# ---- design 1 ----
Figure 1. Sequential cells coloured by netlist name (design 1).
Bar = 20 microns.
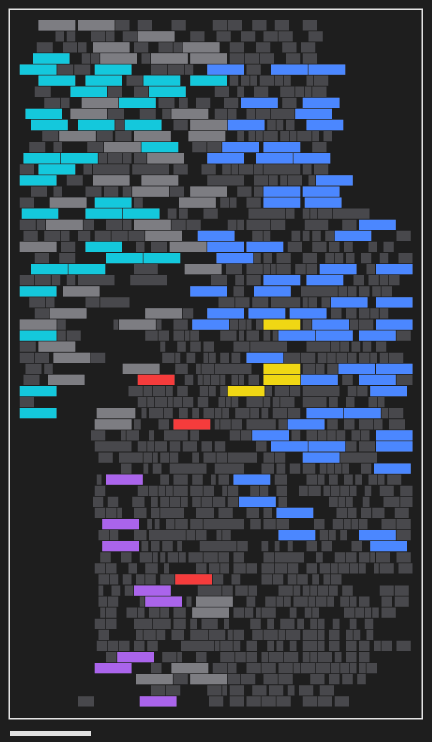

`config.mk`:
```
export PLATFORM = sky130hd
export DESIGN_NAME = qspi_mem_ctrl
export DESIGN_NICKNAME = d
export VERILOG_FILES = /design/src/rtl/qspi_pkg.sv /design/src/rtl/qspi_clkgen.sv /design/src/rtl/qspi_mem_ctrl.sv
export SDC_FILE = /design/constraint.sdc
export NUM_CORES = 1
export LEC_CHECK = 0
export ABC_AREA = 0
export CORE_ASPECT_RATIO = 1.75
export CORE_MARGIN = 2
export CORE_UTILIZATION = 49
export CTS_CLUSTER_SIZE = 24
export DETAILED_ROUTE_END_ITERATION = 8
export HOLD_SLACK_MARGIN = 0.02
export PLACE_DENSITY = 0.84
export SYNTH_ARGS = -nofsm -noshare
export SYNTH_HDL_FRONTEND = slang
export SYNTH_SLANG_ARGS = --single-unit
```
`constraint.sdc`:
```
create_clock -name clk -period 3.1 [get_ports clk]
set_input_delay 0.93 -clock clk [delete_from_list [all_inputs] [get_ports clk]]
set_output_delay 0.93 -clock clk [all_outputs]
set_load 0.01 [all_outputs]
```
`src/rtl/qspi_pkg.sv`:
```
// Shared types and constants for the QPI memory controller: FSM states, device
// command bytes and the write byte-enable decoder.
package qspi_pkg;

  typedef enum logic [2:0] {
    ST_INIT,
    ST_IDLE,
    ST_CMD,
    ST_ADDR,
    ST_WAIT,
    ST_DATA,
    ST_CSHI
  } state_e;

  localparam logic [7:0] CMD_QREAD     = 8'hEB;
  localparam logic [7:0] CMD_QWRITE    = 8'h38;
  localparam logic [7:0] CMD_ENTER_QPI = 8'h35;

  typedef struct packed {
    logic       ok;
    logic [1:0] off;
    logic [2:0] len;
  } be_info_t;

  // Only runs of 1..4 adjacent lanes map onto a single device burst.
  function automatic be_info_t be_to_offset_len(input logic [3:0] be);
    be_info_t r;
    r.ok  = 1'b1;
    r.off = 2'd0;
    r.len = 3'd0;
    case (be)
      4'b0001: begin r.off = 2'd0; r.len = 3'd1; end
      4'b0010: begin r.off = 2'd1; r.len = 3'd1; end
      4'b0100: begin r.off = 2'd2; r.len = 3'd1; end
      4'b1000: begin r.off = 2'd3; r.len = 3'd1; end
      4'b0011: begin r.off = 2'd0; r.len = 3'd2; end
      4'b0110: begin r.off = 2'd1; r.len = 3'd2; end
      4'b1100: begin r.off = 2'd2; r.len = 3'd2; end
      4'b0111: begin r.off = 2'd0; r.len = 3'd3; end
      4'b1110: begin r.off = 2'd1; r.len = 3'd3; end
      4'b1111: begin r.off = 2'd0; r.len = 3'd4; end
      default: r.ok = 1'b0;
    endcase
    return r;
  endfunction

endpackage

```
`src/rtl/qspi_clkgen.sv`:
```
// SCK divider: CLK_DIV clk cycles per half-period, with strobes marking the
// cycle in which SCK is about to rise or fall. Dropping en parks SCK low.
module qspi_clkgen #(
  parameter int CLK_DIV = 1
) (
  input  logic clk,
  input  logic rst_n,
  input  logic en,
  output logic ck_o,
  output logic rise_stb,
  output logic fall_stb
);

  localparam int CW = (CLK_DIV > 1) ? $clog2(CLK_DIV) : 1;

  logic [CW-1:0] cnt_q, cnt_d;
  logic          ck_q, ck_d;
  logic          expire;

  assign expire   = en && (cnt_q == CW'(CLK_DIV - 1));
  assign rise_stb = expire && !ck_q;
  assign fall_stb = expire && ck_q;
  assign ck_o     = ck_q;

  always_comb begin
    cnt_d = cnt_q;
    ck_d  = ck_q;
    if (!en) begin
      cnt_d = '0;
      ck_d  = 1'b0;
    end else if (expire) begin
      cnt_d = '0;
      ck_d  = ~ck_q;
    end else begin
      cnt_d = cnt_q + CW'(1);
    end
  end

  always_ff @(posedge clk or negedge rst_n) begin
    if (!rst_n) begin
      cnt_q <= '0;
      ck_q  <= 1'b0;
    end else begin
      cnt_q <= cnt_d;
      ck_q  <= ck_d;
    end
  end

endmodule

```
`src/rtl/qspi_mem_ctrl.sv`:
```
// QPI master turning single-word memory requests into APS6404-style frames:
// command, 24-bit address, optional dummy cycles, then 1..4 data bytes.
module qspi_mem_ctrl
  import qspi_pkg::*;
#(
  parameter int ADDR_W      = 24,
  parameter int CLK_DIV     = 1,
  parameter int RD_WAIT     = 6,
  parameter int CS_HIGH_MIN = 2,
  parameter bit INIT_EN     = 1'b1
) (
  input  logic              clk,
  input  logic              rst,
  input  logic              req_valid,
  output logic              req_ready,
  input  logic [ADDR_W-1:0] req_addr,
  input  logic              req_we,
  input  logic [3:0]        req_be,
  input  logic [31:0]       req_wdata,
  output logic              rsp_valid,
  output logic [31:0]       rsp_rdata,
  output logic              rsp_err,
  output logic              qspi_ck_o,
  output logic              qspi_cs_o,
  output logic [3:0]        qspi_io_o,
  output logic [3:0]        qspi_io_oe,
  input  logic [3:0]        qspi_io_i
);

  state_e      state_q, state_d;
  logic        cs_q, cs_d, en_q, en_d, we_q, we_d;
  logic [3:0]  io_q, io_d, oe_q, oe_d;
  logic [63:0] sh_q, sh_d;
  logic [31:0] acc_q, acc_d, rdata_q, rdata_d;
  logic [7:0]  cnt_q, cnt_d;
  logic [2:0]  len_q, len_d;
  logic        ready_q, ready_d, vld_q, vld_d, err_q, err_d;
  logic        rise_stb, fall_stb;

  be_info_t          chk;
  logic [ADDR_W-1:0] start_addr;
  logic [23:0]       addr24;
  logic [31:0]       wd_shift, wbytes;
  logic [7:0]        data_last;
  logic              unused_addr_lsb;

  qspi_clkgen #(.CLK_DIV(CLK_DIV)) u_clkgen (
    .clk      (clk),
    .rst_n    (rst),
    .en       (en_q),
    .ck_o     (qspi_ck_o),
    .rise_stb (rise_stb),
    .fall_stb (fall_stb)
  );

  // Write bytes are queued lowest enabled lane first, so they stream out in address order.
  assign chk        = be_to_offset_len(req_be);
  assign wd_shift   = req_wdata >> {chk.off, 3'b000};
  assign wbytes     = {wd_shift[7:0], wd_shift[15:8], wd_shift[23:16], wd_shift[31:24]};
  assign start_addr = req_we ? {req_addr[ADDR_W-1:2], chk.off} : {req_addr[ADDR_W-1:2], 2'b00};
  assign addr24     = 24'(start_addr);
  assign data_last  = {4'd0, len_q, 1'b0} - 8'd1;
  assign unused_addr_lsb = ^req_addr[1:0];

  always_comb begin
    state_d = state_q;
    cs_d    = cs_q;
    en_d    = en_q;
    we_d    = we_q;
    io_d    = io_q;
    oe_d    = oe_q;
    sh_d    = sh_q;
    acc_d   = acc_q;
    cnt_d   = cnt_q;
    len_d   = len_q;
    ready_d = 1'b0;
    vld_d   = 1'b0;
    err_d   = 1'b0;
    rdata_d = '0;
    case (state_q)
      ST_INIT: begin
        if (!en_q) begin
          cs_d  = 1'b0;
          en_d  = 1'b1;
          sh_d  = {CMD_ENTER_QPI, 56'd0};
          io_d  = {3'b000, CMD_ENTER_QPI[7]};
          oe_d  = 4'b0001;
          cnt_d = '0;
        end else if (fall_stb) begin
          if (cnt_q == 8'd7) begin
            cs_d    = 1'b1;
            en_d    = 1'b0;
            io_d    = '0;
            oe_d    = '0;
            cnt_d   = '0;
            state_d = ST_CSHI;
          end else begin
            sh_d  = sh_q << 1;
            io_d  = {3'b000, sh_q[62]};
            cnt_d = cnt_q + 8'd1;
          end
        end
      end
      ST_IDLE: begin
        ready_d = 1'b1;
        if (req_valid && ready_q) begin
          ready_d = 1'b0;
          if (req_we && !chk.ok) begin
            vld_d = 1'b1;
            err_d = 1'b1;
          end else begin
            we_d    = req_we;
            len_d   = req_we ? chk.len : 3'd4;
            sh_d    = {(req_we ? CMD_QWRITE : CMD_QREAD), addr24, wbytes};
            io_d    = req_we ? CMD_QWRITE[7:4] : CMD_QREAD[7:4];
            oe_d    = 4'hF;
            cs_d    = 1'b0;
            en_d    = 1'b1;
            cnt_d   = '0;
            state_d = ST_CMD;
          end
        end
      end
      ST_CMD: begin
        if (fall_stb) begin
          sh_d  = sh_q << 4;
          io_d  = sh_q[59:56];
          cnt_d = cnt_q + 8'd1;
          if (cnt_q == 8'd1) begin
            cnt_d   = '0;
            state_d = ST_ADDR;
          end
        end
      end
      ST_ADDR: begin
        if (fall_stb) begin
          sh_d  = sh_q << 4;
          io_d  = sh_q[59:56];
          cnt_d = cnt_q + 8'd1;
          if (cnt_q == 8'd5) begin
            cnt_d = '0;
            if (we_q) begin
              state_d = ST_DATA;
            end else begin
              io_d    = '0;
              oe_d    = '0;
              state_d = (RD_WAIT > 0) ? ST_WAIT : ST_DATA;
            end
          end
        end
      end
      ST_WAIT: begin
        if (fall_stb) begin
          cnt_d = cnt_q + 8'd1;
          if (cnt_q == 8'(RD_WAIT - 1)) begin
            cnt_d   = '0;
            state_d = ST_DATA;
          end
        end
      end
      ST_DATA: begin
        if (rise_stb && !we_q) begin
          acc_d = {acc_q[27:0], qspi_io_i};
        end
        if (fall_stb) begin
          if (cnt_q == data_last) begin
            cs_d    = 1'b1;
            en_d    = 1'b0;
            io_d    = '0;
            oe_d    = '0;
            cnt_d   = '0;
            vld_d   = 1'b1;
            rdata_d = we_q ? 32'd0 : {acc_q[7:0], acc_q[15:8], acc_q[23:16], acc_q[31:24]};
            state_d = ST_CSHI;
          end else begin
            sh_d  = sh_q << 4;
            io_d  = we_q ? sh_q[59:56] : 4'h0;
            cnt_d = cnt_q + 8'd1;
          end
        end
      end
      ST_CSHI: begin
        cnt_d = cnt_q + 8'd1;
        if (cnt_q == 8'(CS_HIGH_MIN - 1)) begin
          cnt_d   = '0;
          ready_d = 1'b1;
          state_d = ST_IDLE;
        end
      end
      default: state_d = ST_IDLE;
    endcase
  end

  always_ff @(posedge clk or negedge rst) begin
    if (!rst) begin
      state_q <= INIT_EN ? ST_INIT : ST_IDLE;
      cs_q    <= 1'b1;
      en_q    <= 1'b0;
      we_q    <= 1'b0;
      io_q    <= '0;
      oe_q    <= '0;
      sh_q    <= '0;
      acc_q   <= '0;
      cnt_q   <= '0;
      len_q   <= '0;
      ready_q <= 1'b0;
      vld_q   <= 1'b0;
      err_q   <= 1'b0;
      rdata_q <= '0;
    end else begin
      state_q <= state_d;
      cs_q    <= cs_d;
      en_q    <= en_d;
      we_q    <= we_d;
      io_q    <= io_d;
      oe_q    <= oe_d;
      sh_q    <= sh_d;
      acc_q   <= acc_d;
      cnt_q   <= cnt_d;
      len_q   <= len_d;
      ready_q <= ready_d;
      vld_q   <= vld_d;
      err_q   <= err_d;
      rdata_q <= rdata_d;
    end
  end

  assign req_ready  = ready_q;
  assign rsp_valid  = vld_q;
  assign rsp_rdata  = rdata_q;
  assign rsp_err    = err_q;
  assign qspi_cs_o  = cs_q;
  assign qspi_io_o  = io_q;
  assign qspi_io_oe = oe_q;

endmodule

```
# ---- design 2 ----
==> src/rtl/pulse_period_meter_pkg.sv <==
// Shared tick-domain definitions: FSM state encoding and a saturating increment.
package pulse_period_meter_pkg;

   localparam int unsigned SAT_MAX_W = 64;

   typedef enum logic [1:0] {
      ST_IDLE    = 2'd0,
      ST_ARMED   = 2'd1,
      ST_MEASURE = 2'd2
   } tick_state_e;

   // Increment v, clamping at the all-ones value of a w-bit field (w <= SAT_MAX_W).
   function automatic logic [SAT_MAX_W-1:0] sat_inc(input logic [SAT_MAX_W-1:0] v,
                                                    input int unsigned         w);
      logic [SAT_MAX_W-1:0] top;
      top = {SAT_MAX_W{1'b1}} >> (SAT_MAX_W - w);
      return (v >= top) ? top : v + SAT_MAX_W'(1);
   endfunction

endpackage

==> src/rtl/pulse_period_meter_sat_counter.sv <==
// WIDTH-bit saturating up-counter with synchronous clear.
module pulse_period_meter_sat_counter
   import pulse_period_meter_pkg::*;
#(
   parameter int unsigned WIDTH = 32
) (
   input  logic             clk,
   input  logic             reset,
   input  logic             clr_i,
   input  logic             inc_i,
   output logic [WIDTH-1:0] cnt_o
);

   logic [WIDTH-1:0] cnt_q;
   logic [WIDTH-1:0] cnt_d;

   always_comb begin
      cnt_d = cnt_q;
      if (clr_i) begin
         cnt_d = '0;
      end else if (inc_i) begin
         cnt_d = WIDTH'(sat_inc(SAT_MAX_W'(cnt_q), WIDTH));
      end
   end

   always_ff @(posedge clk) begin
      if (!reset) begin
         cnt_q <= '0;
      end else begin
         cnt_q <= cnt_d;
      end
   end

   assign cnt_o = cnt_q;

endmodule

==> src/rtl/pulse_period_meter.sv <==
// Measures clk cycles between successive tick events; reports last/min/max period,
// a saturating period count and a sticky stall timeout.
module pulse_period_meter
   import pulse_period_meter_pkg::*;
#(
   parameter int unsigned WIDTH   = 32,
   parameter int unsigned TIMEOUT = 1000
) (
   input  logic             clk,
   input  logic             reset,
   input  logic             enable,
   input  logic             pulse_in,
   output logic [WIDTH-1:0] period,
   output logic             period_valid,
   output logic [WIDTH-1:0] min_period,
   output logic [WIDTH-1:0] max_period,
   output logic [WIDTH-1:0] event_count,
   output logic             timeout
);

   localparam bit               TO_EN = (TIMEOUT != 0);
   localparam logic [WIDTH-1:0] TO_K  = WIDTH'(TIMEOUT);

   if ((WIDTH == 0) || (WIDTH > SAT_MAX_W)) begin : g_bad_width
      $error("pulse_period_meter: WIDTH must be 1..%0d", SAT_MAX_W);
   end
   if (WIDTH < 32) begin : g_to_chk
      if (TIMEOUT > ((32'd1 << WIDTH) - 32'd1)) begin : g_bad_to
         $error("pulse_period_meter: TIMEOUT does not fit in WIDTH bits");
      end
   end

   tick_state_e      state_q;
   logic [WIDTH-1:0] period_q;
   logic             valid_q;
   logic [WIDTH-1:0] min_q;
   logic [WIDTH-1:0] max_q;
   logic             timeout_q;

   logic [WIDTH-1:0] cnt;
   logic [WIDTH-1:0] k_d;
   logic             in_meas;
   logic             meas_ev;
   logic             to_hit;
   logic             cnt_inc;

   // k is the period that an event in this cycle would report.
   assign k_d     = WIDTH'(sat_inc(SAT_MAX_W'(cnt), WIDTH));
   assign in_meas = (state_q == ST_MEASURE);
   assign meas_ev = in_meas & enable & pulse_in;
   assign to_hit  = TO_EN && (k_d == TO_K);
   assign cnt_inc = in_meas & enable & ~pulse_in & ~to_hit;

   pulse_period_meter_sat_counter #(.WIDTH(WIDTH)) u_cnt (
      .clk   (clk),
      .reset (reset),
      .clr_i (~cnt_inc),
      .inc_i (cnt_inc),
      .cnt_o (cnt)
   );

   pulse_period_meter_sat_counter #(.WIDTH(WIDTH)) u_event_count (
      .clk   (clk),
      .reset (reset),
      .clr_i (1'b0),
      .inc_i (meas_ev),
      .cnt_o (event_count)
   );

   // Measurement FSM with registered period/min/max/timeout outputs.
   always_ff @(posedge clk) begin
      if (!reset) begin
         state_q   <= ST_IDLE;
         period_q  <= '0;
         valid_q   <= 1'b0;
         min_q     <= '1;
         max_q     <= '0;
         timeout_q <= 1'b0;
      end else begin
         valid_q <= 1'b0;
         if (!enable) begin
            state_q <= ST_IDLE;
         end else begin
            case (state_q)
               ST_IDLE: begin
                  state_q <= pulse_in ? ST_MEASURE : ST_ARMED;
               end
               ST_ARMED: begin
                  if (pulse_in) begin
                     state_q <= ST_MEASURE;
                  end
               end
               ST_MEASURE: begin
                  // An event on the threshold cycle wins over the timeout.
                  if (pulse_in) begin
                     period_q <= k_d;
                     valid_q  <= 1'b1;
                     if (k_d < min_q) begin
                        min_q <= k_d;
                     end
                     if (k_d > max_q) begin
                        max_q <= k_d;
                     end
                  end else if (to_hit) begin
                     timeout_q <= 1'b1;
                     state_q   <= ST_ARMED;
                  end
               end
               default: begin
                  state_q <= ST_IDLE;
               end
            endcase
         end
      end
   end

   assign period       = period_q;
   assign period_valid = valid_q;
   assign min_period   = min_q;
   assign max_period   = max_q;
   assign timeout      = timeout_q;

endmodule

==> config.mk <==
export PLATFORM = sky130hd
export DESIGN_NAME = pulse_period_meter
export DESIGN_NICKNAME = d
export VERILOG_FILES = /design/src/rtl/pulse_period_meter_pkg.sv /design/src/rtl/pulse_period_meter_sat_counter.sv /design/src/rtl/pulse_period_meter.sv
export SDC_FILE = /design/constraint.sdc
export NUM_CORES = 1
export LEC_CHECK = 0
export CAP_MARGIN = 0
export CORE_ASPECT_RATIO = 2
export CORE_MARGIN = 10
export CORE_UTILIZATION = 49
export CTS_CLUSTER_SIZE = 14
export DETAILED_ROUTE_END_ITERATION = 16
export PLACE_DENSITY = 0.77
export SYNTH_ARGS = -nofsm -noshare
export SYNTH_HDL_FRONTEND = slang
export SYNTH_SLANG_ARGS = --single-unit
==> constraint.sdc <==
create_clock -name clk -period 4.2 [get_ports clk]
set_input_delay 0.42 -clock clk [delete_from_list [all_inputs] [get_ports clk]]
set_output_delay 0.42 -clock clk [all_outputs]
set_load 0.02 [all_outputs]
# ---- design 3 ----
### src/rtl/tube_access_sequencer.sv
// Maps host IO cycles in the &FC10-&FC17 window onto timed 6502-style Tube cycles (CS/RnW/PHI2).
// Host is held with WAIT_OUT_B for SETUP+PHI2+hold cycles; read data stays on the host bus until IOREQ_B rises.
module tube_access_sequencer #(
    parameter logic [11:0] BASE_TOP12   = 12'hFC1,
    parameter int unsigned SETUP_CYC    = 1,
    parameter int unsigned PHI2_CYC     = 2,
    parameter int unsigned RECOVERY_CYC = 2
) (
    input  logic        CLK,
    input  logic        RESET_B,
    input  logic [15:0] ADR,
    input  logic        IOREQ_B,
    input  logic        RD_B,
    input  logic        WR_B,
    input  logic [7:0]  HOST_DIN,
    output logic [7:0]  HOST_DOUT,
    output logic        HOST_DOUT_EN,
    output logic        WAIT_OUT_B,
    input  logic [7:0]  TUBE_DIN,
    output logic [7:0]  TUBE_DOUT,
    output logic        TUBE_DOUT_EN,
    output logic [2:0]  TUBE_ADR,
    output logic        TUBE_RNW,
    output logic        TUBE_CS_B,
    output logic        TUBE_PHI2,
    output logic        BUSY
);

    typedef enum logic [2:0] {
        ST_IDLE    = 3'd0,
        ST_SETUP   = 3'd1,
        ST_STROBE  = 3'd2,
        ST_HOLD    = 3'd3,
        ST_RECOVER = 3'd4
    } state_t;

    localparam logic [3:0] SETUP_LD = 4'(SETUP_CYC) - 4'd1;
    localparam logic [3:0] PHI2_LD  = 4'(PHI2_CYC) - 4'd1;
    localparam logic [3:0] REC_LD   = 4'(RECOVERY_CYC) - 4'd1;

    state_t      state;
    state_t      state_nxt;
    logic [3:0]  cnt;
    logic [3:0]  cnt_nxt;
    logic        done_q;
    logic [2:0]  adr_q;
    logic        rnw_q;
    logic [7:0]  wdata_q;
    logic [7:0]  rd_data_q;

    logic        in_window;
    logic        req;
    logic        tube_active;
    logic        launch;
    logic        capture;
    logic        leave_hold;

    assign in_window = (ADR[15:4] == BASE_TOP12) && !ADR[3];
    assign req       = !IOREQ_B && (!RD_B || !WR_B) && in_window;

    // done_q masks req so a long host cycle cannot launch a second Tube access.
    assign WAIT_OUT_B = !(req && !done_q);

    always_comb begin
        state_nxt  = state;
        cnt_nxt    = cnt;
        launch     = 1'b0;
        capture    = 1'b0;
        leave_hold = 1'b0;
        case (state)
            ST_IDLE: begin
                if (req && !done_q && (cnt == 4'd0)) begin
                    state_nxt = ST_SETUP;
                    cnt_nxt   = SETUP_LD;
                    launch    = 1'b1;
                end
            end
            ST_SETUP: begin
                if (cnt == 4'd0) begin
                    state_nxt = ST_STROBE;
                    cnt_nxt   = PHI2_LD;
                end else begin
                    cnt_nxt = cnt - 4'd1;
                end
            end
            ST_STROBE: begin
                if (cnt == 4'd0) begin
                    state_nxt = ST_HOLD;
                    cnt_nxt   = 4'd0;
                    capture   = rnw_q;
                end else begin
                    cnt_nxt = cnt - 4'd1;
                end
            end
            ST_HOLD: begin
                leave_hold = 1'b1;
                if (RECOVERY_CYC == 0) begin
                    state_nxt = ST_IDLE;
                    cnt_nxt   = 4'd0;
                end else begin
                    state_nxt = ST_RECOVER;
                    cnt_nxt   = REC_LD;
                end
            end
            ST_RECOVER: begin
                if (cnt == 4'd0) begin
                    state_nxt = ST_IDLE;
                    cnt_nxt   = 4'd0;
                end else begin
                    cnt_nxt = cnt - 4'd1;
                end
            end
            default: begin
                state_nxt = ST_IDLE;
                cnt_nxt   = 4'd0;
            end
        endcase
    end

    always_ff @(posedge CLK or negedge RESET_B) begin
        if (!RESET_B) begin
            state <= ST_IDLE;
            cnt   <= 4'd0;
        end else begin
            state <= state_nxt;
            cnt   <= cnt_nxt;
        end
    end

    always_ff @(posedge CLK or negedge RESET_B) begin
        if (!RESET_B) begin
            done_q    <= 1'b0;
            adr_q     <= 3'd0;
            rnw_q     <= 1'b1;
            wdata_q   <= 8'd0;
            rd_data_q <= 8'd0;
        end else begin
            if (launch) begin
                adr_q   <= ADR[2:0];
                rnw_q   <= WR_B;
                wdata_q <= HOST_DIN;
            end
            if (capture) begin
                rd_data_q <= TUBE_DIN;
            end
            // Setting wins so an IOREQ_B rise mid-access is only honoured after HOLD.
            if (leave_hold) begin
                done_q <= 1'b1;
            end else if (IOREQ_B) begin
                done_q <= 1'b0;
            end
        end
    end

    // Tube pins decode straight from the state register so reset drops PHI2/CS at once.
    assign tube_active  = (state == ST_SETUP) || (state == ST_STROBE) || (state == ST_HOLD);
    assign TUBE_CS_B    = !tube_active;
    assign TUBE_PHI2    = (state == ST_STROBE);
    assign TUBE_RNW     = rnw_q;
    assign TUBE_ADR     = adr_q;
    assign TUBE_DOUT    = wdata_q;
    assign TUBE_DOUT_EN = tube_active && !rnw_q;
    assign HOST_DOUT    = rd_data_q;
    assign HOST_DOUT_EN = done_q && !IOREQ_B && !RD_B && in_window;
    assign BUSY         = (state != ST_IDLE);

endmodule
### config.mk
export PLATFORM = sky130hd
export DESIGN_NAME = tube_access_sequencer
export DESIGN_NICKNAME = d
export VERILOG_FILES = /design/src/rtl/tube_access_sequencer.sv
export SDC_FILE = /design/constraint.sdc
export NUM_CORES = 1
export LEC_CHECK = 0
export CORE_AREA = 2 2 59 61
export CTS_CLUSTER_SIZE = 14
export DETAILED_ROUTE_END_ITERATION = 8
export DIE_AREA = 0 0 61 63
export HOLD_SLACK_MARGIN = 0.03
export PLACE_DENSITY_LB_ADDON = 0.1
export SETUP_SLACK_MARGIN = 0.1
export SLEW_MARGIN = 5
export SYNTH_ARGS = -nofsm -noshare
export SYNTH_HDL_FRONTEND = slang
export SYNTH_SLANG_ARGS = --single-unit
### constraint.sdc
create_clock -name CLK -period 3.2 [get_ports CLK]
set_input_delay 0.64 -clock CLK [delete_from_list [all_inputs] [get_ports CLK]]
set_output_delay 0.64 -clock CLK [all_outputs]
set_load 0.1 [all_outputs]
# ---- design 4 ----
===== src/rtl/demux_1x8_32bit_buf_pkg.sv =====
// Shared constants and helpers for the 1-to-8 registered word distributor.
package demux_1x8_32bit_buf_pkg;

   localparam int unsigned Lanes    = 8;
   localparam int unsigned SelW     = 3;
   localparam int unsigned DefWidth = 32;
   localparam int unsigned DefCntW  = 16;

   typedef logic [SelW-1:0]  lane_sel_t;
   typedef logic [Lanes-1:0] lane_vec_t;

   function automatic lane_vec_t lane_onehot(input lane_sel_t sel);
      lane_vec_t vec;
      vec      = '0;
      vec[sel] = 1'b1;
      return vec;
   endfunction

endpackage


===== src/rtl/demux_1x8_32bit_buf_lane_buf.sv =====
// One-entry output buffer for a single lane: a load wins over a pop, so a full lane
// can be refilled in the same cycle it drains without a bubble.
module demux_1x8_32bit_buf_lane_buf #(
   parameter int unsigned WIDTH = 32
) (
   input  logic             clk,
   input  logic             rst,
   input  logic             load_i,
   input  logic             pop_i,
   input  logic [WIDTH-1:0] data_i,
   output logic             valid_o,
   output logic [WIDTH-1:0] data_o
);

   logic             valid_d, valid_q;
   logic [WIDTH-1:0] data_d, data_q;

   always_comb begin
      valid_d = valid_q;
      data_d  = data_q;
      if (load_i) begin
         valid_d = 1'b1;
         data_d  = data_i;
      end else if (valid_q && pop_i) begin
         valid_d = 1'b0;
      end
   end

   always_ff @(posedge clk) begin
      if (rst) begin
         valid_q <= 1'b0;
         data_q  <= '0;
      end else begin
         valid_q <= valid_d;
         data_q  <= data_d;
      end
   end

   assign valid_o = valid_q;
   assign data_o  = data_q;

endmodule


===== src/rtl/demux_1x8_32bit_buf.sv =====
// Registered 1-to-8 distributor: routes each accepted word to one lane (or all lanes on
// broadcast) and counts input handshakes.
module demux_1x8_32bit_buf
   import demux_1x8_32bit_buf_pkg::*;
#(
   parameter int unsigned WIDTH = DefWidth,
   parameter int unsigned CNT_W = DefCntW
) (
   input  logic                   clk,
   input  logic                   rst,
   input  logic                   in_valid,
   output logic                   in_ready,
   input  logic [WIDTH-1:0]       in_data,
   input  logic [SelW-1:0]        in_select,
   input  logic                   in_bcast,
   output logic [Lanes-1:0]       out_valid,
   input  logic [Lanes-1:0]       out_ready,
   output logic [Lanes*WIDTH-1:0] out_data,
   output logic [CNT_W-1:0]       accept_cnt
);

   lane_vec_t        lane_free;
   lane_vec_t        load;
   logic             accept;
   logic [CNT_W-1:0] cnt_d, cnt_q;

   // Broadcast is all-or-nothing, so it waits until every lane can take the word.
   always_comb begin
      lane_free = ~out_valid | out_ready;
      in_ready  = 1'b0;
      if (!rst) begin
         in_ready = in_bcast ? &lane_free : lane_free[in_select];
      end
      accept = in_valid & in_ready;
      load   = '0;
      if (accept) begin
         load = in_bcast ? '1 : lane_onehot(in_select);
      end
   end

   always_comb begin
      cnt_d = cnt_q + CNT_W'(accept);
   end

   always_ff @(posedge clk) begin
      if (rst) begin
         cnt_q <= '0;
      end else begin
         cnt_q <= cnt_d;
      end
   end

   assign accept_cnt = cnt_q;

   for (genvar i = 0; i < Lanes; i++) begin : g_lane
      demux_1x8_32bit_buf_lane_buf #(
         .WIDTH(WIDTH)
      ) u_lane_buf (
         .clk    (clk),
         .rst    (rst),
         .load_i (load[i]),
         .pop_i  (out_ready[i]),
         .data_i (in_data),
         .valid_o(out_valid[i]),
         .data_o (out_data[i*WIDTH +: WIDTH])
      );
   end

endmodule


===== config.mk =====
export PLATFORM = sky130hd
export DESIGN_NAME = demux_1x8_32bit_buf
export DESIGN_NICKNAME = d
export VERILOG_FILES = /design/src/rtl/demux_1x8_32bit_buf_pkg.sv /design/src/rtl/demux_1x8_32bit_buf_lane_buf.sv /design/src/rtl/demux_1x8_32bit_buf.sv
export SDC_FILE = /design/constraint.sdc
export NUM_CORES = 1
export LEC_CHECK = 0
export CAP_MARGIN = 0
export CORE_ASPECT_RATIO = 1.75
export CORE_MARGIN = 2
export CORE_UTILIZATION = 49
export CTS_BUF_LIST = sky130_fd_sc_hd__clkbuf_8
export CTS_CLUSTER_DIAMETER = 30
export CTS_CLUSTER_SIZE = 40
export DETAILED_ROUTE_END_ITERATION = 6
export PLACE_DENSITY = 0.89
export SYNTH_ARGS = -nofsm -noshare
export SYNTH_HDL_FRONTEND = slang
export SYNTH_SLANG_ARGS = --single-unit

===== constraint.sdc =====
create_clock -name clk -period 3.2 [get_ports clk]
set_input_delay 0.8 -clock clk [delete_from_list [all_inputs] [get_ports clk]]
set_output_delay 0.8 -clock clk [all_outputs]
set_load 0.02 [all_outputs]

Figure 2. Cell placement (design 4).
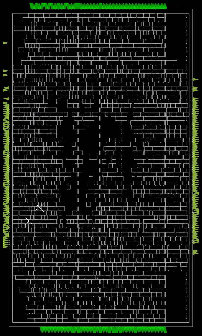
num tapcells: 296
num rows: 72
registers: 280
FILL cells: 1,643
Util after Layout: 69.80%

==> impl_metrics.toml, design 4 <==
# synthesis and place-and-route metrics
[status]
status = "finished, violations left"
failed_checks = "design-rule violations, negative setup slack"

[timing]
fin_ws_ns = -0.07663
tightest_slew_ns = 0.9023
setup_violations = 1

[routing]
drc = 3
drtIter0Drc = 1123
ant_nets = 0
drt-vias-per-instance = 6.196

[synth]
synth_area_per_cell_sq_um = 9.332
synth_top_cell_by_area = "dfxtp_1"

[finish]
dominant_cells = "flip-flops and latches"
largest_reg_flops = 256
diodes = 0
fin_area_sq_mm = 0.01534
comb-cell-share_pct = 30.23

[critical_path]
rrSetupSlack_ns = 0.60
worstPathMaxFanout = 3
r2r_end = "accept_cnt[10]"
crit_path_top_delay_cell = "clkdlybuf4s50_1"

[place]
hpwl_mm = 27.89
post-place-ws_ns = -0.5040
place_inst = 1722

[hold_path]
min_path_cells = 2

[clock_network]
clkLatencyLatePin_ns = 0.56
cts_tree = "yes"

[power]
p_total_mw = 7.881
==> design 4: layer usage <==
| metal | up-vias | track usage [%] | wire [microns] |
|---|---|---|---|
| met2 | 677 | 55.08 | 20170 |
| met4 | 2 | 24.71 | 3625 |
| met3 | 181 | 5.723 | 3296 |
| met1 | 5348 | 39.04 | 14860 |
| met5 | - | 0 | 13 |
| li1 | 4871 | - | - |
==> design 4: power by group <==
part | internal, mW | switching (mW) | leakage, nW
clock network | 1.47 | 1.62 | 0.409
registers | 3.62 | 0.0844 | 2.27
logic | 0.458 | 0.631 | 2.51
total | 5.55 | 2.33 | 5.19
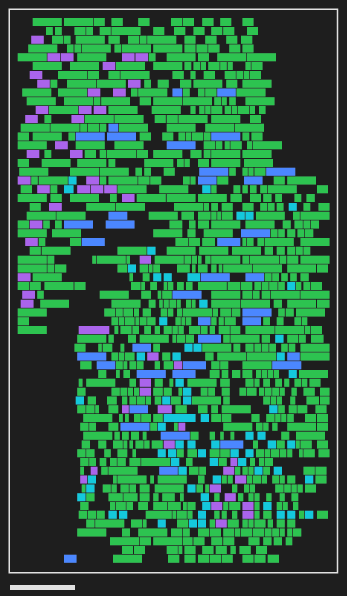
Figure 3: design 1, cell sizes after repair.
Bar = 20 microns.
_2 cells: in purple, cells 53. _3 and _4 cells: in cyan, cells 66. _0 and _1 cells: in green, cells 764. _6 and larger: in blue, cells 38.

## Picture notes: Figure 1
qspi_io_o: in yellow, sequential cells 4. sh_q: in blue, sequential cells 63. cnt_q: in purple, sequential cells 8. acc_q: in cyan, sequential cells 32, where north-west. state_q: in red, sequential cells 3.
Another 45 sequential cells are not coloured.
flop share of the area: 37.48%
register area: 0.003880 sq mm
Seq group: 2.06 mW
Util after Layout: 63.55%

==> impl_metrics.toml, design 1 <==
# synthesis and place-and-route metrics
[status]
status = "completed"

[clock_network]
cts_hold_buf = 0
cts.sinks = 155

[finish]
largest_reg_flops = 63
synthToLayoutAreaGrowth_pct = 28.32

[routing]
wirelength_mm = 23.69
wl_met2_mm = 12.24
drtIter0Drc = 691

[grt]
grt_pass1_vias = 7213
grt_use_met2_pct = 46.33
use_met3_pct = 6.613
grtUsageTotal_pct = 27.61

[timing]
min_period_ns = 2.891
grt_setup_unrepaired = "no"
min_period_over_period_pct = 93.27

[critical_path]
worstPathArrival_ns = 3.20
r2r_end = "sh_q[2]"
cp-end-kind = "register"

[synth]
xor_share_pct = 1.148
postSynthSeqShare_pct = 48.09
synth.most_common_cell = "dfrtp_1"
synthAoiAreaFrac_pct = 26.21
synth_area_per_cell_sq_um = 10.29
yosysCellCount = 784

[place]
placedInstanceArea_sq_mm = 0.009716

[hold_path]
hold_path.class = "in -> async"

[power]
power_leader = "clock"
-- design 1: worst max-delay path: stages --
cell	delay [ns]
clkdlybuf4s50_1	0.48
or2_1	0.27
a211o_1	0.33
a2111oi_4	0.40
and3_2	0.26
buf_12	0.17
mux2_1	0.35
-- design 1: area by class of cell --
cell class | instances | area (sq um) | area share, %
clock buffers | 17 | 425.4 | 4.109
flip-flops and latches | 155 | 3880 | 37.48
inverters | 12 | 45.04 | 0.4351
repair buffers | 179 | 1695 | 16.38
multi-input cells | 543 | 3855 | 37.24
well taps | 192 | 240.2 | 2.321
clock inverters | 15 | 211.5 | 2.043
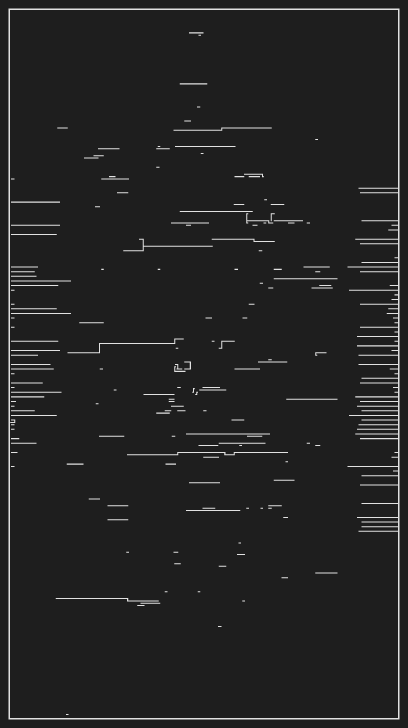
Figure 4: design 2, signal wires on met3.
The layer holds 4.6% of the routed length. The layer carries 1,320 microns of wire.
met3 usage: 4.832%
WL final: 28.63 mm
number of vias in the routed layout: 8,347

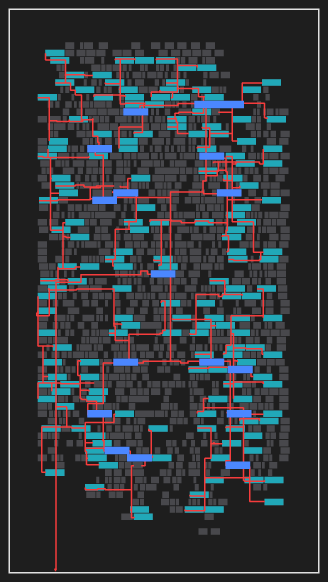
Figure 5: design 2, routed clock nets over the placement.
flip-flops: in cyan, count 164. clock drivers: in blue, count 17. clock wires: in red, length 2,080 microns.
There are 18 routed clock nets. Position of the flops: widely spread.

==> impl_metrics.toml, design 2 <==
# synthesis and place-and-route metrics
[status]
status = "completed"

[grt]
grt_pass1_wl_mm = 44.62
grt_use_met2_pct = 43.86

[timing]
min_period_over_period_pct = 95.97
finalClockSkew_ns = 0.01261
max_freq_mhz = 248.1

[routing]
drtIter0Drc = 484

[critical_path]
rr_worst_depth = 18
r2r-start = "u_cnt.cnt_o[10]"
rrSetupSlack_ns = 0.17

[finish]
dominant_cells = "combinational gates"
final_layout_top_logic_cells = "dfxtp_1 (163), clkdlybuf4s50_1 (132), nor2_1 (112)"

[clock_network]
clkLatencyLatePin_ns = 0.44
numCtsBuffers = 17

[place]
io_buffers = 133

[die]
die_y_microns = 207.7
tap_cells = 210
io_pins = 134

[power]
power.internal_mw = 2.581
power_switching_mw = 0.8161

[synth]
synth_top_cell_by_area = "dfxtp_1"
-- design 2: registers in the layout, summed over array words and instances, names as in the netlist --
name	flops
state_q	2
min_period	32
timeout	1
u_event_count.cnt_o	32
u_cnt.cnt_o	32
max_period	32
period_valid	1
period	32
-- design 2: what timing repair did --
action,CTS,global route
resized,1,21
pin swaps,0,1
setup buffers,0,1
cloned,0,1
setup endpoints to repair,14,64
-- design 2: tightest hold or removal path: stages --
cell and delay [ns]:
buf_2 0.11, nand2_1 0.05, o21ai_0 0.06
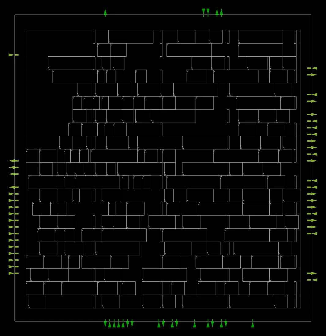
Figure 6: design 3, cell placement.
num rows: 21
num tapcells: 46
flop share of the area: 34.06%
Post-Layout Cell Count: 221
FILL cells: 281

==> impl_metrics.toml, design 3 <==
# synthesis and place-and-route metrics
[timing]
finalMaxSlewViolations = 0
finalClockSkew_ns = 0.01051
relSlewSlack_pct = 65.81
max_freq_mhz = 328.6
tightest_slew_ns = 0.5098

[place]
hpwl_mm = 2.430
placedInstanceArea_sq_mm = 0.002008
post-place-ws_ns = 0.08477

[status]
status = "completed"

[grt]
grtUsageTotal_pct = 17.25
use_met3_pct = 2.692

[clock_network]
post_cts_buffers = 0
path_clk_slew_ns = 0.15
cts_hold_buf = 0

[routing]
drc = 0

[synth]
yosys-top-cells-count = "dfrtp_1 (27), mux2_2 (10), mux2_4 (10)"
adder_share_pct = 0.9132

[power]
power_frac_comb_pct = 50.9
## design 3: state kept, by name, indices dropped and copies added, names as in the netlist
register,count
cnt,4
state,3
TUBE_ADR,3
TUBE_RNW,1
HOST_DOUT,8
done_q,1
TUBE_DOUT,8
## design 3: area by class of cell
type                            count  share of cell area, %
Multi-Input combinational cell     76                  31.15
Inverter                            3                 0.5464
Clock buffer                        3                  1.093
Clock inverter                      1                  1.457
Sequential cell                    28                  34.06
Tap cell                           46                  2.793
Timing Repair Buffer               64                  28.90

==> layout pictures side by side <==
Signal metal coverage by tile.
panel A
12 x 13 tiles, from dark blue (low) to red (high), scaled to the fullest tile. Values are wire area over tile area, all layers added.
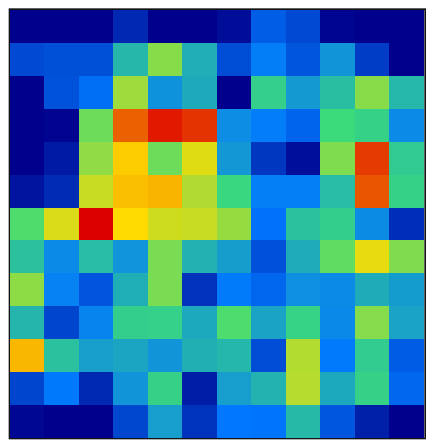
panel B
11 x 21 tiles, from dark blue (low) to red (high), scaled to the fullest tile. Values are wire area over tile area, all layers added.
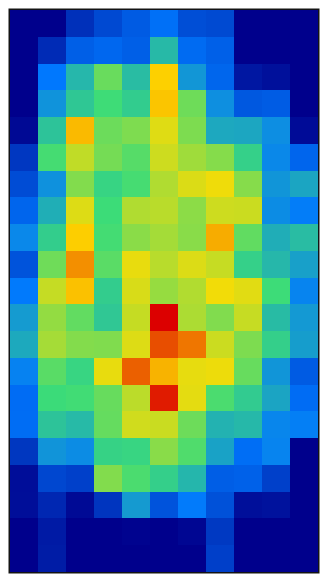
panel C
20 x 35 tiles, from dark blue (low) to red (high), scaled to the fullest tile. Values are wire area over tile area, all layers added.
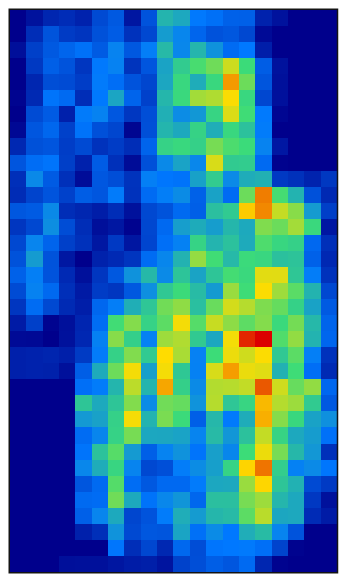
panel D
12 x 20 tiles, from dark blue (low) to red (high), scaled to the fullest tile. Values are wire area over tile area, all layers added.
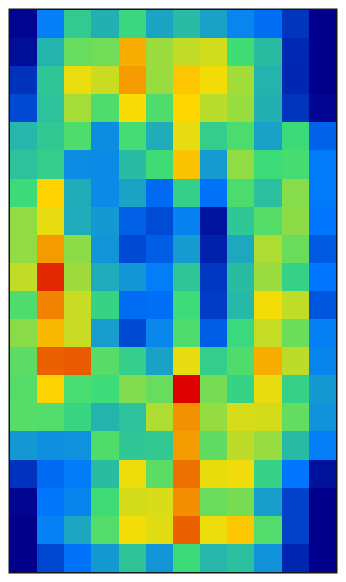
| picture | from |
|---|---|
| panel C | design 1 |
| panel D | design 4 |
| panel B | design 2 |
| panel A | design 3 |

Key to panel B:
38% of the tiles are over half the peak. The emptiest ninth of the die: south-east. 16% of the tiles are nearly empty. The fullest tile reaches 0.53. The densest ninth of the die: centre. The mean over all tiles is 0.20.


# ---- design 5 ----
Figure 7. Cell placement (design 5).
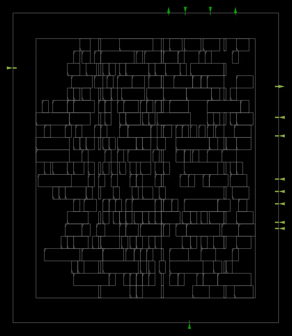

$ cat src/rtl/clk_div_gen.sv
// clk_div_gen: integer clock divider with glitch-free ratio updates.
// Optional define CLKDIV_TICK_EN enables the o_div_tick period marker.
module clk_div_gen #(
  parameter int WIDTH = 8
) (
  input  logic             i_ref_clk,
  input  logic             i_rst,
  input  logic             i_clk_en,
  input  logic [WIDTH-1:0] i_div_ratio,
  output logic             o_div_clk,
  output logic             o_div_tick,
  output logic             o_ratio_upd
);

  logic [WIDTH-1:0] act_ratio_q, act_ratio_d;
  logic [WIDTH-1:0] cnt_q, cnt_d;
  logic             q_q, q_d;
  logic             upd_q, upd_d;

  logic [WIDTH-1:0] half;
  logic [WIDTH-1:0] cnt_inc;
  logic             bypass;
  logic             last_cyc;
  logic             boundary;
  logic             new_ok;

  // Period bookkeeping shared by all registers
  always_comb begin
    half     = act_ratio_q >> 1;
    cnt_inc  = cnt_q + WIDTH'(1);
    bypass   = !i_clk_en || (act_ratio_q < WIDTH'(2));
    last_cyc = (act_ratio_q >= WIDTH'(2))
            && (cnt_q == act_ratio_q - WIDTH'(1));
    boundary = i_clk_en && (bypass || last_cyc);
    new_ok   = i_div_ratio >= WIDTH'(2);
  end

  // Next-state: adopt ratio at boundaries, otherwise step the period
  always_comb begin
    act_ratio_d = act_ratio_q;
    cnt_d       = cnt_q;
    q_d         = q_q;
    upd_d       = 1'b0;
    if (!i_clk_en) begin
      act_ratio_d = '0;
      cnt_d       = '0;
      q_d         = 1'b0;
    end else if (boundary) begin
      act_ratio_d = i_div_ratio;
      cnt_d       = '0;
      q_d         = new_ok;
      upd_d       = (i_div_ratio != act_ratio_q);
    end else begin
      cnt_d = cnt_inc;
      q_d   = (cnt_inc < half);
    end
  end

  // State registers with synchronous reset
  always_ff @(posedge i_ref_clk) begin
    if (i_rst) begin
      act_ratio_q <= '0;
      cnt_q       <= '0;
      q_q         <= 1'b0;
      upd_q       <= 1'b0;
    end else begin
      act_ratio_q <= act_ratio_d;
      cnt_q       <= cnt_d;
      q_q         <= q_d;
      upd_q       <= upd_d;
    end
  end

`ifdef CLKDIV_TICK_EN
  logic tick_q, tick_d;

  // Tick marks the first cycle of each divided period
  always_comb begin
    tick_d = boundary && new_ok;
  end

  // Tick register
  always_ff @(posedge i_ref_clk) begin
    if (i_rst) begin
      tick_q <= 1'b0;
    end else begin
      tick_q <= tick_d;
    end
  end

  assign o_div_tick = tick_q;
`else
  assign o_div_tick = 1'b0;
`endif

  // Bypass passes the reference clock straight through
  assign o_div_clk   = bypass ? i_ref_clk : q_q;
  assign o_ratio_upd = upd_q;

endmodule

$ cat config.mk
export PLATFORM = sky130hd
export DESIGN_NAME = clk_div_gen
export DESIGN_NICKNAME = d
export VERILOG_FILES = /design/src/rtl/clk_div_gen.sv
export SDC_FILE = /design/constraint.sdc
export NUM_CORES = 1
export LEC_CHECK = 0
export ABC_AREA = 1
export CORE_ASPECT_RATIO = 1.2
export CORE_MARGIN = 5
export CORE_UTILIZATION = 50
export CTS_BUF_LIST = sky130_fd_sc_hd__clkbuf_8
export CTS_CLUSTER_DIAMETER = 100
export CTS_CLUSTER_SIZE = 16
export DETAILED_ROUTE_END_ITERATION = 8
export GPL_ROUTABILITY_DRIVEN = 0
export GPL_TIMING_DRIVEN = 0
export PLACE_DENSITY_LB_ADDON = 0.08
export SYNTH_ARGS = -nofsm -noshare
export SYNTH_HDL_FRONTEND = slang
export SYNTH_SLANG_ARGS = --single-unit
export TNS_END_PERCENT = 30
$ cat constraint.sdc
create_clock -name i_ref_clk -period 2.2 [get_ports i_ref_clk]
set_clock_uncertainty 0.05 [all_clocks]
set_input_delay 0.22 -clock i_ref_clk [delete_from_list [all_inputs] [get_ports i_ref_clk]]
set_output_delay 0.22 -clock i_ref_clk [all_outputs]
set_load 0.01 [all_outputs]
# ---- design 6 ----
<file path="src/rtl/fifo_wr_arbiter.sv">
// Round-robin arbiter that shares one async FIFO write port among num_req
// requesters, granting each owner a bounded burst and never writing into a full FIFO.
module fifo_wr_arbiter #(
   parameter int unsigned data_width = 8,
   parameter int unsigned num_req    = 4,
   parameter int unsigned max_burst  = 4
) (
   input  logic                          wr_clk,
   input  logic                          rst,
   input  logic [num_req-1:0]            req,
   input  logic [num_req*data_width-1:0] req_data,
   output logic [num_req-1:0]            ack,
   input  logic                          fifo_full,
   output logic                          fifo_wr_en,
   output logic [data_width-1:0]         fifo_wdata,
   output logic                          grant_valid,
   output logic [$clog2(num_req)-1:0]    grant_id,
   output logic [15:0]                   stall_cnt
);

   localparam int unsigned     ID_W      = $clog2(num_req);
   localparam logic [ID_W-1:0] LAST_ID   = ID_W'(num_req - 1);
   localparam logic [3:0]      LAST_BEAT = 4'(max_burst - 1);

   typedef enum logic {
      IDLE,
      BURST
   } state_t;

   state_t                state_q, state_d;
   logic [ID_W-1:0]       rr_ptr_q, rr_ptr_d;
   logic [ID_W-1:0]       owner_q, owner_d;
   logic [3:0]            beat_q, beat_d;
   logic [15:0]           stall_q, stall_d;

   logic [data_width-1:0] words [num_req];
   logic [ID_W-1:0]       pick_id;
   logic                  pick_found;
   logic [ID_W-1:0]       next_ptr;
   logic                  accept;
   int unsigned           cand_idx;
   logic [ID_W-1:0]       cand;

   for (genvar gi = 0; gi < num_req; gi++) begin : g_unpack
      assign words[gi] = req_data[gi*data_width +: data_width];
   end

   // First requester at or after rr_ptr, wrapping modulo num_req.
   always_comb begin
      pick_found = 1'b0;
      pick_id    = '0;
      cand_idx   = 0;
      cand       = '0;
      for (int unsigned k = 0; k < num_req; k++) begin
         cand_idx = 32'(rr_ptr_q) + k;
         if (cand_idx >= num_req) begin
            cand_idx = cand_idx - num_req;
         end
         cand = ID_W'(cand_idx);
         if (!pick_found && req[cand]) begin
            pick_found = 1'b1;
            pick_id    = cand;
         end
      end
   end

   assign accept   = (state_q == BURST) && req[owner_q] && !fifo_full;
   assign next_ptr = (owner_q == LAST_ID) ? '0 : owner_q + ID_W'(1);

   always_comb begin
      ack        = '0;
      fifo_wdata = '0;
      if (accept) begin
         ack[owner_q] = 1'b1;
         fifo_wdata   = words[owner_q];
      end
   end

   assign fifo_wr_en  = accept;
   assign grant_valid = (state_q == BURST);
   assign grant_id    = owner_q;
   assign stall_cnt   = stall_q;

   always_comb begin
      state_d  = state_q;
      rr_ptr_d = rr_ptr_q;
      owner_d  = owner_q;
      beat_d   = beat_q;
      stall_d  = stall_q;
      unique case (state_q)
         IDLE: begin
            if (pick_found) begin
               state_d = BURST;
               owner_d = pick_id;
               beat_d  = '0;
            end
         end
         BURST: begin
            // Release on the last beat or when the owner withdraws; a full
            // FIFO only holds the grant and counts the stall.
            if (accept) begin
               if (beat_q == LAST_BEAT) begin
                  state_d  = IDLE;
                  rr_ptr_d = next_ptr;
                  beat_d   = '0;
               end else begin
                  beat_d = beat_q + 4'd1;
               end
            end else if (!req[owner_q]) begin
               state_d  = IDLE;
               rr_ptr_d = next_ptr;
               beat_d   = '0;
            end else if (stall_q != '1) begin
               stall_d = stall_q + 16'd1;
            end
         end
         default: state_d = IDLE;
      endcase
   end

   always_ff @(posedge wr_clk) begin
      if (rst) begin
         state_q  <= IDLE;
         rr_ptr_q <= '0;
         owner_q  <= '0;
         beat_q   <= '0;
         stall_q  <= '0;
      end else begin
         state_q  <= state_d;
         rr_ptr_q <= rr_ptr_d;
         owner_q  <= owner_d;
         beat_q   <= beat_d;
         stall_q  <= stall_d;
      end
   end

endmodule

</file>
<file path="config.mk">
export PLATFORM = sky130hd
export DESIGN_NAME = fifo_wr_arbiter
export DESIGN_NICKNAME = d
export VERILOG_FILES = /design/src/rtl/fifo_wr_arbiter.sv
export SDC_FILE = /design/constraint.sdc
export NUM_CORES = 1
export LEC_CHECK = 0
export ABC_AREA = 0
export CELL_PAD_IN_SITES_DETAIL_PLACEMENT = 1
export CELL_PAD_IN_SITES_GLOBAL_PLACEMENT = 2
export CORE_ASPECT_RATIO = 0.8
export CORE_MARGIN = 2
export CORE_UTILIZATION = 26
export CTS_BUF_LIST = sky130_fd_sc_hd__clkbuf_8
export DETAILED_ROUTE_END_ITERATION = 10
export GPL_TIMING_DRIVEN = 0
export MAX_ROUTING_LAYER = met4
export PLACE_DENSITY = 0.95
export SETUP_SLACK_MARGIN = 0.05
export SLEW_MARGIN = 30
export SYNTH_ARGS = -nofsm -noshare
export SYNTH_HDL_FRONTEND = slang
export SYNTH_SLANG_ARGS = --single-unit
</file>
<file path="constraint.sdc">
create_clock -name wr_clk -period 3.25 [get_ports wr_clk]
set_input_delay 0.65 -clock wr_clk [delete_from_list [all_inputs] [get_ports wr_clk]]
set_output_delay 0.65 -clock wr_clk [all_outputs]
set_load 0.005 [all_outputs]
</file>
# ---- design 7 ----
**config.mk**
```make
export PLATFORM = sky130hd
export DESIGN_NAME = psw_cond_unit
export DESIGN_NICKNAME = d
export VERILOG_FILES = /design/src/rtl/parisc_pkg.sv /design/src/rtl/psw_cond_unit_cond_eval.sv /design/src/rtl/psw_cond_unit.sv
export SDC_FILE = /design/constraint.sdc
export NUM_CORES = 1
export LEC_CHECK = 0
export CAP_MARGIN = 25
export CORE_ASPECT_RATIO = 1.2
export CORE_MARGIN = 8
export CORE_UTILIZATION = 50
export CTS_BUF_LIST = sky130_fd_sc_hd__clkbuf_8
export DETAILED_ROUTE_END_ITERATION = 8
export PLACE_DENSITY_LB_ADDON = 0.3
export RECOVER_POWER = 100
export SLEW_MARGIN = 20
export SYNTH_ARGS = -nofsm -noshare
export SYNTH_HDL_FRONTEND = slang
export SYNTH_SLANG_ARGS = --single-unit
```
**constraint.sdc**
```tcl
create_clock -name clk -period 2.8 [get_ports clk]
set_input_delay 0.56 -clock clk [delete_from_list [all_inputs] [get_ports clk]]
set_output_delay 0.56 -clock clk [all_outputs]
set_load 0.05 [all_outputs]
```
**src/rtl/parisc_pkg.sv**
```systemverilog
// Shared PA-RISC execute-stage definitions: condition codes, nullify FSM
// states and ALU opcodes. The flag-setting opcodes are what the decoder uses
// to derive flag_we.
package parisc_pkg;

  localparam int unsigned COND_W   = 3;
  localparam int unsigned ALU_OP_W = 4;

  // Completer condition select, evaluated on the flags of A-B
  localparam logic [COND_W-1:0] COND_NEVER = 3'd0;
  localparam logic [COND_W-1:0] COND_EQ    = 3'd1;
  localparam logic [COND_W-1:0] COND_LT    = 3'd2;
  localparam logic [COND_W-1:0] COND_LE    = 3'd3;
  localparam logic [COND_W-1:0] COND_LTU   = 3'd4;
  localparam logic [COND_W-1:0] COND_LEU   = 3'd5;
  localparam logic [COND_W-1:0] COND_SV    = 3'd6;
  localparam logic [COND_W-1:0] COND_OD    = 3'd7;

  typedef enum logic {
    ST_IDLE = 1'b0,
    ST_PEND = 1'b1
  } state_e;

  // Flag-setting ALU ops occupy 0000-0011
  localparam logic [ALU_OP_W-1:0] ALU_OP_ADD  = 4'b0000;
  localparam logic [ALU_OP_W-1:0] ALU_OP_ADDC = 4'b0001;
  localparam logic [ALU_OP_W-1:0] ALU_OP_SUB  = 4'b0010;
  localparam logic [ALU_OP_W-1:0] ALU_OP_SUBB = 4'b0011;

  function automatic logic is_flag_op(input logic [ALU_OP_W-1:0] op);
    return (op[3:2] == 2'b00);
  endfunction

endpackage

```
**src/rtl/psw_cond_unit_cond_eval.sv**
```systemverilog
// Combinational evaluation of the nullify condition.
// Inputs : alu_z/n/c/v flags, alu_lsb, cond select, cond_f negate
// Output : hit = eval(cond) ^ cond_f
module cond_eval
  import parisc_pkg::*;
(
  input  logic              alu_z,
  input  logic              alu_n,
  input  logic              alu_c,
  input  logic              alu_v,
  input  logic              alu_lsb,
  input  logic [COND_W-1:0] cond,
  input  logic              cond_f,
  output logic              hit
);

  logic eval;

  always_comb begin
    eval = 1'b0;
    case (cond)
      COND_NEVER: eval = 1'b0;
      COND_EQ:    eval = alu_z;
      COND_LT:    eval = alu_n ^ alu_v;
      COND_LE:    eval = (alu_n ^ alu_v) | alu_z;
      COND_LTU:   eval = alu_c;
      COND_LEU:   eval = alu_c | alu_z;
      COND_SV:    eval = alu_v;
      COND_OD:    eval = alu_lsb;
      default:    eval = 1'b0;
    endcase
    hit = eval ^ cond_f;
  end

endmodule

```
**src/rtl/psw_cond_unit.sv**
```systemverilog
// Execute-stage PSW/condition unit: evaluates the completer condition to
// nullify the next instruction, holds the PSW carry fed back to the ALU and
// counts nullified instructions.
// Inputs : ex_valid, stall, flush, ALU flags + lsb, flag_we, cond_en,
//          cond, cond_f, cnt_clr
// Outputs: psw_c, nullify_next (registered), ex_squash (combinational),
//          nul_cnt (saturating)
module psw_cond_unit
  import parisc_pkg::*;
#(
  parameter int unsigned CNT_W = 16
) (
  input  logic              clk,
  input  logic              rst_n,
  input  logic              ex_valid,
  input  logic              stall,
  input  logic              flush,
  input  logic              alu_z,
  input  logic              alu_n,
  input  logic              alu_c,
  input  logic              alu_v,
  input  logic              alu_lsb,
  input  logic              flag_we,
  input  logic              cond_en,
  input  logic [COND_W-1:0] cond,
  input  logic              cond_f,
  input  logic              cnt_clr,
  output logic              psw_c,
  output logic              nullify_next,
  output logic              ex_squash,
  output logic [CNT_W-1:0]  nul_cnt
);

  localparam logic [CNT_W-1:0] CNT_MAX = '1;

  state_e           state_q, state_d;
  logic             psw_c_q, psw_c_d;
  logic [CNT_W-1:0] nul_cnt_q, nul_cnt_d;
  logic             hit;
  logic             live;
  logic             squash_evt;

  cond_eval u_cond_eval (
    .alu_z   (alu_z),
    .alu_n   (alu_n),
    .alu_c   (alu_c),
    .alu_v   (alu_v),
    .alu_lsb (alu_lsb),
    .cond    (cond),
    .cond_f  (cond_f),
    .hit     (hit)
  );

  // State register, PSW carry and counter
  always_ff @(posedge clk or negedge rst_n) begin
    if (!rst_n) begin
      state_q   <= ST_IDLE;
      psw_c_q   <= 1'b0;
      nul_cnt_q <= '0;
    end else begin
      state_q   <= state_d;
      psw_c_q   <= psw_c_d;
      nul_cnt_q <= nul_cnt_d;
    end
  end

  // Next-state, carry and counter update
  always_comb begin
    state_d    = state_q;
    psw_c_d    = psw_c_q;
    nul_cnt_d  = nul_cnt_q;
    ex_squash  = (state_q == ST_PEND) & ex_valid;
    live       = ex_valid & ~ex_squash & ~stall & ~flush;
    // Only a real squash (not a flush) retires the pending nullify as a count
    squash_evt = ex_squash & ~stall & ~flush;

    if (flush) begin
      state_d = ST_IDLE;
    end else if (!stall) begin
      case (state_q)
        ST_IDLE: if (live && cond_en && hit) state_d = ST_PEND;
        // Squashed instruction's own cond_en is ignored, so it cannot re-arm
        ST_PEND: if (ex_valid) state_d = ST_IDLE;
        default: state_d = ST_IDLE;
      endcase
    end

    if (live && flag_we) psw_c_d = alu_c;

    // Clear wins over increment and still acts during stall
    if (cnt_clr) begin
      nul_cnt_d = '0;
    end else if (squash_evt && (nul_cnt_q != CNT_MAX)) begin
      nul_cnt_d = nul_cnt_q + CNT_W'(1);
    end
  end

  assign psw_c        = psw_c_q;
  assign nullify_next = (state_q == ST_PEND);
  assign nul_cnt      = nul_cnt_q;

endmodule

```

==> gallery <==
Signal metal coverage by tile.
picture 1
19 x 15 tiles, from dark blue (low) to red (high), scaled to the fullest tile. Values are wire area over tile area, all layers added.
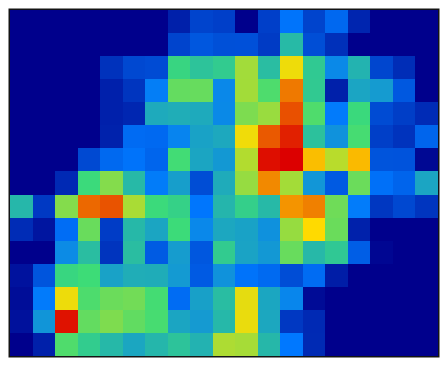
picture 2
12 x 14 tiles, from dark blue (low) to red (high), scaled to the fullest tile. Values are wire area over tile area, all layers added.
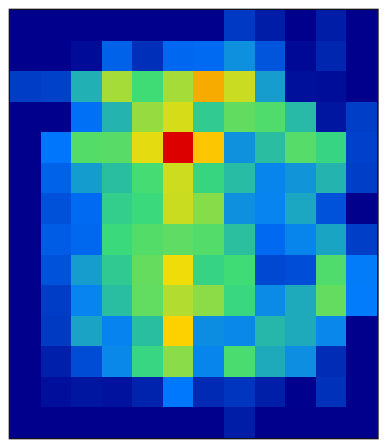
picture 3
12 x 13 tiles, from dark blue (low) to red (high), scaled to the fullest tile. Values are wire area over tile area, all layers added.
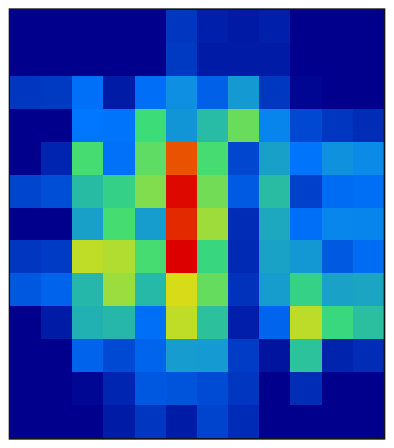
design 7: picture 3
design 5: picture 2
design 6: picture 1

Figure 8. Cell sizes after repair (design 7).
Bar = 20 microns.
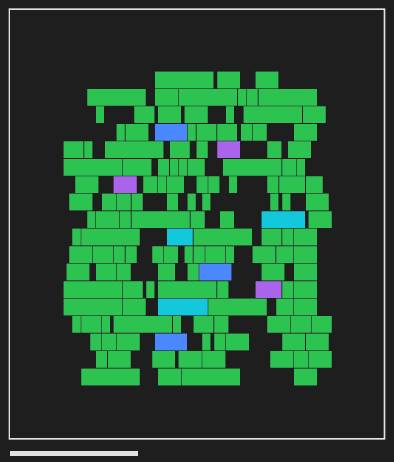
_6 and larger: in blue, cells 3. _3 and _4 cells: in cyan, cells 3. _0 and _1 cells: in green, cells 135. _2 cells: in purple, cells 3.

==> impl_metrics.toml, design 7 <==
# synthesis and place-and-route metrics
[status]
status = "completed"

[clock_network]
cts_tree = "yes"
root_buffer = "clkbuf_8"

[die]
num_rows = 18
chipArea_sq_mm = 0.003878
io_pins = 36
die_y_microns = 66.64
core_area_sq_mm = 0.002049

[synth]
top_cells_by_area = "dfrtp_1 (42%), xor2_1 (8.2%), nor2_1 (5.6%)"
netlist_instances = 108

[place]
gp_congestion = 0.7759
place_inst = 171
io_buffers = 35

[timing]
relSlewSlack_pct = 44.32
finalClockSkew_ns = 0.003044
max_freq_mhz = 422.4
min_period_over_period_pct = 84.56

[power]
power_frac_clock_pct = 35.5
power_switching_mw = 0.1269
p_comb_mw = 0.0696

[finish]
drive_gt1_share_pct = 6.250
nMultiInputCombCells = 86
final_layout_top_logic_cells = "dlygate4sd3_1 (22), dfrtp_1 (18), nor2_1 (17)"
buffers = 35

[critical_path]
path_buffers = 1
rrSetupSlack_ns = 0.76

[routing]
drt-vias-per-instance = 5.471
ant_nets = 0
==> design 7: per-layer routing <==
metal  part of all wire [%]  track usage (%)
met4                    2.2            7.362
met1                     42            15.15
met3                    7.4            5.202
met5                      0                0
met2                     49            24.72
==> design 7: final timing paths <==
check / from / end / depth (start not counted)
max: flush / nul_cnt[13] / 6
min in group asynchronous: rst_n / nul_cnt[12] / 1
min: psw_c / psw_c / 1
min reg2reg: psw_c / psw_c / 1
max reg2reg: nul_cnt[0] / nul_cnt[1] / 6
max in group asynchronous: rst_n / nul_cnt[6] / 1
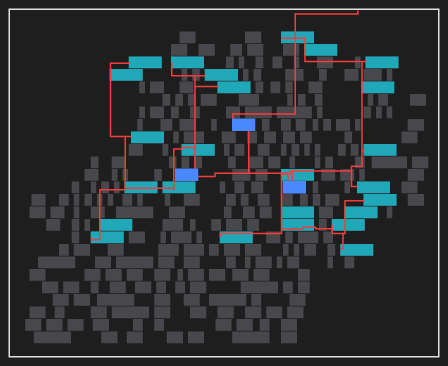
Figure 9: design 6, routed clock nets over the placement.
clock drivers: in blue, count 3. flip-flops: in cyan, count 25. clock wires: in red, length 345 microns.
There are 4 routed clock nets.

==> impl_metrics.toml, design 6 <==
# synthesis and place-and-route metrics
[finish]
drive_gt1_share_pct = 12.41
nets = 320
comb_area_sq_mm = 0.001092

[power]
p_leak_nw = 0.9122

[clock_network]
ctsHtreeMaxLevel = 1
clockBufferDepth = 2
path_clk_slew_ns = 0.09

[critical_path]
critPathMostFrequentCell = "buf_4"
max_stage_delay_ns = 0.34
path_buffers = 13

[synth]
numSynthFlops = 25

[die]
initCoreUtil_pct = 27.38
die_w_microns = 93.14

[status]
status = "completed"

[routing]
dr_total_vias = 1726

[timing]
finalClockSkew_ns = 0.007894
hold_violations = 0

[place]
gp_congestion = 0.7617
==> design 6: sequential cells by signal, summed over array words and instances (netlist names) <==
name         count
grant_id         2
rr_ptr_q         2
stall_cnt       16
beat_q           4
grant_valid      1
==> design 6: where the power goes <==
| part | total [mW] | switching [mW] | internal [mW] | leakage (nW) |
|---|---|---|---|---|
| sequential | 0.320 | 0.00783 | 0.312 | 0.202 |
| combinational | 0.165 | 0.0629 | 0.102 | 0.684 |
| clock | 0.190 | 0.104 | 0.0860 | 0.0255 |
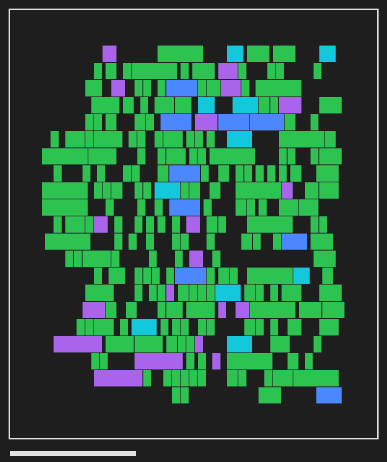
Figure 10: design 5, cell sizes after repair.
Bar = 20 microns.
_6 and larger: in blue, cells 9. _2 cells: in purple, cells 19. _0 and _1 cells: in green, cells 204. _3 and _4 cells: in cyan, cells 10.

About Figure 7:
Util after Layout: 61.77%
Post-Layout Cell Count: 276

==> impl_metrics.toml, design 5 <==
# synthesis and place-and-route metrics
[clock_network]
post_cts_buffers = 1
cts_hold_buf = 0

[hold_path]
min_to = "o_ratio_upd"
hold_path.class = "in -> reg"

[finish]
bufAreaShareNonClock_pct = 10.72
seq_cell_count = 18
register_area_sq_um = 364.1

[synth]
simple_gate_area_share_pct = 39.80
ff_type = "dfxtp_1"
numSynthFlops = 18
top_logic_kind = "simple AND/OR/NAND/NOR gates"
adder_share_pct = 7.092
xor_share_pct = 8.067
async_flop_share_pct = 0
edf_count = 0

[grt]
antenna_found_initial = 0
grt-ovfl-total = 0
grt_use_met2_pct = 28.21

[routing]
wl_met3_microns = 119
routedWlPerCell_microns = 10.82

[critical_path]
rrSetupSlack_ns = 0.22
worstPathMaxFanout = 8
required_ns = 1.93
critPathLaunchType = "register"

[status]
status = "completed"

[power]
power.internal_mw = 1.155
swShare_pct = 43.46
p_leak_nw = 0.8302

[die]
io_pins = 14
core_area_sq_mm = 0.002759
## design 5: placed cells by master, fill, tap and decap left out, drive strengths merged
cell type      count
nand4              1
inv               28
ha                 8
a31oi              1
dfxtp             18
nand3             11
o21ai             10
clkdlybuf4s15      1
clkinv             1
nor3               4
o21bai             1
nor4               1
nand2             63
conb               1
nor2              46
clkbuf             6
xor2               7
nand3b             2
xnor2              6
buf                8
a21oi              6
clkdlybuf4s50     11
o21a               1
## design 5: flip-flops by register name (all words and copies together) (netlist names)
register and flops:
q_q 1, cnt_q 8, act_ratio_q 8, o_ratio_upd 1

# ---- design 8 ----
Figure 11. Sequential cells coloured by netlist name (design 8).
Bar = 100 microns.
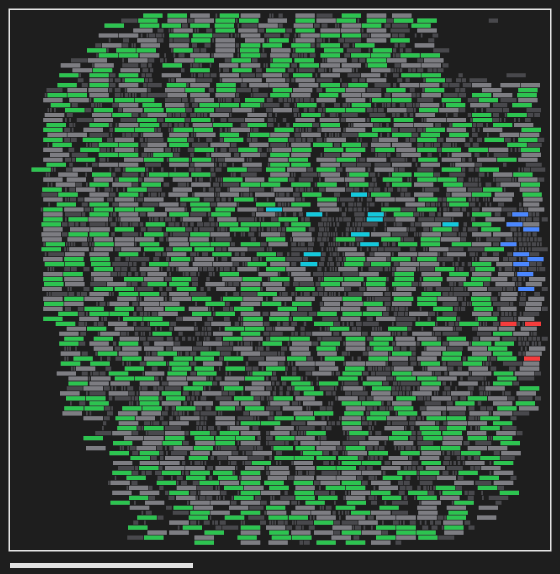

`src/rtl/vip_pkg.sv`:
```
// vip_pkg: shared defaults for the binary video-processing stages.
package vip_pkg;
   localparam int IMG_HDISP_DEF = 640;
   localparam int IMG_VDISP_DEF = 480;
   localparam int SYNC_DLY      = 3;
endpackage

```
`src/rtl/vip_bin_line_buffer.sv`:
```
// vip_bin_line_buffer: two cascaded 1-bit shift RAMs giving the pixel one and two lines above.
module vip_bin_line_buffer
   import vip_pkg::*;
#(
   parameter int DEPTH = IMG_HDISP_DEF
)(
   input  logic clk,
   input  logic rst_n,
   input  logic shift_en,
   input  logic din,
   output logic tap1,
   output logic tap2
);
   localparam int AW = $clog2(DEPTH);

   logic          r_mem1 [DEPTH];
   logic          r_mem2 [DEPTH];
   logic [AW-1:0] r_ptr;

   // storage is left unreset; the top masks stale lines with its row counter
   always_ff @(posedge clk) begin
      if (shift_en) begin
         r_mem1[r_ptr] <= din;
         r_mem2[r_ptr] <= r_mem1[r_ptr];
      end
   end

   always_ff @(posedge clk or negedge rst_n) begin
      if (!rst_n) begin
         r_ptr <= '0;
         tap1  <= 1'b0;
         tap2  <= 1'b0;
      end else if (shift_en) begin
         r_ptr <= (r_ptr == AW'(DEPTH-1)) ? '0 : r_ptr + 1'b1;
         tap1  <= r_mem1[r_ptr];
         tap2  <= r_mem2[r_ptr];
      end
   end
endmodule

```
`src/rtl/vip_bin_dilation_3x3.sv`:
```
// vip_bin_dilation_3x3: streaming binary 3x3 dilation, 3 clk latency, output shifted by (+1,+1).
// Define VIP_DILATION_CROSS_EN for a cross-shaped element instead of the full square.
module vip_bin_dilation_3x3
   import vip_pkg::*;
#(
   parameter int IMG_HDISP = IMG_HDISP_DEF,
   parameter int IMG_VDISP = IMG_VDISP_DEF
)(
   input  logic clk,
   input  logic rst_n,
   input  logic per_frame_vsync,
   input  logic per_frame_href,
   input  logic per_frame_clken,
   input  logic per_img_bit,
   output logic post_frame_vsync,
   output logic post_frame_href,
   output logic post_frame_clken,
   output logic post_img_bit
);
   localparam int CW = $clog2(IMG_HDISP);
   localparam int RW = $clog2(IMG_VDISP);

   logic [SYNC_DLY-1:0] r_vs_sr, r_href_sr, r_clken_sr;
   logic [CW-1:0]       r_col;
   logic [RW-1:0]       r_row;
   logic                r_s1_acc, r_s1_cur, r_s1_fall, r_s1_ge1, r_s1_ge2;
   logic [2:0]          r_win_t, r_win_m, r_win_b;
   logic                r_out;
   logic                w_acc, w_href_fall, w_vs_fall, w_tap1, w_tap2, w_dil;

   assign w_acc       = per_frame_href & per_frame_clken;
   assign w_href_fall = r_href_sr[0] & ~per_frame_href;
   assign w_vs_fall   = r_vs_sr[0] & ~per_frame_vsync;

   vip_bin_line_buffer #(.DEPTH(IMG_HDISP)) u_lbuf (
      .clk      (clk),
      .rst_n    (rst_n),
      .shift_en (w_acc),
      .din      (per_img_bit),
      .tap1     (w_tap1),
      .tap2     (w_tap2)
   );

`ifdef VIP_DILATION_CROSS_EN
   assign w_dil = r_win_t[1] | (|r_win_m) | r_win_b[1];
`else
   assign w_dil = |{r_win_t, r_win_m, r_win_b};
`endif

   always_ff @(posedge clk or negedge rst_n) begin
      if (!rst_n) begin
         r_vs_sr    <= '0;
         r_href_sr  <= '0;
         r_clken_sr <= '0;
         r_col      <= '0;
         r_row      <= '0;
         r_s1_acc   <= 1'b0;
         r_s1_cur   <= 1'b0;
         r_s1_fall  <= 1'b0;
         r_s1_ge1   <= 1'b0;
         r_s1_ge2   <= 1'b0;
         r_win_t    <= '0;
         r_win_m    <= '0;
         r_win_b    <= '0;
         r_out      <= 1'b0;
      end else begin
         r_vs_sr    <= {r_vs_sr[SYNC_DLY-2:0], per_frame_vsync};
         r_href_sr  <= {r_href_sr[SYNC_DLY-2:0], per_frame_href};
         r_clken_sr <= {r_clken_sr[SYNC_DLY-2:0], per_frame_clken};
         r_col      <= w_acc ? ((r_col == CW'(IMG_HDISP-1)) ? r_col : r_col + 1'b1)
                             : (w_href_fall ? '0 : r_col);
         r_row      <= w_vs_fall ? '0
                     : (w_href_fall && r_row != RW'(IMG_VDISP-1)) ? r_row + 1'b1 : r_row;
         r_s1_acc   <= w_acc;
         r_s1_fall  <= w_href_fall;
         // row masks travel with the pixel so the taps are zero-padded at the frame top
         if (w_acc) begin
            r_s1_cur <= per_img_bit;
            r_s1_ge1 <= r_row != '0;
            r_s1_ge2 <= r_row > RW'(1);
         end
         if (r_s1_acc) begin
            r_win_t <= {r_win_t[1:0], w_tap2 & r_s1_ge2};
            r_win_m <= {r_win_m[1:0], w_tap1 & r_s1_ge1};
            r_win_b <= {r_win_b[1:0], r_s1_cur};
         end else if (r_s1_fall) begin
            r_win_t <= '0;
            r_win_m <= '0;
            r_win_b <= '0;
         end
         r_out      <= w_dil & r_href_sr[SYNC_DLY-2];
      end
   end

   assign post_frame_vsync = r_vs_sr[SYNC_DLY-1];
   assign post_frame_href  = r_href_sr[SYNC_DLY-1];
   assign post_frame_clken = r_clken_sr[SYNC_DLY-1];
   assign post_img_bit     = r_out;
endmodule
```
`config.mk`:
```
export PLATFORM = sky130hd
export DESIGN_NAME = vip_bin_dilation_3x3
export DESIGN_NICKNAME = d
export VERILOG_FILES = /design/src/rtl/vip_pkg.sv /design/src/rtl/vip_bin_line_buffer.sv /design/src/rtl/vip_bin_dilation_3x3.sv
export SDC_FILE = /design/constraint.sdc
export NUM_CORES = 1
export LEC_CHECK = 0
export CORE_UTILIZATION = 63
export DETAILED_ROUTE_END_ITERATION = 8
export HOLD_SLACK_MARGIN = 0.02
export PLACE_DENSITY = 0.79
export REMOVE_ABC_BUFFERS = 1
export SYNTH_ARGS = -nofsm -noshare
export SYNTH_HDL_FRONTEND = slang
export SYNTH_HIERARCHICAL = 1
export SYNTH_SLANG_ARGS = --single-unit
```
`constraint.sdc`:
```
create_clock -name clk -period 17.2 [get_ports clk]
set_input_delay 5.16 -clock clk [delete_from_list [all_inputs] [get_ports clk]]
set_output_delay 5.16 -clock clk [all_outputs]
set_load 0.05 [all_outputs]
```
# ---- design 9 ----
### src/rtl/fwd_scoreboard_pkg.sv
// -----------------------------------------------------------------------------
// fwd_scoreboard_pkg
// Shared pipeline constants for the hazard/forwarding scoreboard:
//   - stage indices after decode (E/M/W)
//   - typical tnew/tuse encodings per instruction class
//   - result-source class codes reported on fwd_src
// No ports; imported by the scoreboard, its match sub-module and the interface.
// -----------------------------------------------------------------------------
package fwd_scoreboard_pkg;

    // Stage index k of the tracked writer shift register
    localparam int STG_E = 1;
    localparam int STG_M = 2;
    localparam int STG_W = 3;

    // tnew: cycles from entering E until the result exists
    localparam int TNEW_PC8  = 0;   // jal/jalr link value known at issue
    localparam int TNEW_ALU  = 1;   // available at end of E
    localparam int TNEW_LOAD = 2;   // available at end of M

    // tuse: cycles from D until the operand is consumed
    localparam int TUSE_BRANCH = 0; // compared in D
    localparam int TUSE_ALU    = 1; // consumed in E
    localparam int TUSE_STORE  = 2; // store data consumed in M

    // Result-source classes
    localparam int SRC_ALU = 0;
    localparam int SRC_PC8 = 1;
    localparam int SRC_IMM = 2;
    localparam int SRC_MD  = 3;

endpackage

### src/rtl/fwd_scoreboard_if.sv
// -----------------------------------------------------------------------------
// fwd_scoreboard_if
// Decode-side bundle between the D stage (master) and the scoreboard (slave).
//   master -> slave : flush, issue_{valid,addr,tnew,src}, src_{valid,addr,tuse}
//   slave -> master : stall, fwd_sel, fwd_src
// Per-port fields are flat vectors, port p at [p*W +: W].
// -----------------------------------------------------------------------------
interface fwd_scoreboard_if #(
    parameter int AW      = 5,
    parameter int TW      = 2,
    parameter int STAGES  = 3,
    parameter int NUM_SRC = 2,
    parameter int SRCW    = 2
);
    localparam int SW = $clog2(STAGES + 1);

    logic                      flush;
    logic                      issue_valid;
    logic [AW-1:0]             issue_addr;
    logic [TW-1:0]             issue_tnew;
    logic [SRCW-1:0]           issue_src;
    logic [NUM_SRC-1:0]        src_valid;
    logic [NUM_SRC*AW-1:0]     src_addr;
    logic [NUM_SRC*TW-1:0]     src_tuse;
    logic                      stall;
    logic [NUM_SRC*SW-1:0]     fwd_sel;
    logic [NUM_SRC*SRCW-1:0]   fwd_src;

    modport master (
        output flush, issue_valid, issue_addr, issue_tnew, issue_src,
        output src_valid, src_addr, src_tuse,
        input  stall, fwd_sel, fwd_src
    );

    modport slave (
        input  flush, issue_valid, issue_addr, issue_tnew, issue_src,
        input  src_valid, src_addr, src_tuse,
        output stall, fwd_sel, fwd_src
    );

endinterface

### src/rtl/fwd_scoreboard_match.sv
// -----------------------------------------------------------------------------
// fwd_sb_match
// One decode read port: finds the youngest in-flight writer of i_addr and
// decides forward / stall / read-register-file.
//   i_valid, i_addr, i_tuse     : read port request
//   i_ent_*                     : scoreboard entries, index 1 = youngest (E)
//   o_stall                     : this port needs the decode stage held
//   o_sel                       : 0 = register file, k = forward from stage k
//   o_src                       : source class of the forwarding entry, else 0
// -----------------------------------------------------------------------------
module fwd_sb_match
    import fwd_scoreboard_pkg::*;
#(
    parameter int AW     = 5,
    parameter int TW     = 2,
    parameter int STAGES = 3,
    parameter int SRCW   = 2,
    parameter int SW     = $clog2(STAGES + 1)
) (
    input  logic                        i_valid,
    input  logic [AW-1:0]               i_addr,
    input  logic [TW-1:0]               i_tuse,
    input  logic [STAGES:1]             i_ent_v,
    input  logic [STAGES:1][AW-1:0]     i_ent_addr,
    input  logic [STAGES:1][TW-1:0]     i_ent_tnew,
    input  logic [STAGES:1][SRCW-1:0]   i_ent_src,
    output logic                        o_stall,
    output logic [SW-1:0]               o_sel,
    output logic [SRCW-1:0]             o_src
);

    logic            w_hit;
    logic [SW-1:0]   w_k;
    logic [TW-1:0]   w_tnew;
    logic [SRCW-1:0] w_src;
    logic            w_en;

    assign w_en = i_valid && (i_addr != '0);

    // Scan oldest to youngest so the last hit (lowest k) wins: a younger
    // writer of the same register shadows older ones.
    always_comb begin
        w_hit  = 1'b0;
        w_k    = '0;
        w_tnew = '0;
        w_src  = '0;
        for (int k = STAGES; k >= 1; k--) begin
            if (i_ent_v[k] && (i_ent_addr[k] == i_addr)) begin
                w_hit  = 1'b1;
                w_k    = SW'(k);
                w_tnew = i_ent_tnew[k];
                w_src  = i_ent_src[k];
            end
        end
    end

    // Result ready -> forward now. Not ready but needed later than it
    // arrives -> no stall; a later stage's forward path picks it up.
    always_comb begin
        o_stall = 1'b0;
        o_sel   = '0;
        o_src   = '0;
        if (w_en && w_hit) begin
            if (w_tnew == '0) begin
                o_sel = w_k;
                o_src = w_src;
            end else if (w_tnew > i_tuse) begin
                o_stall = 1'b1;
            end
        end
    end

endmodule

### src/rtl/fwd_scoreboard.sv
// -----------------------------------------------------------------------------
// fwd_scoreboard
// Hazard/forwarding scoreboard beside the decode stage of the in-order MIPS
// pipeline. Tracks in-flight register writers from E onward and resolves
// stall vs. forward for every decode read port.
//   clk   : rising-edge clock
//   reset : synchronous, active low
//   bus   : fwd_scoreboard_if.slave (issue, read ports, stall/forward out)
// -----------------------------------------------------------------------------
module fwd_scoreboard
    import fwd_scoreboard_pkg::*;
#(
    parameter int AW      = 5,
    parameter int TW      = 2,
    parameter int STAGES  = 3,
    parameter int NUM_SRC = 2,
    parameter int SRCW    = 2
) (
    input  logic             clk,
    input  logic             reset,
    fwd_scoreboard_if.slave  bus
);

    localparam int SW = $clog2(STAGES + 1);

    logic [STAGES:1]                r_v;
    logic [STAGES:1][AW-1:0]        r_addr;
    logic [STAGES:1][TW-1:0]        r_tnew;
    logic [STAGES:1][SRCW-1:0]      r_src;

    logic [NUM_SRC-1:0]             w_stall_req;
    logic [NUM_SRC-1:0][SW-1:0]     w_sel;
    logic [NUM_SRC-1:0][SRCW-1:0]   w_src;
    logic                           w_stall;

    assign w_stall     = |w_stall_req;
    assign bus.stall   = w_stall;
    assign bus.fwd_sel = w_sel;
    assign bus.fwd_src = w_src;

    // Writer shift register. A stall holds D, so E receives a bubble; the
    // older entries keep advancing. Writes to $0 never enter as valid.
    always_ff @(posedge clk) begin
        if (!reset) begin
            r_v    <= '0;
            r_addr <= '0;
            r_tnew <= '0;
            r_src  <= '0;
        end else if (bus.flush) begin
            r_v <= '0;
        end else begin
            if (w_stall) begin
                r_v[STG_E]    <= 1'b0;
                r_addr[STG_E] <= '0;
                r_tnew[STG_E] <= '0;
                r_src[STG_E]  <= '0;
            end else begin
                r_v[STG_E]    <= bus.issue_valid && (bus.issue_addr != '0);
                r_addr[STG_E] <= bus.issue_addr;
                r_tnew[STG_E] <= bus.issue_tnew;
                r_src[STG_E]  <= bus.issue_src;
            end
            for (int k = 1; k < STAGES; k++) begin
                r_v[k+1]    <= r_v[k];
                r_addr[k+1] <= r_addr[k];
                r_tnew[k+1] <= (r_tnew[k] == '0) ? '0 : r_tnew[k] - TW'(1);
                r_src[k+1]  <= r_src[k];
            end
        end
    end

    for (genvar p = 0; p < NUM_SRC; p++) begin : g_port
        fwd_sb_match #(
            .AW     (AW),
            .TW     (TW),
            .STAGES (STAGES),
            .SRCW   (SRCW),
            .SW     (SW)
        ) u_match (
            .i_valid    (bus.src_valid[p]),
            .i_addr     (bus.src_addr[p*AW +: AW]),
            .i_tuse     (bus.src_tuse[p*TW +: TW]),
            .i_ent_v    (r_v),
            .i_ent_addr (r_addr),
            .i_ent_tnew (r_tnew),
            .i_ent_src  (r_src),
            .o_stall    (w_stall_req[p]),
            .o_sel      (w_sel[p]),
            .o_src      (w_src[p])
        );
    end

endmodule

### src/flat_wrapper.sv
// flat-port wrapper written by rule: the top's interface ports become plain ports
module fwd_scoreboard_flat import fwd_scoreboard_pkg::*;
#(
    parameter int AW      = 5,
    parameter int TW      = 2,
    parameter int STAGES  = 3,
    parameter int NUM_SRC = 2,
    parameter int SRCW    = 2
)
  (clk, reset, bus_flush, bus_issue_valid, bus_issue_addr, bus_issue_tnew, bus_issue_src, bus_src_valid, bus_src_addr, bus_src_tuse, bus_stall, bus_fwd_sel, bus_fwd_src);
  fwd_scoreboard_if #(.AW(AW), .TW(TW), .STAGES(STAGES), .NUM_SRC(NUM_SRC), .SRCW(SRCW)) bus_i ();
  input  logic clk;
  input  logic reset;
  input wire logic [$bits(bus_i.flush)-1:0] bus_flush;
  input wire logic [$bits(bus_i.issue_valid)-1:0] bus_issue_valid;
  input wire logic [$bits(bus_i.issue_addr)-1:0] bus_issue_addr;
  input wire logic [$bits(bus_i.issue_tnew)-1:0] bus_issue_tnew;
  input wire logic [$bits(bus_i.issue_src)-1:0] bus_issue_src;
  input wire logic [$bits(bus_i.src_valid)-1:0] bus_src_valid;
  input wire logic [$bits(bus_i.src_addr)-1:0] bus_src_addr;
  input wire logic [$bits(bus_i.src_tuse)-1:0] bus_src_tuse;
  output wire logic [$bits(bus_i.stall)-1:0] bus_stall;
  output wire logic [$bits(bus_i.fwd_sel)-1:0] bus_fwd_sel;
  output wire logic [$bits(bus_i.fwd_src)-1:0] bus_fwd_src;
  assign bus_i.flush = bus_flush;
  assign bus_i.issue_valid = bus_issue_valid;
  assign bus_i.issue_addr = bus_issue_addr;
  assign bus_i.issue_tnew = bus_issue_tnew;
  assign bus_i.issue_src = bus_issue_src;
  assign bus_i.src_valid = bus_src_valid;
  assign bus_i.src_addr = bus_src_addr;
  assign bus_i.src_tuse = bus_src_tuse;
  assign bus_stall = bus_i.stall;
  assign bus_fwd_sel = bus_i.fwd_sel;
  assign bus_fwd_src = bus_i.fwd_src;
  fwd_scoreboard #(.AW(AW), .TW(TW), .STAGES(STAGES), .NUM_SRC(NUM_SRC), .SRCW(SRCW)) u_core (.clk(clk), .reset(reset), .bus(bus_i));
endmodule
### config.mk
export PLATFORM = sky130hd
export DESIGN_NAME = fwd_scoreboard_flat
export DESIGN_NICKNAME = d
export VERILOG_FILES = /design/src/rtl/fwd_scoreboard_pkg.sv /design/src/rtl/fwd_scoreboard_if.sv /design/src/rtl/fwd_scoreboard_match.sv /design/src/rtl/fwd_scoreboard.sv /design/src/flat_wrapper.sv
export SDC_FILE = /design/constraint.sdc
export NUM_CORES = 1
export LEC_CHECK = 0
export CAP_MARGIN = 40
export CORE_MARGIN = 5
export CORE_UTILIZATION = 53
export CTS_CLUSTER_SIZE = 20
export DETAILED_ROUTE_END_ITERATION = 7
export HOLD_SLACK_MARGIN = 0.1
export PLACE_DENSITY = 0.82
export SKIP_LAST_GASP = 1
export SLEW_MARGIN = 20
export SYNTH_ARGS = -nofsm -noshare
export SYNTH_HDL_FRONTEND = slang
export SYNTH_SLANG_ARGS = --single-unit
### constraint.sdc
create_clock -name clk -period 6.1 [get_ports clk]
set_clock_uncertainty 0.15 [all_clocks]
set_input_delay 1.525 -clock clk [delete_from_list [all_inputs] [get_ports clk]]
set_output_delay 1.525 -clock clk [all_outputs]
set_load 0.02 [all_outputs]
Figure 12. Signal metal coverage by tile (design 9).
14 x 14 tiles, from dark blue (low) to red (high), scaled to the fullest tile. Values are wire area over tile area, all layers added.
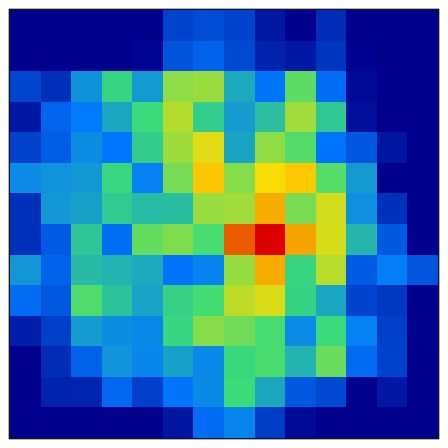
The densest ninth of the die: centre. 21% of the tiles are nearly empty. The fullest tile reaches 0.57. The mean over all tiles is 0.16.

==> impl_metrics.toml, design 9 <==
# synthesis and place-and-route metrics
[finish]
register_area_sq_um = 600.6
layout.cells.non_filler = 314
registers.top_by_ff_count = "u_core.r_addr"
largest_reg_flops = 15

[status]
status = "completed"

[timing]
relSlewSlack_pct = 48.78
min_period_over_period_pct = 97.16
grt_setup_unrepaired = "no"

[synth]
postSynthSeqShare_pct = 31.83
adder_share_pct = 2.653
synth_top_area_share_pct = 31.83
numSynthFlops = 30
top_cells_by_area = "dfxtp_1 (32%), xor2_1 (9.3%), mux2i_1 (7.4%)"
synth.most_common_cell = "dfxtp_1"
yosys-top-cells-count = "dfxtp_1 (30), xor2_1 (20), nor2b_1 (18)"

[place]
hpwl_mm = 3.710
place_inst = 306
io_buffers = 37
placedInstanceArea_sq_mm = 0.002446

[grt]
grt_pass1_wl_mm = 8.045

[die]
die_w_microns = 69.67
chipArea_sq_mm = 0.004853

[routing]
drt-vias-per-instance = 5.640

[power]
p_total_mw = 0.3955
power_switching_mw = 0.1112
p_per_area_mw_per_mm2 = 155.7
power_clock_mw = 0.113

[clock_network]
root_buffer = "clkbuf_4"

[critical_path]
rrSetupSlack_ns = 3.18
design 9: path summary, 6_finish.rpt:
kind / startpoint / end / cells after the start
worst max-delay path: bus_src_addr[7] / bus_fwd_src[2] / 10
worst min-delay path: u_core.r_tnew[1] / u_core.r_tnew[1] / 1
worst min register to register: u_core.r_tnew[1] / u_core.r_tnew[1] / 1
worst max register to register: u_core.r_addr[7] / u_core.r_addr[3] / 12
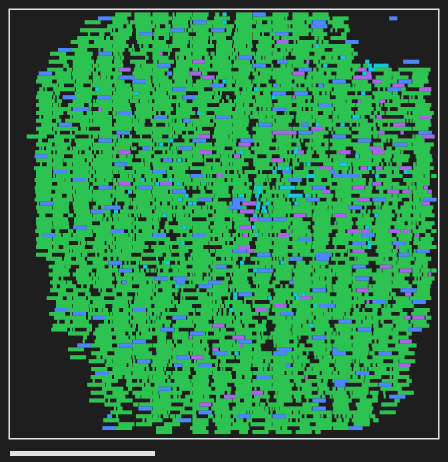
Figure 13: design 8, cell sizes after repair.
Bar = 100 microns.
_3 and _4 cells: in cyan, cells 87. _6 and larger: in blue, cells 165. _0 and _1 cells: in green, cells 3,235. _2 cells: in purple, cells 95.
fin worst setup slack: 8.573 ns
Non-clk bufs: 92
Final Instance Area: 0.05922 sq mm
synthesis-to-layout area growth: 9.150%

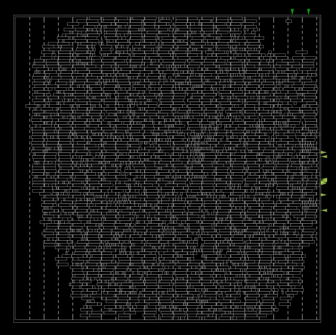
Figure 14: design 8, cell placement.
Core Region: 0.08528 sq mm
num rows: 107
flop share of the area: 66.82%

About Figure 11:
r_win_m: in red, sequential cells 3. u_lbuf/r_mem1: in green, sequential cells 640, where widely spread. u_lbuf/r_ptr: in cyan, sequential cells 10. r_row: in blue, sequential cells 9, where east.
Another 663 sequential cells are not coloured.

==> impl_metrics.toml, design 8 <==
# synthesis and place-and-route metrics
[status]
status = "completed"

[clock_network]
post_cts_buffers = 0
post_cts_resized = 0
clockBufferDepth = 3

[hold_path]
hold_path.class = "reg -> reg"
min_path_cells = 0
hold_start = "r_vs_sr[1]"

[routing]
wl_met1_mm = 49.63
wl_met2_mm = 67.85
wirelength_mm = 148.2

[synth]
synthAoiAreaFrac_pct = 4.156
yosys-top-cells-count = "edfxtp_1 (1,280), nor2_1 (683), mux2i_1 (541)"
ys_warn_count = 6
ys_sh_mux_pct = 12.35

[power]
seq_power_share_pct = 47.8
p_leak_nw = 19.10

[critical_path]
crit_path_top_delay_cell = "dfrtp_4"
worstPathArrival_ns = 8.90
r2r-start = "u_lbuf/r_ptr[0]"
worstPathMaxFanout = 136

[place]
gp_congestion = 0.9012
post-place-ws_ns = 8.759
placedInstanceArea_sq_mm = 0.05512

[die]
io_pins = 10
die_y_microns = 295.5

[finish]
layout.cells.most_common = "edfxtp_1"

[grt]
grt-ovfl-total = 0

[timing]
relSlewSlack_pct = 8.088
==> design 8: cell families (layout without fill, tap and decap cells) <==
logic type / count (synthesis) / after routing
multiplexers: 602 / 602
buffers and inverters: 266 / 331
AND/OR/NAND/NOR: 965 / 965
AND-OR/OR-AND: 346 / 346
XOR/XNOR: 6 / 6
adder cells (fa/ha/maj): 7 / 7
flip-flops: 1325 / 1325
==> design 8: registers in the layout (all words and copies together), names as in the netlist, 9 cells and up <==
| register | cells |
|---|---|
| r_row | 9 |
| u_lbuf/r_ptr | 10 |
| u_lbuf/r_mem1 | 640 |
| u_lbuf/r_mem2 | 640 |

# ---- design 10 ----
Figure 15. Cell sizes after repair (design 10).
Bar = 20 microns.
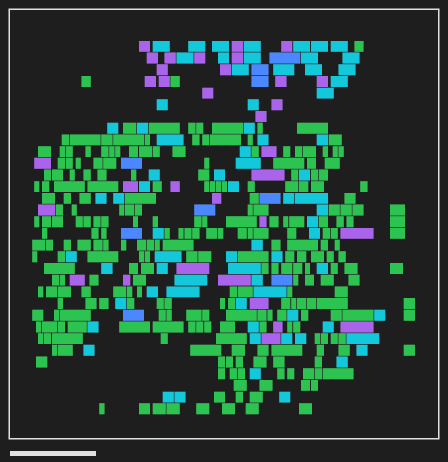

## src/rtl/f_stage_if.sv

```systemverilog
// f_stage_if: instruction ROM bus between the fetch stage and the asynchronous ROM.
interface f_stage_if;
    logic [31:0] i_inst_addr;
    logic [31:0] i_inst_rdata;
    modport master (output i_inst_addr, input i_inst_rdata);
    modport slave (input i_inst_addr, output i_inst_rdata);
endinterface

```

## src/rtl/f_stage.sv

```systemverilog
// f_stage: MIPS fetch stage; PC select, ROM read, AdEL detection and delay-slot/eret annotation.
module f_stage #(
    parameter logic [31:0] PC_RESET  = 32'h0000_3000,
    parameter logic [31:0] EXC_ENTRY = 32'h0000_4180,
    parameter logic [31:0] IM_BASE   = 32'h0000_3000,
    parameter logic [31:0] IM_TOP    = 32'h0000_6ffc
) (
    input  logic        Clk,
    input  logic        Rst,
    input  logic        Stall,
    input  logic        Req,
    input  logic        D_Eret,
    input  logic [31:0] EPC,
    input  logic        D_IsJump,
    input  logic        D_BranchTaken,
    input  logic [31:0] D_Target,
    f_stage_if.master   rom,
    output logic [31:0] F_PC,
    output logic [31:0] F_IR,
    output logic        F_BD,
    output logic [4:0]  F_ExcCode
);
    logic [31:0] r_pc;
    logic [31:0] w_npc;
    logic        w_adel;
    logic        w_squash;

    always_comb w_npc = Req ? EXC_ENTRY : Stall ? r_pc : D_Eret ? EPC :
                        D_BranchTaken ? D_Target : r_pc + 32'd4;

    always_ff @(posedge Clk) r_pc <= Rst ? PC_RESET : w_npc;

    // eret has no delay slot, so the sequential fetch behind it becomes a bubble
    assign w_squash = D_Eret && !Stall;
    assign w_adel = (r_pc[1:0] != 2'b00) || (r_pc < IM_BASE) || (r_pc > IM_TOP);
    assign rom.i_inst_addr = r_pc;
    assign F_PC = r_pc;
    assign F_IR = (w_squash || w_adel) ? 32'd0 : rom.i_inst_rdata;
    assign F_BD = !w_squash && D_IsJump;
    assign F_ExcCode = (!w_squash && w_adel) ? 5'd4 : 5'd31;
endmodule

```

## src/flat_wrapper.sv

```systemverilog
// flat-port wrapper written by rule: the top's interface ports become plain ports
module f_stage_flat 
#(
    parameter logic [31:0] PC_RESET  = 32'h0000_3000,
    parameter logic [31:0] EXC_ENTRY = 32'h0000_4180,
    parameter logic [31:0] IM_BASE   = 32'h0000_3000,
    parameter logic [31:0] IM_TOP    = 32'h0000_6ffc
)
  (Clk, Rst, Stall, Req, D_Eret, EPC, D_IsJump, D_BranchTaken, D_Target, F_PC, F_IR, F_BD, F_ExcCode, rom_i_inst_addr, rom_i_inst_rdata);
  f_stage_if rom_i ();
  input  logic Clk;
  input  logic Rst;
  input  logic Stall;
  input  logic Req;
  input  logic D_Eret;
  input  logic [31:0] EPC;
  input  logic D_IsJump;
  input  logic D_BranchTaken;
  input  logic [31:0] D_Target;
  output logic [31:0] F_PC;
  output logic [31:0] F_IR;
  output logic F_BD;
  output logic [4:0] F_ExcCode;
  output wire logic [$bits(rom_i.i_inst_addr)-1:0] rom_i_inst_addr;
  input wire logic [$bits(rom_i.i_inst_rdata)-1:0] rom_i_inst_rdata;
  assign rom_i_inst_addr = rom_i.i_inst_addr;
  assign rom_i.i_inst_rdata = rom_i_inst_rdata;
  f_stage #(.PC_RESET(PC_RESET), .EXC_ENTRY(EXC_ENTRY), .IM_BASE(IM_BASE), .IM_TOP(IM_TOP)) u_core (.Clk(Clk), .Rst(Rst), .Stall(Stall), .Req(Req), .D_Eret(D_Eret), .EPC(EPC), .D_IsJump(D_IsJump), .D_BranchTaken(D_BranchTaken), .D_Target(D_Target), .rom(rom_i), .F_PC(F_PC), .F_IR(F_IR), .F_BD(F_BD), .F_ExcCode(F_ExcCode));
endmodule
```

## config.mk

```make
export PLATFORM = sky130hd
export DESIGN_NAME = f_stage_flat
export DESIGN_NICKNAME = d
export VERILOG_FILES = /design/src/rtl/f_stage_if.sv /design/src/rtl/f_stage.sv /design/src/flat_wrapper.sv
export SDC_FILE = /design/constraint.sdc
export NUM_CORES = 1
export LEC_CHECK = 0
export CORE_MARGIN = 5
export CORE_UTILIZATION = 36
export DETAILED_ROUTE_END_ITERATION = 12
export DONT_BUFFER_PORTS = 1
export MAX_ROUTING_LAYER = met4
export SLEW_MARGIN = 20
export SYNTH_ARGS = -nofsm -noshare
export SYNTH_HDL_FRONTEND = slang
export SYNTH_SLANG_ARGS = --single-unit
export TNS_END_PERCENT = 20
```

## constraint.sdc

```tcl
create_clock -name Clk -period 2.08 [get_ports Clk]
set_input_delay 0.416 -clock Clk [delete_from_list [all_inputs] [get_ports Clk]]
set_output_delay 0.416 -clock Clk [all_outputs]
set_load 0.02 [all_outputs]
```

# ---- design 11 ----
<file path="src/rtl/reversi_pkg.sv">
// Shared definitions for the reversi datapath: cell/player/winner codes,
// board geometry and the turn controller state encoding.
package reversi_pkg;

    localparam logic [2:0] CELL_EMPTY = 3'b000;
    localparam logic [2:0] CELL_WHITE = 3'b110;
    localparam logic [2:0] CELL_BLACK = 3'b111;

    localparam logic PLAYER_BLACK = 1'b0;
    localparam logic PLAYER_WHITE = 1'b1;

    localparam logic [1:0] WINNER_NONE  = 2'b00;
    localparam logic [1:0] WINNER_BLACK = 2'b01;
    localparam logic [1:0] WINNER_WHITE = 2'b10;
    localparam logic [1:0] WINNER_DRAW  = 2'b11;

    localparam int unsigned BOARD_CELLS = 64;
    localparam int unsigned BOARD_W     = 192;
    localparam int unsigned POS_W       = 6;
    localparam int unsigned SCORE_W     = 7;

    typedef enum logic [3:0] {
        ST_IDLE,
        ST_INIT,
        ST_WAIT_MOVE,
        ST_CHECK_ISSUE,
        ST_CHECK_WAIT,
        ST_COMMIT,
        ST_COUNT_ISSUE,
        ST_COUNT_WAIT,
        ST_PROBE_OPP_ISSUE,
        ST_PROBE_OPP_WAIT,
        ST_PROBE_SELF_ISSUE,
        ST_PROBE_SELF_WAIT,
        ST_END,
        ST_FAULT
    } ctrl_state_e;

    function automatic logic [1:0] pick_winner(input logic [SCORE_W-1:0] black,
                                               input logic [SCORE_W-1:0] white);
        if (black > white)      return WINNER_BLACK;
        else if (white > black) return WINNER_WHITE;
        else                    return WINNER_DRAW;
    endfunction

endpackage

</file>
<file path="src/rtl/reversi_timeout_ctr.sv">
// Watchdog counter: load clears it, en advances it, expired latches once
// TIMEOUT enabled cycles have elapsed since the last load.
module reversi_timeout_ctr #(
    parameter int unsigned TIMEOUT = 512,
    parameter int unsigned TO_W    = 10
) (
    input  logic clk,
    input  logic resetn,
    input  logic load,
    input  logic en,
    output logic expired
);

    logic [TO_W-1:0] count;
    logic [TO_W-1:0] count_inc;

    assign count_inc = count + TO_W'(1);

    always_ff @(posedge clk) begin
        if (!resetn) begin
            count   <= '0;
            expired <= 1'b0;
        end else if (load) begin
            count   <= '0;
            expired <= 1'b0;
        end else if (en && !expired) begin
            count   <= count_inc;
            expired <= (count_inc == TO_W'(TIMEOUT));
        end
    end

endmodule

</file>
<file path="src/rtl/reversi_turn_ctrl.sv">
// Game-flow controller: accepts moves, drives the move checker, board commit
// and score counter, then decides the next player, passes and game end.
module reversi_turn_ctrl
    import reversi_pkg::*;
#(
    parameter int unsigned TIMEOUT = 512,
    parameter int unsigned TO_W    = 10
) (
    input  logic       clk,
    input  logic       resetn,
    input  logic       new_game,
    input  logic       move_valid,
    input  logic [5:0] move_pos,
    output logic       move_ready,
    output logic       chk_start,
    output logic       chk_mode,
    output logic       chk_player,
    output logic [5:0] chk_pos,
    input  logic       chk_done,
    input  logic       chk_legal,
    output logic       commit_en,
    output logic       score_init,
    output logic       score_start,
    input  logic       score_done,
    input  logic [6:0] score_black,
    input  logic [6:0] score_white,
    output logic       cur_player,
    output logic       pass_evt,
    output logic       illegal_move,
    output logic       game_over,
    output logic [1:0] winner,
    output logic       fault
);

    ctrl_state_e      state;
    logic [6:0]       black_q;
    logic [6:0]       white_q;
    logic [7:0]       score_sum;
    logic             board_final;
    logic             to_load;
    logic             to_en;
    logic             to_expired;

    // Full board or a wiped-out colour ends the game without probing.
    assign score_sum   = 8'(score_black) + 8'(score_white);
    assign board_final = (score_sum == 8'(BOARD_CELLS)) ||
                         (score_black == 7'd0) || (score_white == 7'd0);

    assign to_load = chk_start || score_start;
    assign to_en   = (state == ST_CHECK_WAIT)     || (state == ST_COUNT_WAIT) ||
                     (state == ST_PROBE_OPP_WAIT) || (state == ST_PROBE_SELF_WAIT);

    reversi_timeout_ctr #(
        .TIMEOUT (TIMEOUT),
        .TO_W    (TO_W)
    ) u_timeout (
        .clk     (clk),
        .resetn  (resetn),
        .load    (to_load),
        .en      (to_en),
        .expired (to_expired)
    );

    // Pulse outputs are raised on the edge that enters their state.
    always_ff @(posedge clk) begin
        if (!resetn) begin
            state        <= ST_IDLE;
            move_ready   <= 1'b0;
            chk_start    <= 1'b0;
            chk_mode     <= 1'b0;
            chk_player   <= PLAYER_BLACK;
            chk_pos      <= '0;
            commit_en    <= 1'b0;
            score_init   <= 1'b0;
            score_start  <= 1'b0;
            cur_player   <= PLAYER_BLACK;
            pass_evt     <= 1'b0;
            illegal_move <= 1'b0;
            game_over    <= 1'b0;
            winner       <= WINNER_NONE;
            fault        <= 1'b0;
            black_q      <= '0;
            white_q      <= '0;
        end else begin
            chk_start    <= 1'b0;
            commit_en    <= 1'b0;
            score_init   <= 1'b0;
            score_start  <= 1'b0;
            pass_evt     <= 1'b0;
            illegal_move <= 1'b0;

            if (new_game) begin
                state      <= ST_INIT;
                score_init <= 1'b1;
                move_ready <= 1'b0;
                cur_player <= PLAYER_BLACK;
                game_over  <= 1'b0;
                winner     <= WINNER_NONE;
                fault      <= 1'b0;
            end else begin
                case (state)
                    ST_INIT: begin
                        state      <= ST_WAIT_MOVE;
                        move_ready <= 1'b1;
                    end
                    ST_WAIT_MOVE: begin
                        if (move_valid && move_ready) begin
                            state      <= ST_CHECK_ISSUE;
                            move_ready <= 1'b0;
                            chk_pos    <= move_pos;
                            chk_mode   <= 1'b0;
                            chk_player <= cur_player;
                            chk_start  <= 1'b1;
                        end
                    end
                    ST_CHECK_ISSUE: state <= ST_CHECK_WAIT;
                    ST_CHECK_WAIT: begin
                        if (chk_done) begin
                            if (chk_legal) begin
                                state     <= ST_COMMIT;
                                commit_en <= 1'b1;
                            end else begin
                                state        <= ST_WAIT_MOVE;
                                move_ready   <= 1'b1;
                                illegal_move <= 1'b1;
                            end
                        end else if (to_expired) begin
                            state <= ST_FAULT;
                            fault <= 1'b1;
                        end
                    end
                    ST_COMMIT: begin
                        state       <= ST_COUNT_ISSUE;
                        score_start <= 1'b1;
                    end
                    ST_COUNT_ISSUE: state <= ST_COUNT_WAIT;
                    ST_COUNT_WAIT: begin
                        if (score_done) begin
                            black_q <= score_black;
                            white_q <= score_white;
                            if (board_final) begin
                                state     <= ST_END;
                                game_over <= 1'b1;
                                winner    <= pick_winner(score_black, score_white);
                            end else begin
                                state      <= ST_PROBE_OPP_ISSUE;
                                chk_start  <= 1'b1;
                                chk_mode   <= 1'b1;
                                chk_player <= ~cur_player;
                            end
                        end else if (to_expired) begin
                            state <= ST_FAULT;
                            fault <= 1'b1;
                        end
                    end
                    ST_PROBE_OPP_ISSUE: state <= ST_PROBE_OPP_WAIT;
                    ST_PROBE_OPP_WAIT: begin
                        if (chk_done) begin
                            if (chk_legal) begin
                                state      <= ST_WAIT_MOVE;
                                move_ready <= 1'b1;
                                cur_player <= ~cur_player;
                            end else begin
                                state      <= ST_PROBE_SELF_ISSUE;
                                chk_start  <= 1'b1;
                                chk_mode   <= 1'b1;
                                chk_player <= cur_player;
                            end
                        end else if (to_expired) begin
                            state <= ST_FAULT;
                            fault <= 1'b1;
                        end
                    end
                    ST_PROBE_SELF_ISSUE: state <= ST_PROBE_SELF_WAIT;
                    ST_PROBE_SELF_WAIT: begin
                        if (chk_done) begin
                            if (chk_legal) begin
                                state      <= ST_WAIT_MOVE;
                                move_ready <= 1'b1;
                                pass_evt   <= 1'b1;
                            end else begin
                                state     <= ST_END;
                                game_over <= 1'b1;
                                winner    <= pick_winner(black_q, white_q);
                            end
                        end else if (to_expired) begin
                            state <= ST_FAULT;
                            fault <= 1'b1;
                        end
                    end
                    ST_IDLE, ST_END, ST_FAULT: state <= state;
                    default: state <= ST_IDLE;
                endcase
            end
        end
    end

endmodule

</file>
<file path="config.mk">
export PLATFORM = sky130hd
export DESIGN_NAME = reversi_turn_ctrl
export DESIGN_NICKNAME = d
export VERILOG_FILES = /design/src/rtl/reversi_pkg.sv /design/src/rtl/reversi_timeout_ctr.sv /design/src/rtl/reversi_turn_ctrl.sv
export SDC_FILE = /design/constraint.sdc
export NUM_CORES = 1
export LEC_CHECK = 0
export CAP_MARGIN = 20
export CORE_MARGIN = 4
export CORE_UTILIZATION = 45
export CTS_BUF_LIST = sky130_fd_sc_hd__clkbuf_4 sky130_fd_sc_hd__clkbuf_8
export CTS_CLUSTER_SIZE = 16
export DETAILED_ROUTE_END_ITERATION = 7
export DONT_BUFFER_PORTS = 1
export PLACE_DENSITY = 0.65
export SLEW_MARGIN = 10
export SYNTH_ARGS = -nofsm -noshare
export SYNTH_HDL_FRONTEND = slang
export SYNTH_SLANG_ARGS = --single-unit
</file>
<file path="constraint.sdc">
create_clock -name clk -period 2.49 [get_ports clk]
set_input_delay 0.6225 -clock clk [delete_from_list [all_inputs] [get_ports clk]]
set_output_delay 0.6225 -clock clk [all_outputs]
set_load 0.005 [all_outputs]
</file>
Figure 16. Signal wires on met3 (design 10).
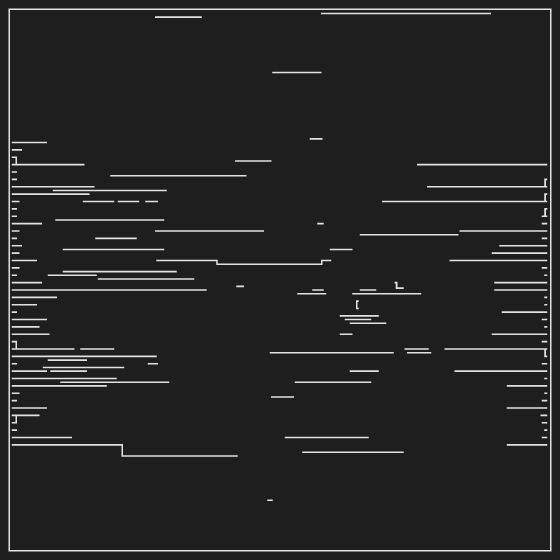
The longest straight run is 35.6 microns. The wires run mostly horizontal. The layer holds 8.8% of the routed length.

Notes on Figure 15 above:
_6 and larger: in blue, cells 9. _3 and _4 cells: in cyan, cells 73. _0 and _1 cells: in green, cells 271. _2 cells: in purple, cells 33.
Final Instance Area: 0.003301 sq mm
Non-clk bufs: 50
fin worst setup slack: -0.1282 ns
synthesis-to-layout area growth: 14.25%

==> impl_metrics.toml, design 10 <==
# synthesis and place-and-route metrics
[status]
status = "finished, violations left"
failed_checks = "negative setup slack"

[finish]
largest_reg_flops = 30
nets = 489
diodes = 0

[power]
swShare_pct = 37.50
power.internal_mw = 1.118

[critical_path]
critPathLaunchType = "register"
r2r-start = "u_core.F_PC[15]"
required_ns = 1.66
startpoint = "u_core.F_PC[26]"
worstPathMaxFanout = 8

[die]
chipArea_sq_mm = 0.009916
die_y_microns = 99.58

[clock_network]
ctsHtreeMaxLevel = 2
path_clk_slew_ns = 0.08
clkLatencyLatePin_ns = 0.30

[synth]
xor_share_pct = 0.3032
synth.most_common_cell = "and3_1"

[grt]
use_met3_pct = 6.241
antenna_found_initial = 0

[place]
placedInstanceArea_sq_mm = 0.003059

[routing]
wl_met2_mm = 5.304
wl_met3_mm = 1.005

[job]
max_cap_violations = 0

[timing]
fin_ws_ns = -0.1282
tightest_slew_ns = 0.5236
setup_violations = 36

[hold_path]
hold_start = "Rst"
==> design 10: area by class of cell <==
| cell class | instances | share of cell area, % |
|---|---|---|
| multi-input combinational | 288 | 60.84 |
| sequential | 32 | 19.60 |
| timing repair buffer | 50 | 11.98 |
| tap | 102 | 3.867 |
| clock buffer | 6 | 2.502 |
| inverter | 8 | 0.9098 |
| clock inverter | 2 | 0.3033 |
==> design 10: worst max-delay path, cell delays in order, from the launching register on <==
cell and delay [ns]:
dfxtp_2 0.33, nor4_4 0.31, nand3_2 0.13, nor3_4 0.28
buf_4 0.19, and3_2 0.26
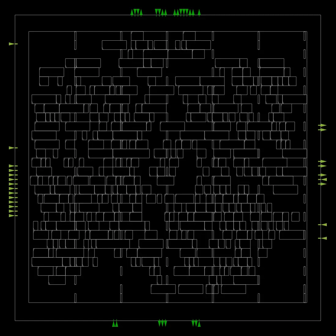
Figure 17: design 11, cell placement.
Util after Layout: 51.41%
num tapcells: 96
num rows: 30
Core Region: 0.006832 sq mm

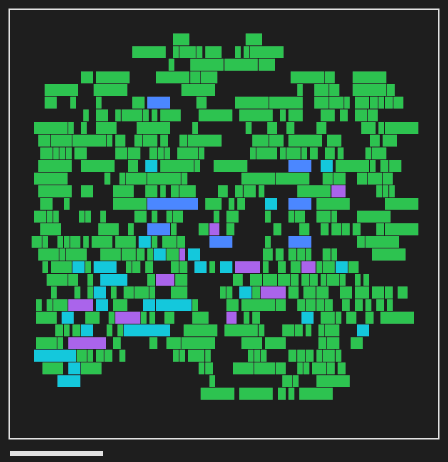
Figure 18: design 11, cell sizes after repair.
Bar = 20 microns.
_2 cells: in purple, cells 11. _6 and larger: in blue, cells 7. _0 and _1 cells: in green, cells 364. _3 and _4 cells: in cyan, cells 25.

==> impl_metrics.toml, design 11 <==
# synthesis and place-and-route metrics
[finish]
comb_area_sq_mm = 0.002039
seq_share_pct = 27.93
buffers = 18
bufAreaShareNonClock_pct = 3.848

[grt]
grt_pass1_wl_mm = 12.94
gr-usage-met1_pct = 24.02
grt-ovfl-total = 0
grt_use_met2_pct = 31.27

[critical_path]
required_ns = 2.73
worstPathCellList = "ha_4 -> fa_2 -> buf_4 -> nand2b_4 -> a21oi_4 -> a311o_2 -> a31oi_4 -> a21o_1 -> mux2i_1"
rrSetupSlack_ns = 0.26

[synth]
ys_area_sq_mm = 0.003176
yosysCellCount = 401
synthAoiAreaFrac_pct = 22.70
synth.most_common_cell = "nand2_1"

[timing]
grt_setup_unrepaired = "no"
fin_ws_ns = 0.2432
relSlewSlack_pct = 67.82

[routing]
drt-vias-per-instance = 5.577
drtIter0Drc = 104

[die]
initCoreUtil_pct = 46.48

[hold_path]
hold_start = "new_game"

[power]
p_total_mw = 1.584

[status]
status = "completed"
[design 11: power by group]
group / internal, mW / total, mW / leakage (nW) / switching [mW]
Clock: 0.339 / 0.606 / 0.0619 / 0.267
Combinational: 0.0832 / 0.186 / 0.847 / 0.103
Sequential: 0.786 / 0.792 / 0.395 / 0.00579
Total: 1.21 / 1.58 / 1.30 / 0.376
[design 11: worst register-to-register path, cell delays in order, from the launching register on]
cell and delay [ns]:
dfxtp_1 0.37, inv_1 0.10, ha_1 0.35, inv_1 0.18, o21ai_0 0.19, a22oi_1 0.12
nor4b_2 0.40, a21boi_0 0.16, mux2i_1 0.15, a31oi_1 0.09

==> gallery <==
Signal metal coverage by tile.
image #1
18 x 18 tiles, from dark blue (low) to red (high), scaled to the fullest tile. Values are wire area over tile area, all layers added.
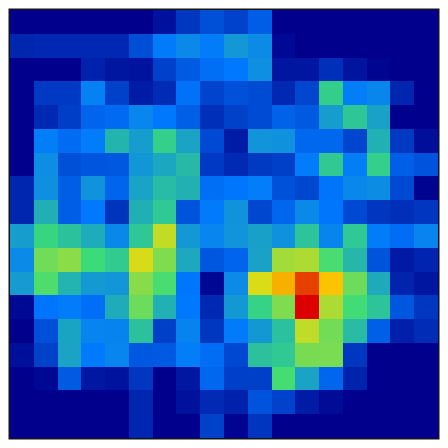
image #2
20 x 20 tiles, from dark blue (low) to red (high), scaled to the fullest tile. Values are wire area over tile area, all layers added.
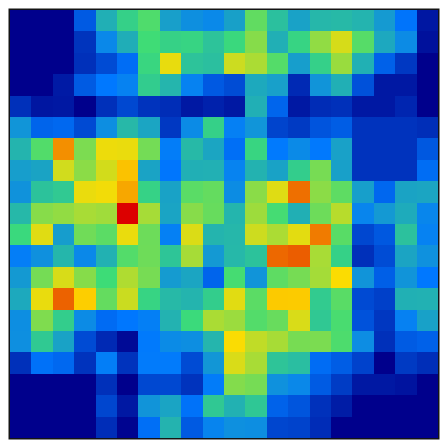
Image #2 comes from design 10.
Image #1 comes from design 11.

Key to image #2:
25% of the tiles are over half the peak. The fullest tile reaches 0.56. The mean over all tiles is 0.19.


# ---- design 12 ----
**src/rtl/clb_param_pkg.sv**
```systemverilog
// Shared types and frame layout for the clb_param configurable logic block.
// Cell frame: mem[2^K] then out_sel, fb_sel, q_init, sr_mode[1:0] at the offsets below.
package clb_param_pkg;

    typedef enum logic [1:0] {
        ST_UNCONFIG = 2'd0,
        ST_LOADING  = 2'd1,
        ST_ACTIVE   = 2'd2
    } clb_state_e;

    localparam logic [1:0] SR_NONE = 2'b00;
    localparam logic [1:0] SR_SET  = 2'b01;
    localparam logic [1:0] SR_CLR  = 2'b10;
    localparam logic [1:0] SR_RSVD = 2'b11;

    localparam int OFF_OUT_SEL = 0;
    localparam int OFF_FB_SEL  = 1;
    localparam int OFF_Q_INIT  = 2;
    localparam int OFF_SR_MODE = 3;

    function automatic int cell_bits(input int lut_k);
        return (1 << lut_k) + 5;
    endfunction

endpackage

```
**src/rtl/clb_lut_cell.sv**
```systemverilog
// One LUT cell: LUT read, optional self-feedback on the top input, cell flop
// with synchronous set/reset, and the combinational/registered output mux.
module clb_lut_cell
    import clb_param_pkg::*;
#(
    parameter int LUT_K = 4
) (
    input  logic                    K,
    input  logic                    RST,
    input  logic                    i_active,
    input  logic                    i_run,
    input  logic                    i_load,
    input  logic                    i_init,
    input  logic                    i_ce,
    input  logic                    i_sr,
    input  logic [LUT_K-1:0]        i_din,
    input  logic [(1<<LUT_K)-1:0]   i_mem,
    input  logic                    i_out_sel,
    input  logic                    i_fb_sel,
    input  logic [1:0]              i_sr_mode,
    output logic                    o_y
);

    logic             r_q;
    logic [LUT_K-1:0] w_idx;
    logic             w_f;

    // Feedback comes from the flop, so no combinational loop can form.
    assign w_idx = {i_fb_sel ? r_q : i_din[LUT_K-1], i_din[LUT_K-2:0]};
    assign w_f   = i_mem[w_idx];
    assign o_y   = i_active ? (i_out_sel ? r_q : w_f) : 1'b0;

    always_ff @(posedge K) begin
        if (RST) begin
            r_q <= 1'b0;
        end else if (i_load) begin
            r_q <= i_init;
        end else if (!i_run) begin
            r_q <= 1'b0;
        end else begin
            case (i_sr_mode)
                SR_SET: begin
                    if (i_sr)      r_q <= 1'b1;
                    else if (i_ce) r_q <= w_f;
                end
                SR_CLR: begin
                    if (i_sr)      r_q <= 1'b0;
                    else if (i_ce) r_q <= w_f;
                end
                SR_NONE, SR_RSVD: begin
                    if (i_ce) r_q <= w_f;
                end
            endcase
        end
    end

endmodule

```
**src/rtl/clb_param.sv**
```systemverilog
// Configurable logic block top: serial config shift register, bit counter and load FSM.
// Define CLB_PARAM_READBACK_EN to add cfg_dout (old frame streams out bit 0 first).
//
// state       | meaning
// UNCONFIG    | after reset, outputs forced low, waiting for cfg_start
// LOADING     | shifting in FRAME_BITS valid bits, outputs forced low
// ACTIVE      | configured, cells running
module clb_param
    import clb_param_pkg::*;
#(
    parameter int LUT_K   = 4,
    parameter int NUM_LUT = 2
) (
    input  logic                       K,
    input  logic                       RST,
    input  logic                       cfg_start,
    input  logic                       cfg_valid,
    input  logic                       cfg_din,
    output logic                       cfg_done,
    input  logic                       ce,
    input  logic [NUM_LUT-1:0]         sr_in,
    input  logic [NUM_LUT*LUT_K-1:0]   din,
    output logic [NUM_LUT-1:0]         Y
`ifdef CLB_PARAM_READBACK_EN
    ,
    output logic                       cfg_dout
`endif
);

    localparam int MEM_BITS   = 1 << LUT_K;
    localparam int CELL_BITS  = cell_bits(LUT_K);
    localparam int FRAME_BITS = NUM_LUT * CELL_BITS;
    localparam int CW         = $clog2(FRAME_BITS);

    clb_state_e              r_state;
    logic [CW-1:0]           r_cnt;
    logic [FRAME_BITS-1:0]   r_frame;
    logic                    r_done;
    logic [FRAME_BITS-1:0]   w_next;
    logic                    w_shift;
    logic                    w_last;
    logic                    w_load;
    logic                    w_active;
    logic                    w_run;

    assign w_next   = {cfg_din, r_frame[FRAME_BITS-1:1]};
    assign w_shift  = (r_state == ST_LOADING) && cfg_valid && !cfg_start;
    assign w_last   = (r_cnt == CW'(FRAME_BITS - 1));
    assign w_load   = w_shift && w_last;
    assign w_active = (r_state == ST_ACTIVE);
    assign w_run    = w_active && !cfg_start;
    assign cfg_done = r_done;

    always_ff @(posedge K) begin
        if (RST) begin
            r_state <= ST_UNCONFIG;
            r_cnt   <= '0;
            r_frame <= '0;
            r_done  <= 1'b0;
        end else begin
            case (r_state)
                ST_UNCONFIG, ST_ACTIVE: begin
                    if (cfg_start) begin
                        r_state <= ST_LOADING;
                        r_cnt   <= '0;
                        r_done  <= 1'b0;
                    end
                end
                ST_LOADING: begin
                    // A restart discards any bit presented in the same cycle.
                    if (cfg_start) begin
                        r_cnt <= '0;
                    end else if (cfg_valid) begin
                        r_frame <= w_next;
                        if (w_last) begin
                            r_state <= ST_ACTIVE;
                            r_cnt   <= '0;
                            r_done  <= 1'b1;
                        end else begin
                            r_cnt <= r_cnt + 1'b1;
                        end
                    end
                end
                default: begin
                    r_state <= ST_UNCONFIG;
                    r_cnt   <= '0;
                end
            endcase
        end
    end

`ifdef CLB_PARAM_READBACK_EN
    logic r_dout;

    always_ff @(posedge K) begin
        if (RST)          r_dout <= 1'b0;
        else if (w_shift) r_dout <= r_frame[0];
    end

    assign cfg_dout = r_dout;
`endif

    for (genvar g = 0; g < NUM_LUT; g++) begin : g_cell
        localparam int BASE = g * CELL_BITS;

        // q_init comes from the post-shift frame so the final bit is honoured.
        clb_lut_cell #(.LUT_K(LUT_K)) u_cell (
            .K         (K),
            .RST       (RST),
            .i_active  (w_active),
            .i_run     (w_run),
            .i_load    (w_load),
            .i_init    (w_next[BASE + MEM_BITS + OFF_Q_INIT]),
            .i_ce      (ce),
            .i_sr      (sr_in[g]),
            .i_din     (din[g*LUT_K +: LUT_K]),
            .i_mem     (r_frame[BASE +: MEM_BITS]),
            .i_out_sel (r_frame[BASE + MEM_BITS + OFF_OUT_SEL]),
            .i_fb_sel  (r_frame[BASE + MEM_BITS + OFF_FB_SEL]),
            .i_sr_mode (r_frame[BASE + MEM_BITS + OFF_SR_MODE +: 2]),
            .o_y       (Y[g])
        );
    end

endmodule
```
**config.mk**
```make
export PLATFORM = sky130hd
export DESIGN_NAME = clb_param
export DESIGN_NICKNAME = d
export VERILOG_FILES = /design/src/rtl/clb_param_pkg.sv /design/src/rtl/clb_lut_cell.sv /design/src/rtl/clb_param.sv
export SDC_FILE = /design/constraint.sdc
export NUM_CORES = 1
export LEC_CHECK = 0
export CAP_MARGIN = 20
export CORE_ASPECT_RATIO = 0.6
export CORE_MARGIN = 2
export CORE_UTILIZATION = 52
export DETAILED_ROUTE_END_ITERATION = 10
export PLACE_DENSITY = 0.85
export SLEW_MARGIN = 0
export SYNTH_ARGS = -nofsm -noshare
export SYNTH_HDL_FRONTEND = slang
export SYNTH_HIERARCHICAL = 1
export SYNTH_SLANG_ARGS = --single-unit
```
**constraint.sdc**
```tcl
create_clock -name K -period 1.5 [get_ports K]
set_clock_uncertainty 0.05 [all_clocks]
set_input_delay 0.15 -clock K [delete_from_list [all_inputs] [get_ports K]]
set_output_delay 0.15 -clock K [all_outputs]
set_load 0.005 [all_outputs]
```
# ---- design 13 ----
File: config.mk
export PLATFORM = sky130hd
export DESIGN_NAME = spdif_subframe_decoder
export DESIGN_NICKNAME = d
export VERILOG_FILES = /design/src/rtl/spdif_pkg.sv /design/src/rtl/spdif_lock_tracker.sv /design/src/rtl/spdif_subframe_decoder.sv
export SDC_FILE = /design/constraint.sdc
export NUM_CORES = 1
export LEC_CHECK = 0
export CORE_MARGIN = 2
export CORE_UTILIZATION = 50
export DETAILED_ROUTE_END_ITERATION = 8
export PLACE_DENSITY_LB_ADDON = 0.08
export SKIP_CTS_REPAIR_TIMING = 1
export SLEW_MARGIN = 0
export SYNTH_ARGS = -nofsm -noshare
export SYNTH_HDL_FRONTEND = slang
export SYNTH_SLANG_ARGS = --single-unit
File: constraint.sdc
create_clock -name clk_i -period 2.75 [get_ports clk_i]
set_input_delay 0.275 -clock clk_i [delete_from_list [all_inputs] [get_ports clk_i]]
set_output_delay 0.275 -clock clk_i [all_outputs]
set_load 0.01 [all_outputs]
File: src/rtl/spdif_pkg.sv
`default_nettype none
// +----------------------------------------------------------------------------+
// | Module   : spdif_pkg                                                        |
// | Purpose  : Shared types, slot constants and small helpers for the S/PDIF    |
// |            subframe decoder (interval codes, preamble codes, order rule).   |
// | Revision : 1.0 - initial release                                            |
// +----------------------------------------------------------------------------+
package spdif_pkg;

    // Preamble code as presented on preamble_o
    typedef enum logic [1:0] {
        PRE_NONE = 2'd0,
        PRE_B    = 2'd1,
        PRE_M    = 2'd2,
        PRE_W    = 2'd3
    } preamble_t;

    // Classified length of the interval between two line transitions
    typedef enum logic [1:0] {
        IV_SHORT = 2'd0,
        IV_MID   = 2'd1,
        IV_LONG  = 2'd2,
        IV_BAD   = 2'd3
    } interval_t;

    localparam int SLOT_DATA_FIRST   = 4;
    localparam int SLOT_V            = 28;
    localparam int SLOT_U            = 29;
    localparam int SLOT_C            = 30;
    localparam int SLOT_P            = 31;
    localparam int BITS_PER_SUBFRAME = 28;

    // Exactly one class flag must be set; anything else is a code violation
    function automatic interval_t classify(input logic s, input logic m, input logic l);
        case ({s, m, l})
            3'b100:  classify = IV_SHORT;
            3'b010:  classify = IV_MID;
            3'b001:  classify = IV_LONG;
            default: classify = IV_BAD;
        endcase
    endfunction

    // The first interval after the leading long selects the preamble candidate
    function automatic preamble_t pre_from_first(input interval_t iv);
        case (iv)
            IV_SHORT: pre_from_first = PRE_B;
            IV_LONG:  pre_from_first = PRE_M;
            IV_MID:   pre_from_first = PRE_W;
            default:  pre_from_first = PRE_NONE;
        endcase
    endfunction

    // The middle interval is always short; the last one disambiguates
    function automatic interval_t pre_third(input preamble_t p);
        case (p)
            PRE_B:   pre_third = IV_LONG;
            PRE_M:   pre_third = IV_SHORT;
            PRE_W:   pre_third = IV_MID;
            default: pre_third = IV_BAD;
        endcase
    endfunction

    // Legal subframe ordering: B->W, W->M|B, M->W
    function automatic logic order_ok(input preamble_t prev, input preamble_t cur);
        case (prev)
            PRE_B:   order_ok = (cur == PRE_W);
            PRE_W:   order_ok = (cur == PRE_M) || (cur == PRE_B);
            PRE_M:   order_ok = (cur == PRE_W);
            default: order_ok = 1'b1;
        endcase
    endfunction

endpackage
`default_nettype wire

File: src/rtl/spdif_lock_tracker.sv
`default_nettype none
// +----------------------------------------------------------------------------+
// | Module   : spdif_lock_tracker                                               |
// | Purpose  : Loss-of-signal watchdog, subframe order check and good-subframe  |
// |            counter driving the receiver lock flag.                          |
// | Ports    : clk_i, nrst_i        clock / async active-low reset              |
// |            i_ena                interval strobe from the edge detector      |
// |            i_emit, i_pre        subframe completed this cycle + its type    |
// |            i_parity_err         parity result of the completing subframe    |
// |            i_cv                 code violation seen this cycle              |
// |            o_lock               registered lock flag                        |
// |            o_timeout            watchdog expiry term (combinational)        |
// |            o_order_err          order violation term (combinational)        |
// | Revision : 1.0 - initial release                                            |
// +----------------------------------------------------------------------------+
module spdif_lock_tracker
    import spdif_pkg::*;
#(
    parameter int LOCK_CNT    = 8,
    parameter int TIMEOUT_CYC = 64
) (
    input  logic      clk_i,
    input  logic      nrst_i,
    input  logic      i_ena,
    input  logic      i_emit,
    input  preamble_t i_pre,
    input  logic      i_parity_err,
    input  logic      i_cv,
    output logic      o_lock,
    output logic      o_timeout,
    output logic      o_order_err
);

    localparam int c_wd_w = $clog2(TIMEOUT_CYC + 1);
    localparam int c_gd_w = $clog2(LOCK_CNT + 1);
    localparam logic [c_wd_w-1:0] c_wd_max  = c_wd_w'(TIMEOUT_CYC);
    localparam logic [c_wd_w-1:0] c_wd_fire = c_wd_w'(TIMEOUT_CYC - 1);
    localparam logic [c_gd_w-1:0] c_gd_max  = c_gd_w'(LOCK_CNT);

    logic [c_wd_w-1:0] r_wd_cnt;
    logic [c_gd_w-1:0] r_good_cnt;
    preamble_t         r_prev_pre;
    logic              r_prev_vld;

    logic w_bad;
    logic w_good;

    // Fires on the cycle the count would reach TIMEOUT_CYC; a strobe in that
    // same cycle reloads the counter instead, so the strobe wins.
    assign o_timeout   = !i_ena && (r_wd_cnt == c_wd_fire);
    // r_prev_vld is cleared on every resync, so the first subframe is exempt
    assign o_order_err = i_emit && r_prev_vld && !order_ok(r_prev_pre, i_pre);

    assign w_bad  = i_cv || o_timeout || (i_emit && (i_parity_err || o_order_err));
    assign w_good = i_emit && !i_parity_err && !o_order_err;

    always_ff @(posedge clk_i or negedge nrst_i) begin
        if (!nrst_i) begin
            r_wd_cnt   <= '0;
            r_good_cnt <= '0;
            r_prev_pre <= PRE_NONE;
            r_prev_vld <= 1'b0;
            o_lock     <= 1'b0;
        end else begin
            // Watchdog saturates so a dead line reports only once
            if (i_ena) begin
                r_wd_cnt <= '0;
            end else if (r_wd_cnt != c_wd_max) begin
                r_wd_cnt <= r_wd_cnt + 1'b1;
            end

            if (i_cv || o_timeout) begin
                r_prev_vld <= 1'b0;
            end else if (i_emit) begin
                r_prev_pre <= i_pre;
                r_prev_vld <= 1'b1;
            end

            // Lock follows the counter one cycle late, but drops immediately
            if (w_bad) begin
                r_good_cnt <= '0;
                o_lock     <= 1'b0;
            end else begin
                if (w_good && (r_good_cnt != c_gd_max)) begin
                    r_good_cnt <= r_good_cnt + 1'b1;
                end
                o_lock <= (r_good_cnt == c_gd_max);
            end
        end
    end

endmodule
`default_nettype wire

File: src/rtl/spdif_subframe_decoder.sv
`default_nettype none
// +----------------------------------------------------------------------------+
// | Module   : spdif_subframe_decoder                                           |
// | Purpose  : Biphase-mark bit recovery, B/M/W preamble detection and 32-slot  |
// |            subframe assembly from classified interval strobes.              |
// | Ports    : clk_i, nrst_i                 clock / async active-low reset     |
// |            short_i, mid_i, long_i, ena_i interval class + valid strobe      |
// |            data_o, v_o, u_o, c_o         subframe fields (held)             |
// |            parity_err_o, preamble_o      subframe status (held)             |
// |            valid_o                       new subframe strobe                |
// |            lock_o                        receiver locked                    |
// |            err_o                         code/order/timeout error strobe    |
// | Revision : 1.0 - initial release                                            |
// +----------------------------------------------------------------------------+
module spdif_subframe_decoder
    import spdif_pkg::*;
#(
    parameter int LOCK_CNT    = 8,
    parameter int TIMEOUT_CYC = 64
) (
    input  logic        clk_i,
    input  logic        nrst_i,
    input  logic        short_i,
    input  logic        mid_i,
    input  logic        long_i,
    input  logic        ena_i,
    output logic [23:0] data_o,
    output logic        v_o,
    output logic        u_o,
    output logic        c_o,
    output logic        parity_err_o,
    output logic [1:0]  preamble_o,
    output logic        valid_o,
    output logic        lock_o,
    output logic        err_o
);

    localparam logic [1:0] c_st_hunt = 2'd0;
    localparam logic [1:0] c_st_pre  = 2'd1;
    localparam logic [1:0] c_st_data = 2'd2;
    localparam logic [1:0] c_st_half = 2'd3;

    localparam int         c_v_idx    = SLOT_V - SLOT_DATA_FIRST;
    localparam int         c_u_idx    = SLOT_U - SLOT_DATA_FIRST;
    localparam int         c_c_idx    = SLOT_C - SLOT_DATA_FIRST;
    localparam logic [4:0] c_last_bit = 5'(BITS_PER_SUBFRAME - 1);

    logic [1:0]  r_state;
    logic [1:0]  r_pre_idx;
    logic        r_need_long;   // subframe just closed; next interval must be long
    preamble_t   r_pre_type;
    logic [26:0] r_shift;       // first 27 bits; the 28th arrives as w_shift_bit
    logic [4:0]  r_bit_cnt;

    interval_t   w_iv;
    logic        w_cv;
    logic        w_shift_en;
    logic        w_shift_bit;
    logic        w_emit;
    logic        w_parity_err;
    logic        w_timeout;
    logic        w_order_err;
    logic [27:0] w_frame;

    assign w_iv         = classify(short_i, mid_i, long_i);
    assign w_frame      = {w_shift_bit, r_shift};   // bit 0 = slot 4
    assign w_emit       = w_shift_en && (r_bit_cnt == c_last_bit);
    assign w_parity_err = ^w_frame;

    always_comb begin
        w_cv        = 1'b0;
        w_shift_en  = 1'b0;
        w_shift_bit = 1'b0;
        if (ena_i) begin
            case (r_state)
                c_st_pre: begin
                    if (r_need_long) begin
                        w_cv = (w_iv != IV_LONG);
                    end else begin
                        case (r_pre_idx)
                            2'd0:    w_cv = (w_iv == IV_BAD);
                            2'd1:    w_cv = (w_iv != IV_SHORT);
                            default: w_cv = (w_iv != pre_third(r_pre_type));
                        endcase
                    end
                end
                c_st_data: begin
                    // A mid is a whole 0 cell; a short opens a 1 cell
                    if (w_iv == IV_MID) begin
                        w_shift_en = 1'b1;
                    end else if (w_iv != IV_SHORT) begin
                        w_cv = 1'b1;
                    end
                end
                c_st_half: begin
                    if (w_iv == IV_SHORT) begin
                        w_shift_en  = 1'b1;
                        w_shift_bit = 1'b1;
                    end else begin
                        w_cv = 1'b1;
                    end
                end
                default: begin
                    // Hunting: everything except a long is ignored
                end
            endcase
        end
    end

    always_ff @(posedge clk_i or negedge nrst_i) begin
        if (!nrst_i) begin
            r_state      <= c_st_hunt;
            r_pre_idx    <= '0;
            r_need_long  <= 1'b0;
            r_pre_type   <= PRE_NONE;
            r_shift      <= '0;
            r_bit_cnt    <= '0;
            data_o       <= '0;
            v_o          <= 1'b0;
            u_o          <= 1'b0;
            c_o          <= 1'b0;
            parity_err_o <= 1'b0;
            preamble_o   <= '0;
            valid_o      <= 1'b0;
            err_o        <= 1'b0;
        end else begin
            valid_o <= w_emit;
            err_o   <= w_cv || w_timeout || w_order_err;

            if (w_emit) begin
                data_o       <= w_frame[c_v_idx-1:0];
                v_o          <= w_frame[c_v_idx];
                u_o          <= w_frame[c_u_idx];
                c_o          <= w_frame[c_c_idx];
                parity_err_o <= w_parity_err;
                preamble_o   <= r_pre_type;
            end

            if (w_cv || w_timeout) begin
                r_state     <= c_st_hunt;
                r_need_long <= 1'b0;
                r_pre_idx   <= '0;
                r_bit_cnt   <= '0;
            end else if (ena_i) begin
                case (r_state)
                    c_st_hunt: begin
                        if (w_iv == IV_LONG) begin
                            r_state   <= c_st_pre;
                            r_pre_idx <= '0;
                        end
                    end
                    c_st_pre: begin
                        if (r_need_long) begin
                            r_need_long <= 1'b0;
                        end else if (r_pre_idx == 2'd0) begin
                            r_pre_type <= pre_from_first(w_iv);
                            r_pre_idx  <= 2'd1;
                        end else if (r_pre_idx == 2'd1) begin
                            r_pre_idx <= 2'd2;
                        end else begin
                            r_state   <= c_st_data;
                            r_pre_idx <= '0;
                            r_bit_cnt <= '0;
                        end
                    end
                    default: begin
                        if (w_shift_en) begin
                            r_shift <= {w_shift_bit, r_shift[26:1]};
                            if (w_emit) begin
                                r_state     <= c_st_pre;
                                r_need_long <= 1'b1;
                                r_bit_cnt   <= '0;
                            end else begin
                                r_state   <= c_st_data;
                                r_bit_cnt <= r_bit_cnt + 5'd1;
                            end
                        end else begin
                            r_state <= c_st_half;
                        end
                    end
                endcase
            end
        end
    end

    spdif_lock_tracker #(
        .LOCK_CNT    (LOCK_CNT),
        .TIMEOUT_CYC (TIMEOUT_CYC)
    ) u_lock_tracker (
        .clk_i        (clk_i),
        .nrst_i       (nrst_i),
        .i_ena        (ena_i),
        .i_emit       (w_emit),
        .i_pre        (r_pre_type),
        .i_parity_err (w_parity_err),
        .i_cv         (w_cv),
        .o_lock       (lock_o),
        .o_timeout    (w_timeout),
        .o_order_err  (w_order_err)
    );

endmodule
`default_nettype wire
# ---- design 14 ----
**config.mk**
```make
export PLATFORM = sky130hd
export DESIGN_NAME = interboard_tx_handshake
export DESIGN_NICKNAME = d
export VERILOG_FILES = /design/src/rtl/interboard_tx_handshake_pkg.sv /design/src/rtl/interboard_tx_handshake_sync_2ff.sv /design/src/rtl/interboard_tx_handshake.sv
export SDC_FILE = /design/constraint.sdc
export NUM_CORES = 1
export LEC_CHECK = 0
export ABC_CLOCK_PERIOD_IN_PS = 6200
export CAP_MARGIN = 20
export CORE_MARGIN = 5
export CORE_UTILIZATION = 50
export DETAILED_ROUTE_END_ITERATION = 8
export PLACE_DENSITY = 0.73
export SLEW_MARGIN = 20
export SYNTH_ARGS = -nofsm -noshare
export SYNTH_HDL_FRONTEND = slang
export SYNTH_SLANG_ARGS = --single-unit
```
**constraint.sdc**
```tcl
create_clock -name clk -period 6.2 [get_ports clk]
set_clock_uncertainty 0.1 [all_clocks]
set_input_delay 1.24 -clock clk [delete_from_list [all_inputs] [get_ports clk]]
set_output_delay 1.24 -clock clk [all_outputs]
set_load 0.01 [all_outputs]
```
**src/rtl/interboard_tx_handshake_pkg.sv**
```systemverilog
// -----------------------------------------------------------------------------
// interboard_tx_handshake_pkg
// Shared definitions for the board-to-board link: handshake FSM states, the
// game-control message layout and its packing into four 6-bit chunks. The
// receive path imports the same package to unpack chunks back into a message.
// -----------------------------------------------------------------------------
package interboard_tx_handshake_pkg;

    localparam int CHUNKS  = 4;
    localparam int CHUNK_W = 6;

    // Field positions inside each chunk (LSB offsets, MSB-first packing)
    localparam int C0_TYPE_LSB = 2;
    localparam int C0_EN_BIT   = 1;
    localparam int C0_DIR_BIT  = 0;
    localparam int C1_CARD_LSB = 0;
    localparam int C2_Y_LSB    = 3;
    localparam int C2_LEN_LSB  = 0;
    localparam int C3_X_LSB    = 1;

    typedef enum logic [2:0] {
        ST_IDLE   = 3'd0,
        ST_SETUP  = 3'd1,
        ST_REQ_HI = 3'd2,
        ST_REQ_LO = 3'd3,
        ST_DONE   = 3'd4,
        ST_ABORT  = 3'd5
    } tx_state_t;

    typedef struct packed {
        logic       en;
        logic       move_dir;
        logic [4:0] block_x;
        logic [2:0] block_y;
        logic [3:0] msg_type;
        logic [5:0] card;
        logic [2:0] sel_len;
    } ctrl_msg_t;

    // Returns chunk idx of message m; chunk3 carries a zero pad in bit 0.
    function automatic logic [CHUNK_W-1:0] pack_chunk(input ctrl_msg_t m,
                                                      input logic [1:0] idx);
        logic [CHUNK_W-1:0] c;
        c = '0;
        case (idx)
            2'd0: begin
                c[C0_TYPE_LSB +: 4] = m.msg_type;
                c[C0_EN_BIT]        = m.en;
                c[C0_DIR_BIT]       = m.move_dir;
            end
            2'd1: c[C1_CARD_LSB +: 6] = m.card;
            2'd2: begin
                c[C2_Y_LSB +: 3]   = m.block_y;
                c[C2_LEN_LSB +: 3] = m.sel_len;
            end
            2'd3: c[C3_X_LSB +: 5] = m.block_x;
            default: c = '0;
        endcase
        return c;
    endfunction

endpackage

```
**src/rtl/interboard_tx_handshake_sync_2ff.sv**
```systemverilog
// -----------------------------------------------------------------------------
// sync_2ff
// Two-flop synchronizer for a single asynchronous level (Ack on the transmit
// side, Request on the receive side). Output lags the input by two clocks.
// Ports: clk, rst (async active-high, clears to 0), d (async in), q (synced).
// -----------------------------------------------------------------------------
module sync_2ff (
    input  logic clk,
    input  logic rst,
    input  logic d,
    output logic q
);

    logic meta_r;
    logic sync_r;

    // Two-stage capture of the asynchronous input
    always_ff @(posedge clk or posedge rst) begin
        if (rst) begin
            meta_r <= 1'b0;
            sync_r <= 1'b0;
        end else begin
            meta_r <= d;
            sync_r <= meta_r;
        end
    end

    assign q = sync_r;

endmodule

```
**src/rtl/interboard_tx_handshake.sv**
```systemverilog
// -----------------------------------------------------------------------------
// interboard_tx_handshake
// Transmit side of the board-to-board link. On a transmit pulse the control
// fields are latched and sent as four 6-bit chunks, each with a four-phase
// Request/Ack handshake. All outputs are registered.
// Ports:
//   clk, rst                 clock, async active-high reset
//   transmit                 one-cycle send request
//   ctrl_*                   message fields latched on transmit
//   ack_in                   raw Ack pin (asynchronous)
//   req_out, data_out        Request / data pin drive values
//   data_oe                  this board drives Request and data pins
//   busy                     message in progress
//   tx_done, tx_error        one-cycle completion / timeout pulses
//   tx_overrun               one-cycle pulse: transmit dropped while busy
// -----------------------------------------------------------------------------
module interboard_tx_handshake
    import interboard_tx_handshake_pkg::*;
#(
    parameter int SETUP_CYCLES   = 4,
    parameter int TIMEOUT_CYCLES = 1_000_000,
    parameter int CHUNKS         = 4
) (
    input  logic       clk,
    input  logic       rst,
    input  logic       transmit,
    input  logic       ctrl_en,
    input  logic       ctrl_move_dir,
    input  logic [4:0] ctrl_block_x,
    input  logic [2:0] ctrl_block_y,
    input  logic [3:0] ctrl_msg_type,
    input  logic [5:0] ctrl_card,
    input  logic [2:0] ctrl_sel_len,
    input  logic       ack_in,
    output logic       req_out,
    output logic [5:0] data_out,
    output logic       data_oe,
    output logic       busy,
    output logic       tx_done,
    output logic       tx_error,
    output logic       tx_overrun
);

    localparam int SCNT_W = $clog2(SETUP_CYCLES + 1);
    localparam int TCNT_W = $clog2(TIMEOUT_CYCLES + 1);
    localparam logic [SCNT_W-1:0] SETUP_LAST = SCNT_W'(SETUP_CYCLES - 1);
    localparam logic [SCNT_W-1:0] SETUP_MAX  = SCNT_W'(SETUP_CYCLES);
    localparam logic [TCNT_W-1:0] TOUT_LAST  = TCNT_W'(TIMEOUT_CYCLES - 1);
    localparam logic [TCNT_W-1:0] TOUT_MAX   = TCNT_W'(TIMEOUT_CYCLES);
    localparam logic [1:0]        IDX_LAST   = 2'(CHUNKS - 1);

    tx_state_t         state_r, state_nxt_s;
    logic              ack_s;
    ctrl_msg_t         in_msg_s;
    ctrl_msg_t         msg_r, msg_nxt_s;
    logic [1:0]        idx_r, idx_nxt_s;
    logic [SCNT_W-1:0] scnt_r, scnt_nxt_s;
    logic [TCNT_W-1:0] tcnt_r, tcnt_nxt_s;
    logic              req_r, req_nxt_s;
    logic [5:0]        data_r, data_nxt_s;
    logic              oe_r, oe_nxt_s;
    logic              busy_r, busy_nxt_s;
    logic              done_r, done_nxt_s;
    logic              error_r, error_nxt_s;
    logic              overrun_r, overrun_nxt_s;
    logic              scnt_step_s;
    logic              setup_done_s;
    logic              timeout_s;

    sync_2ff u_ack_sync (
        .clk (clk),
        .rst (rst),
        .d   (ack_in),
        .q   (ack_s)
    );

    assign in_msg_s = '{en:       ctrl_en,
                        move_dir: ctrl_move_dir,
                        block_x:  ctrl_block_x,
                        block_y:  ctrl_block_y,
                        msg_type: ctrl_msg_type,
                        card:     ctrl_card,
                        sel_len:  ctrl_sel_len};

    // The setup count may only leave zero once the peer has released Ack;
    // after that it runs to completion regardless of Ack.
    assign scnt_step_s  = (scnt_r != '0) || !ack_s;
    assign setup_done_s = scnt_step_s && (scnt_r == SETUP_LAST);
    // Fires on the cycle whose edge completes TIMEOUT_CYCLES of waiting
    assign timeout_s    = (tcnt_r >= TOUT_LAST);

    // FSM state register
    always_ff @(posedge clk or posedge rst) begin
        if (rst) begin
            state_r <= ST_IDLE;
        end else begin
            state_r <= state_nxt_s;
        end
    end

    // FSM next-state decode
    always_comb begin
        state_nxt_s = state_r;
        case (state_r)
            ST_IDLE: begin
                if (transmit) state_nxt_s = ST_SETUP;
                else          state_nxt_s = ST_IDLE;
            end
            ST_SETUP: begin
                if (setup_done_s) state_nxt_s = ST_REQ_HI;
                else              state_nxt_s = ST_SETUP;
            end
            ST_REQ_HI: begin
                if (ack_s)          state_nxt_s = ST_REQ_LO;
                else if (timeout_s) state_nxt_s = ST_ABORT;
                else                state_nxt_s = ST_REQ_HI;
            end
            ST_REQ_LO: begin
                if (!ack_s) begin
                    if (idx_r == IDX_LAST) state_nxt_s = ST_DONE;
                    else                   state_nxt_s = ST_SETUP;
                end else if (timeout_s) begin
                    state_nxt_s = ST_ABORT;
                end else begin
                    state_nxt_s = ST_REQ_LO;
                end
            end
            ST_DONE:  state_nxt_s = ST_IDLE;
            ST_ABORT: state_nxt_s = ST_IDLE;
            default:  state_nxt_s = ST_IDLE;
        endcase
    end

    // Next values of datapath and output registers
    always_comb begin
        msg_nxt_s     = msg_r;
        idx_nxt_s     = idx_r;
        scnt_nxt_s    = scnt_r;
        tcnt_nxt_s    = tcnt_r;
        req_nxt_s     = req_r;
        data_nxt_s    = data_r;
        oe_nxt_s      = oe_r;
        busy_nxt_s    = busy_r;
        done_nxt_s    = 1'b0;
        error_nxt_s   = 1'b0;
        // DONE and ABORT still count as busy, so a request there is dropped too
        overrun_nxt_s = transmit && (state_r != ST_IDLE);
        case (state_r)
            ST_IDLE: begin
                if (transmit) begin
                    msg_nxt_s  = in_msg_s;
                    idx_nxt_s  = 2'd0;
                    scnt_nxt_s = '0;
                    busy_nxt_s = 1'b1;
                    oe_nxt_s   = 1'b1;
                    data_nxt_s = pack_chunk(in_msg_s, 2'd0);
                end else begin
                    scnt_nxt_s = '0;
                end
            end
            ST_SETUP: begin
                if (setup_done_s) begin
                    req_nxt_s  = 1'b1;
                    tcnt_nxt_s = '0;
                end else if (scnt_step_s && (scnt_r != SETUP_MAX)) begin
                    scnt_nxt_s = scnt_r + SCNT_W'(1);
                end else begin
                    scnt_nxt_s = scnt_r;
                end
            end
            ST_REQ_HI: begin
                if (ack_s) begin
                    req_nxt_s  = 1'b0;
                    tcnt_nxt_s = '0;
                end else if (timeout_s) begin
                    // Release Request as soon as the link is abandoned
                    req_nxt_s   = 1'b0;
                    error_nxt_s = 1'b1;
                end else if (tcnt_r != TOUT_MAX) begin
                    tcnt_nxt_s = tcnt_r + TCNT_W'(1);
                end else begin
                    tcnt_nxt_s = tcnt_r;
                end
            end
            ST_REQ_LO: begin
                if (!ack_s) begin
                    if (idx_r == IDX_LAST) begin
                        done_nxt_s = 1'b1;
                    end else begin
                        idx_nxt_s  = idx_r + 2'd1;
                        scnt_nxt_s = '0;
                        data_nxt_s = pack_chunk(msg_r, idx_r + 2'd1);
                    end
                end else if (timeout_s) begin
                    error_nxt_s = 1'b1;
                end else if (tcnt_r != TOUT_MAX) begin
                    tcnt_nxt_s = tcnt_r + TCNT_W'(1);
                end else begin
                    tcnt_nxt_s = tcnt_r;
                end
            end
            ST_DONE, ST_ABORT: begin
                req_nxt_s  = 1'b0;
                busy_nxt_s = 1'b0;
                oe_nxt_s   = 1'b0;
                data_nxt_s = 6'd0;
                idx_nxt_s  = 2'd0;
                scnt_nxt_s = '0;
                tcnt_nxt_s = '0;
            end
            default: begin
                req_nxt_s  = 1'b0;
                busy_nxt_s = 1'b0;
                oe_nxt_s   = 1'b0;
                data_nxt_s = 6'd0;
                idx_nxt_s  = 2'd0;
                scnt_nxt_s = '0;
                tcnt_nxt_s = '0;
            end
        endcase
    end

    // Datapath, counters and registered outputs
    always_ff @(posedge clk or posedge rst) begin
        if (rst) begin
            msg_r     <= '0;
            idx_r     <= 2'd0;
            scnt_r    <= '0;
            tcnt_r    <= '0;
            req_r     <= 1'b0;
            data_r    <= 6'd0;
            oe_r      <= 1'b0;
            busy_r    <= 1'b0;
            done_r    <= 1'b0;
            error_r   <= 1'b0;
            overrun_r <= 1'b0;
        end else begin
            msg_r     <= msg_nxt_s;
            idx_r     <= idx_nxt_s;
            scnt_r    <= scnt_nxt_s;
            tcnt_r    <= tcnt_nxt_s;
            req_r     <= req_nxt_s;
            data_r    <= data_nxt_s;
            oe_r      <= oe_nxt_s;
            busy_r    <= busy_nxt_s;
            done_r    <= done_nxt_s;
            error_r   <= error_nxt_s;
            overrun_r <= overrun_nxt_s;
        end
    end

    assign req_out    = req_r;
    assign data_out   = data_r;
    assign data_oe    = oe_r;
    assign busy       = busy_r;
    assign tx_done    = done_r;
    assign tx_error   = error_r;
    assign tx_overrun = overrun_r;

endmodule

```
Figure 19. Signal metal coverage by tile (design 12).
19 x 12 tiles, from dark blue (low) to red (high), scaled to the fullest tile. Values are wire area over tile area, all layers added.
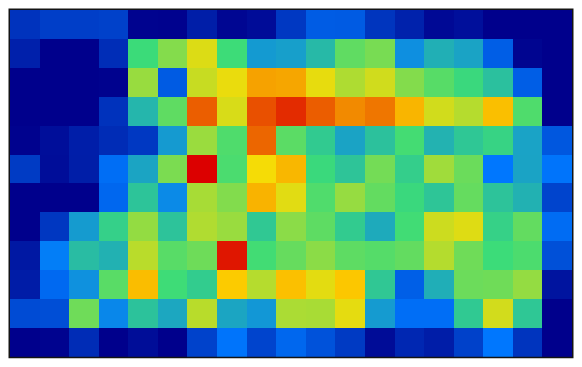
The densest ninth of the die: centre. The emptiest ninth of the die: north-west. The fullest tile reaches 0.48. 39% of the tiles are over half the peak. 14% of the tiles are nearly empty. The mean over all tiles is 0.18.

==> impl_metrics.toml, design 12 <==
# synthesis and place-and-route metrics
[synth]
simple_gate_area_share_pct = 20.17
synth_nets = 306
yosysCellCount = 284
xor_share_pct = 0.6920

[timing]
fin_ws_ns = -0.3353
setup_violations = 4
finalSetupTns_ns = -0.7671
hold_violations = 0
min_period_over_period_pct = 122.4
grt_setup_unrepaired = "yes"

[critical_path]
critPathTopFamily = "multiplexers"
worstSetupEndpoint = "Y[1]"
worstPathArrival_ns = 1.64

[routing]
ant_nets = 0
dr.pass1.iters = 4
wl_met1_mm = 3.069
drt-vias-per-instance = 5.401
drtIter0Drc = 161

[power]
power_leader = "sequential cells"

[status]
status = "finished, violations left"
failed_checks = "negative setup slack"

[finish]
final_layout_top_logic_cells = "nand2_1 (77), buf_4 (62), dfxtp_1 (39)"

[clock_network]
clkLatencyLatePin_ns = 0.31

[place]
placedInstanceArea_sq_mm = 0.003214
## design 12: sequential cells by signal (all words and copies together), names as in the netlist
| signal | cells |
|---|---|
| g_cell.u_cell/r_q | 2 |
| cfg_done | 1 |
| r_state | 2 |
| r_frame | 42 |
| r_cnt | 6 |
## design 12: cell type report
cell class | instances | area share [%]
clock inverter | 2 | 0.2925
timing repair buffer | 83 | 20.26
multi-input combinational | 205 | 41.97
clock buffer | 6 | 2.121
tap | 63 | 2.303
inverter | 12 | 1.463
sequential | 53 | 31.59
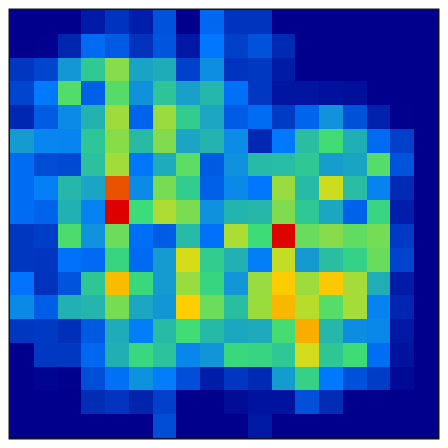
Figure 20: design 14, signal metal coverage by tile.
18 x 18 tiles, from dark blue (low) to red (high), scaled to the fullest tile. Values are wire area over tile area, all layers added.
The densest ninth of the die: centre. 22% of the tiles are nearly empty. The emptiest ninth of the die: north-east. The fullest tile reaches 0.49.
GRT Resource Usage Total: 17.10%
WL final: 6.775 mm
number of vias in the routed layout: 2,563
WL per Instance: 15.54 microns

==> impl_metrics.toml, design 14 <==
# synthesis and place-and-route metrics
[status]
status = "completed"

[critical_path]
rr_worst_depth = 3
critPathLaunchType = "primary input"
worstPathArrival_ns = 3.03

[synth]
yosys-top-cells-count = "dfrtp_1 (64), a21oi_1 (26), mux2_2 (24)"
ys_types = 53

[finish]
layout.cells.most_common = "dfrtp_1"
nMultiInputCombCells = 217
drive_gt1_share_pct = 15.04
fill_cells = 567
comb_area_sq_mm = 0.001572
buffers = 39

[place]
place_inst = 420

[die]
num_rows = 29

[timing]
hold_violations = 0
setup_violations = 0
min_period_over_period_pct = 46.84

[power]
power_switching_mw = 0.5198
p_leak_nw = 1.652

[routing]
drc = 0
dr.pass1.iters = 5

[clock_network]
cts.sinks = 64
path_clk_slew_ns = 0.07

[grt]
grt_pass1_vias = 2480

[job]
max_cap_violations = 0
## design 14: worst reg2reg max path, stage by stage (launching register included)
cell     delay (ns)
dfrtp_1        0.53
nor3_1         0.74
and2_1         0.91
mux2_2         0.43
## design 14: logic make-up (layout without fill, tap and decap cells)
logic type | count (synthesis) | after routing | share of synthesized area (%)
muxes | 24 | 24 | 8.148
buffers and inverters | 39 | 78 | 4.941
adders and majority gates | 11 | 11 | 4.149
and+or+nand+nor | 89 | 89 | 15.16
xor gates and xnor gates | 2 | 2 | 0.5282
AOI/OAI and AO/OA | 91 | 91 | 18.79
DFF | 64 | 64 | 48.28
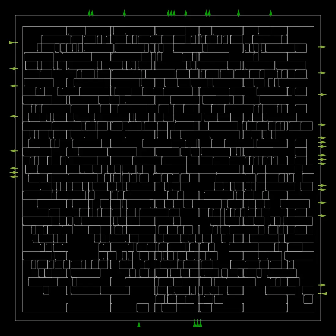
Figure 21: design 13, cell placement.
Core Region: 0.008217 sq mm
flop share of the area: 41.68%

==> impl_metrics.toml, design 13 <==
# synthesis and place-and-route metrics
[status]
status = "completed"

[synth]
yosys-top-cells-count = "nand2_1 (102), dfrtp_1 (86), mux2_2 (23)"
synth_top_area_share_pct = 50.87
edf_count = 0

[place]
hpwl_mm = 5.739

[power]
p_leak_nw = 2.539
swShare_pct = 31.41

[die]
io_pins = 39

[grt]
grtUsageTotal_pct = 18.88
antenna_found_initial = 0
grt_pass1_vias = 2881

[critical_path]
worstPathCellList = "clkdlybuf4s50_1 -> nor3b_2 -> inv_1 -> ha_1 -> o21bai_1 -> a22oi_2 -> a2bb2oi_2 -> o2111ai_2 -> nand2_2 -> nand4_4 -> buf_4 -> mux2_2"
startpoint = "mid_i"

[finish]
clkCellAreaFrac_pct = 3.828
nNonClkInverters = 14
fin_area_sq_mm = 0.005164
fill_cells = 696
clock_buffers = 10

[timing]
relSlewSlack_pct = 27.95
max_freq_mhz = 386.6

[clock_network]
path_clk_slew_ns = 0.09

[routing]
drt-vias-per-instance = 5.160
drtIter0Drc = 87
==> design 13: critical path, delay by kind of cell <==
kind,cells,cell delay (ns)
AND-OR/OR-AND,4,0.76
adder cells (fa/ha/maj),1,0.24
buffers and inverters,3,0.76
multiplexers,1,0.28
AND/OR/NAND/NOR,3,0.50
==> design 13: metal layers <==
metal / vias to the layer above / global-route usage [%] / part of all wire (%)
met4: 0 / 6.071 / 1.3
li1: 1534 / - / -
met1: 1479 / 26.57 / 49
met2: 40 / 29.17 / 47
met3: 7 / 4.072 / 2.5
met5: - / 0 / 0

# ---- design 15 ----
Figure 22. Cell placement (design 15).
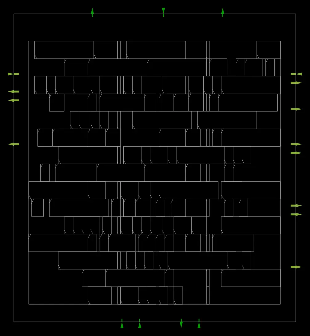

[config.mk]
export PLATFORM = sky130hd
export DESIGN_NAME = sipo_word_collector
export DESIGN_NICKNAME = d
export VERILOG_FILES = /design/src/rtl/sipo_word_collector.sv
export SDC_FILE = /design/constraint.sdc
export NUM_CORES = 1
export LEC_CHECK = 0
export ABC_AREA = 1
export ABC_CLOCK_PERIOD_IN_PS = 1300
export CAP_MARGIN = 20
export CORE_ASPECT_RATIO = 1.1
export CORE_MARGIN = 2
export CORE_UTILIZATION = 54
export DETAILED_ROUTE_END_ITERATION = 6
export DONT_BUFFER_PORTS = 1
export PLACE_DENSITY = 0.72
export SYNTH_ARGS = -nofsm -noshare
export SYNTH_HDL_FRONTEND = slang
export SYNTH_SLANG_ARGS = --single-unit
[constraint.sdc]
create_clock -name clk -period 1.3 [get_ports clk]
set_clock_uncertainty 0.05 [all_clocks]
set_input_delay 0.195 -clock clk [delete_from_list [all_inputs] [get_ports clk]]
set_output_delay 0.195 -clock clk [all_outputs]
set_load 0.01 [all_outputs]
[src/rtl/sipo_word_collector.sv]
// sipo_word_collector
//
// Packs a single-bit serial stream into WIDTH-bit words. A shift register and
// a bit counter assemble the current word. A one-word output buffer with a
// valid/ready handshake decouples assembly from a stalling consumer.
//
// Parameters
//   WIDTH      word width in bits (2..32)
//   MSB_FIRST  1: first accepted bit ends up in dout[WIDTH-1]; 0: in dout[0]
//
// Ports
//   clk         rising-edge clock
//   rst         asynchronous active-high reset
//   din         serial data bit
//   din_valid   din carries a bit this cycle
//   din_ready   stage accepts din this cycle (transfer = din_valid && din_ready)
//   clear       synchronous flush of the partial word (output buffer untouched)
//   dout        assembled word, stable while dout_valid is high
//   dout_valid  output buffer holds a word
//   dout_ready  consumer takes the word (transfer = dout_valid && dout_ready)
//   bit_count   bits currently held in the shift register (0..WIDTH-1)
module sipo_word_collector #(
    parameter int WIDTH     = 8,
    parameter bit MSB_FIRST = 1'b1
) (
    input  logic                     clk,
    input  logic                     rst,
    input  logic                     din,
    input  logic                     din_valid,
    output logic                     din_ready,
    input  logic                     clear,
    output logic [WIDTH-1:0]         dout,
    output logic                     dout_valid,
    input  logic                     dout_ready,
    output logic [$clog2(WIDTH)-1:0] bit_count
);

    localparam int CW = $clog2(WIDTH);
    localparam logic [CW-1:0] LAST_BIT = CW'(WIDTH - 1);

    typedef enum logic {
        EMPTY = 1'b0,
        FULL  = 1'b1
    } ob_state_t;

    ob_state_t        state_reg, state_next;
    logic [WIDTH-1:0] sr_reg, sr_next;
    logic [WIDTH-1:0] ob_reg, ob_next;
    logic [CW-1:0]    cnt_reg, cnt_next;
    logic [WIDTH-1:0] sr_shift;

    logic full;
    logic last;
    logic accept;
    logic complete;
    logic pop;

    // Shift direction decides which end of the word the first bit lands in.
    generate
        if (MSB_FIRST) begin : g_msb_first
            assign sr_shift = {sr_reg[WIDTH-2:0], din};
        end else begin : g_lsb_first
            assign sr_shift = {din, sr_reg[WIDTH-1:1]};
        end
    endgenerate

    assign full = (state_reg == FULL);
    assign last = (cnt_reg == LAST_BIT);

    // Only the final bit of a word can stall: its completion needs the buffer,
    // which is free if empty or being drained in this very cycle.
    assign din_ready = !(last && full && !dout_ready);

    assign accept   = din_valid && din_ready;
    // clear outranks accept, so a bit arriving with clear never completes.
    assign complete = accept && last && !clear;
    assign pop      = full && dout_ready;

    always_comb begin
        state_next = state_reg;
        sr_next    = sr_reg;
        cnt_next   = cnt_reg;
        ob_next    = ob_reg;

        if (clear) begin
            sr_next  = '0;
            cnt_next = '0;
        end else if (accept) begin
            if (last) begin
                ob_next  = sr_shift;
                sr_next  = '0;
                cnt_next = '0;
            end else begin
                sr_next  = sr_shift;
                cnt_next = cnt_reg + CW'(1);
            end
        end

        case (state_reg)
            EMPTY: if (complete) state_next = FULL;
            // A pop coinciding with a completion keeps the buffer occupied
            // with the new word.
            FULL:  if (pop && !complete) state_next = EMPTY;
            default: state_next = EMPTY;
        endcase
    end

    always_ff @(posedge clk or posedge rst) begin
        if (rst) begin
            state_reg <= EMPTY;
            sr_reg    <= '0;
            ob_reg    <= '0;
            cnt_reg   <= '0;
        end else begin
            state_reg <= state_next;
            sr_reg    <= sr_next;
            ob_reg    <= ob_next;
            cnt_reg   <= cnt_next;
        end
    end

    assign dout       = ob_reg;
    assign dout_valid = full;
    assign bit_count  = cnt_reg;

endmodule

# ---- design 16 ----
## config.mk

```make
export PLATFORM = sky130hd
export DESIGN_NAME = steed_fifo_seq
export DESIGN_NICKNAME = d
export VERILOG_FILES = /design/src/rtl/steed_fifo_seq.sv
export SDC_FILE = /design/constraint.sdc
export NUM_CORES = 1
export LEC_CHECK = 0
export ABC_CLOCK_PERIOD_IN_PS = 2400
export CAP_MARGIN = 15
export CORE_MARGIN = 2
export CORE_UTILIZATION = 45
export DETAILED_ROUTE_END_ITERATION = 8
export HOLD_SLACK_MARGIN = 0.02
export PLACE_DENSITY = 0.93
export SKIP_LAST_GASP = 1
export SYNTH_ARGS = -nofsm -noshare
export SYNTH_HDL_FRONTEND = slang
export SYNTH_SLANG_ARGS = --single-unit
```

## constraint.sdc

```tcl
create_clock -name clk -period 2.4 [get_ports clk]
set_clock_uncertainty 0.1 [all_clocks]
set_input_delay 0.48 -clock clk [delete_from_list [all_inputs] [get_ports clk]]
set_output_delay 0.48 -clock clk [all_outputs]
set_load 0.02 [all_outputs]
```

## src/rtl/steed_fifo_seq.sv

```systemverilog
// steed_fifo_seq -- sequencer for the shared host<->NAND sector FIFO.
//
// Runs one ATA data transfer at a time. Each sector is first filled into the FIFO
// by the writer side, then drained from it by the reader side. H2N: host fills
// and NAND drains. N2H: NAND fills and host drains. The block counts words per
// sector and sectors per command. It drives the ATA DRQ and NAND go handshakes.
// On abort it drains the FIFO before it returns to idle.
//
// Ports
//   clk, rst_n                 clock, async active-low reset
//   xfer_start/dir/sectors     command launch; sampled only when IDLE (sectors 0 = 256)
//   xfer_abort                 abort the running transfer; flushes the FIFO
//   host_wr/rd_strb, host_data IDE side word strobes and write data
//   nand_wr/rd_strb, nand_data NAND engine word strobes and read data
//   fifo_full, fifo_empty      FIFO status
//   fifo_*                     FIFO direction, selects, push/pop and write data
//   host_drq, nand_go          per-sector handshakes
//   xfer_busy/done/aborted     transfer status; done/aborted are 1-cycle pulses
//   ovf_err                    sticky dropped-strobe flag, cleared by an accepted start
module steed_fifo_seq #(
    parameter int DW           = 16,
    parameter int SECTOR_WORDS = 256,
    parameter int CW           = 9
) (
    input  logic          clk,
    input  logic          rst_n,
    input  logic          xfer_start,
    input  logic          xfer_dir,
    input  logic [7:0]    xfer_sectors,
    input  logic          xfer_abort,
    input  logic          host_wr_strb,
    input  logic          host_rd_strb,
    input  logic [DW-1:0] host_data,
    input  logic          nand_wr_strb,
    input  logic          nand_rd_strb,
    input  logic [DW-1:0] nand_data,
    input  logic          fifo_full,
    input  logic          fifo_empty,
    output logic          fifo_host_nand,
    output logic          fifo_wr_cs,
    output logic          fifo_rd_cs,
    output logic          fifo_wr_en,
    output logic          fifo_rd_en,
    output logic [DW-1:0] fifo_data_in,
    output logic          host_drq,
    output logic          nand_go,
    output logic          xfer_busy,
    output logic          xfer_done,
    output logic          xfer_aborted,
    output logic          ovf_err
);

    localparam logic [2:0] S_IDLE      = 3'd0;
    localparam logic [2:0] S_H2N_FILL  = 3'd1;
    localparam logic [2:0] S_H2N_DRAIN = 3'd2;
    localparam logic [2:0] S_N2H_FILL  = 3'd3;
    localparam logic [2:0] S_N2H_DRAIN = 3'd4;
    localparam logic [2:0] S_DONE      = 3'd5;
    localparam logic [2:0] S_FLUSH     = 3'd6;

    localparam logic [CW-1:0] LAST_WORD = CW'(SECTOR_WORDS - 1);

    logic [2:0]    state;
    logic [CW-1:0] wcnt;
    logic [8:0]    sec_left;   // 9 bits so that 256 sectors can be held
    logic          dir_q;      // direction of the current or last transfer, shown during FLUSH
    logic          aborted_q;
    logic          ovf_q;

    logic wr_phase, rd_phase, wr_strb, rd_strb, live;
    logic wr_acc, rd_acc, acc, drop, last_word, in_flush;

    // Phase decode. Only the side that owns the current phase can move words.
    // Strobes from the other side are ignored.
    assign wr_phase = (state == S_H2N_FILL)  || (state == S_N2H_FILL);
    assign rd_phase = (state == S_H2N_DRAIN) || (state == S_N2H_DRAIN);
    assign in_flush = (state == S_FLUSH);

    always_comb begin
        wr_strb = 1'b0;
        rd_strb = 1'b0;
        case (state)
            S_H2N_FILL:  wr_strb = host_wr_strb;
            S_N2H_FILL:  wr_strb = nand_wr_strb;
            S_H2N_DRAIN: rd_strb = nand_rd_strb;
            S_N2H_DRAIN: rd_strb = host_rd_strb;
            default: ;
        endcase
    end

    // Abort outranks any strobe in the same cycle. Gating here keeps the count,
    // the enables and the error flag consistent with the FLUSH entry.
    assign live      = !xfer_abort;
    assign wr_acc    = live && wr_phase && wr_strb && !fifo_full;
    assign rd_acc    = live && rd_phase && rd_strb && !fifo_empty;
    assign acc       = wr_acc || rd_acc;
    assign drop      = live && ((wr_phase && wr_strb && fifo_full) ||
                                (rd_phase && rd_strb && fifo_empty));
    assign last_word = acc && (wcnt == LAST_WORD);

    assign fifo_wr_en     = wr_acc;
    assign fifo_rd_en     = rd_acc || (in_flush && !fifo_empty);
    assign fifo_wr_cs     = wr_phase;
    assign fifo_rd_cs     = rd_phase || in_flush;
    assign host_drq       = (state == S_H2N_FILL) || (state == S_N2H_DRAIN);
    assign nand_go        = (state == S_H2N_DRAIN) || (state == S_N2H_FILL);
    assign fifo_host_nand = (state == S_H2N_FILL) || (state == S_H2N_DRAIN) ||
                            (in_flush && dir_q);
    assign fifo_data_in   = fifo_host_nand ? host_data : nand_data;
    assign xfer_busy      = (state != S_IDLE);
    assign xfer_done      = (state == S_DONE);
    assign xfer_aborted   = aborted_q;
    assign ovf_err        = ovf_q;

    always_ff @(posedge clk or negedge rst_n) begin
        if (!rst_n) begin
            state     <= S_IDLE;
            wcnt      <= '0;
            sec_left  <= '0;
            dir_q     <= 1'b0;
            aborted_q <= 1'b0;
            ovf_q     <= 1'b0;
        end else begin
            aborted_q <= 1'b0;
            if (state == S_IDLE) begin
                if (xfer_start) begin
                    state    <= xfer_dir ? S_H2N_FILL : S_N2H_FILL;
                    dir_q    <= xfer_dir;
                    sec_left <= (xfer_sectors == 8'd0) ? 9'd256 : {1'b0, xfer_sectors};
                    wcnt     <= '0;
                    ovf_q    <= 1'b0;
                end
            end else if (xfer_abort) begin
                state <= S_FLUSH;
            end else begin
                case (state)
                    S_H2N_FILL, S_N2H_FILL: begin
                        if (last_word) begin
                            wcnt  <= '0;
                            state <= (state == S_H2N_FILL) ? S_H2N_DRAIN : S_N2H_DRAIN;
                        end else if (acc) begin
                            wcnt <= wcnt + CW'(1);
                        end
                    end
                    S_H2N_DRAIN, S_N2H_DRAIN: begin
                        if (last_word) begin
                            wcnt     <= '0;
                            sec_left <= sec_left - 9'd1;
                            if (sec_left == 9'd1)
                                state <= S_DONE;
                            else
                                state <= (state == S_H2N_DRAIN) ? S_H2N_FILL : S_N2H_FILL;
                        end else if (acc) begin
                            wcnt <= wcnt + CW'(1);
                        end
                    end
                    S_DONE: state <= S_IDLE;
                    S_FLUSH: begin
                        // The transfer context is held until the FIFO is empty.
                        if (fifo_empty) begin
                            state     <= S_IDLE;
                            aborted_q <= 1'b1;
                            wcnt      <= '0;
                            sec_left  <= '0;
                        end
                    end
                    default: state <= S_IDLE;
                endcase
                if (drop)
                    ovf_q <= 1'b1;
            end
        end
    end

endmodule

```

# ---- design 17 ----
[src/rtl/rotate_rom_arbiter.sv]
// Two-requester arbiter for the shared rotation sin/cos ROM with tag pipeline.
// Define ROTATE_ROM_ARB_PRIO_EN for fixed priority (req0 wins); default is round-robin.
module rotate_rom_arbiter #(
  parameter int ADDR_WIDTH = 10,
  parameter int DATA_WIDTH = 32,
  parameter int RD_LATENCY = 1
) (
  input  logic                  clk,
  input  logic                  rst,
  input  logic                  req0,
  input  logic                  req1,
  input  logic [ADDR_WIDTH-1:0] addr0,
  input  logic [ADDR_WIDTH-1:0] addr1,
  output logic                  gnt0,
  output logic                  gnt1,
  output logic                  rvalid0,
  output logic                  rvalid1,
  output logic [DATA_WIDTH-1:0] rdata0,
  output logic [DATA_WIDTH-1:0] rdata1,
  output logic [ADDR_WIDTH-1:0] rom_addr,
  output logic                  rom_en,
  input  logic [DATA_WIDTH-1:0] rom_rd_data,
  output logic                  busy
);

  if (RD_LATENCY < 1 || RD_LATENCY > 2) begin : g_bad_lat
    $error("rotate_rom_arbiter: RD_LATENCY must be 1 or 2");
  end

  logic                  sel0;
  logic                  a_vld;
  logic                  a_tag;
  logic [RD_LATENCY-1:0] p_vld;
  logic [RD_LATENCY-1:0] p_tag;

`ifdef ROTATE_ROM_ARB_PRIO_EN
  always_comb begin
    sel0 = req0;
  end
`else
  logic last;

  // last=1 out of reset so requester 0 wins the first contention
  always_ff @(posedge clk or posedge rst) begin
    if (rst) begin
      last <= 1'b1;
    end else if (gnt0) begin
      last <= 1'b0;
    end else if (gnt1) begin
      last <= 1'b1;
    end
  end

  always_comb begin
    sel0 = req0 & (~req1 | last);
  end
`endif

  assign gnt0 = ~rst & sel0;
  assign gnt1 = ~rst & req1 & ~sel0;

  always_ff @(posedge clk or posedge rst) begin
    if (rst) begin
      a_vld    <= 1'b0;
      a_tag    <= 1'b0;
      rom_addr <= '0;
    end else begin
      a_vld <= gnt0 | gnt1;
      a_tag <= gnt1;
      if (gnt0) begin
        rom_addr <= addr0;
      end else if (gnt1) begin
        rom_addr <= addr1;
      end
    end
  end

  // Bit 0 is youngest; the top bit lines up with ROM data
  always_ff @(posedge clk or posedge rst) begin
    if (rst) begin
      p_vld <= '0;
      p_tag <= '0;
    end else begin
      p_vld <= RD_LATENCY'({p_vld, a_vld});
      p_tag <= RD_LATENCY'({p_tag, a_tag});
    end
  end

  assign rvalid0 = p_vld[RD_LATENCY-1] & ~p_tag[RD_LATENCY-1];
  assign rvalid1 = p_vld[RD_LATENCY-1] & p_tag[RD_LATENCY-1];
  assign rdata0  = rom_rd_data;
  assign rdata1  = rom_rd_data;
  assign rom_en  = a_vld | (|p_vld);
  assign busy    = rom_en | (~rst & (req0 | req1));

endmodule

[config.mk]
export PLATFORM = sky130hd
export DESIGN_NAME = rotate_rom_arbiter
export DESIGN_NICKNAME = d
export VERILOG_FILES = /design/src/rtl/rotate_rom_arbiter.sv
export SDC_FILE = /design/constraint.sdc
export NUM_CORES = 1
export LEC_CHECK = 0
export CAP_MARGIN = 0
export CORE_ASPECT_RATIO = 1.4
export CORE_MARGIN = 5
export CORE_UTILIZATION = 25
export DETAILED_ROUTE_END_ITERATION = 8
export PLACE_DENSITY_LB_ADDON = 0.08
export SYNTH_ARGS = -nofsm -noshare
export SYNTH_HDL_FRONTEND = slang
export SYNTH_SLANG_ARGS = --single-unit
[constraint.sdc]
create_clock -name clk -period 1.35 [get_ports clk]
set_clock_uncertainty 0.2 [all_clocks]
set_input_delay 0.135 -clock clk [delete_from_list [all_inputs] [get_ports clk]]
set_output_delay 0.135 -clock clk [all_outputs]
set_load 0.005 [all_outputs]

==> layout pictures side by side <==
Signal metal coverage by tile.
shot_01.png
9 x 10 tiles, from dark blue (low) to red (high), scaled to the fullest tile. Values are wire area over tile area, all layers added.
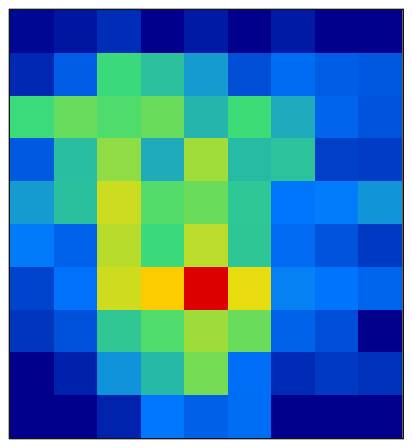
shot_02.png
15 x 15 tiles, from dark blue (low) to red (high), scaled to the fullest tile. Values are wire area over tile area, all layers added.
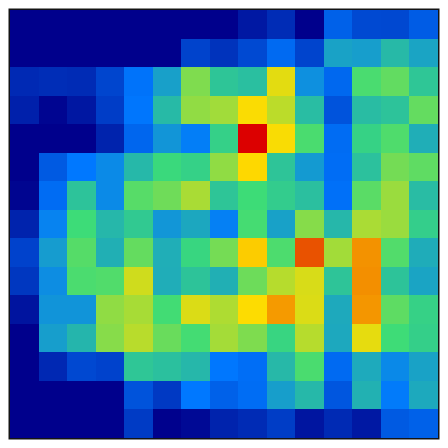
shot_03.png
14 x 18 tiles, from dark blue (low) to red (high), scaled to the fullest tile. Values are wire area over tile area, all layers added.
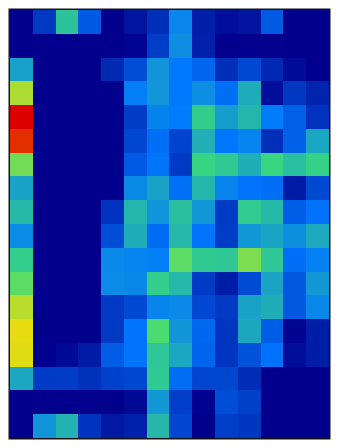
- shot_02.png = design 16
- shot_01.png = design 15
- shot_03.png = design 17

Figure 23. Routed clock nets over the placement (design 15).
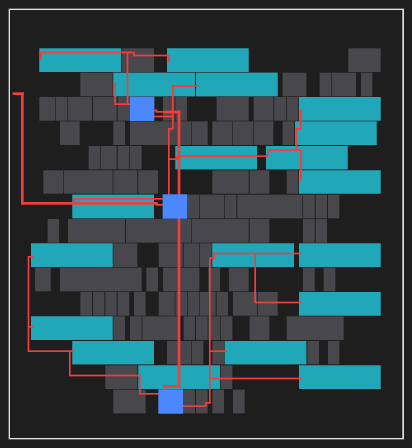
clock drivers: in blue, count 3. clock wires: in red, length 236 microns. flip-flops: in cyan, count 19.
There are 4 routed clock nets. Position of the flops: widely spread.
P_clk: 0.304 mW
Clk pwr share: 29.0%

About Figure 22:
num rows: 15
num tapcells: 17
Core Region: 0.001595 sq mm

==> impl_metrics.toml, design 15 <==
# synthesis and place-and-route metrics
[critical_path]
crit_path_top_delay_cell = "dfrtp_1"
max_stage_delay_ns = 0.41

[clock_network]
cts_tree = "yes"

[grt]
grt_pass1_vias = 733

[synth]
yosys-top-cells-count = "nand2_1 (44), dfrtp_1 (19), nand3_1 (10), nand4_1 (10), inv_1 (7)"
synth_top_area_share_pct = 50.60
top_cells_by_area = "dfrtp_1 (51%), nand2_1 (18%), nand4_1 (6.7%)"

[routing]
routedWlPerCell_microns = 14.42
drtIter0Drc = 11
wl_met3_microns = 73
wl_met2_microns = 943

[power]
p_per_area_mw_per_mm2 = 922.9

[status]
status = "finished, violations left"
failed_checks = "negative setup slack"

[timing]
setup_violations = 20
fin_ws_ns = -0.2358

[finish]
clkCellAreaFrac_pct = 2.310
[design 15: logic make-up after synthesis]
kind of cell	Yosys count	synth area share, %
and+or+nand+nor	70	37.82
DFF	19	50.60
adders and majority gates	2	2.663
buffers and inverters	13	8.922
[design 15: power breakdown]
group / internal (mW) / switching (mW) / total (mW)
sequential: 0.612 / 0.0198 / 0.632
combinational: 0.0478 / 0.0657 / 0.114
clock: 0.120 / 0.185 / 0.304
total: 0.780 / 0.270 / 1.05
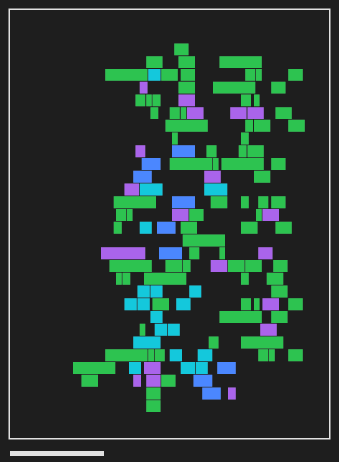
Figure 24: design 17, cell sizes after repair.
Bar = 20 microns.
_6 and larger: in blue, cells 9. _0 and _1 cells: in green, cells 84. _3 and _4 cells: in cyan, cells 19. _2 cells: in purple, cells 19.
synthesis-to-layout area growth: 17.57%
Final Instance Area: 0.001390 sq mm
Non-clk bufs: 56

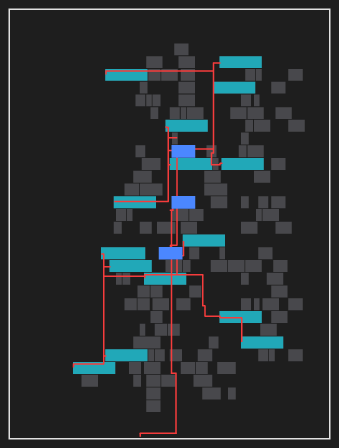
Figure 25: design 17, routed clock nets over the placement.
clock wires: in red, length 263 microns. clock drivers: in blue, count 3. flip-flops: in cyan, count 15.
There are 4 routed clock nets.

==> impl_metrics.toml, design 17 <==
# synthesis and place-and-route metrics
[status]
status = "finished, violations left"
failed_checks = "negative setup slack"

[clock_network]
ctsHtreeMaxLevel = 1
clockBufferDepth = 2
root_buffer = "clkbuf_8"

[die]
initCoreUtil_pct = 25.86

[routing]
drc = 0
dr.pass1.iters = 4
drtIter0Drc = 31
routedWlPerCell_microns = 16.21
top_layer_used = "met4"

[timing]
fin_ws_ns = -0.1906
setup_violations = 11
finalMaxSlewViolations = 0
max_freq_mhz = 649.1

[finish]
clkCellAreaFrac_pct = 3.240
nets = 188
seq_cell_count = 15
layout.cells.most_common = "clkdlybuf4s50_1"

[power]
power_clock_mw = 0.368

[job]
warnings = 28

[synth]
xor_share_pct = 0

[critical_path]
worstSetupEndpoint = "busy"

[hold_path]
min_to = "rdata1[16]"

[place]
placedInstanceArea_sq_mm = 0.001235
## design 17: flip-flops by register name (all words and copies together) (netlist names)
register and cells:
p_tag 1, a_tag 1, last 1, p_vld 1, rom_addr 10, a_vld 1
## design 17: repair_timing
| item | 4_1_cts | 5_1_grt |
|---|---|---|
| setup endpoints to repair | 26 | 16 |
| cloned | 1 | 0 |
| buffers inserted | 3 | 3 |
| pin swaps | 19 | 12 |
| resized | 60 | 9 |
| hold endpoints to repair | 14 | 0 |
| hold buffers | 1 | 0 |
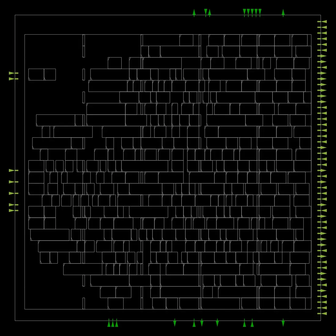
Figure 26: design 16, cell placement.
registers: 24
FILL cells: 334
num rows: 24
flop share of the area: 18.74%

==> impl_metrics.toml, design 16 <==
# synthesis and place-and-route metrics
[timing]
setup_violations = 6
fin_ws_ns = -0.03292

[critical_path]
r2r-start = "state[1]"
critPathTopFamily = "buffers and inverters"
rr_worst_depth = 7

[status]
status = "finished, violations left"
failed_checks = "negative setup slack"

[die]
tap_cells = 52
initCoreUtil_pct = 47.69
die_w_microns = 72.63

[synth]
netlist_instances = 254
synth_area_per_cell_sq_um = 8.345
edf_count = 0
ys_warn_count = 0
top_logic_kind = "AND-OR/OR-AND gates"
xor_share_pct = 1.240
synth_nets = 308

[power]
p_leak_nw = 1.344
ir_drop_mv = 0.6966

[clock_network]
root_buffer = "clkbuf_8"
numCtsBuffers = 3

[job]
max_cap_violations = 0

[routing]
dr_total_vias = 2597
wl_met1_mm = 2.671

[place]
placedInstanceArea_sq_mm = 0.003127

[finish]
comb_area_sq_mm = 0.001400

[hold_path]
min_path_cells = 1
## design 16: metrics by stage
step           util [%]  setup WS [ns]  hold WS (ns)  instances  setup TNS [ns]
6_report          72.27       -0.03292        0.4322        410        -0.09307
3_3_place_gp      70.35        -0.2084        0.3663        401         -0.4213
5_1_grt           72.27       -0.08300        0.4556        410         -0.5323
3_5_place_dp      70.35        -0.3260        0.4007        401         -0.7939
4_1_cts           72.04       -0.06147        0.4209        407         -0.5344
2_1_floorplan         -         0.1042       0.08441        254               0

# ---- design 18 ----
Figure 27. Cell sizes after repair (design 18).
Bar = 20 microns.
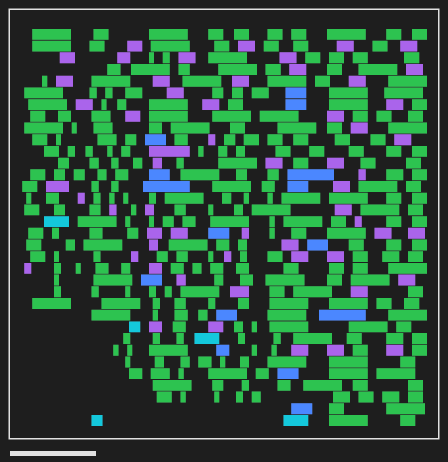

==> src/rtl/regs_watch_scanner.sv <==
// regs_watch_scanner: sweeps the register file watch port over
// [FIRST_REG, LAST_REG] and presents each captured value as a tagged
// valid/ready beat. Supports one-shot sweeps and wrap-around scanning
// with a programmable idle dwell after every accepted beat.
module regs_watch_scanner #(
  parameter int FIRST_REG = 1,
  parameter int LAST_REG  = 31,
  parameter int DWELL     = 0
) (
  input  logic        clk,
  input  logic        reset,
  input  logic        start,
  input  logic        autoScan,
  input  logic        stop,
  output logic [4:0]  regWatchNum,
  input  logic [31:0] regWatchData,
  output logic        outValid,
  input  logic        outReady,
  output logic [4:0]  outNum,
  output logic [31:0] outData,
  output logic        busy,
  output logic        done
);

  localparam logic [4:0]  FIRST_IDX    = 5'(FIRST_REG);
  localparam logic [4:0]  LAST_IDX     = 5'(LAST_REG);
  localparam logic [15:0] DWELL_LEN    = 16'(DWELL);
  localparam logic [15:0] DWELL_RELOAD = DWELL_LEN - 16'd1;
  localparam logic        HAS_DWELL    = (DWELL_LEN != 16'd0);

  typedef enum logic [1:0] {
    IDLE = 2'd0,
    LOAD = 2'd1,
    SEND = 2'd2,
    GAP  = 2'd3
  } state_t;

  state_t      state_r;
  logic [4:0]  index_r;
  logic [15:0] dwell_cnt_r;
  logic        accept_s;
  logic [4:0]  index_inc_s;

  // Beat handshake and the 5-bit wrapping successor of the current index.
  always_comb begin
    accept_s    = outValid && outReady;
    index_inc_s = index_r + 5'd1;
  end

  // Scanner FSM; regWatchNum is updated together with index so that it
  // already shows the next register when LOAD is entered (0 while idle).
  always_ff @(posedge clk or negedge reset) begin
    if (!reset) begin
      state_r     <= IDLE;
      index_r     <= FIRST_IDX;
      dwell_cnt_r <= 16'd0;
      regWatchNum <= 5'd0;
      outValid    <= 1'b0;
      outNum      <= 5'd0;
      outData     <= 32'd0;
      busy        <= 1'b0;
      done        <= 1'b0;
    end else begin
      done <= 1'b0;
      case (state_r)
        IDLE: begin
          if (start && !stop) begin
            index_r     <= FIRST_IDX;
            regWatchNum <= FIRST_IDX;
            busy        <= 1'b1;
            state_r     <= LOAD;
          end
        end
        LOAD: begin
          // Capture edge: any negedge write during LOAD is already visible.
          outData  <= regWatchData;
          outNum   <= index_r;
          outValid <= 1'b1;
          state_r  <= SEND;
        end
        SEND: begin
          if (accept_s) begin
            outValid <= 1'b0;
            if (stop) begin
              regWatchNum <= 5'd0;
              busy        <= 1'b0;
              state_r     <= IDLE;
            end else if (index_r == LAST_IDX) begin
              done <= 1'b1;
              if (autoScan) begin
                index_r     <= FIRST_IDX;
                regWatchNum <= FIRST_IDX;
                if (HAS_DWELL) begin
                  dwell_cnt_r <= DWELL_RELOAD;
                  state_r     <= GAP;
                end else begin
                  state_r <= LOAD;
                end
              end else begin
                regWatchNum <= 5'd0;
                busy        <= 1'b0;
                state_r     <= IDLE;
              end
            end else begin
              index_r     <= index_inc_s;
              regWatchNum <= index_inc_s;
              if (HAS_DWELL) begin
                dwell_cnt_r <= DWELL_RELOAD;
                state_r     <= GAP;
              end else begin
                state_r <= LOAD;
              end
            end
          end
        end
        GAP: begin
          if (stop) begin
            regWatchNum <= 5'd0;
            busy        <= 1'b0;
            dwell_cnt_r <= 16'd0;
            state_r     <= IDLE;
          end else if (dwell_cnt_r == 16'd0) begin
            state_r <= LOAD;
          end else begin
            dwell_cnt_r <= dwell_cnt_r - 16'd1;
          end
        end
        default: begin
          regWatchNum <= 5'd0;
          outValid    <= 1'b0;
          busy        <= 1'b0;
          state_r     <= IDLE;
        end
      endcase
    end
  end

endmodule
==> config.mk <==
export PLATFORM = sky130hd
export DESIGN_NAME = regs_watch_scanner
export DESIGN_NICKNAME = d
export VERILOG_FILES = /design/src/rtl/regs_watch_scanner.sv
export SDC_FILE = /design/constraint.sdc
export NUM_CORES = 1
export LEC_CHECK = 0
export CELL_PAD_IN_SITES_DETAIL_PLACEMENT = 2
export CELL_PAD_IN_SITES_GLOBAL_PLACEMENT = 2
export CORE_MARGIN = 2
export CORE_UTILIZATION = 35
export CTS_BUF_LIST = sky130_fd_sc_hd__clkbuf_4 sky130_fd_sc_hd__clkbuf_8
export CTS_CLUSTER_DIAMETER = 50
export CTS_CLUSTER_SIZE = 30
export DETAILED_ROUTE_END_ITERATION = 6
export GPL_TIMING_DRIVEN = 0
export PLACE_DENSITY = 0.9
export SYNTH_ARGS = -nofsm -noshare
export SYNTH_HDL_FRONTEND = slang
export SYNTH_SLANG_ARGS = --single-unit
==> constraint.sdc <==
create_clock -name clk -period 4.15 [get_ports clk]
set_input_delay 0.83 -clock clk [delete_from_list [all_inputs] [get_ports clk]]
set_output_delay 0.83 -clock clk [all_outputs]
set_load 0.005 [all_outputs]
# ---- design 19 ----
## config.mk

```make
export PLATFORM = sky130hd
export DESIGN_NAME = car_sequencer
export DESIGN_NICKNAME = d
export VERILOG_FILES = /design/src/rtl/car_sequencer.sv
export SDC_FILE = /design/constraint.sdc
export NUM_CORES = 1
export LEC_CHECK = 0
export CAP_MARGIN = 30
export CORE_UTILIZATION = 30
export DETAILED_ROUTE_END_ITERATION = 7
export HOLD_SLACK_MARGIN = 0.1
export PLACE_DENSITY_LB_ADDON = 0.05
export SLEW_MARGIN = 10
export SYNTH_ARGS = -nofsm -noshare
export SYNTH_HDL_FRONTEND = slang
export SYNTH_SLANG_ARGS = --single-unit
```

## constraint.sdc

```tcl
create_clock -name clk -period 2.7 [get_ports clk]
set_clock_uncertainty 0.05 [all_clocks]
set_input_delay 0.27 -clock clk [delete_from_list [all_inputs] [get_ports clk]]
set_output_delay 0.27 -clock clk [all_outputs]
set_load 0.1 [all_outputs]
```

## src/rtl/car_sequencer.sv

```systemverilog
// Elevator car motion/door sequencer: IDLE/DOOR_OPEN/MOVING FSM advancing on enable ticks.
// All outputs registered; serviceValid is a one-clock pulse on DOOR_OPEN entry.
module car_sequencer #(
  parameter int FLOOR_TICKS = 4,
  parameter int DOOR_TICKS  = 6
) (
  input  logic        clk,
  input  logic        reset,
  input  logic        enable,
  input  logic [1:0]  nextDirection,
  input  logic [13:0] floorButton,
  input  logic [7:1]  internalButton,
  output logic [2:0]  currentFloor,
  output logic [1:0]  currentDirection,
  output logic        doorState,
  output logic        move,
  output logic        serviceValid,
  output logic [2:0]  serviceFloor,
  output logic [1:0]  serviceDir
);

  localparam int CMAX = (FLOOR_TICKS > DOOR_TICKS) ? FLOOR_TICKS : DOOR_TICKS;
  localparam int CW   = $clog2(CMAX + 1);

  localparam logic [1:0] STOP = 2'b00;
  localparam logic [1:0] UP   = 2'b10;
  localparam logic [1:0] DOWN = 2'b01;

  typedef enum logic [1:0] {IDLE, DOOR_OPEN, MOVING} state_t;

  state_t        r_state;
  logic [CW-1:0] r_cnt;
  logic [2:0]    r_floor;
  logic [1:0]    r_dir;
  logic          r_door;
  logic          r_move;
  logic          r_svc_vld;
  logic [2:0]    r_svc_floor;
  logic [1:0]    r_svc_dir;

  logic [7:0]  w_car_vec;
  logic [15:0] w_hall_vec;
  logic        w_car_call;
  logic [1:0]  w_hall;
  logic [1:0]  w_next_raw;
  logic [1:0]  w_next;
  logic        w_stop_here;

  // Pad the call vectors so the floor number indexes them directly.
  assign w_car_vec  = {internalButton, 1'b0};
  assign w_hall_vec = {floorButton, 2'b00};
  assign w_car_call = w_car_vec[r_floor];
  assign w_hall     = w_hall_vec[{r_floor, 1'b0} +: 2];

  // A request that would leave the shaft is folded into STOP.
  assign w_next_raw = (nextDirection == 2'b11) ? STOP : nextDirection;
  assign w_next     = ((w_next_raw == UP && r_floor == 3'd7) ||
                       (w_next_raw == DOWN && r_floor == 3'd1)) ? STOP : w_next_raw;

  assign w_stop_here = w_car_call ||
                       (r_dir == UP   && w_hall[1]) ||
                       (r_dir == DOWN && w_hall[0]) ||
                       (r_dir == STOP && (|w_hall));

  always_ff @(posedge clk) begin
    if (reset) begin
      r_state     <= IDLE;
      r_cnt       <= '0;
      r_floor     <= 3'd1;
      r_dir       <= STOP;
      r_door      <= 1'b0;
      r_move      <= 1'b0;
      r_svc_vld   <= 1'b0;
      r_svc_floor <= 3'd1;
      r_svc_dir   <= 2'b00;
    end else begin
      r_svc_vld <= 1'b0;
      if (enable) begin
        case (r_state)
          IDLE: begin
            if (w_stop_here) begin
              r_state     <= DOOR_OPEN;
              r_cnt       <= CW'(DOOR_TICKS);
              r_door      <= 1'b1;
              r_svc_vld   <= 1'b1;
              r_svc_floor <= r_floor;
              r_svc_dir   <= (r_dir == STOP) ? 2'b11 : r_dir;
            end else if (w_next != r_dir) begin
              r_dir <= w_next;
            end else if (w_next != STOP) begin
              r_state <= MOVING;
              r_cnt   <= CW'(FLOOR_TICKS);
              r_move  <= 1'b1;
            end
          end
          DOOR_OPEN: begin
            r_cnt <= r_cnt - CW'(1);
            if (r_cnt == CW'(1)) begin
              r_door  <= 1'b0;
              r_state <= IDLE;
            end
          end
          MOVING: begin
            r_cnt <= r_cnt - CW'(1);
            if (r_cnt == CW'(1)) begin
              if (r_dir == UP && r_floor != 3'd7)
                r_floor <= r_floor + 3'd1;
              else if (r_dir == DOWN && r_floor != 3'd1)
                r_floor <= r_floor - 3'd1;
              r_move  <= 1'b0;
              r_state <= IDLE;
            end
          end
          default: r_state <= IDLE;
        endcase
      end
    end
  end

  assign currentFloor     = r_floor;
  assign currentDirection = r_dir;
  assign doorState        = r_door;
  assign move             = r_move;
  assign serviceValid     = r_svc_vld;
  assign serviceFloor     = r_svc_floor;
  assign serviceDir       = r_svc_dir;

endmodule

```

Figure 28. Sequential cells coloured by netlist name (design 18).
Bar = 20 microns.
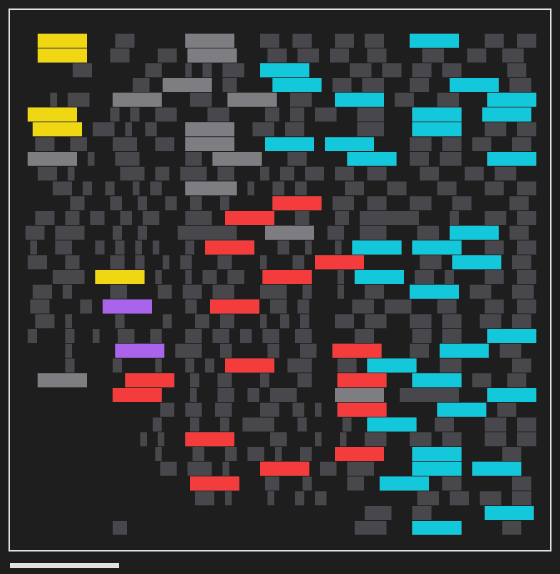
dwell_cnt_r: in red, sequential cells 16. regWatchNum: in yellow, sequential cells 5, where north-west. outData: in cyan, sequential cells 32. state_r: in purple, sequential cells 2.
Another 13 sequential cells are not coloured.
register area: 0.001703 sq mm
flop share of the area: 38.75%
Seq group: 1.17 mW

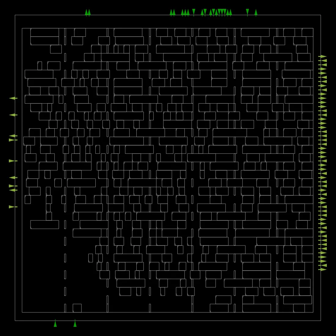
Figure 29: design 18, cell placement.
Post-Layout Cell Count: 470
num tapcells: 108

About Figure 27:
_3 and _4 cells: in cyan, cells 5. _6 and larger: in blue, cells 15. _2 cells: in purple, cells 57. _0 and _1 cells: in green, cells 285.
Non-clk bufs: 91
Final Instance Area: 0.004394 sq mm
synthesis-to-layout area growth: 37.62%
fin worst setup slack: 1.920 ns

==> impl_metrics.toml, design 18 <==
# synthesis and place-and-route metrics
[status]
status = "completed"

[synth]
async_flop_share_pct = 100.0
ys_sh_mux_pct = 14.73
ys_area_sq_mm = 0.003193
edf_count = 0

[critical_path]
rrSetupSlack_ns = 1.92
r2r_end = "index_r[3]"

[grt]
antenna_found_initial = 0
use_met3_pct = 4.708
gr-usage-met1_pct = 25.16
grt_pass1_vias = 2991

[power]
p_total_mw = 3.222

[place]
post-place-ws_ns = 1.559

[die]
die_w_microns = 99.52
initCoreUtil_pct = 36.44

[clock_network]
root_buffer = "clkbuf_8"
ctsHtreeMaxLevel = 3

[routing]
drc = 0
wl_met2_mm = 5.431
dr.pass1.iters = 4

[timing]
max_freq_mhz = 448.5
tightest_slew_ns = 0.8862

[finish]
final_layout_top_logic_cells = "clkdlybuf4s50_1 (80), dfrtp_1 (67), mux2_2 (33)"
[design 18: worst max-delay path, delay by kind of cell (launching register included)]
kind,cells,cell delay [ns]
mux,1,0.33
flops,1,0.61
simple gates,3,0.45
fa+ha+maj,2,0.45
compound gates,1,0.27
[design 18: registers in the layout, indices dropped and copies added, names as in the netlist]
| name | count |
|---|---|
| busy | 1 |
| done | 1 |
| dwell_cnt_r | 16 |
| index_r | 5 |
| outData | 32 |
| outNum | 5 |
| outValid | 1 |
| regWatchNum | 5 |
| state_r | 2 |
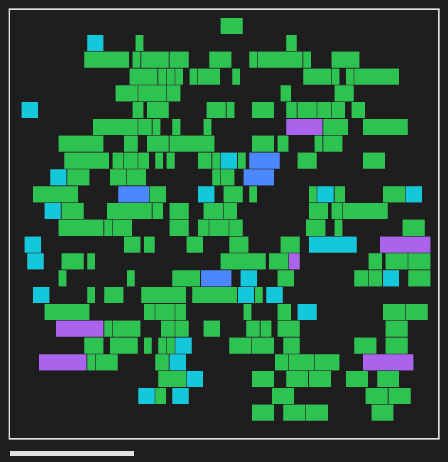
Figure 30: design 19, cell sizes after repair.
Bar = 20 microns.
_2 cells: in purple, cells 6. _0 and _1 cells: in green, cells 166. _3 and _4 cells: in cyan, cells 22. _6 and larger: in blue, cells 4.

==> impl_metrics.toml, design 19 <==
# synthesis and place-and-route metrics
[power]
seq_cell_power_mw = 0.293
power_leader = "sequential cells"

[finish]
register_area_sq_um = 362.8
comb-cell-share_pct = 49.28
drive_gt1_share_pct = 16.16

[clock_network]
cts_tree = "yes"
ctsHtreeMaxLevel = 1

[synth]
synth.most_common_cell = "dfxtp_1"
netlist_instances = 157
async_flop_share_pct = 0
ff_type = "dfxtp_1"
postSynthSeqShare_pct = 26.57
synthesis.area_sq_mm = 0.001356

[critical_path]
worstPathCellList = "mux4_2 -> and2_4 -> o31a_1 -> o31a_1 -> a221oi_1"
critPathTopFamily = "AND-OR/OR-AND gates"
worstPathMaxFanout = 15

[die]
tap_cells = 52
die_y_microns = 69.24

[routing]
drt-vias-per-instance = 5.356
drc = 0

[timing]
fin_ws_ns = 0.2046

[place]
io_buffers = 38

[status]
status = "completed"

[hold_path]
hold_path.class = "reg -> reg"
design 19: per-layer routing:
metal	global-route usage, %	vias up	share of wire [%]
met5	0	-	0
met4	5.442	0	1.3
met3	4.215	4	4.9
met2	28.59	33	48
met1	21.58	632	46
li1	-	670	-
design 19: sequential cells by signal (all words and copies together) (netlist names):
signal,count
r_state,2
serviceFloor,3
currentDirection,2
serviceDir,2
doorState,1
currentFloor,3
r_cnt,3
move,1
serviceValid,1
design 19: stage by stage:
step,power [mW],utilization (%)
finish,0.7827,42.10
global route,0.8219,42.10
CTS,0.7937,41.98
detailed placement,0.5570,40.72
global placement,0.5560,40.72
floorplan,0.4703,-

==> gallery <==
Routed clock nets over the placement.
(a)
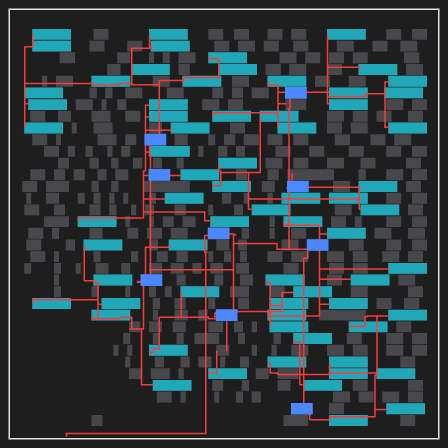
(b)
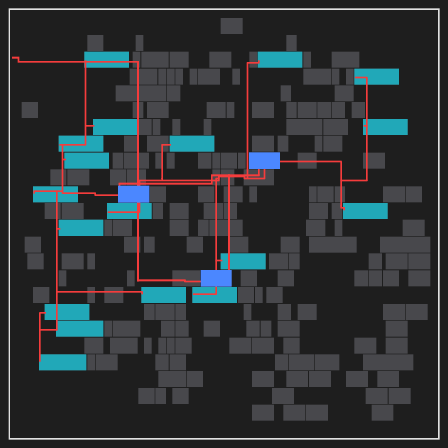
(b) -> design 19
(a) -> design 18
- most sequential cells: (a)


# ---- design 20 ----
File: src/rtl/idecoder_seq.sv
// rtl/idecoder_seq.sv - queued instruction decoder sequencing register read, execute and writeback phases
module idecoder_seq #(
    parameter int DW     = 16,
    parameter int QDEPTH = 2
) (
    input  logic          clk,
    input  logic          rst,
    input  logic          in_valid,
    output logic          in_ready,
    input  logic [15:0]   in_instr,
    input  logic          stall,
    output logic [2:0]    opcode,
    output logic [1:0]    alu_op,
    output logic [1:0]    shift_op,
    output logic [DW-1:0] sximm5,
    output logic [DW-1:0] sximm8,
    output logic [2:0]    r_addr,
    output logic [2:0]    w_addr,
    output logic          load_a,
    output logic          load_b,
    output logic          load_c,
    output logic          load_s,
    output logic          asel,
    output logic          wen,
    output logic          vsel,
    output logic          illegal,
    output logic          busy,
    output logic [2:0]    phase
);
    localparam int AW = (QDEPTH > 1) ? $clog2(QDEPTH) : 1;
    localparam logic [AW:0] QFULL = QDEPTH[AW:0];

    typedef enum logic [2:0] {
        S_IDLE = 3'd0,
        S_DEC  = 3'd1,
        S_RDA  = 3'd2,
        S_RDB  = 3'd3,
        S_EXE  = 3'd4,
        S_WB   = 3'd5
    } state_t;

    state_t        r_state;
    state_t        w_next;
    logic [15:0]   r_mem [QDEPTH];
    logic [AW-1:0] r_wptr;
    logic [AW-1:0] r_rptr;
    logic [AW:0]   r_count;
    logic [15:0]   r_ir;
    logic [2:0]    r_raddr_hold;
    logic [2:0]    r_waddr_hold;

    logic          w_push;
    logic          w_pop;
    logic          w_end;
    logic          w_full;
    logic          w_empty;
    logic [2:0]    w_rn;
    logic [2:0]    w_rd;
    logic [2:0]    w_rm;
    logic          w_mov_imm;
    logic          w_mov_sh;
    logic          w_alu;
    logic          w_cmp;
    logic          w_mvn;
    logic          w_legal;

    // Field extraction and instruction class, all pure functions of IR
    always_comb begin
        opcode    = r_ir[15:13];
        alu_op    = r_ir[12:11];
        shift_op  = r_ir[4:3];
        sximm5    = {{(DW-5){r_ir[4]}}, r_ir[4:0]};
        sximm8    = {{(DW-8){r_ir[7]}}, r_ir[7:0]};
        w_rn      = r_ir[10:8];
        w_rd      = r_ir[7:5];
        w_rm      = r_ir[2:0];
        w_mov_imm = (r_ir[15:13] == 3'b110) && (r_ir[12:11] == 2'b10);
        w_mov_sh  = (r_ir[15:13] == 3'b110) && (r_ir[12:11] == 2'b00);
        w_alu     = (r_ir[15:13] == 3'b101);
        w_cmp     = w_alu && (r_ir[12:11] == 2'b01);
        w_mvn     = w_alu && (r_ir[12:11] == 2'b11);
        w_legal   = w_mov_imm | w_mov_sh | w_alu;
    end

    // Queue status; a full queue refuses pushes even if a pop happens the same cycle
    always_comb begin
        w_full   = (r_count == QFULL);
        w_empty  = (r_count == '0);
        in_ready = !w_full;
        w_push   = in_valid && !w_full;
        busy     = (r_state != S_IDLE) || !w_empty;
        phase    = r_state;
    end

    // Next state and phase strobes; stall freezes the state and silences every strobe
    always_comb begin
        w_next  = r_state;
        w_end   = 1'b0;
        load_a  = 1'b0;
        load_b  = 1'b0;
        load_c  = 1'b0;
        load_s  = 1'b0;
        asel    = 1'b0;
        wen     = 1'b0;
        vsel    = 1'b0;
        illegal = 1'b0;
        case (r_state)
            S_IDLE: w_end = 1'b1;
            S_DEC: begin
                if (!w_legal) begin
                    illegal = 1'b1;
                    w_end   = 1'b1;
                end else if (w_mov_imm) begin
                    w_next = S_WB;
                end else if (w_mov_sh || w_mvn) begin
                    w_next = S_RDB;
                end else begin
                    w_next = S_RDA;
                end
            end
            S_RDA: begin
                load_a = 1'b1;
                w_next = S_RDB;
            end
            S_RDB: begin
                load_b = 1'b1;
                w_next = S_EXE;
            end
            S_EXE: begin
                load_c = 1'b1;
                load_s = w_alu;
                asel   = w_mov_sh | w_mvn;
                if (w_cmp) w_end = 1'b1;
                else       w_next = S_WB;
            end
            S_WB: begin
                wen   = 1'b1;
                vsel  = w_mov_imm;
                w_end = 1'b1;
            end
            default: w_next = S_IDLE;
        endcase
        w_pop = w_end && !stall && !w_empty;
        if (stall) begin
            w_next  = r_state;
            load_a  = 1'b0;
            load_b  = 1'b0;
            load_c  = 1'b0;
            load_s  = 1'b0;
            asel    = 1'b0;
            wen     = 1'b0;
            vsel    = 1'b0;
            illegal = 1'b0;
        end else if (w_end) begin
            w_next = w_pop ? S_DEC : S_IDLE;
        end
    end

    // Register addresses are driven in their phase and otherwise keep the last driven value
    always_comb begin
        case (r_state)
            S_RDA:   r_addr = w_rn;
            S_RDB:   r_addr = w_rm;
            default: r_addr = r_raddr_hold;
        endcase
        w_addr = (r_state == S_WB) ? (w_mov_imm ? w_rn : w_rd) : r_waddr_hold;
    end

    // Queue storage; contents need no reset because occupancy is tracked by r_count
    always_ff @(posedge clk) begin
        if (w_push) r_mem[r_wptr] <= in_instr;
    end

    // Queue pointers, IR, FSM state and address hold registers
    always_ff @(posedge clk or posedge rst) begin
        if (rst) begin
            r_wptr       <= '0;
            r_rptr       <= '0;
            r_count      <= '0;
            r_ir         <= '0;
            r_state      <= S_IDLE;
            r_raddr_hold <= '0;
            r_waddr_hold <= '0;
        end else begin
            r_state      <= w_next;
            r_raddr_hold <= r_addr;
            r_waddr_hold <= w_addr;
            if (w_push) r_wptr <= r_wptr + 1'b1;
            if (w_pop) begin
                r_rptr <= r_rptr + 1'b1;
                r_ir   <= r_mem[r_rptr];
            end
            if (w_push && !w_pop)      r_count <= r_count + 1'b1;
            else if (!w_push && w_pop) r_count <= r_count - 1'b1;
        end
    end
endmodule

File: config.mk
export PLATFORM = sky130hd
export DESIGN_NAME = idecoder_seq
export DESIGN_NICKNAME = d
export VERILOG_FILES = /design/src/rtl/idecoder_seq.sv
export SDC_FILE = /design/constraint.sdc
export NUM_CORES = 1
export LEC_CHECK = 0
export CORE_ASPECT_RATIO = 0.7
export CORE_UTILIZATION = 52
export DETAILED_ROUTE_END_ITERATION = 10
export PLACE_DENSITY_LB_ADDON = 0.12
export SLEW_MARGIN = 20
export SYNTH_ARGS = -nofsm -noshare
export SYNTH_HDL_FRONTEND = slang
export SYNTH_SLANG_ARGS = --single-unit
File: constraint.sdc
create_clock -name clk -period 3.7 [get_ports clk]
set_clock_uncertainty 0.15 [all_clocks]
set_input_delay 1.11 -clock clk [delete_from_list [all_inputs] [get_ports clk]]
set_output_delay 1.11 -clock clk [all_outputs]
set_load 0.05 [all_outputs]
# ---- design 21 ----
==> config.mk <==
export PLATFORM = sky130hd
export DESIGN_NAME = serial_frame_rx
export DESIGN_NICKNAME = d
export VERILOG_FILES = /design/src/rtl/serial_frame_rx.sv
export SDC_FILE = /design/constraint.sdc
export NUM_CORES = 1
export LEC_CHECK = 0
export CELL_PAD_IN_SITES_DETAIL_PLACEMENT = 0
export CELL_PAD_IN_SITES_GLOBAL_PLACEMENT = 1
export CORE_MARGIN = 4
export CORE_UTILIZATION = 30
export DETAILED_ROUTE_END_ITERATION = 12
export PLACE_DENSITY = 0.66
export SYNTH_ARGS = -nofsm -noshare
export SYNTH_HDL_FRONTEND = slang
export SYNTH_SLANG_ARGS = --single-unit
==> constraint.sdc <==
create_clock -name clk -period 1.58 [get_ports clk]
set_input_delay 0.316 -clock clk [delete_from_list [all_inputs] [get_ports clk]]
set_output_delay 0.316 -clock clk [all_outputs]
set_load 0.02 [all_outputs]
==> src/rtl/serial_frame_rx.sv <==
// serial_frame_rx: bit-serial frame receiver.
// Frame = start(0), DATA_WIDTH data bits LSB first, optional parity, stop(1).
// Good frames update dout with a one-cycle dout_valid pulse. Bad frames give a
// one-cycle frame_err pulse and bump a saturating error counter.
// Optional parity stage is compiled in when SERIAL_RX_PARITY_EN is defined;
// the default build has no parity bit and PARITY_ODD is ignored.
`timescale 1ns/1ps

module serial_frame_rx #(
    parameter int DATA_WIDTH = 8,
    parameter int PARITY_ODD = 0,
    parameter int ERR_CNT_W  = 8
) (
    input  logic                  clk,
    input  logic                  reset,
    input  logic                  din,
    output logic [DATA_WIDTH-1:0] dout,
    output logic                  dout_valid,
    output logic                  frame_err,
    output logic                  busy,
    output logic [ERR_CNT_W-1:0]  err_count
);

    localparam int CNT_W = (DATA_WIDTH > 1) ? $clog2(DATA_WIDTH) : 1;
    localparam logic [CNT_W-1:0] LAST_BIT = CNT_W'(DATA_WIDTH - 1);

    if (DATA_WIDTH < 1 || DATA_WIDTH > 16 || PARITY_ODD < 0 || PARITY_ODD > 1) begin : g_param_check
        $error("serial_frame_rx: illegal parameter value");
    end

`ifdef SERIAL_RX_PARITY_EN
    typedef enum logic [1:0] {IDLE, DATA, PARITY, STOP} state_t;
`else
    typedef enum logic [1:0] {IDLE, DATA, STOP} state_t;
`endif

    state_t                 state_q, state_d;
    logic [DATA_WIDTH-1:0]  shift_q, shift_d;
    logic [DATA_WIDTH-1:0]  shift_nxt;
    logic [CNT_W-1:0]       cnt_q, cnt_d;
    logic [DATA_WIDTH-1:0]  dout_q, dout_d;
    logic                   dout_valid_q, dout_valid_d;
    logic                   frame_err_q, frame_err_d;
    logic                   busy_q, busy_d;
    logic [ERR_CNT_W-1:0]   err_count_q, err_count_d;
    logic                   frame_ok;
`ifdef SERIAL_RX_PARITY_EN
    logic                   par_ok_q, par_ok_d;
`endif

    // New bits enter at the MSB so that after DATA_WIDTH shifts the first
    // received bit sits at bit 0.
    if (DATA_WIDTH == 1) begin : g_shift_one
        assign shift_nxt = din;
    end else begin : g_shift_many
        assign shift_nxt = {din, shift_q[DATA_WIDTH-1:1]};
    end

    // A frame is accepted when the stop bit is 1 (and parity matched, if present).
`ifdef SERIAL_RX_PARITY_EN
    assign frame_ok = din & par_ok_q;
`else
    assign frame_ok = din;
`endif

    // Next-state and output decode for the receive FSM.
    always_comb begin
        state_d      = state_q;
        shift_d      = shift_q;
        cnt_d        = cnt_q;
        dout_d       = dout_q;
        dout_valid_d = 1'b0;
        frame_err_d  = 1'b0;
        err_count_d  = err_count_q;
`ifdef SERIAL_RX_PARITY_EN
        par_ok_d     = par_ok_q;
`endif
        case (state_q)
            IDLE: begin
                if (!din) begin
                    state_d = DATA;
                    cnt_d   = '0;
                end
            end
            DATA: begin
                shift_d = shift_nxt;
                cnt_d   = cnt_q + 1'b1;
                if (cnt_q == LAST_BIT) begin
`ifdef SERIAL_RX_PARITY_EN
                    state_d = PARITY;
`else
                    state_d = STOP;
`endif
                end
            end
`ifdef SERIAL_RX_PARITY_EN
            PARITY: begin
                // Parity bit is judged here so STOP only has to look at din.
                par_ok_d = (((^shift_q) ^ din) == (PARITY_ODD != 0));
                state_d  = STOP;
            end
`endif
            STOP: begin
                state_d = IDLE;
                if (frame_ok) begin
                    dout_d       = shift_q;
                    dout_valid_d = 1'b1;
                end else begin
                    frame_err_d = 1'b1;
                    if (err_count_q != {ERR_CNT_W{1'b1}}) begin
                        err_count_d = err_count_q + 1'b1;
                    end
                end
            end
            default: state_d = IDLE;
        endcase
        busy_d = (state_d != IDLE);
    end

    // State and registered outputs; reset aborts any frame in progress.
    always_ff @(posedge clk or posedge reset) begin
        if (reset) begin
            state_q      <= IDLE;
            shift_q      <= '0;
            cnt_q        <= '0;
            dout_q       <= '0;
            dout_valid_q <= 1'b0;
            frame_err_q  <= 1'b0;
            busy_q       <= 1'b0;
            err_count_q  <= '0;
`ifdef SERIAL_RX_PARITY_EN
            par_ok_q     <= 1'b0;
`endif
        end else begin
            state_q      <= state_d;
            shift_q      <= shift_d;
            cnt_q        <= cnt_d;
            dout_q       <= dout_d;
            dout_valid_q <= dout_valid_d;
            frame_err_q  <= frame_err_d;
            busy_q       <= busy_d;
            err_count_q  <= err_count_d;
`ifdef SERIAL_RX_PARITY_EN
            par_ok_q     <= par_ok_d;
`endif
        end
    end

    assign dout       = dout_q;
    assign dout_valid = dout_valid_q;
    assign frame_err  = frame_err_q;
    assign busy       = busy_q;
    assign err_count  = err_count_q;

endmodule

# ---- design 22 ----
File: config.mk
export PLATFORM = sky130hd
export DESIGN_NAME = store_merge_unit
export DESIGN_NICKNAME = d
export VERILOG_FILES = /design/src/rtl/store_merge_unit.sv
export SDC_FILE = /design/constraint.sdc
export NUM_CORES = 1
export LEC_CHECK = 0
export CORE_MARGIN = 2
export CORE_UTILIZATION = 40
export DETAILED_ROUTE_END_ITERATION = 10
export PLACE_DENSITY = 0.71
export SYNTH_ARGS = -nofsm -noshare
export SYNTH_HDL_FRONTEND = slang
export SYNTH_SLANG_ARGS = --single-unit
File: constraint.sdc
create_clock -name clk -period 5.25 [get_ports clk]
set_clock_uncertainty 0.15 [all_clocks]
set_input_delay 0.7875 -clock clk [delete_from_list [all_inputs] [get_ports clk]]
set_output_delay 0.7875 -clock clk [all_outputs]
set_load 0.02 [all_outputs]
File: src/rtl/store_merge_unit.sv
`default_nettype none
// ============================================================================
// Module   : store_merge_unit
// Purpose  : Narrows sb/sh/sw stores onto a 32-bit word-only memory port,
//            using read-modify-write for byte and half stores.
// Revision : 1.0
// ============================================================================
module store_merge_unit #(
    parameter int ADDR_W = 32
) (
    input  logic              clk,
    input  logic              reset,
    input  logic              st_valid,
    output logic              st_ready,
    input  logic [1:0]        st_size,
    input  logic [ADDR_W-1:0] st_addr,
    input  logic [31:0]       st_data,
    output logic              mem_req,
    output logic              mem_we,
    output logic [ADDR_W-1:0] mem_addr,
    output logic [31:0]       mem_wdata,
    input  logic [31:0]       mem_rdata,
    input  logic              mem_ack,
    output logic              done,
    output logic              misaligned
);

    localparam logic [1:0] c_size_byte = 2'b00;
    localparam logic [1:0] c_size_half = 2'b01;
    localparam logic [1:0] c_size_word = 2'b10;

    typedef enum logic [1:0] {
        S_IDLE = 2'd0,
        S_RD   = 2'd1,
        S_WR   = 2'd2
    } state_t;

    state_t              r_state, w_state_nxt;
    logic [1:0]          r_size, w_size_nxt;
    logic [1:0]          r_off, w_off_nxt;
    logic [31:0]         r_data, w_data_nxt;
    logic                r_req, w_req_nxt;
    logic                r_we, w_we_nxt;
    logic [ADDR_W-1:0]   r_addr, w_addr_nxt;
    logic [31:0]         r_wdata, w_wdata_nxt;
    logic                r_done, w_done_nxt;
    logic                r_mis, w_mis_nxt;
    logic                w_st_mis;
    logic                w_ack;
    logic [31:0]         w_merged;

    assign w_st_mis = (st_size == 2'b11) ||
                      ((st_size == c_size_half) && st_addr[0]) ||
                      ((st_size == c_size_word) && (st_addr[1:0] != 2'b00));

    // An ack only counts while a request is actually outstanding.
    assign w_ack = r_req && mem_ack;

    // Little-endian lane merge of the latched store data into the read word.
    always_comb begin
        w_merged = mem_rdata;
        case (r_size)
            c_size_byte: w_merged[{r_off, 3'b000} +: 8]        = r_data[7:0];
            c_size_half: w_merged[{r_off[1], 4'b0000} +: 16]  = r_data[15:0];
            default:     w_merged                              = r_data;
        endcase
    end

    always_comb begin
        w_state_nxt = r_state;
        w_size_nxt  = r_size;
        w_off_nxt   = r_off;
        w_data_nxt  = r_data;
        w_req_nxt   = r_req;
        w_we_nxt    = r_we;
        w_addr_nxt  = r_addr;
        w_wdata_nxt = r_wdata;
        w_done_nxt  = 1'b0;
        w_mis_nxt   = 1'b0;
        case (r_state)
            S_IDLE: begin
                if (st_valid) begin
                    w_size_nxt = st_size;
                    w_off_nxt  = st_addr[1:0];
                    w_data_nxt = st_data;
                    if (w_st_mis) begin
                        w_mis_nxt = 1'b1;
                    end else begin
                        w_addr_nxt = {st_addr[ADDR_W-1:2], 2'b00};
                        w_req_nxt  = 1'b1;
                        if (st_size == c_size_word) begin
                            w_we_nxt    = 1'b1;
                            w_wdata_nxt = st_data;
                            w_state_nxt = S_WR;
                        end else begin
                            w_we_nxt    = 1'b0;
                            w_state_nxt = S_RD;
                        end
                    end
                end
            end
            S_RD: begin
                if (w_ack) begin
                    w_wdata_nxt = w_merged;
                    w_we_nxt    = 1'b1;
                    w_state_nxt = S_WR;
                end
            end
            S_WR: begin
                if (w_ack) begin
                    w_req_nxt   = 1'b0;
                    w_we_nxt    = 1'b0;
                    w_done_nxt  = 1'b1;
                    w_state_nxt = S_IDLE;
                end
            end
            default: begin
                w_req_nxt   = 1'b0;
                w_we_nxt    = 1'b0;
                w_state_nxt = S_IDLE;
            end
        endcase
    end

    always_ff @(posedge clk) begin
        if (reset) begin
            r_state <= S_IDLE;
            r_size  <= 2'b00;
            r_off   <= 2'b00;
            r_data  <= 32'h0;
            r_req   <= 1'b0;
            r_we    <= 1'b0;
            r_addr  <= '0;
            r_wdata <= 32'h0;
            r_done  <= 1'b0;
            r_mis   <= 1'b0;
        end else begin
            r_state <= w_state_nxt;
            r_size  <= w_size_nxt;
            r_off   <= w_off_nxt;
            r_data  <= w_data_nxt;
            r_req   <= w_req_nxt;
            r_we    <= w_we_nxt;
            r_addr  <= w_addr_nxt;
            r_wdata <= w_wdata_nxt;
            r_done  <= w_done_nxt;
            r_mis   <= w_mis_nxt;
        end
    end

    assign st_ready   = (r_state == S_IDLE);
    assign mem_req    = r_req;
    assign mem_we     = r_we;
    assign mem_addr   = r_addr;
    assign mem_wdata  = r_wdata;
    assign done       = r_done;
    assign misaligned = r_mis;

endmodule
`default_nettype wire


==> screenshots <==
Sequential cells coloured by netlist name.
Bar = 20 microns.
Plate I
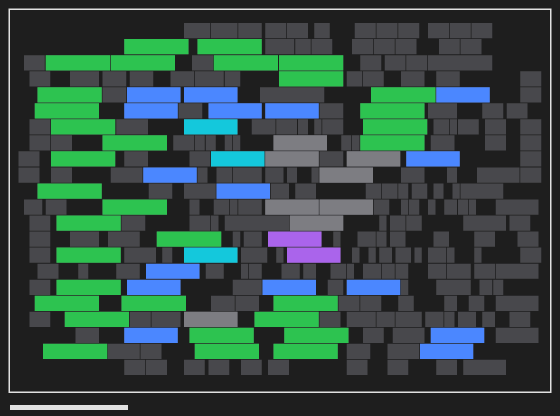
Plate II
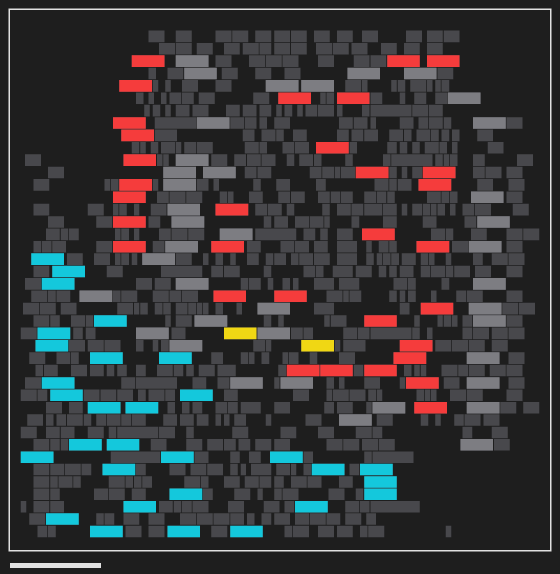
Plate III
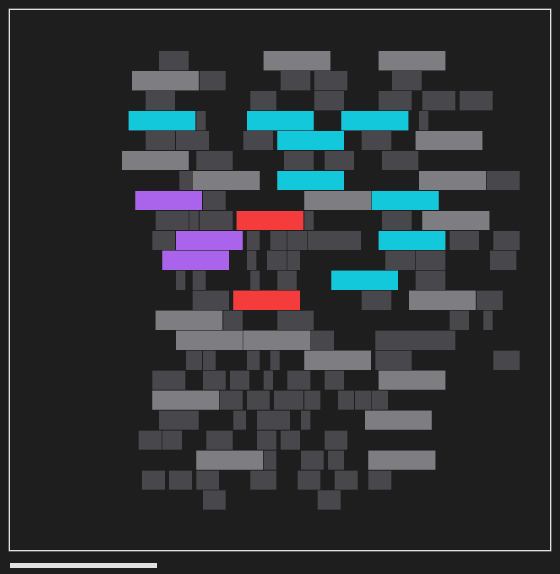
Plate III comes from design 21.
Plate I comes from design 20.
Plate II comes from design 22.
The one with the fewest sequential cells is Plate III.
The one with the most cells is Plate II.

Key to Plate I:
r_mem: in green, sequential cells 32. r_count: in purple, sequential cells 2. r_ir: in blue, sequential cells 16. r_raddr_hold: in cyan, sequential cells 3.

Figure 31. Cell placement (design 22).
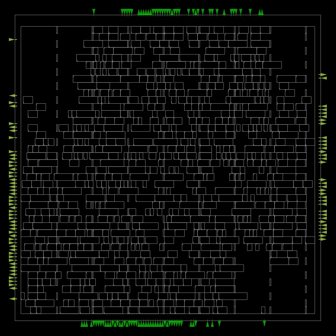
registers: 103
num tapcells: 172
FILL cells: 1,172
flop share of the area: 28.59%

==> impl_metrics.toml, design 22 <==
# synthesis and place-and-route metrics
[status]
status = "completed"

[synth]
postSynthSeqShare_pct = 39.20
synth_top_cell_by_area = "dfxtp_1"
edf_count = 0
synthAoiAreaFrac_pct = 24.64
adder_share_pct = 1.189
synthesis.area_sq_mm = 0.005260
synth_top_area_share_pct = 39.20

[grt]
gr-usage-met1_pct = 30.69
grt_max_degree = 103
grtUsageTotal_pct = 23.45

[hold_path]
hold_path.class = "reg -> reg"

[finish]
clkCellAreaFrac_pct = 4.441
buffers = 178
nMultiInputCombCells = 433

[critical_path]
critPathLaunchType = "primary input"
cp-end-kind = "register"
r2r-start = "r_off[1]"
rrSetupSlack_ns = 2.24

[timing]
finalSetupTns_ns = 0

[place]
gp_congestion = 0.8511

[routing]
top_layer_used = "met4"
wl_met3_mm = 1.408

[clock_network]
clkLatencyLatePin_ns = 0.35
clockBufferDepth = 2
path_clk_slew_ns = 0.07
cts_hold_buf = 0
-- design 22: registers in the layout, summed over array words and instances (netlist names) --
signal / flops
mem_req: 1
r_data: 32
mem_wdata: 32
r_state: 1
done: 1
r_off: 2
misaligned: 1
mem_we: 1
mem_addr: 30
r_size: 2
-- design 22: critical path, cell delays in order --
cell and delay, ns:
clkdlybuf4s50_1 0.52, nand3_1 0.42, o22ai_2 0.36, and2b_1 0.93
a32o_1 0.29
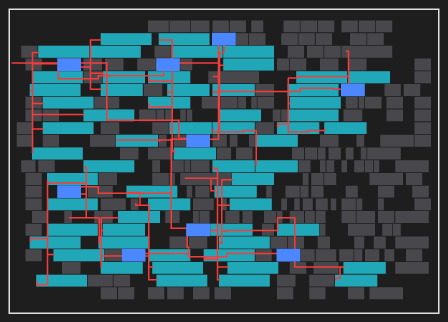
Figure 32: design 20, routed clock nets over the placement.
clock drivers: in blue, count 9. clock wires: in red, length 684 microns. flip-flops: in cyan, count 61.
There are 10 routed clock nets.
Latency at later pin: 0.34 ns

==> impl_metrics.toml, design 20 <==
# synthesis and place-and-route metrics
[synth]
simple_gate_area_share_pct = 8.051
adder_share_pct = 0.4283
edf_count = 32
ys_sh_mux_pct = 15.33
ff_type = "edfxtp_1"

[hold_path]
hold_start = "r_count[1]"
min_to = "r_count[1]"

[timing]
relSlewSlack_pct = 45.50
fin_ws_ns = 0.1362
min_period_ns = 3.564
max_freq_mhz = 280.6

[routing]
wirelength_mm = 5.301

[finish]
clkCellAreaFrac_pct = 6.236

[status]
status = "completed"

[critical_path]
worstSetupPathType = "reg -> out"
## design 20: how the worst max path moves through the flow
| stage | cells after the start | slack, ns | from | endpoint |
|---|---|---|---|---|
| 3_3_place_gp | 4 | 0.16 | stall | asel |
| 5_1_grt | 4 | 0.05 | stall | load_b |
| 4_1_cts | 3 | 0.04 | phase[2] | r_addr[0] |
| 3_5_place_dp | 4 | 0.16 | stall | asel |
| 2_1_floorplan | 3 | -0.07 | phase[0] | w_addr[0] |
| 6_report | 2 | 0.14 | phase[2] | busy |
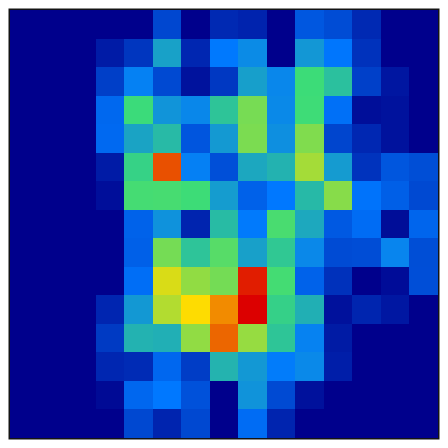
Figure 33: design 21, signal metal coverage by tile.
15 x 15 tiles, from dark blue (low) to red (high), scaled to the fullest tile. Values are wire area over tile area, all layers added.
The fullest tile reaches 0.36. 36% of the tiles are nearly empty. 11% of the tiles are over half the peak. The densest ninth of the die: centre. The emptiest ninth of the die: south-east.

==> impl_metrics.toml, design 21 <==
# synthesis and place-and-route metrics
[routing]
wl_met1_microns = 960
drtIter0Drc = 30

[place]
placedInstanceArea_sq_mm = 0.001637
hpwl_mm = 1.669
place_inst = 171

[die]
chipArea_sq_mm = 0.005408
initCoreUtil_pct = 31.54
die_y_microns = 73.54

[grt]
antenna_found_initial = 0
grt_max_degree = 33
use_met3_pct = 2.462

[critical_path]
cp-end-kind = "register"
critPathTopFamily = "simple AND/OR/NAND/NOR gates"
startpoint = "din"

[finish]
dominant_cells = "flip-flops and latches"
nMultiInputCombCells = 54
final_util_pct = 42.87
fin_area_sq_mm = 0.001752

[timing]
max_freq_mhz = 647.0
tightest_slew_ns = 0.3993
relSlewSlack_pct = 73.38

[clock_network]
ctsHtreeMaxLevel = 2
root_buffer = "clkbuf_8"

[synth]
edf_count = 0
simple_gate_area_share_pct = 7.767
ys_area_sq_mm = 0.001289
adder_share_pct = 2.913
synth_nets = 98

[status]
status = "completed"
==> design 21: cells in the final DEF (no fill, tap or decap), types with 2 or more instances in the layout <==
master and count:
inv_1 5, dfrtp_1 32, buf_4 8, clkbuf_8 5, nor2_1 2, a41oi_1 2, nand3_1 2, a22o_1 2
clkdlybuf4s50_1 7, mux2_2 16, nand2_1 3, ha_1 3, xor2_1 2, a21oi_1 4, dlygate4sd2_1 8, nor2b_1 2
a31oi_1 4, and4_1 2, dlymetal6s2s_1 6

# ---- design 23 ----
Figure 34. Routed clock nets over the placement (design 23).
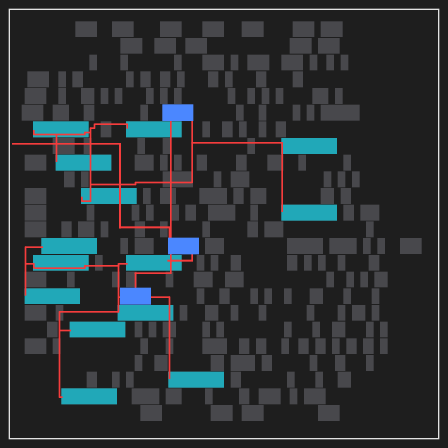

## config.mk

```make
export PLATFORM = sky130hd
export DESIGN_NAME = weighted_round_robin_arbiter
export DESIGN_NICKNAME = d
export VERILOG_FILES = /design/src/rtl/weighted_round_robin_arbiter.sv
export SDC_FILE = /design/constraint.sdc
export NUM_CORES = 1
export LEC_CHECK = 0
export ABC_AREA = 1
export CELL_PAD_IN_SITES_DETAIL_PLACEMENT = 1
export CELL_PAD_IN_SITES_GLOBAL_PLACEMENT = 2
export CORE_UTILIZATION = 27
export DETAILED_ROUTE_END_ITERATION = 8
export GPL_ROUTABILITY_DRIVEN = 0
export PLACE_DENSITY = 0.81
export SLEW_MARGIN = 10
export SYNTH_ARGS = -nofsm -noshare
export SYNTH_HDL_FRONTEND = slang
export SYNTH_SLANG_ARGS = --single-unit
```

## constraint.sdc

```tcl
create_clock -name clock -period 4.5 [get_ports clock]
set_input_delay 0.9 -clock clock [delete_from_list [all_inputs] [get_ports clock]]
set_output_delay 0.9 -clock clock [all_outputs]
set_load 0.1 [all_outputs]
```

## src/rtl/weighted_round_robin_arbiter.sv

```systemverilog
// Weighted round-robin arbiter. The owner keeps a registered one-hot grant for up to
// its weight of consecutive transfers. Priority then rotates to the requester after it.
module weighted_round_robin_arbiter #(
  parameter int SIZE         = 4,
  parameter int WEIGHT_WIDTH = 4
) (
  input  logic                         clock,
  input  logic                         reset,
  input  logic [SIZE-1:0]              requests,
  input  logic [SIZE*WEIGHT_WIDTH-1:0] weights,
  input  logic                         transfer,
  output logic [SIZE-1:0]              grant,
  output logic                         grant_valid,
  output logic [$clog2(SIZE)-1:0]      grant_index,
  output logic [WEIGHT_WIDTH-1:0]      quota_remaining
);

  localparam int IDX_W = $clog2(SIZE);

  localparam logic ST_IDLE  = 1'b0;
  localparam logic ST_OWNED = 1'b1;

  logic                    r_state;
  logic [SIZE-1:0]         r_grant;
  logic                    r_grant_valid;
  logic [IDX_W-1:0]        r_grant_index;
  logic [WEIGHT_WIDTH-1:0] r_quota;
  logic [IDX_W-1:0]        r_pointer;

  logic                    w_release;
  logic [IDX_W-1:0]        w_next_ptr;
  logic [IDX_W-1:0]        w_arb_ptr;
  logic [IDX_W:0]          w_sum;
  logic [IDX_W-1:0]        w_idx;
  logic                    w_found;
  logic [IDX_W-1:0]        w_winner;
  logic [SIZE-1:0]         w_winner_onehot;
  logic [WEIGHT_WIDTH-1:0] w_weight_arr [SIZE];
  logic [WEIGHT_WIDTH-1:0] w_weight;
  logic [WEIGHT_WIDTH-1:0] w_load_quota;

  // A withdrawn request releases even when a transfer lands in the same cycle.
  assign w_release = (r_state == ST_OWNED) &&
                     (!requests[r_grant_index] ||
                      (transfer && (r_quota == WEIGHT_WIDTH'(1))));

  assign w_next_ptr = (r_grant_index == IDX_W'(SIZE - 1)) ? '0
                                                          : r_grant_index + IDX_W'(1);

  // While owned, arbitration only matters on release, so it always searches past the owner.
  assign w_arb_ptr = (r_state == ST_OWNED) ? w_next_ptr : r_pointer;

  // NOTE: every always_comb output gets a default before the loop so no latch is inferred.
  always_comb begin
    w_found  = 1'b0;
    w_winner = '0;
    w_sum    = '0;
    w_idx    = '0;
    for (int i = 0; i < SIZE; i++) begin
      w_sum = {1'b0, w_arb_ptr} + (IDX_W + 1)'(i);
      if (w_sum >= (IDX_W + 1)'(SIZE)) begin
        w_sum = w_sum - (IDX_W + 1)'(SIZE);
      end
      w_idx = w_sum[IDX_W-1:0];
      if (!w_found && requests[w_idx]) begin
        w_found  = 1'b1;
        w_winner = w_idx;
      end
    end
  end

  always_comb begin
    for (int i = 0; i < SIZE; i++) begin
      w_weight_arr[i] = weights[i*WEIGHT_WIDTH +: WEIGHT_WIDTH];
    end
  end

  assign w_weight        = w_weight_arr[w_winner];
  assign w_load_quota    = (w_weight == '0) ? WEIGHT_WIDTH'(1) : w_weight;
  assign w_winner_onehot = SIZE'(1) << w_winner;

  // NOTE: state registers use non-blocking assignments so every flop samples pre-edge values.
  always_ff @(posedge clock or posedge reset) begin
    if (reset) begin
      r_state       <= ST_IDLE;
      r_grant       <= '0;
      r_grant_valid <= 1'b0;
      r_grant_index <= '0;
      r_quota       <= '0;
      r_pointer     <= '0;
    end else begin
      case (r_state)
        ST_IDLE: begin
          if (w_found) begin
            r_state       <= ST_OWNED;
            r_grant       <= w_winner_onehot;
            r_grant_valid <= 1'b1;
            r_grant_index <= w_winner;
            r_quota       <= w_load_quota;
          end
        end
        default: begin
          if (w_release) begin
            r_pointer <= w_next_ptr;
            if (w_found) begin
              r_grant       <= w_winner_onehot;
              r_grant_valid <= 1'b1;
              r_grant_index <= w_winner;
              r_quota       <= w_load_quota;
            end else begin
              r_state       <= ST_IDLE;
              r_grant       <= '0;
              r_grant_valid <= 1'b0;
              r_grant_index <= '0;
              r_quota       <= '0;
            end
          end else if (transfer) begin
            r_quota <= r_quota - WEIGHT_WIDTH'(1);
          end
        end
      endcase
    end
  end

  assign grant           = r_grant;
  assign grant_valid     = r_grant_valid;
  assign grant_index     = r_grant_index;
  assign quota_remaining = r_quota;

endmodule

```

# ---- design 24 ----
==> config.mk <==
export PLATFORM = sky130hd
export DESIGN_NAME = ic_fill_ctrl
export DESIGN_NICKNAME = d
export VERILOG_FILES = /design/src/rtl/ic_fill_ctrl.sv
export SDC_FILE = /design/constraint.sdc
export NUM_CORES = 1
export LEC_CHECK = 0
export ABC_AREA = 0
export CORE_ASPECT_RATIO = 1.2
export CORE_MARGIN = 2
export CORE_UTILIZATION = 50
export DETAILED_ROUTE_END_ITERATION = 10
export GPL_TIMING_DRIVEN = 1
export PLACE_DENSITY = 0.81
export REMOVE_ABC_BUFFERS = 1
export SYNTH_ARGS = -nofsm -noshare
export SYNTH_HDL_FRONTEND = slang
export SYNTH_SLANG_ARGS = --single-unit
==> constraint.sdc <==
create_clock -name clk -period 2.3 [get_ports clk]
set_input_delay 0.46 -clock clk [delete_from_list [all_inputs] [get_ports clk]]
set_output_delay 0.46 -clock clk [all_outputs]
set_load 0.005 [all_outputs]
==> src/rtl/ic_fill_ctrl.sv <==
// rtl/ic_fill_ctrl.sv - instruction-cache line refill controller driving the ic_ram_block write port
module ic_fill_ctrl #(
    parameter int LINE  = 128,
    parameter int DEPTH = 1024,
    parameter int BEAT  = 32,
    parameter int MADDR = 32,
    localparam int ADDR = $clog2(DEPTH)
) (
    input  logic             clk,
    input  logic             reset,
    input  logic             miss_req,
    input  logic [MADDR-1:0] miss_addr,
    output logic             busy,
    output logic             fill_done,
    output logic             fill_err,
    output logic             mem_req,
    output logic [MADDR-1:0] mem_addr,
    input  logic             mem_ack,
    input  logic             mem_rvalid,
    input  logic [BEAT-1:0]  mem_rdata,
    input  logic             mem_err,
    output logic             ram_en_,
    output logic             ram_rw_,
    output logic [ADDR-1:0]  ram_addr,
    output logic [LINE-1:0]  ram_wdata
);

    localparam int BEATS = LINE / BEAT;
    localparam int OFS   = $clog2(LINE / 8);
    localparam int CW    = $clog2(BEATS);
    localparam logic [MADDR-1:0] OFS_MASK = MADDR'((64'd1 << OFS) - 64'd1);
    localparam logic [CW-1:0]    LAST_CNT = CW'(BEATS - 1);

    typedef enum logic [2:0] {
        S_IDLE,
        S_REQ,
        S_RECV,
        S_WRITE,
        S_DONE
    } state_t;

    state_t            state, state_d;
    logic [CW-1:0]     cnt, cnt_d;
    logic [LINE-1:0]   line_buf, line_buf_d;
    logic [ADDR-1:0]   index, index_d;
    logic [MADDR-1:0]  mem_addr_d;
    logic [ADDR-1:0]   ram_addr_d;
    logic [LINE-1:0]   ram_wdata_d;
    logic              fill_err_d;

    // Next state and next values of every registered output and datapath register.
    always_comb begin
        state_d     = state;
        cnt_d       = cnt;
        line_buf_d  = line_buf;
        index_d     = index;
        mem_addr_d  = mem_addr;
        ram_addr_d  = ram_addr;
        ram_wdata_d = ram_wdata;
        fill_err_d  = 1'b0;
        case (state)
            S_IDLE: begin
                if (miss_req) begin
                    state_d    = S_REQ;
                    index_d    = miss_addr[OFS +: ADDR];
                    mem_addr_d = miss_addr & ~OFS_MASK;
                    cnt_d      = '0;
                end
            end
            S_REQ: begin
                if (mem_err) begin
                    state_d    = S_IDLE;
                    fill_err_d = 1'b1;
                end else if (mem_ack) begin
                    state_d = S_RECV;
                end
            end
            S_RECV: begin
                // An error beat is never stored: the abort takes priority over data.
                if (mem_err) begin
                    state_d    = S_IDLE;
                    fill_err_d = 1'b1;
                end else if (mem_rvalid) begin
                    line_buf_d[int'(cnt) * BEAT +: BEAT] = mem_rdata;
                    cnt_d = cnt + CW'(1);
                    if (cnt == LAST_CNT) begin
                        state_d     = S_WRITE;
                        ram_addr_d  = index;
                        ram_wdata_d = line_buf_d;
                    end
                end
            end
            S_WRITE: state_d = S_DONE;
            S_DONE:  state_d = S_IDLE;
            default: state_d = S_IDLE;
        endcase
    end

    // State register.
    always_ff @(posedge clk) begin
        if (reset) begin
            state <= S_IDLE;
        end else begin
            state <= state_d;
        end
    end

    // Datapath and output registers; outputs are decoded from the next state so they line up with it.
    always_ff @(posedge clk) begin
        if (reset) begin
            cnt       <= '0;
            line_buf  <= '0;
            index     <= '0;
            mem_addr  <= '0;
            ram_addr  <= '0;
            ram_wdata <= '0;
            busy      <= 1'b0;
            fill_done <= 1'b0;
            fill_err  <= 1'b0;
            mem_req   <= 1'b0;
            ram_en_   <= 1'b1;
            ram_rw_   <= 1'b1;
        end else begin
            cnt       <= cnt_d;
            line_buf  <= line_buf_d;
            index     <= index_d;
            mem_addr  <= mem_addr_d;
            ram_addr  <= ram_addr_d;
            ram_wdata <= ram_wdata_d;
            busy      <= (state_d != S_IDLE);
            fill_done <= (state_d == S_DONE);
            fill_err  <= fill_err_d;
            mem_req   <= (state_d == S_REQ);
            ram_en_   <= (state_d != S_WRITE);
            ram_rw_   <= (state_d != S_WRITE);
        end
    end

endmodule

# ---- design 25 ----
==> config.mk <==
export PLATFORM = sky130hd
export DESIGN_NAME = pe_link_arbiter_flat
export DESIGN_NICKNAME = d
export VERILOG_FILES = /design/src/rtl/pe_link_arbiter_if.sv /design/src/rtl/pe_link_arbiter.sv /design/src/flat_wrapper.sv
export SDC_FILE = /design/constraint.sdc
export NUM_CORES = 1
export LEC_CHECK = 0
export CELL_PAD_IN_SITES_DETAIL_PLACEMENT = 1
export CELL_PAD_IN_SITES_GLOBAL_PLACEMENT = 1
export CORE_AREA = 2 2 209 211
export DETAILED_ROUTE_END_ITERATION = 10
export DIE_AREA = 0 0 211 213
export PLACE_DENSITY_LB_ADDON = 0.1
export SYNTH_ARGS = -nofsm -noshare
export SYNTH_HDL_FRONTEND = slang
export SYNTH_SLANG_ARGS = --single-unit
==> constraint.sdc <==
create_clock -name clk -period 2.57 [get_ports clk]
set_clock_uncertainty 0.15 [all_clocks]
set_input_delay 0.514 -clock clk [delete_from_list [all_inputs] [get_ports clk]]
set_output_delay 0.514 -clock clk [all_outputs]
set_load 0.1 [all_outputs]
==> src/rtl/pe_link_arbiter_if.sv <==
// Handshake and status bundle for the three-way link arbiter.
// The arbiter side uses master; the traffic sources and sink use slave.
interface pe_link_arbiter_if #(
  parameter int unsigned DATA_WIDTH = 128
);
  logic                    ap_start;
  logic [2:0]              in_valid;
  logic [3*DATA_WIDTH-1:0] in_data;
  logic [2:0]              in_last;
  logic [2:0]              in_ready;
  logic [DATA_WIDTH-1:0]   out_data;
  logic                    out_last;
  logic                    out_valid;
  logic                    out_ready;
  logic [1:0]              grant_id;
  logic                    busy;
  logic [15:0]             pkt_count;

  modport master (
    input  ap_start, in_valid, in_data, in_last, out_ready,
    output in_ready, out_data, out_last, out_valid, grant_id, busy, pkt_count
  );

  modport slave (
    output ap_start, in_valid, in_data, in_last, out_ready,
    input  in_ready, out_data, out_last, out_valid, grant_id, busy, pkt_count
  );
endinterface

==> src/rtl/pe_link_arbiter.sv <==
// Packet-granular round-robin arbiter merging west, east and local streams
// onto one registered output link; one arbitration cycle between packets.
module pe_link_arbiter #(
  parameter int unsigned DATA_WIDTH = 128,
  parameter int unsigned NUM_REQ    = 3
) (
  input  logic                 clk,
  input  logic                 reset,
  pe_link_arbiter_if.master    link
);

  typedef enum logic {
    IDLE = 1'b0,
    BUSY = 1'b1
  } state_t;

  state_t                state_q, state_d;
  logic [1:0]            rr_ptr_q, rr_ptr_d;
  logic [1:0]            grant_q, grant_d;
  logic [DATA_WIDTH-1:0] out_data_q, out_data_d;
  logic                  out_last_q, out_last_d;
  logic                  out_valid_q, out_valid_d;
  logic [15:0]           pkt_count_q, pkt_count_d;

  logic                  sel_valid;
  logic                  sel_last;
  logic [DATA_WIDTH-1:0] sel_data;
  logic                  can_take;
  logic                  accept;
  logic [NUM_REQ-1:0]    ready_vec;
  logic                  found;
  logic [1:0]            pick;
  logic [1:0]            cand;
  logic [2:0]            sum;

  // Payload mux for the current grantee.
  always_comb begin
    sel_valid = 1'b0;
    sel_last  = 1'b0;
    sel_data  = '0;
    for (int unsigned k = 0; k < NUM_REQ; k++) begin
      if (grant_q == 2'(k)) begin
        sel_valid = link.in_valid[k];
        sel_last  = link.in_last[k];
        sel_data  = link.in_data[k*DATA_WIDTH +: DATA_WIDTH];
      end
    end
  end

  // First valid requester searching upward (mod 3) from rr_ptr.
  always_comb begin
    found = 1'b0;
    pick  = rr_ptr_q;
    cand  = '0;
    sum   = '0;
    for (int unsigned i = 0; i < NUM_REQ; i++) begin
      sum  = {1'b0, rr_ptr_q} + 3'(i);
      cand = (sum >= 3'(NUM_REQ)) ? 2'(sum - 3'(NUM_REQ)) : sum[1:0];
      if (!found && link.in_valid[cand]) begin
        found = 1'b1;
        pick  = cand;
      end
    end
  end

  assign can_take = (state_q == BUSY) && (!out_valid_q || link.out_ready);
  assign accept   = can_take && sel_valid;

  always_comb begin
    ready_vec = '0;
    for (int unsigned k = 0; k < NUM_REQ; k++) begin
      ready_vec[k] = can_take && (grant_q == 2'(k));
    end
  end

  always_comb begin
    state_d     = state_q;
    rr_ptr_d    = rr_ptr_q;
    grant_d     = grant_q;
    out_data_d  = out_data_q;
    out_last_d  = out_last_q;
    out_valid_d = out_valid_q;
    pkt_count_d = pkt_count_q;

    // Output slot: a fresh beat overrides the drain, giving back-to-back flow.
    if (accept) begin
      out_data_d  = sel_data;
      out_last_d  = sel_last;
      out_valid_d = 1'b1;
    end else if (out_valid_q && link.out_ready) begin
      out_valid_d = 1'b0;
    end

    case (state_q)
      IDLE: begin
        if (link.ap_start && found) begin
          grant_d = pick;
          state_d = BUSY;
        end
      end
      BUSY: begin
        if (accept && sel_last) begin
          state_d     = IDLE;
          rr_ptr_d    = (grant_q == 2'(NUM_REQ - 1)) ? '0 : grant_q + 2'd1;
          pkt_count_d = pkt_count_q + 16'd1;
        end
      end
      default: state_d = IDLE;
    endcase
  end

  always_ff @(posedge clk or negedge reset) begin
    if (!reset) begin
      state_q     <= IDLE;
      rr_ptr_q    <= '0;
      grant_q     <= '0;
      out_data_q  <= '0;
      out_last_q  <= 1'b0;
      out_valid_q <= 1'b0;
      pkt_count_q <= '0;
    end else begin
      state_q     <= state_d;
      rr_ptr_q    <= rr_ptr_d;
      grant_q     <= grant_d;
      out_data_q  <= out_data_d;
      out_last_q  <= out_last_d;
      out_valid_q <= out_valid_d;
      pkt_count_q <= pkt_count_d;
    end
  end

  assign link.in_ready  = ready_vec;
  assign link.out_data  = out_data_q;
  assign link.out_last  = out_last_q;
  assign link.out_valid = out_valid_q;
  assign link.grant_id  = grant_q;
  assign link.busy      = (state_q == BUSY);
  assign link.pkt_count = pkt_count_q;

endmodule

==> src/flat_wrapper.sv <==
// flat-port wrapper written by rule: the top's interface ports become plain ports
module pe_link_arbiter_flat 
#(
  parameter int unsigned DATA_WIDTH = 128,
  parameter int unsigned NUM_REQ    = 3
)
  (clk, reset, link_ap_start, link_in_valid, link_in_data, link_in_last, link_out_ready, link_in_ready, link_out_data, link_out_last, link_out_valid, link_grant_id, link_busy, link_pkt_count);
  pe_link_arbiter_if #(.DATA_WIDTH(DATA_WIDTH)) link_i ();
  input  logic clk;
  input  logic reset;
  input wire logic [$bits(link_i.ap_start)-1:0] link_ap_start;
  input wire logic [$bits(link_i.in_valid)-1:0] link_in_valid;
  input wire logic [$bits(link_i.in_data)-1:0] link_in_data;
  input wire logic [$bits(link_i.in_last)-1:0] link_in_last;
  input wire logic [$bits(link_i.out_ready)-1:0] link_out_ready;
  output wire logic [$bits(link_i.in_ready)-1:0] link_in_ready;
  output wire logic [$bits(link_i.out_data)-1:0] link_out_data;
  output wire logic [$bits(link_i.out_last)-1:0] link_out_last;
  output wire logic [$bits(link_i.out_valid)-1:0] link_out_valid;
  output wire logic [$bits(link_i.grant_id)-1:0] link_grant_id;
  output wire logic [$bits(link_i.busy)-1:0] link_busy;
  output wire logic [$bits(link_i.pkt_count)-1:0] link_pkt_count;
  assign link_i.ap_start = link_ap_start;
  assign link_i.in_valid = link_in_valid;
  assign link_i.in_data = link_in_data;
  assign link_i.in_last = link_in_last;
  assign link_i.out_ready = link_out_ready;
  assign link_in_ready = link_i.in_ready;
  assign link_out_data = link_i.out_data;
  assign link_out_last = link_i.out_last;
  assign link_out_valid = link_i.out_valid;
  assign link_grant_id = link_i.grant_id;
  assign link_busy = link_i.busy;
  assign link_pkt_count = link_i.pkt_count;
  pe_link_arbiter #(.DATA_WIDTH(DATA_WIDTH), .NUM_REQ(NUM_REQ)) u_core (.clk(clk), .reset(reset), .link(link_i));
endmodule

==> screenshots <==
Cell sizes after repair.
image #1
Bar = 20 microns.
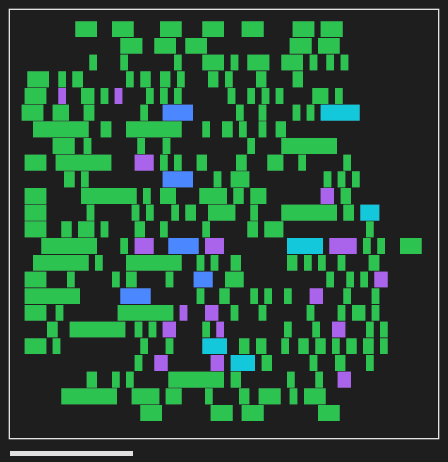
image #2
Bar = 50 microns.
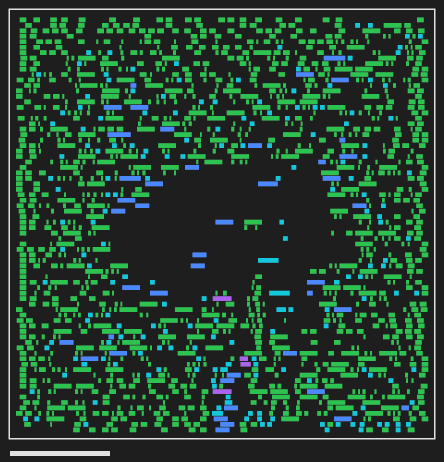
image #3
Bar = 50 microns.
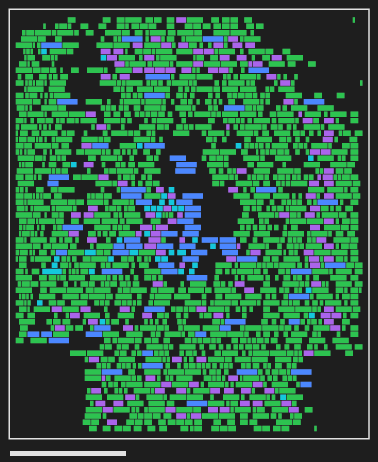
For design 24, see image #3.
For design 25, see image #2.
For design 23, see image #1.

Figure 35. Sequential cells coloured by netlist name (design 25).
Bar = 50 microns.
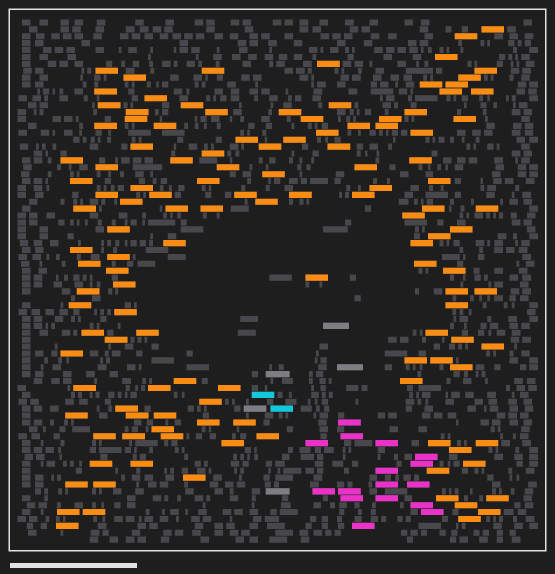
u_core.rr_ptr_q: in cyan, sequential cells 2. u_core.link.pkt_count: in magenta, sequential cells 16. u_core.link.out_data: in orange, sequential cells 128, where widely spread.
Another 5 sequential cells are not coloured.
Util after Layout: 34.82%
flop share of the area: 25.48%

==> impl_metrics.toml, design 25 <==
# synthesis and place-and-route metrics
[grt]
grt_use_met2_pct = 31.37
grt_pass1_vias = 9268

[synth]
adder_share_pct = 0.5981
ys_types = 35
synth.most_common_cell = "dfrtp_1"
yosys-top-cells-count = "dfrtp_1 (151), nand2_1 (140), mux2i_1 (133), nor2_1 (133), a21oi_1 (129)"
ys_area_sq_mm = 0.008368

[timing]
whs_ns = 0.3336
hold_violations = 0
tightest_slew_ns = 0.7022

[routing]
wl_met1_mm = 15.45
drtIter0Drc = 267
top_layer_used = "met5"
routedWlPerCell_microns = 19.94

[finish]
largest_reg_flops = 128
register_area_sq_mm = 0.003789

[job]
warnings = 29

[status]
status = "completed"

[critical_path]
path_buffers = 3
cp-end-kind = "output port"
critPathLaunchType = "primary input"

[hold_path]
hold_path.class = "reg -> reg"

[clock_network]
clkLatencyLatePin_ns = 0.44
root_buffer = "clkbuf_16"

[place]
gp_congestion = 0.7871
-- design 25: worst paths after layout --
check	startpoint	endpoint	slack (ns)	depth (start not counted)
worst max-delay path	link_out_ready	link_in_ready[0]	0.09	6
worst min-delay path	u_core.link.out_last	u_core.link.out_last	0.33	2
worst max register to register	u_core.rr_ptr_q[0]	u_core.link.grant_id[1]	0.33	7
min in group asynchronous	reset	u_core.link.out_data[44]	0.47	2
max in group asynchronous	reset	u_core.link.busy	1.15	3
worst min register to register	u_core.link.out_last	u_core.link.out_last	0.33	2
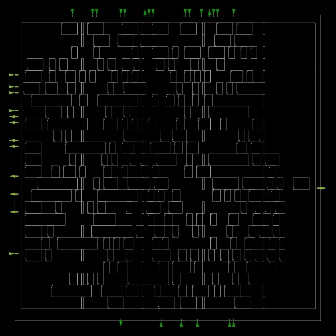
Figure 36: design 23, cell placement.
flop share of the area: 20.93%
num tapcells: 52
Util after Layout: 38.18%

Notes on Figure 34 above:
flip-flops: in cyan, count 14. clock wires: in red, length 260 microns. clock drivers: in blue, count 3.
There are 4 routed clock nets.

==> impl_metrics.toml, design 23 <==
# synthesis and place-and-route metrics
[finish]
drive_gt1_share_pct = 11.95
final_layout_top_logic_cells = "nand2_1 (74), clkdlybuf4s50_1 (33), nand3_1 (19)"

[synth]
xor_share_pct = 1.413
synth_nets = 217
ys_area_sq_mm = 0.001240
async_flop_share_pct = 100.0

[critical_path]
required_ns = 3.60
rrSetupSlack_ns = 1.80
worstSetupPathType = "reg -> out"

[grt]
grt_max_degree = 15

[job]
warnings = 27

[timing]
finalClockSkew_ns = 0.005960
min_period_over_period_pct = 63.08

[status]
status = "completed"

[clock_network]
ctsHtreeMaxLevel = 1

[die]
num_rows = 24

[routing]
drc = 0
[design 23: per-layer routing]
| layer | vias up | wire length (microns) | track usage [%] |
|---|---|---|---|
| met4 | 0 | 37 | 4.000 |
| met3 | 4 | 78 | 2.180 |
| met1 | 571 | 1804 | 21.63 |
| met2 | 16 | 1544 | 24.79 |
| li1 | 691 | - | - |
| met5 | - | 0 | 0 |
[design 23: layout make-up]
class                      instances  area [sq um]  share of cell area, %
timing repair buffer              33         330.3                  19.73
multi-input combinational        152         782.0                  46.71
sequential                        14         350.3                  20.93
tap                               52         65.06                  3.886
clock buffer                       4         55.05                  3.288
inverter                          23         91.34                  5.456
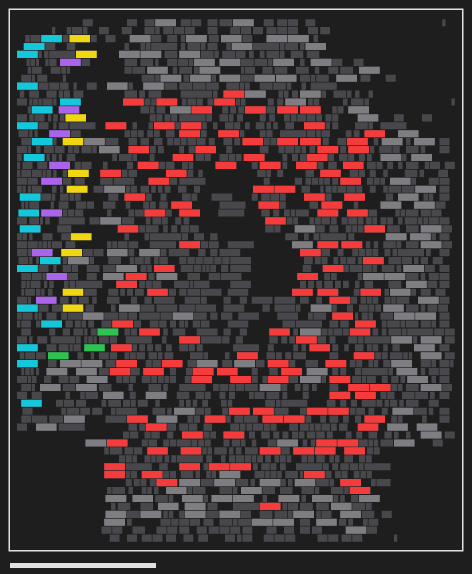
Figure 37: design 24, sequential cells coloured by netlist name.
Bar = 50 microns.
index: in purple, sequential cells 9. ram_addr: in yellow, sequential cells 10. mem_addr: in cyan, sequential cells 19. line_buf: in red, sequential cells 128. state: in green, sequential cells 3.
Another 135 sequential cells are not coloured.

==> impl_metrics.toml, design 24 <==
# synthesis and place-and-route metrics
[synth]
adder_share_pct = 0.5485
ys_warn_count = 0
top_logic_kind = "AND-OR/OR-AND gates"
postSynthSeqShare_pct = 44.46
ys_area_sq_mm = 0.01369

[grt]
grt_pass1_vias = 11999
grt-ovfl-total = 0
gr-usage-met1_pct = 33.98

[place]
gp_congestion = 0.7794

[routing]
wl_met1_mm = 16.42
wl_met3_mm = 3.163

[die]
num_rows = 66
chipArea_sq_mm = 0.02872
io_pins = 246
tap_cells = 340

[finish]
clock_buffers = 46
buffers = 294
final_util_pct = 64.66

[timing]
finalMaxSlewViolations = 0

[critical_path]
startpoint = "cnt[0]"
worstPathArrival_ns = 2.64
r2r_end = "ram_wdata[112]"
rr_worst_depth = 6
worstPathCellList = "inv_1 -> ha_2 -> and4bb_2 -> buf_12 -> a21oi_1 -> a211oi_2"

[clock_network]
cts.sinks = 304

[status]
status = "completed"
==> design 24: how the worst max path moves through the flow <==
stage / end / cells after the start
after global routing: ram_wdata[24] / 6
final: ram_wdata[112] / 6
after detailed placement: ram_addr[3] / 5
after global placement: ram_addr[3] / 5
after floorplan: line_buf[64] / 3
after CTS: ram_wdata[105] / 6
==> design 24: stage by stage <==
step,setup slack (ns)
after global placement,0.1827
after CTS,0.1521
after global routing,0.02369
after detailed placement,0.1368
final,0.1231
after floorplan,-4.679

# ---- design 26 ----
### config.mk
export PLATFORM = sky130hd
export DESIGN_NAME = dev_bus_router
export DESIGN_NICKNAME = d
export VERILOG_FILES = /design/src/rtl/dev_bus_router.sv
export SDC_FILE = /design/constraint.sdc
export NUM_CORES = 1
export LEC_CHECK = 0
export CELL_PAD_IN_SITES_DETAIL_PLACEMENT = 0
export CELL_PAD_IN_SITES_GLOBAL_PLACEMENT = 1
export CORE_MARGIN = 2
export CORE_UTILIZATION = 31
export CTS_BUF_LIST = sky130_fd_sc_hd__clkbuf_8
export DETAILED_ROUTE_END_ITERATION = 16
export GPL_TIMING_DRIVEN = 0
export PLACE_DENSITY = 0.89
export SLEW_MARGIN = 5
export SYNTH_ARGS = -nofsm -noshare
export SYNTH_HDL_FRONTEND = slang
export SYNTH_SLANG_ARGS = --single-unit
### constraint.sdc
create_clock -name clk_i -period 3 [get_ports clk_i]
set_clock_uncertainty 0.2 [all_clocks]
set_input_delay 0.3 -clock clk_i [delete_from_list [all_inputs] [get_ports clk_i]]
set_output_delay 0.3 -clock clk_i [all_outputs]
set_load 0.1 [all_outputs]
### src/rtl/dev_bus_router.sv
// dev_bus_router: decodes one arbitrated request onto NDEV device ports and always returns a response,
// substituting ERR_DATA for unmapped addresses and for devices that stay silent past the timeout.
module dev_bus_router #(
    parameter int XLEN = 32,
    parameter int NDEV = 4,
    parameter logic [3:0] DEV_PREFIX = 4'hC,
    parameter int TIMEOUT_CYCLES = 1024,
    parameter logic [XLEN-1:0] ERR_DATA = 32'hDEAD_BEEF
) (
    input  logic                 clk_i,
    input  logic                 rst_i,
    input  logic                 ARB_strobe_i,
    input  logic [XLEN-1:0]      ARB_addr_i,
    input  logic                 ARB_rw_i,
    input  logic [XLEN/8-1:0]    ARB_byte_enable_i,
    input  logic [XLEN-1:0]      ARB_data_i,
    output logic                 ARB_data_ready_o,
    output logic [XLEN-1:0]      ARB_data_o,
    output logic [NDEV-1:0]      D_strobe_o,
    output logic [XLEN-1:0]      D_addr_o,
    output logic                 D_rw_o,
    output logic [XLEN/8-1:0]    D_byte_enable_o,
    output logic [XLEN-1:0]      D_data_o,
    input  logic [NDEV-1:0]      D_data_ready_i,
    input  logic [NDEV*XLEN-1:0] D_data_i,
    output logic                 err_o,
    output logic [XLEN-1:0]      err_addr_o
);
    localparam int CW = $clog2(TIMEOUT_CYCLES);
    localparam logic [4:0] NDEV_W = 5'(NDEV);
    localparam logic [CW-1:0] CNT_LAST = CW'(TIMEOUT_CYCLES - 1);

    typedef enum logic [1:0] {IDLE, ISSUE, WAIT, RESP} state_t;

    state_t            state_q, state_d;
    logic [XLEN-1:0]   addr_q, addr_d, wdata_q, wdata_d, rdata_q, rdata_d, err_addr_q, err_addr_d;
    logic              rw_q, rw_d, err_q, err_d;
    logic [XLEN/8-1:0] be_q, be_d;
    logic [3:0]        idx_q, idx_d, req_idx;
    logic [CW-1:0]     cnt_q, cnt_d;
    logic              hit, sel_rdy, err_now;
    logic [XLEN-1:0]   sel_data, err_at;

    assign req_idx = ARB_addr_i[XLEN-5 -: 4];
    assign hit = (ARB_addr_i[XLEN-1 -: 4] == DEV_PREFIX) && ({1'b0, req_idx} < NDEV_W);

    always_comb begin
        sel_rdy = 1'b0;
        sel_data = '0;
        for (int k = 0; k < NDEV; k++) begin
            if (idx_q == 4'(k)) begin
                sel_rdy = D_data_ready_i[k];
                sel_data = D_data_i[k*XLEN +: XLEN];
            end
        end
    end

    always_comb begin
        state_d = state_q;
        addr_d = addr_q;
        rw_d = rw_q;
        be_d = be_q;
        wdata_d = wdata_q;
        idx_d = idx_q;
        cnt_d = cnt_q;
        rdata_d = rdata_q;
        err_d = err_q;
        err_addr_d = err_addr_q;
        err_now = 1'b0;
        err_at = '0;
        case (state_q)
            IDLE: if (ARB_strobe_i) begin
                addr_d = ARB_addr_i;
                rw_d = ARB_rw_i;
                be_d = ARB_byte_enable_i;
                wdata_d = ARB_data_i;
                idx_d = req_idx;
                state_d = hit ? ISSUE : RESP;
                if (!hit) begin
                    rdata_d = ERR_DATA;
                    err_now = 1'b1;
                    err_at = ARB_addr_i;
                end
            end
            ISSUE: begin
                state_d = WAIT;
                cnt_d = '0;
            end
            WAIT: begin
                // a ready on the last count cycle takes priority over the timeout
                if (sel_rdy) begin
                    rdata_d = sel_data;
                    state_d = RESP;
                end else if (cnt_q == CNT_LAST) begin
                    rdata_d = ERR_DATA;
                    err_now = 1'b1;
                    err_at = addr_q;
                    state_d = RESP;
                end else begin
                    cnt_d = cnt_q + 1'b1;
                end
            end
            default: state_d = IDLE;
        endcase
        if (err_now && !err_q) begin
            err_d = 1'b1;
            err_addr_d = err_at;
        end
    end

    always_ff @(posedge clk_i) begin
        if (rst_i) begin
            state_q <= IDLE;
            addr_q <= '0;
            rw_q <= 1'b0;
            be_q <= '0;
            wdata_q <= '0;
            idx_q <= '0;
            cnt_q <= '0;
            rdata_q <= '0;
            err_q <= 1'b0;
            err_addr_q <= '0;
        end else begin
            state_q <= state_d;
            addr_q <= addr_d;
            rw_q <= rw_d;
            be_q <= be_d;
            wdata_q <= wdata_d;
            idx_q <= idx_d;
            cnt_q <= cnt_d;
            rdata_q <= rdata_d;
            err_q <= err_d;
            err_addr_q <= err_addr_d;
        end
    end

    assign ARB_data_ready_o = (state_q == RESP);
    assign ARB_data_o = rdata_q;
    assign D_strobe_o = (state_q == ISSUE) ? (NDEV'(1) << idx_q) : '0;
    assign D_addr_o = addr_q;
    assign D_rw_o = rw_q;
    assign D_byte_enable_o = be_q;
    assign D_data_o = wdata_q;
    assign err_o = err_q;
    assign err_addr_o = err_addr_q;
endmodule

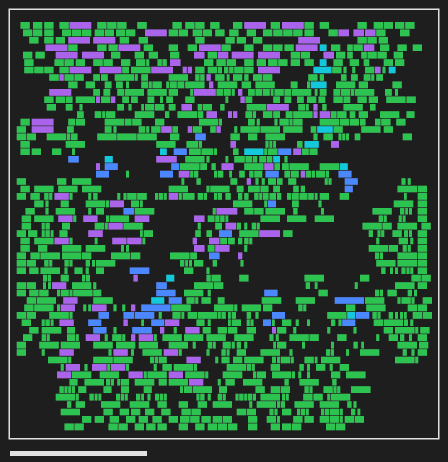
Figure 38: design 26, cell sizes after repair.
Bar = 50 microns.
_3 and _4 cells: in cyan, cells 15. _6 and larger: in blue, cells 34. _0 and _1 cells: in green, cells 996. _2 cells: in purple, cells 108.
Non-clk bufs: 416
fin worst setup slack: 0.1491 ns
synthesis-to-layout area growth: 58.72%
Final Instance Area: 0.01146 sq mm

==> impl_metrics.toml <==
# synthesis and place-and-route metrics
[status]
status = "completed"

[critical_path]
worstPathArrival_ns = 2.35
r2r_end = "ARB_data_o[24]"
max_stage_delay_ns = 0.90

[routing]
routedWlPerCell_microns = 19.01
wirelength_mm = 27.93
drt-vias-per-instance = 5.041
wl_met2_mm = 13.38

[synth]
synth_top_area_share_pct = 40.49
ys_warn_count = 0
ys_area_sq_mm = 0.007219
ys_sh_mux_pct = 11.66
yosys-top-cells-count = "nand2_1 (148), dfxtp_1 (146), a21oi_1 (82)"

[timing]
setup_violations = 0
min_period_ns = 2.851
whs_ns = 0.1931

[finish]
dominant_cells = "buffers"

[clock_network]
numCtsBuffers = 17
cts_tree = "yes"
post_cts_buffers = 0

[grt]
use_met3_pct = 4.763
gr-usage-met1_pct = 29.88
grt_pass1_wl_mm = 41.24

[place]
gp_congestion = 0.8221

[power]
ir_drop_mv = 0.6725

[die]
chipArea_sq_mm = 0.02453
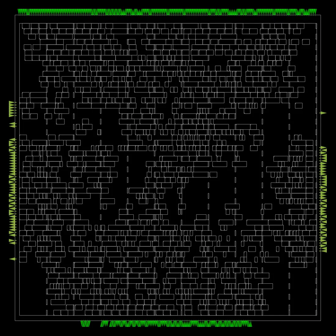
Figure 39: design 26, cell placement.
flop share of the area: 25.54%
num rows: 55
Core Region: 0.02278 sq mm

report_power, final:
part           leakage [nW]  switching (mW)  internal, mW
clock                 0.199           0.808         0.747
sequential             1.20           0.311          2.44
combinational          2.53            5.34          1.92
total                  3.93            6.45          5.11
what timing repair did:
action / CTS / global route
setup endpoints to repair: 4 / 8
pin swaps: 0 / 0
hold endpoints to repair: 0 / 0
resized: 21 / 2
sequential cells by signal, indices dropped and copies added, names as in the netlist:
signal / flops
D_byte_enable_o: 4
D_addr_o: 32
D_data_o: 32
ARB_data_o: 32
state_q: 2
err_o: 1
err_addr_o: 32
D_rw_o: 1
cnt_q: 10


==> screenshots <==
Signal metal coverage by tile.
Plate I
19 x 19 tiles, from dark blue (low) to red (high), scaled to the fullest tile. Values are wire area over tile area, all layers added.
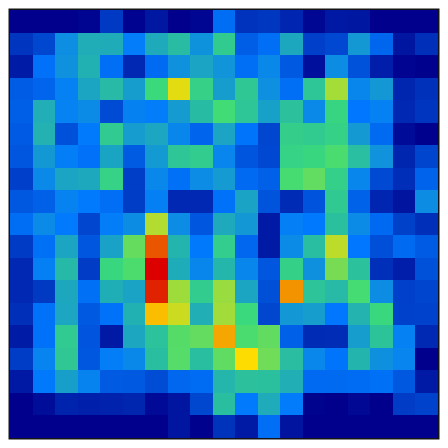
Plate II
14 x 14 tiles, from dark blue (low) to red (high), scaled to the fullest tile. Values are wire area over tile area, all layers added.
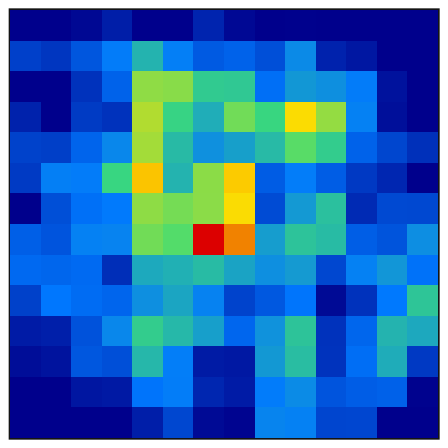
Plate III
20 x 20 tiles, from dark blue (low) to red (high), scaled to the fullest tile. Values are wire area over tile area, all layers added.
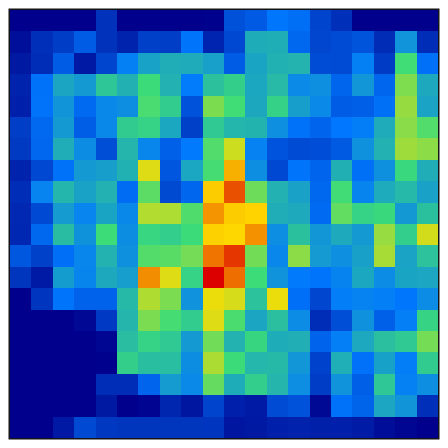
Plate IV
21 x 21 tiles, from dark blue (low) to red (high), scaled to the fullest tile. Values are wire area over tile area, all layers added.
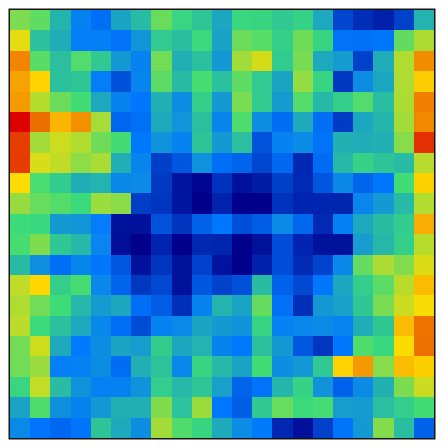
Plate V
31 x 37 tiles, from dark blue (low) to red (high), scaled to the fullest tile. Values are wire area over tile area, all layers added.
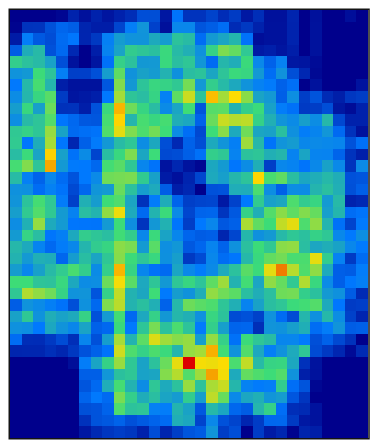
Plate VI
24 x 24 tiles, from dark blue (low) to red (high), scaled to the fullest tile. Values are wire area over tile area, all layers added.
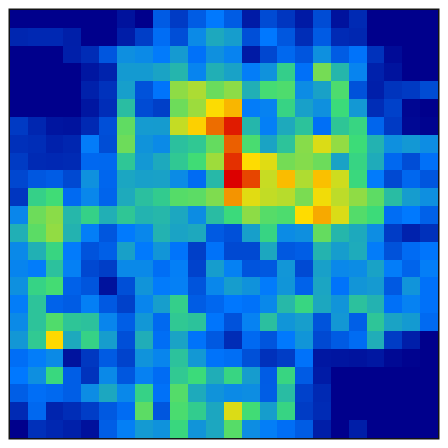
Plate V is design 24.
Plate I is design 13.
Plate III is design 18.
Plate II is design 19.
Plate VI is design 22.
Plate IV is design 25.

Key to Plate III:
The densest ninth of the die: centre. The fullest tile reaches 0.55. 11% of the tiles are nearly empty. The emptiest ninth of the die: south-west. The mean over all tiles is 0.16. 14% of the tiles are over half the peak.


==> gallery <==
Signal wires on met3.
Plate I
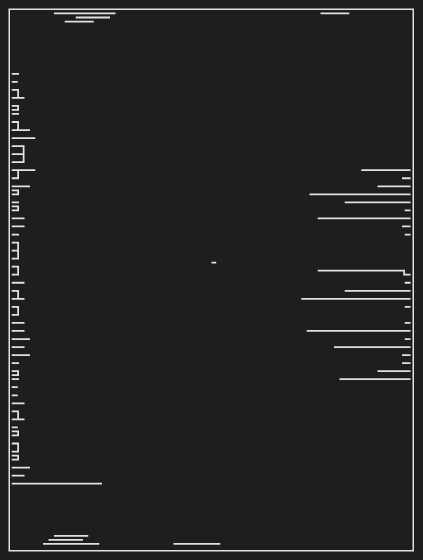
Plate II
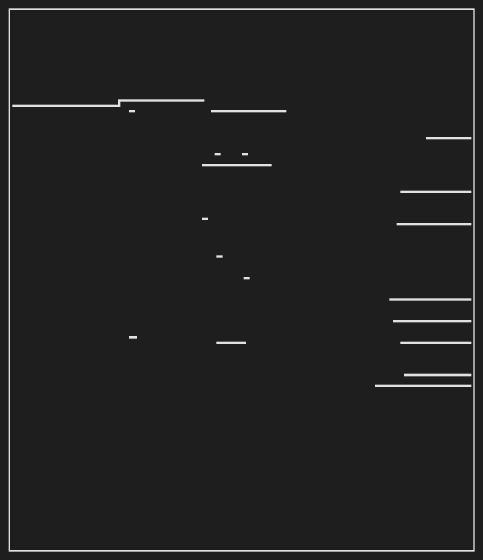
Plate III
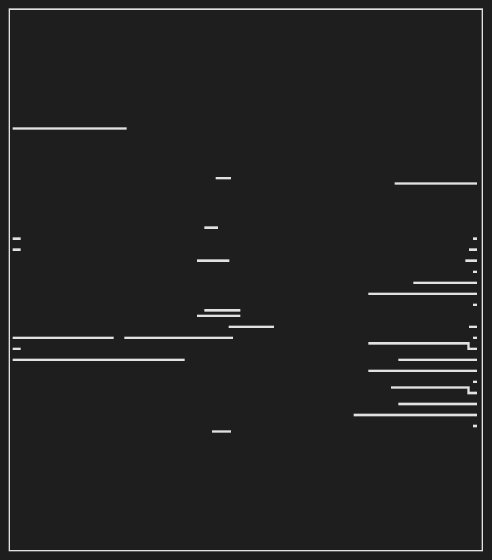
Plate II: design 5
Plate I: design 17
Plate III: design 7

Power figures rest on the tool's default switching activity, not on a simulated workload.
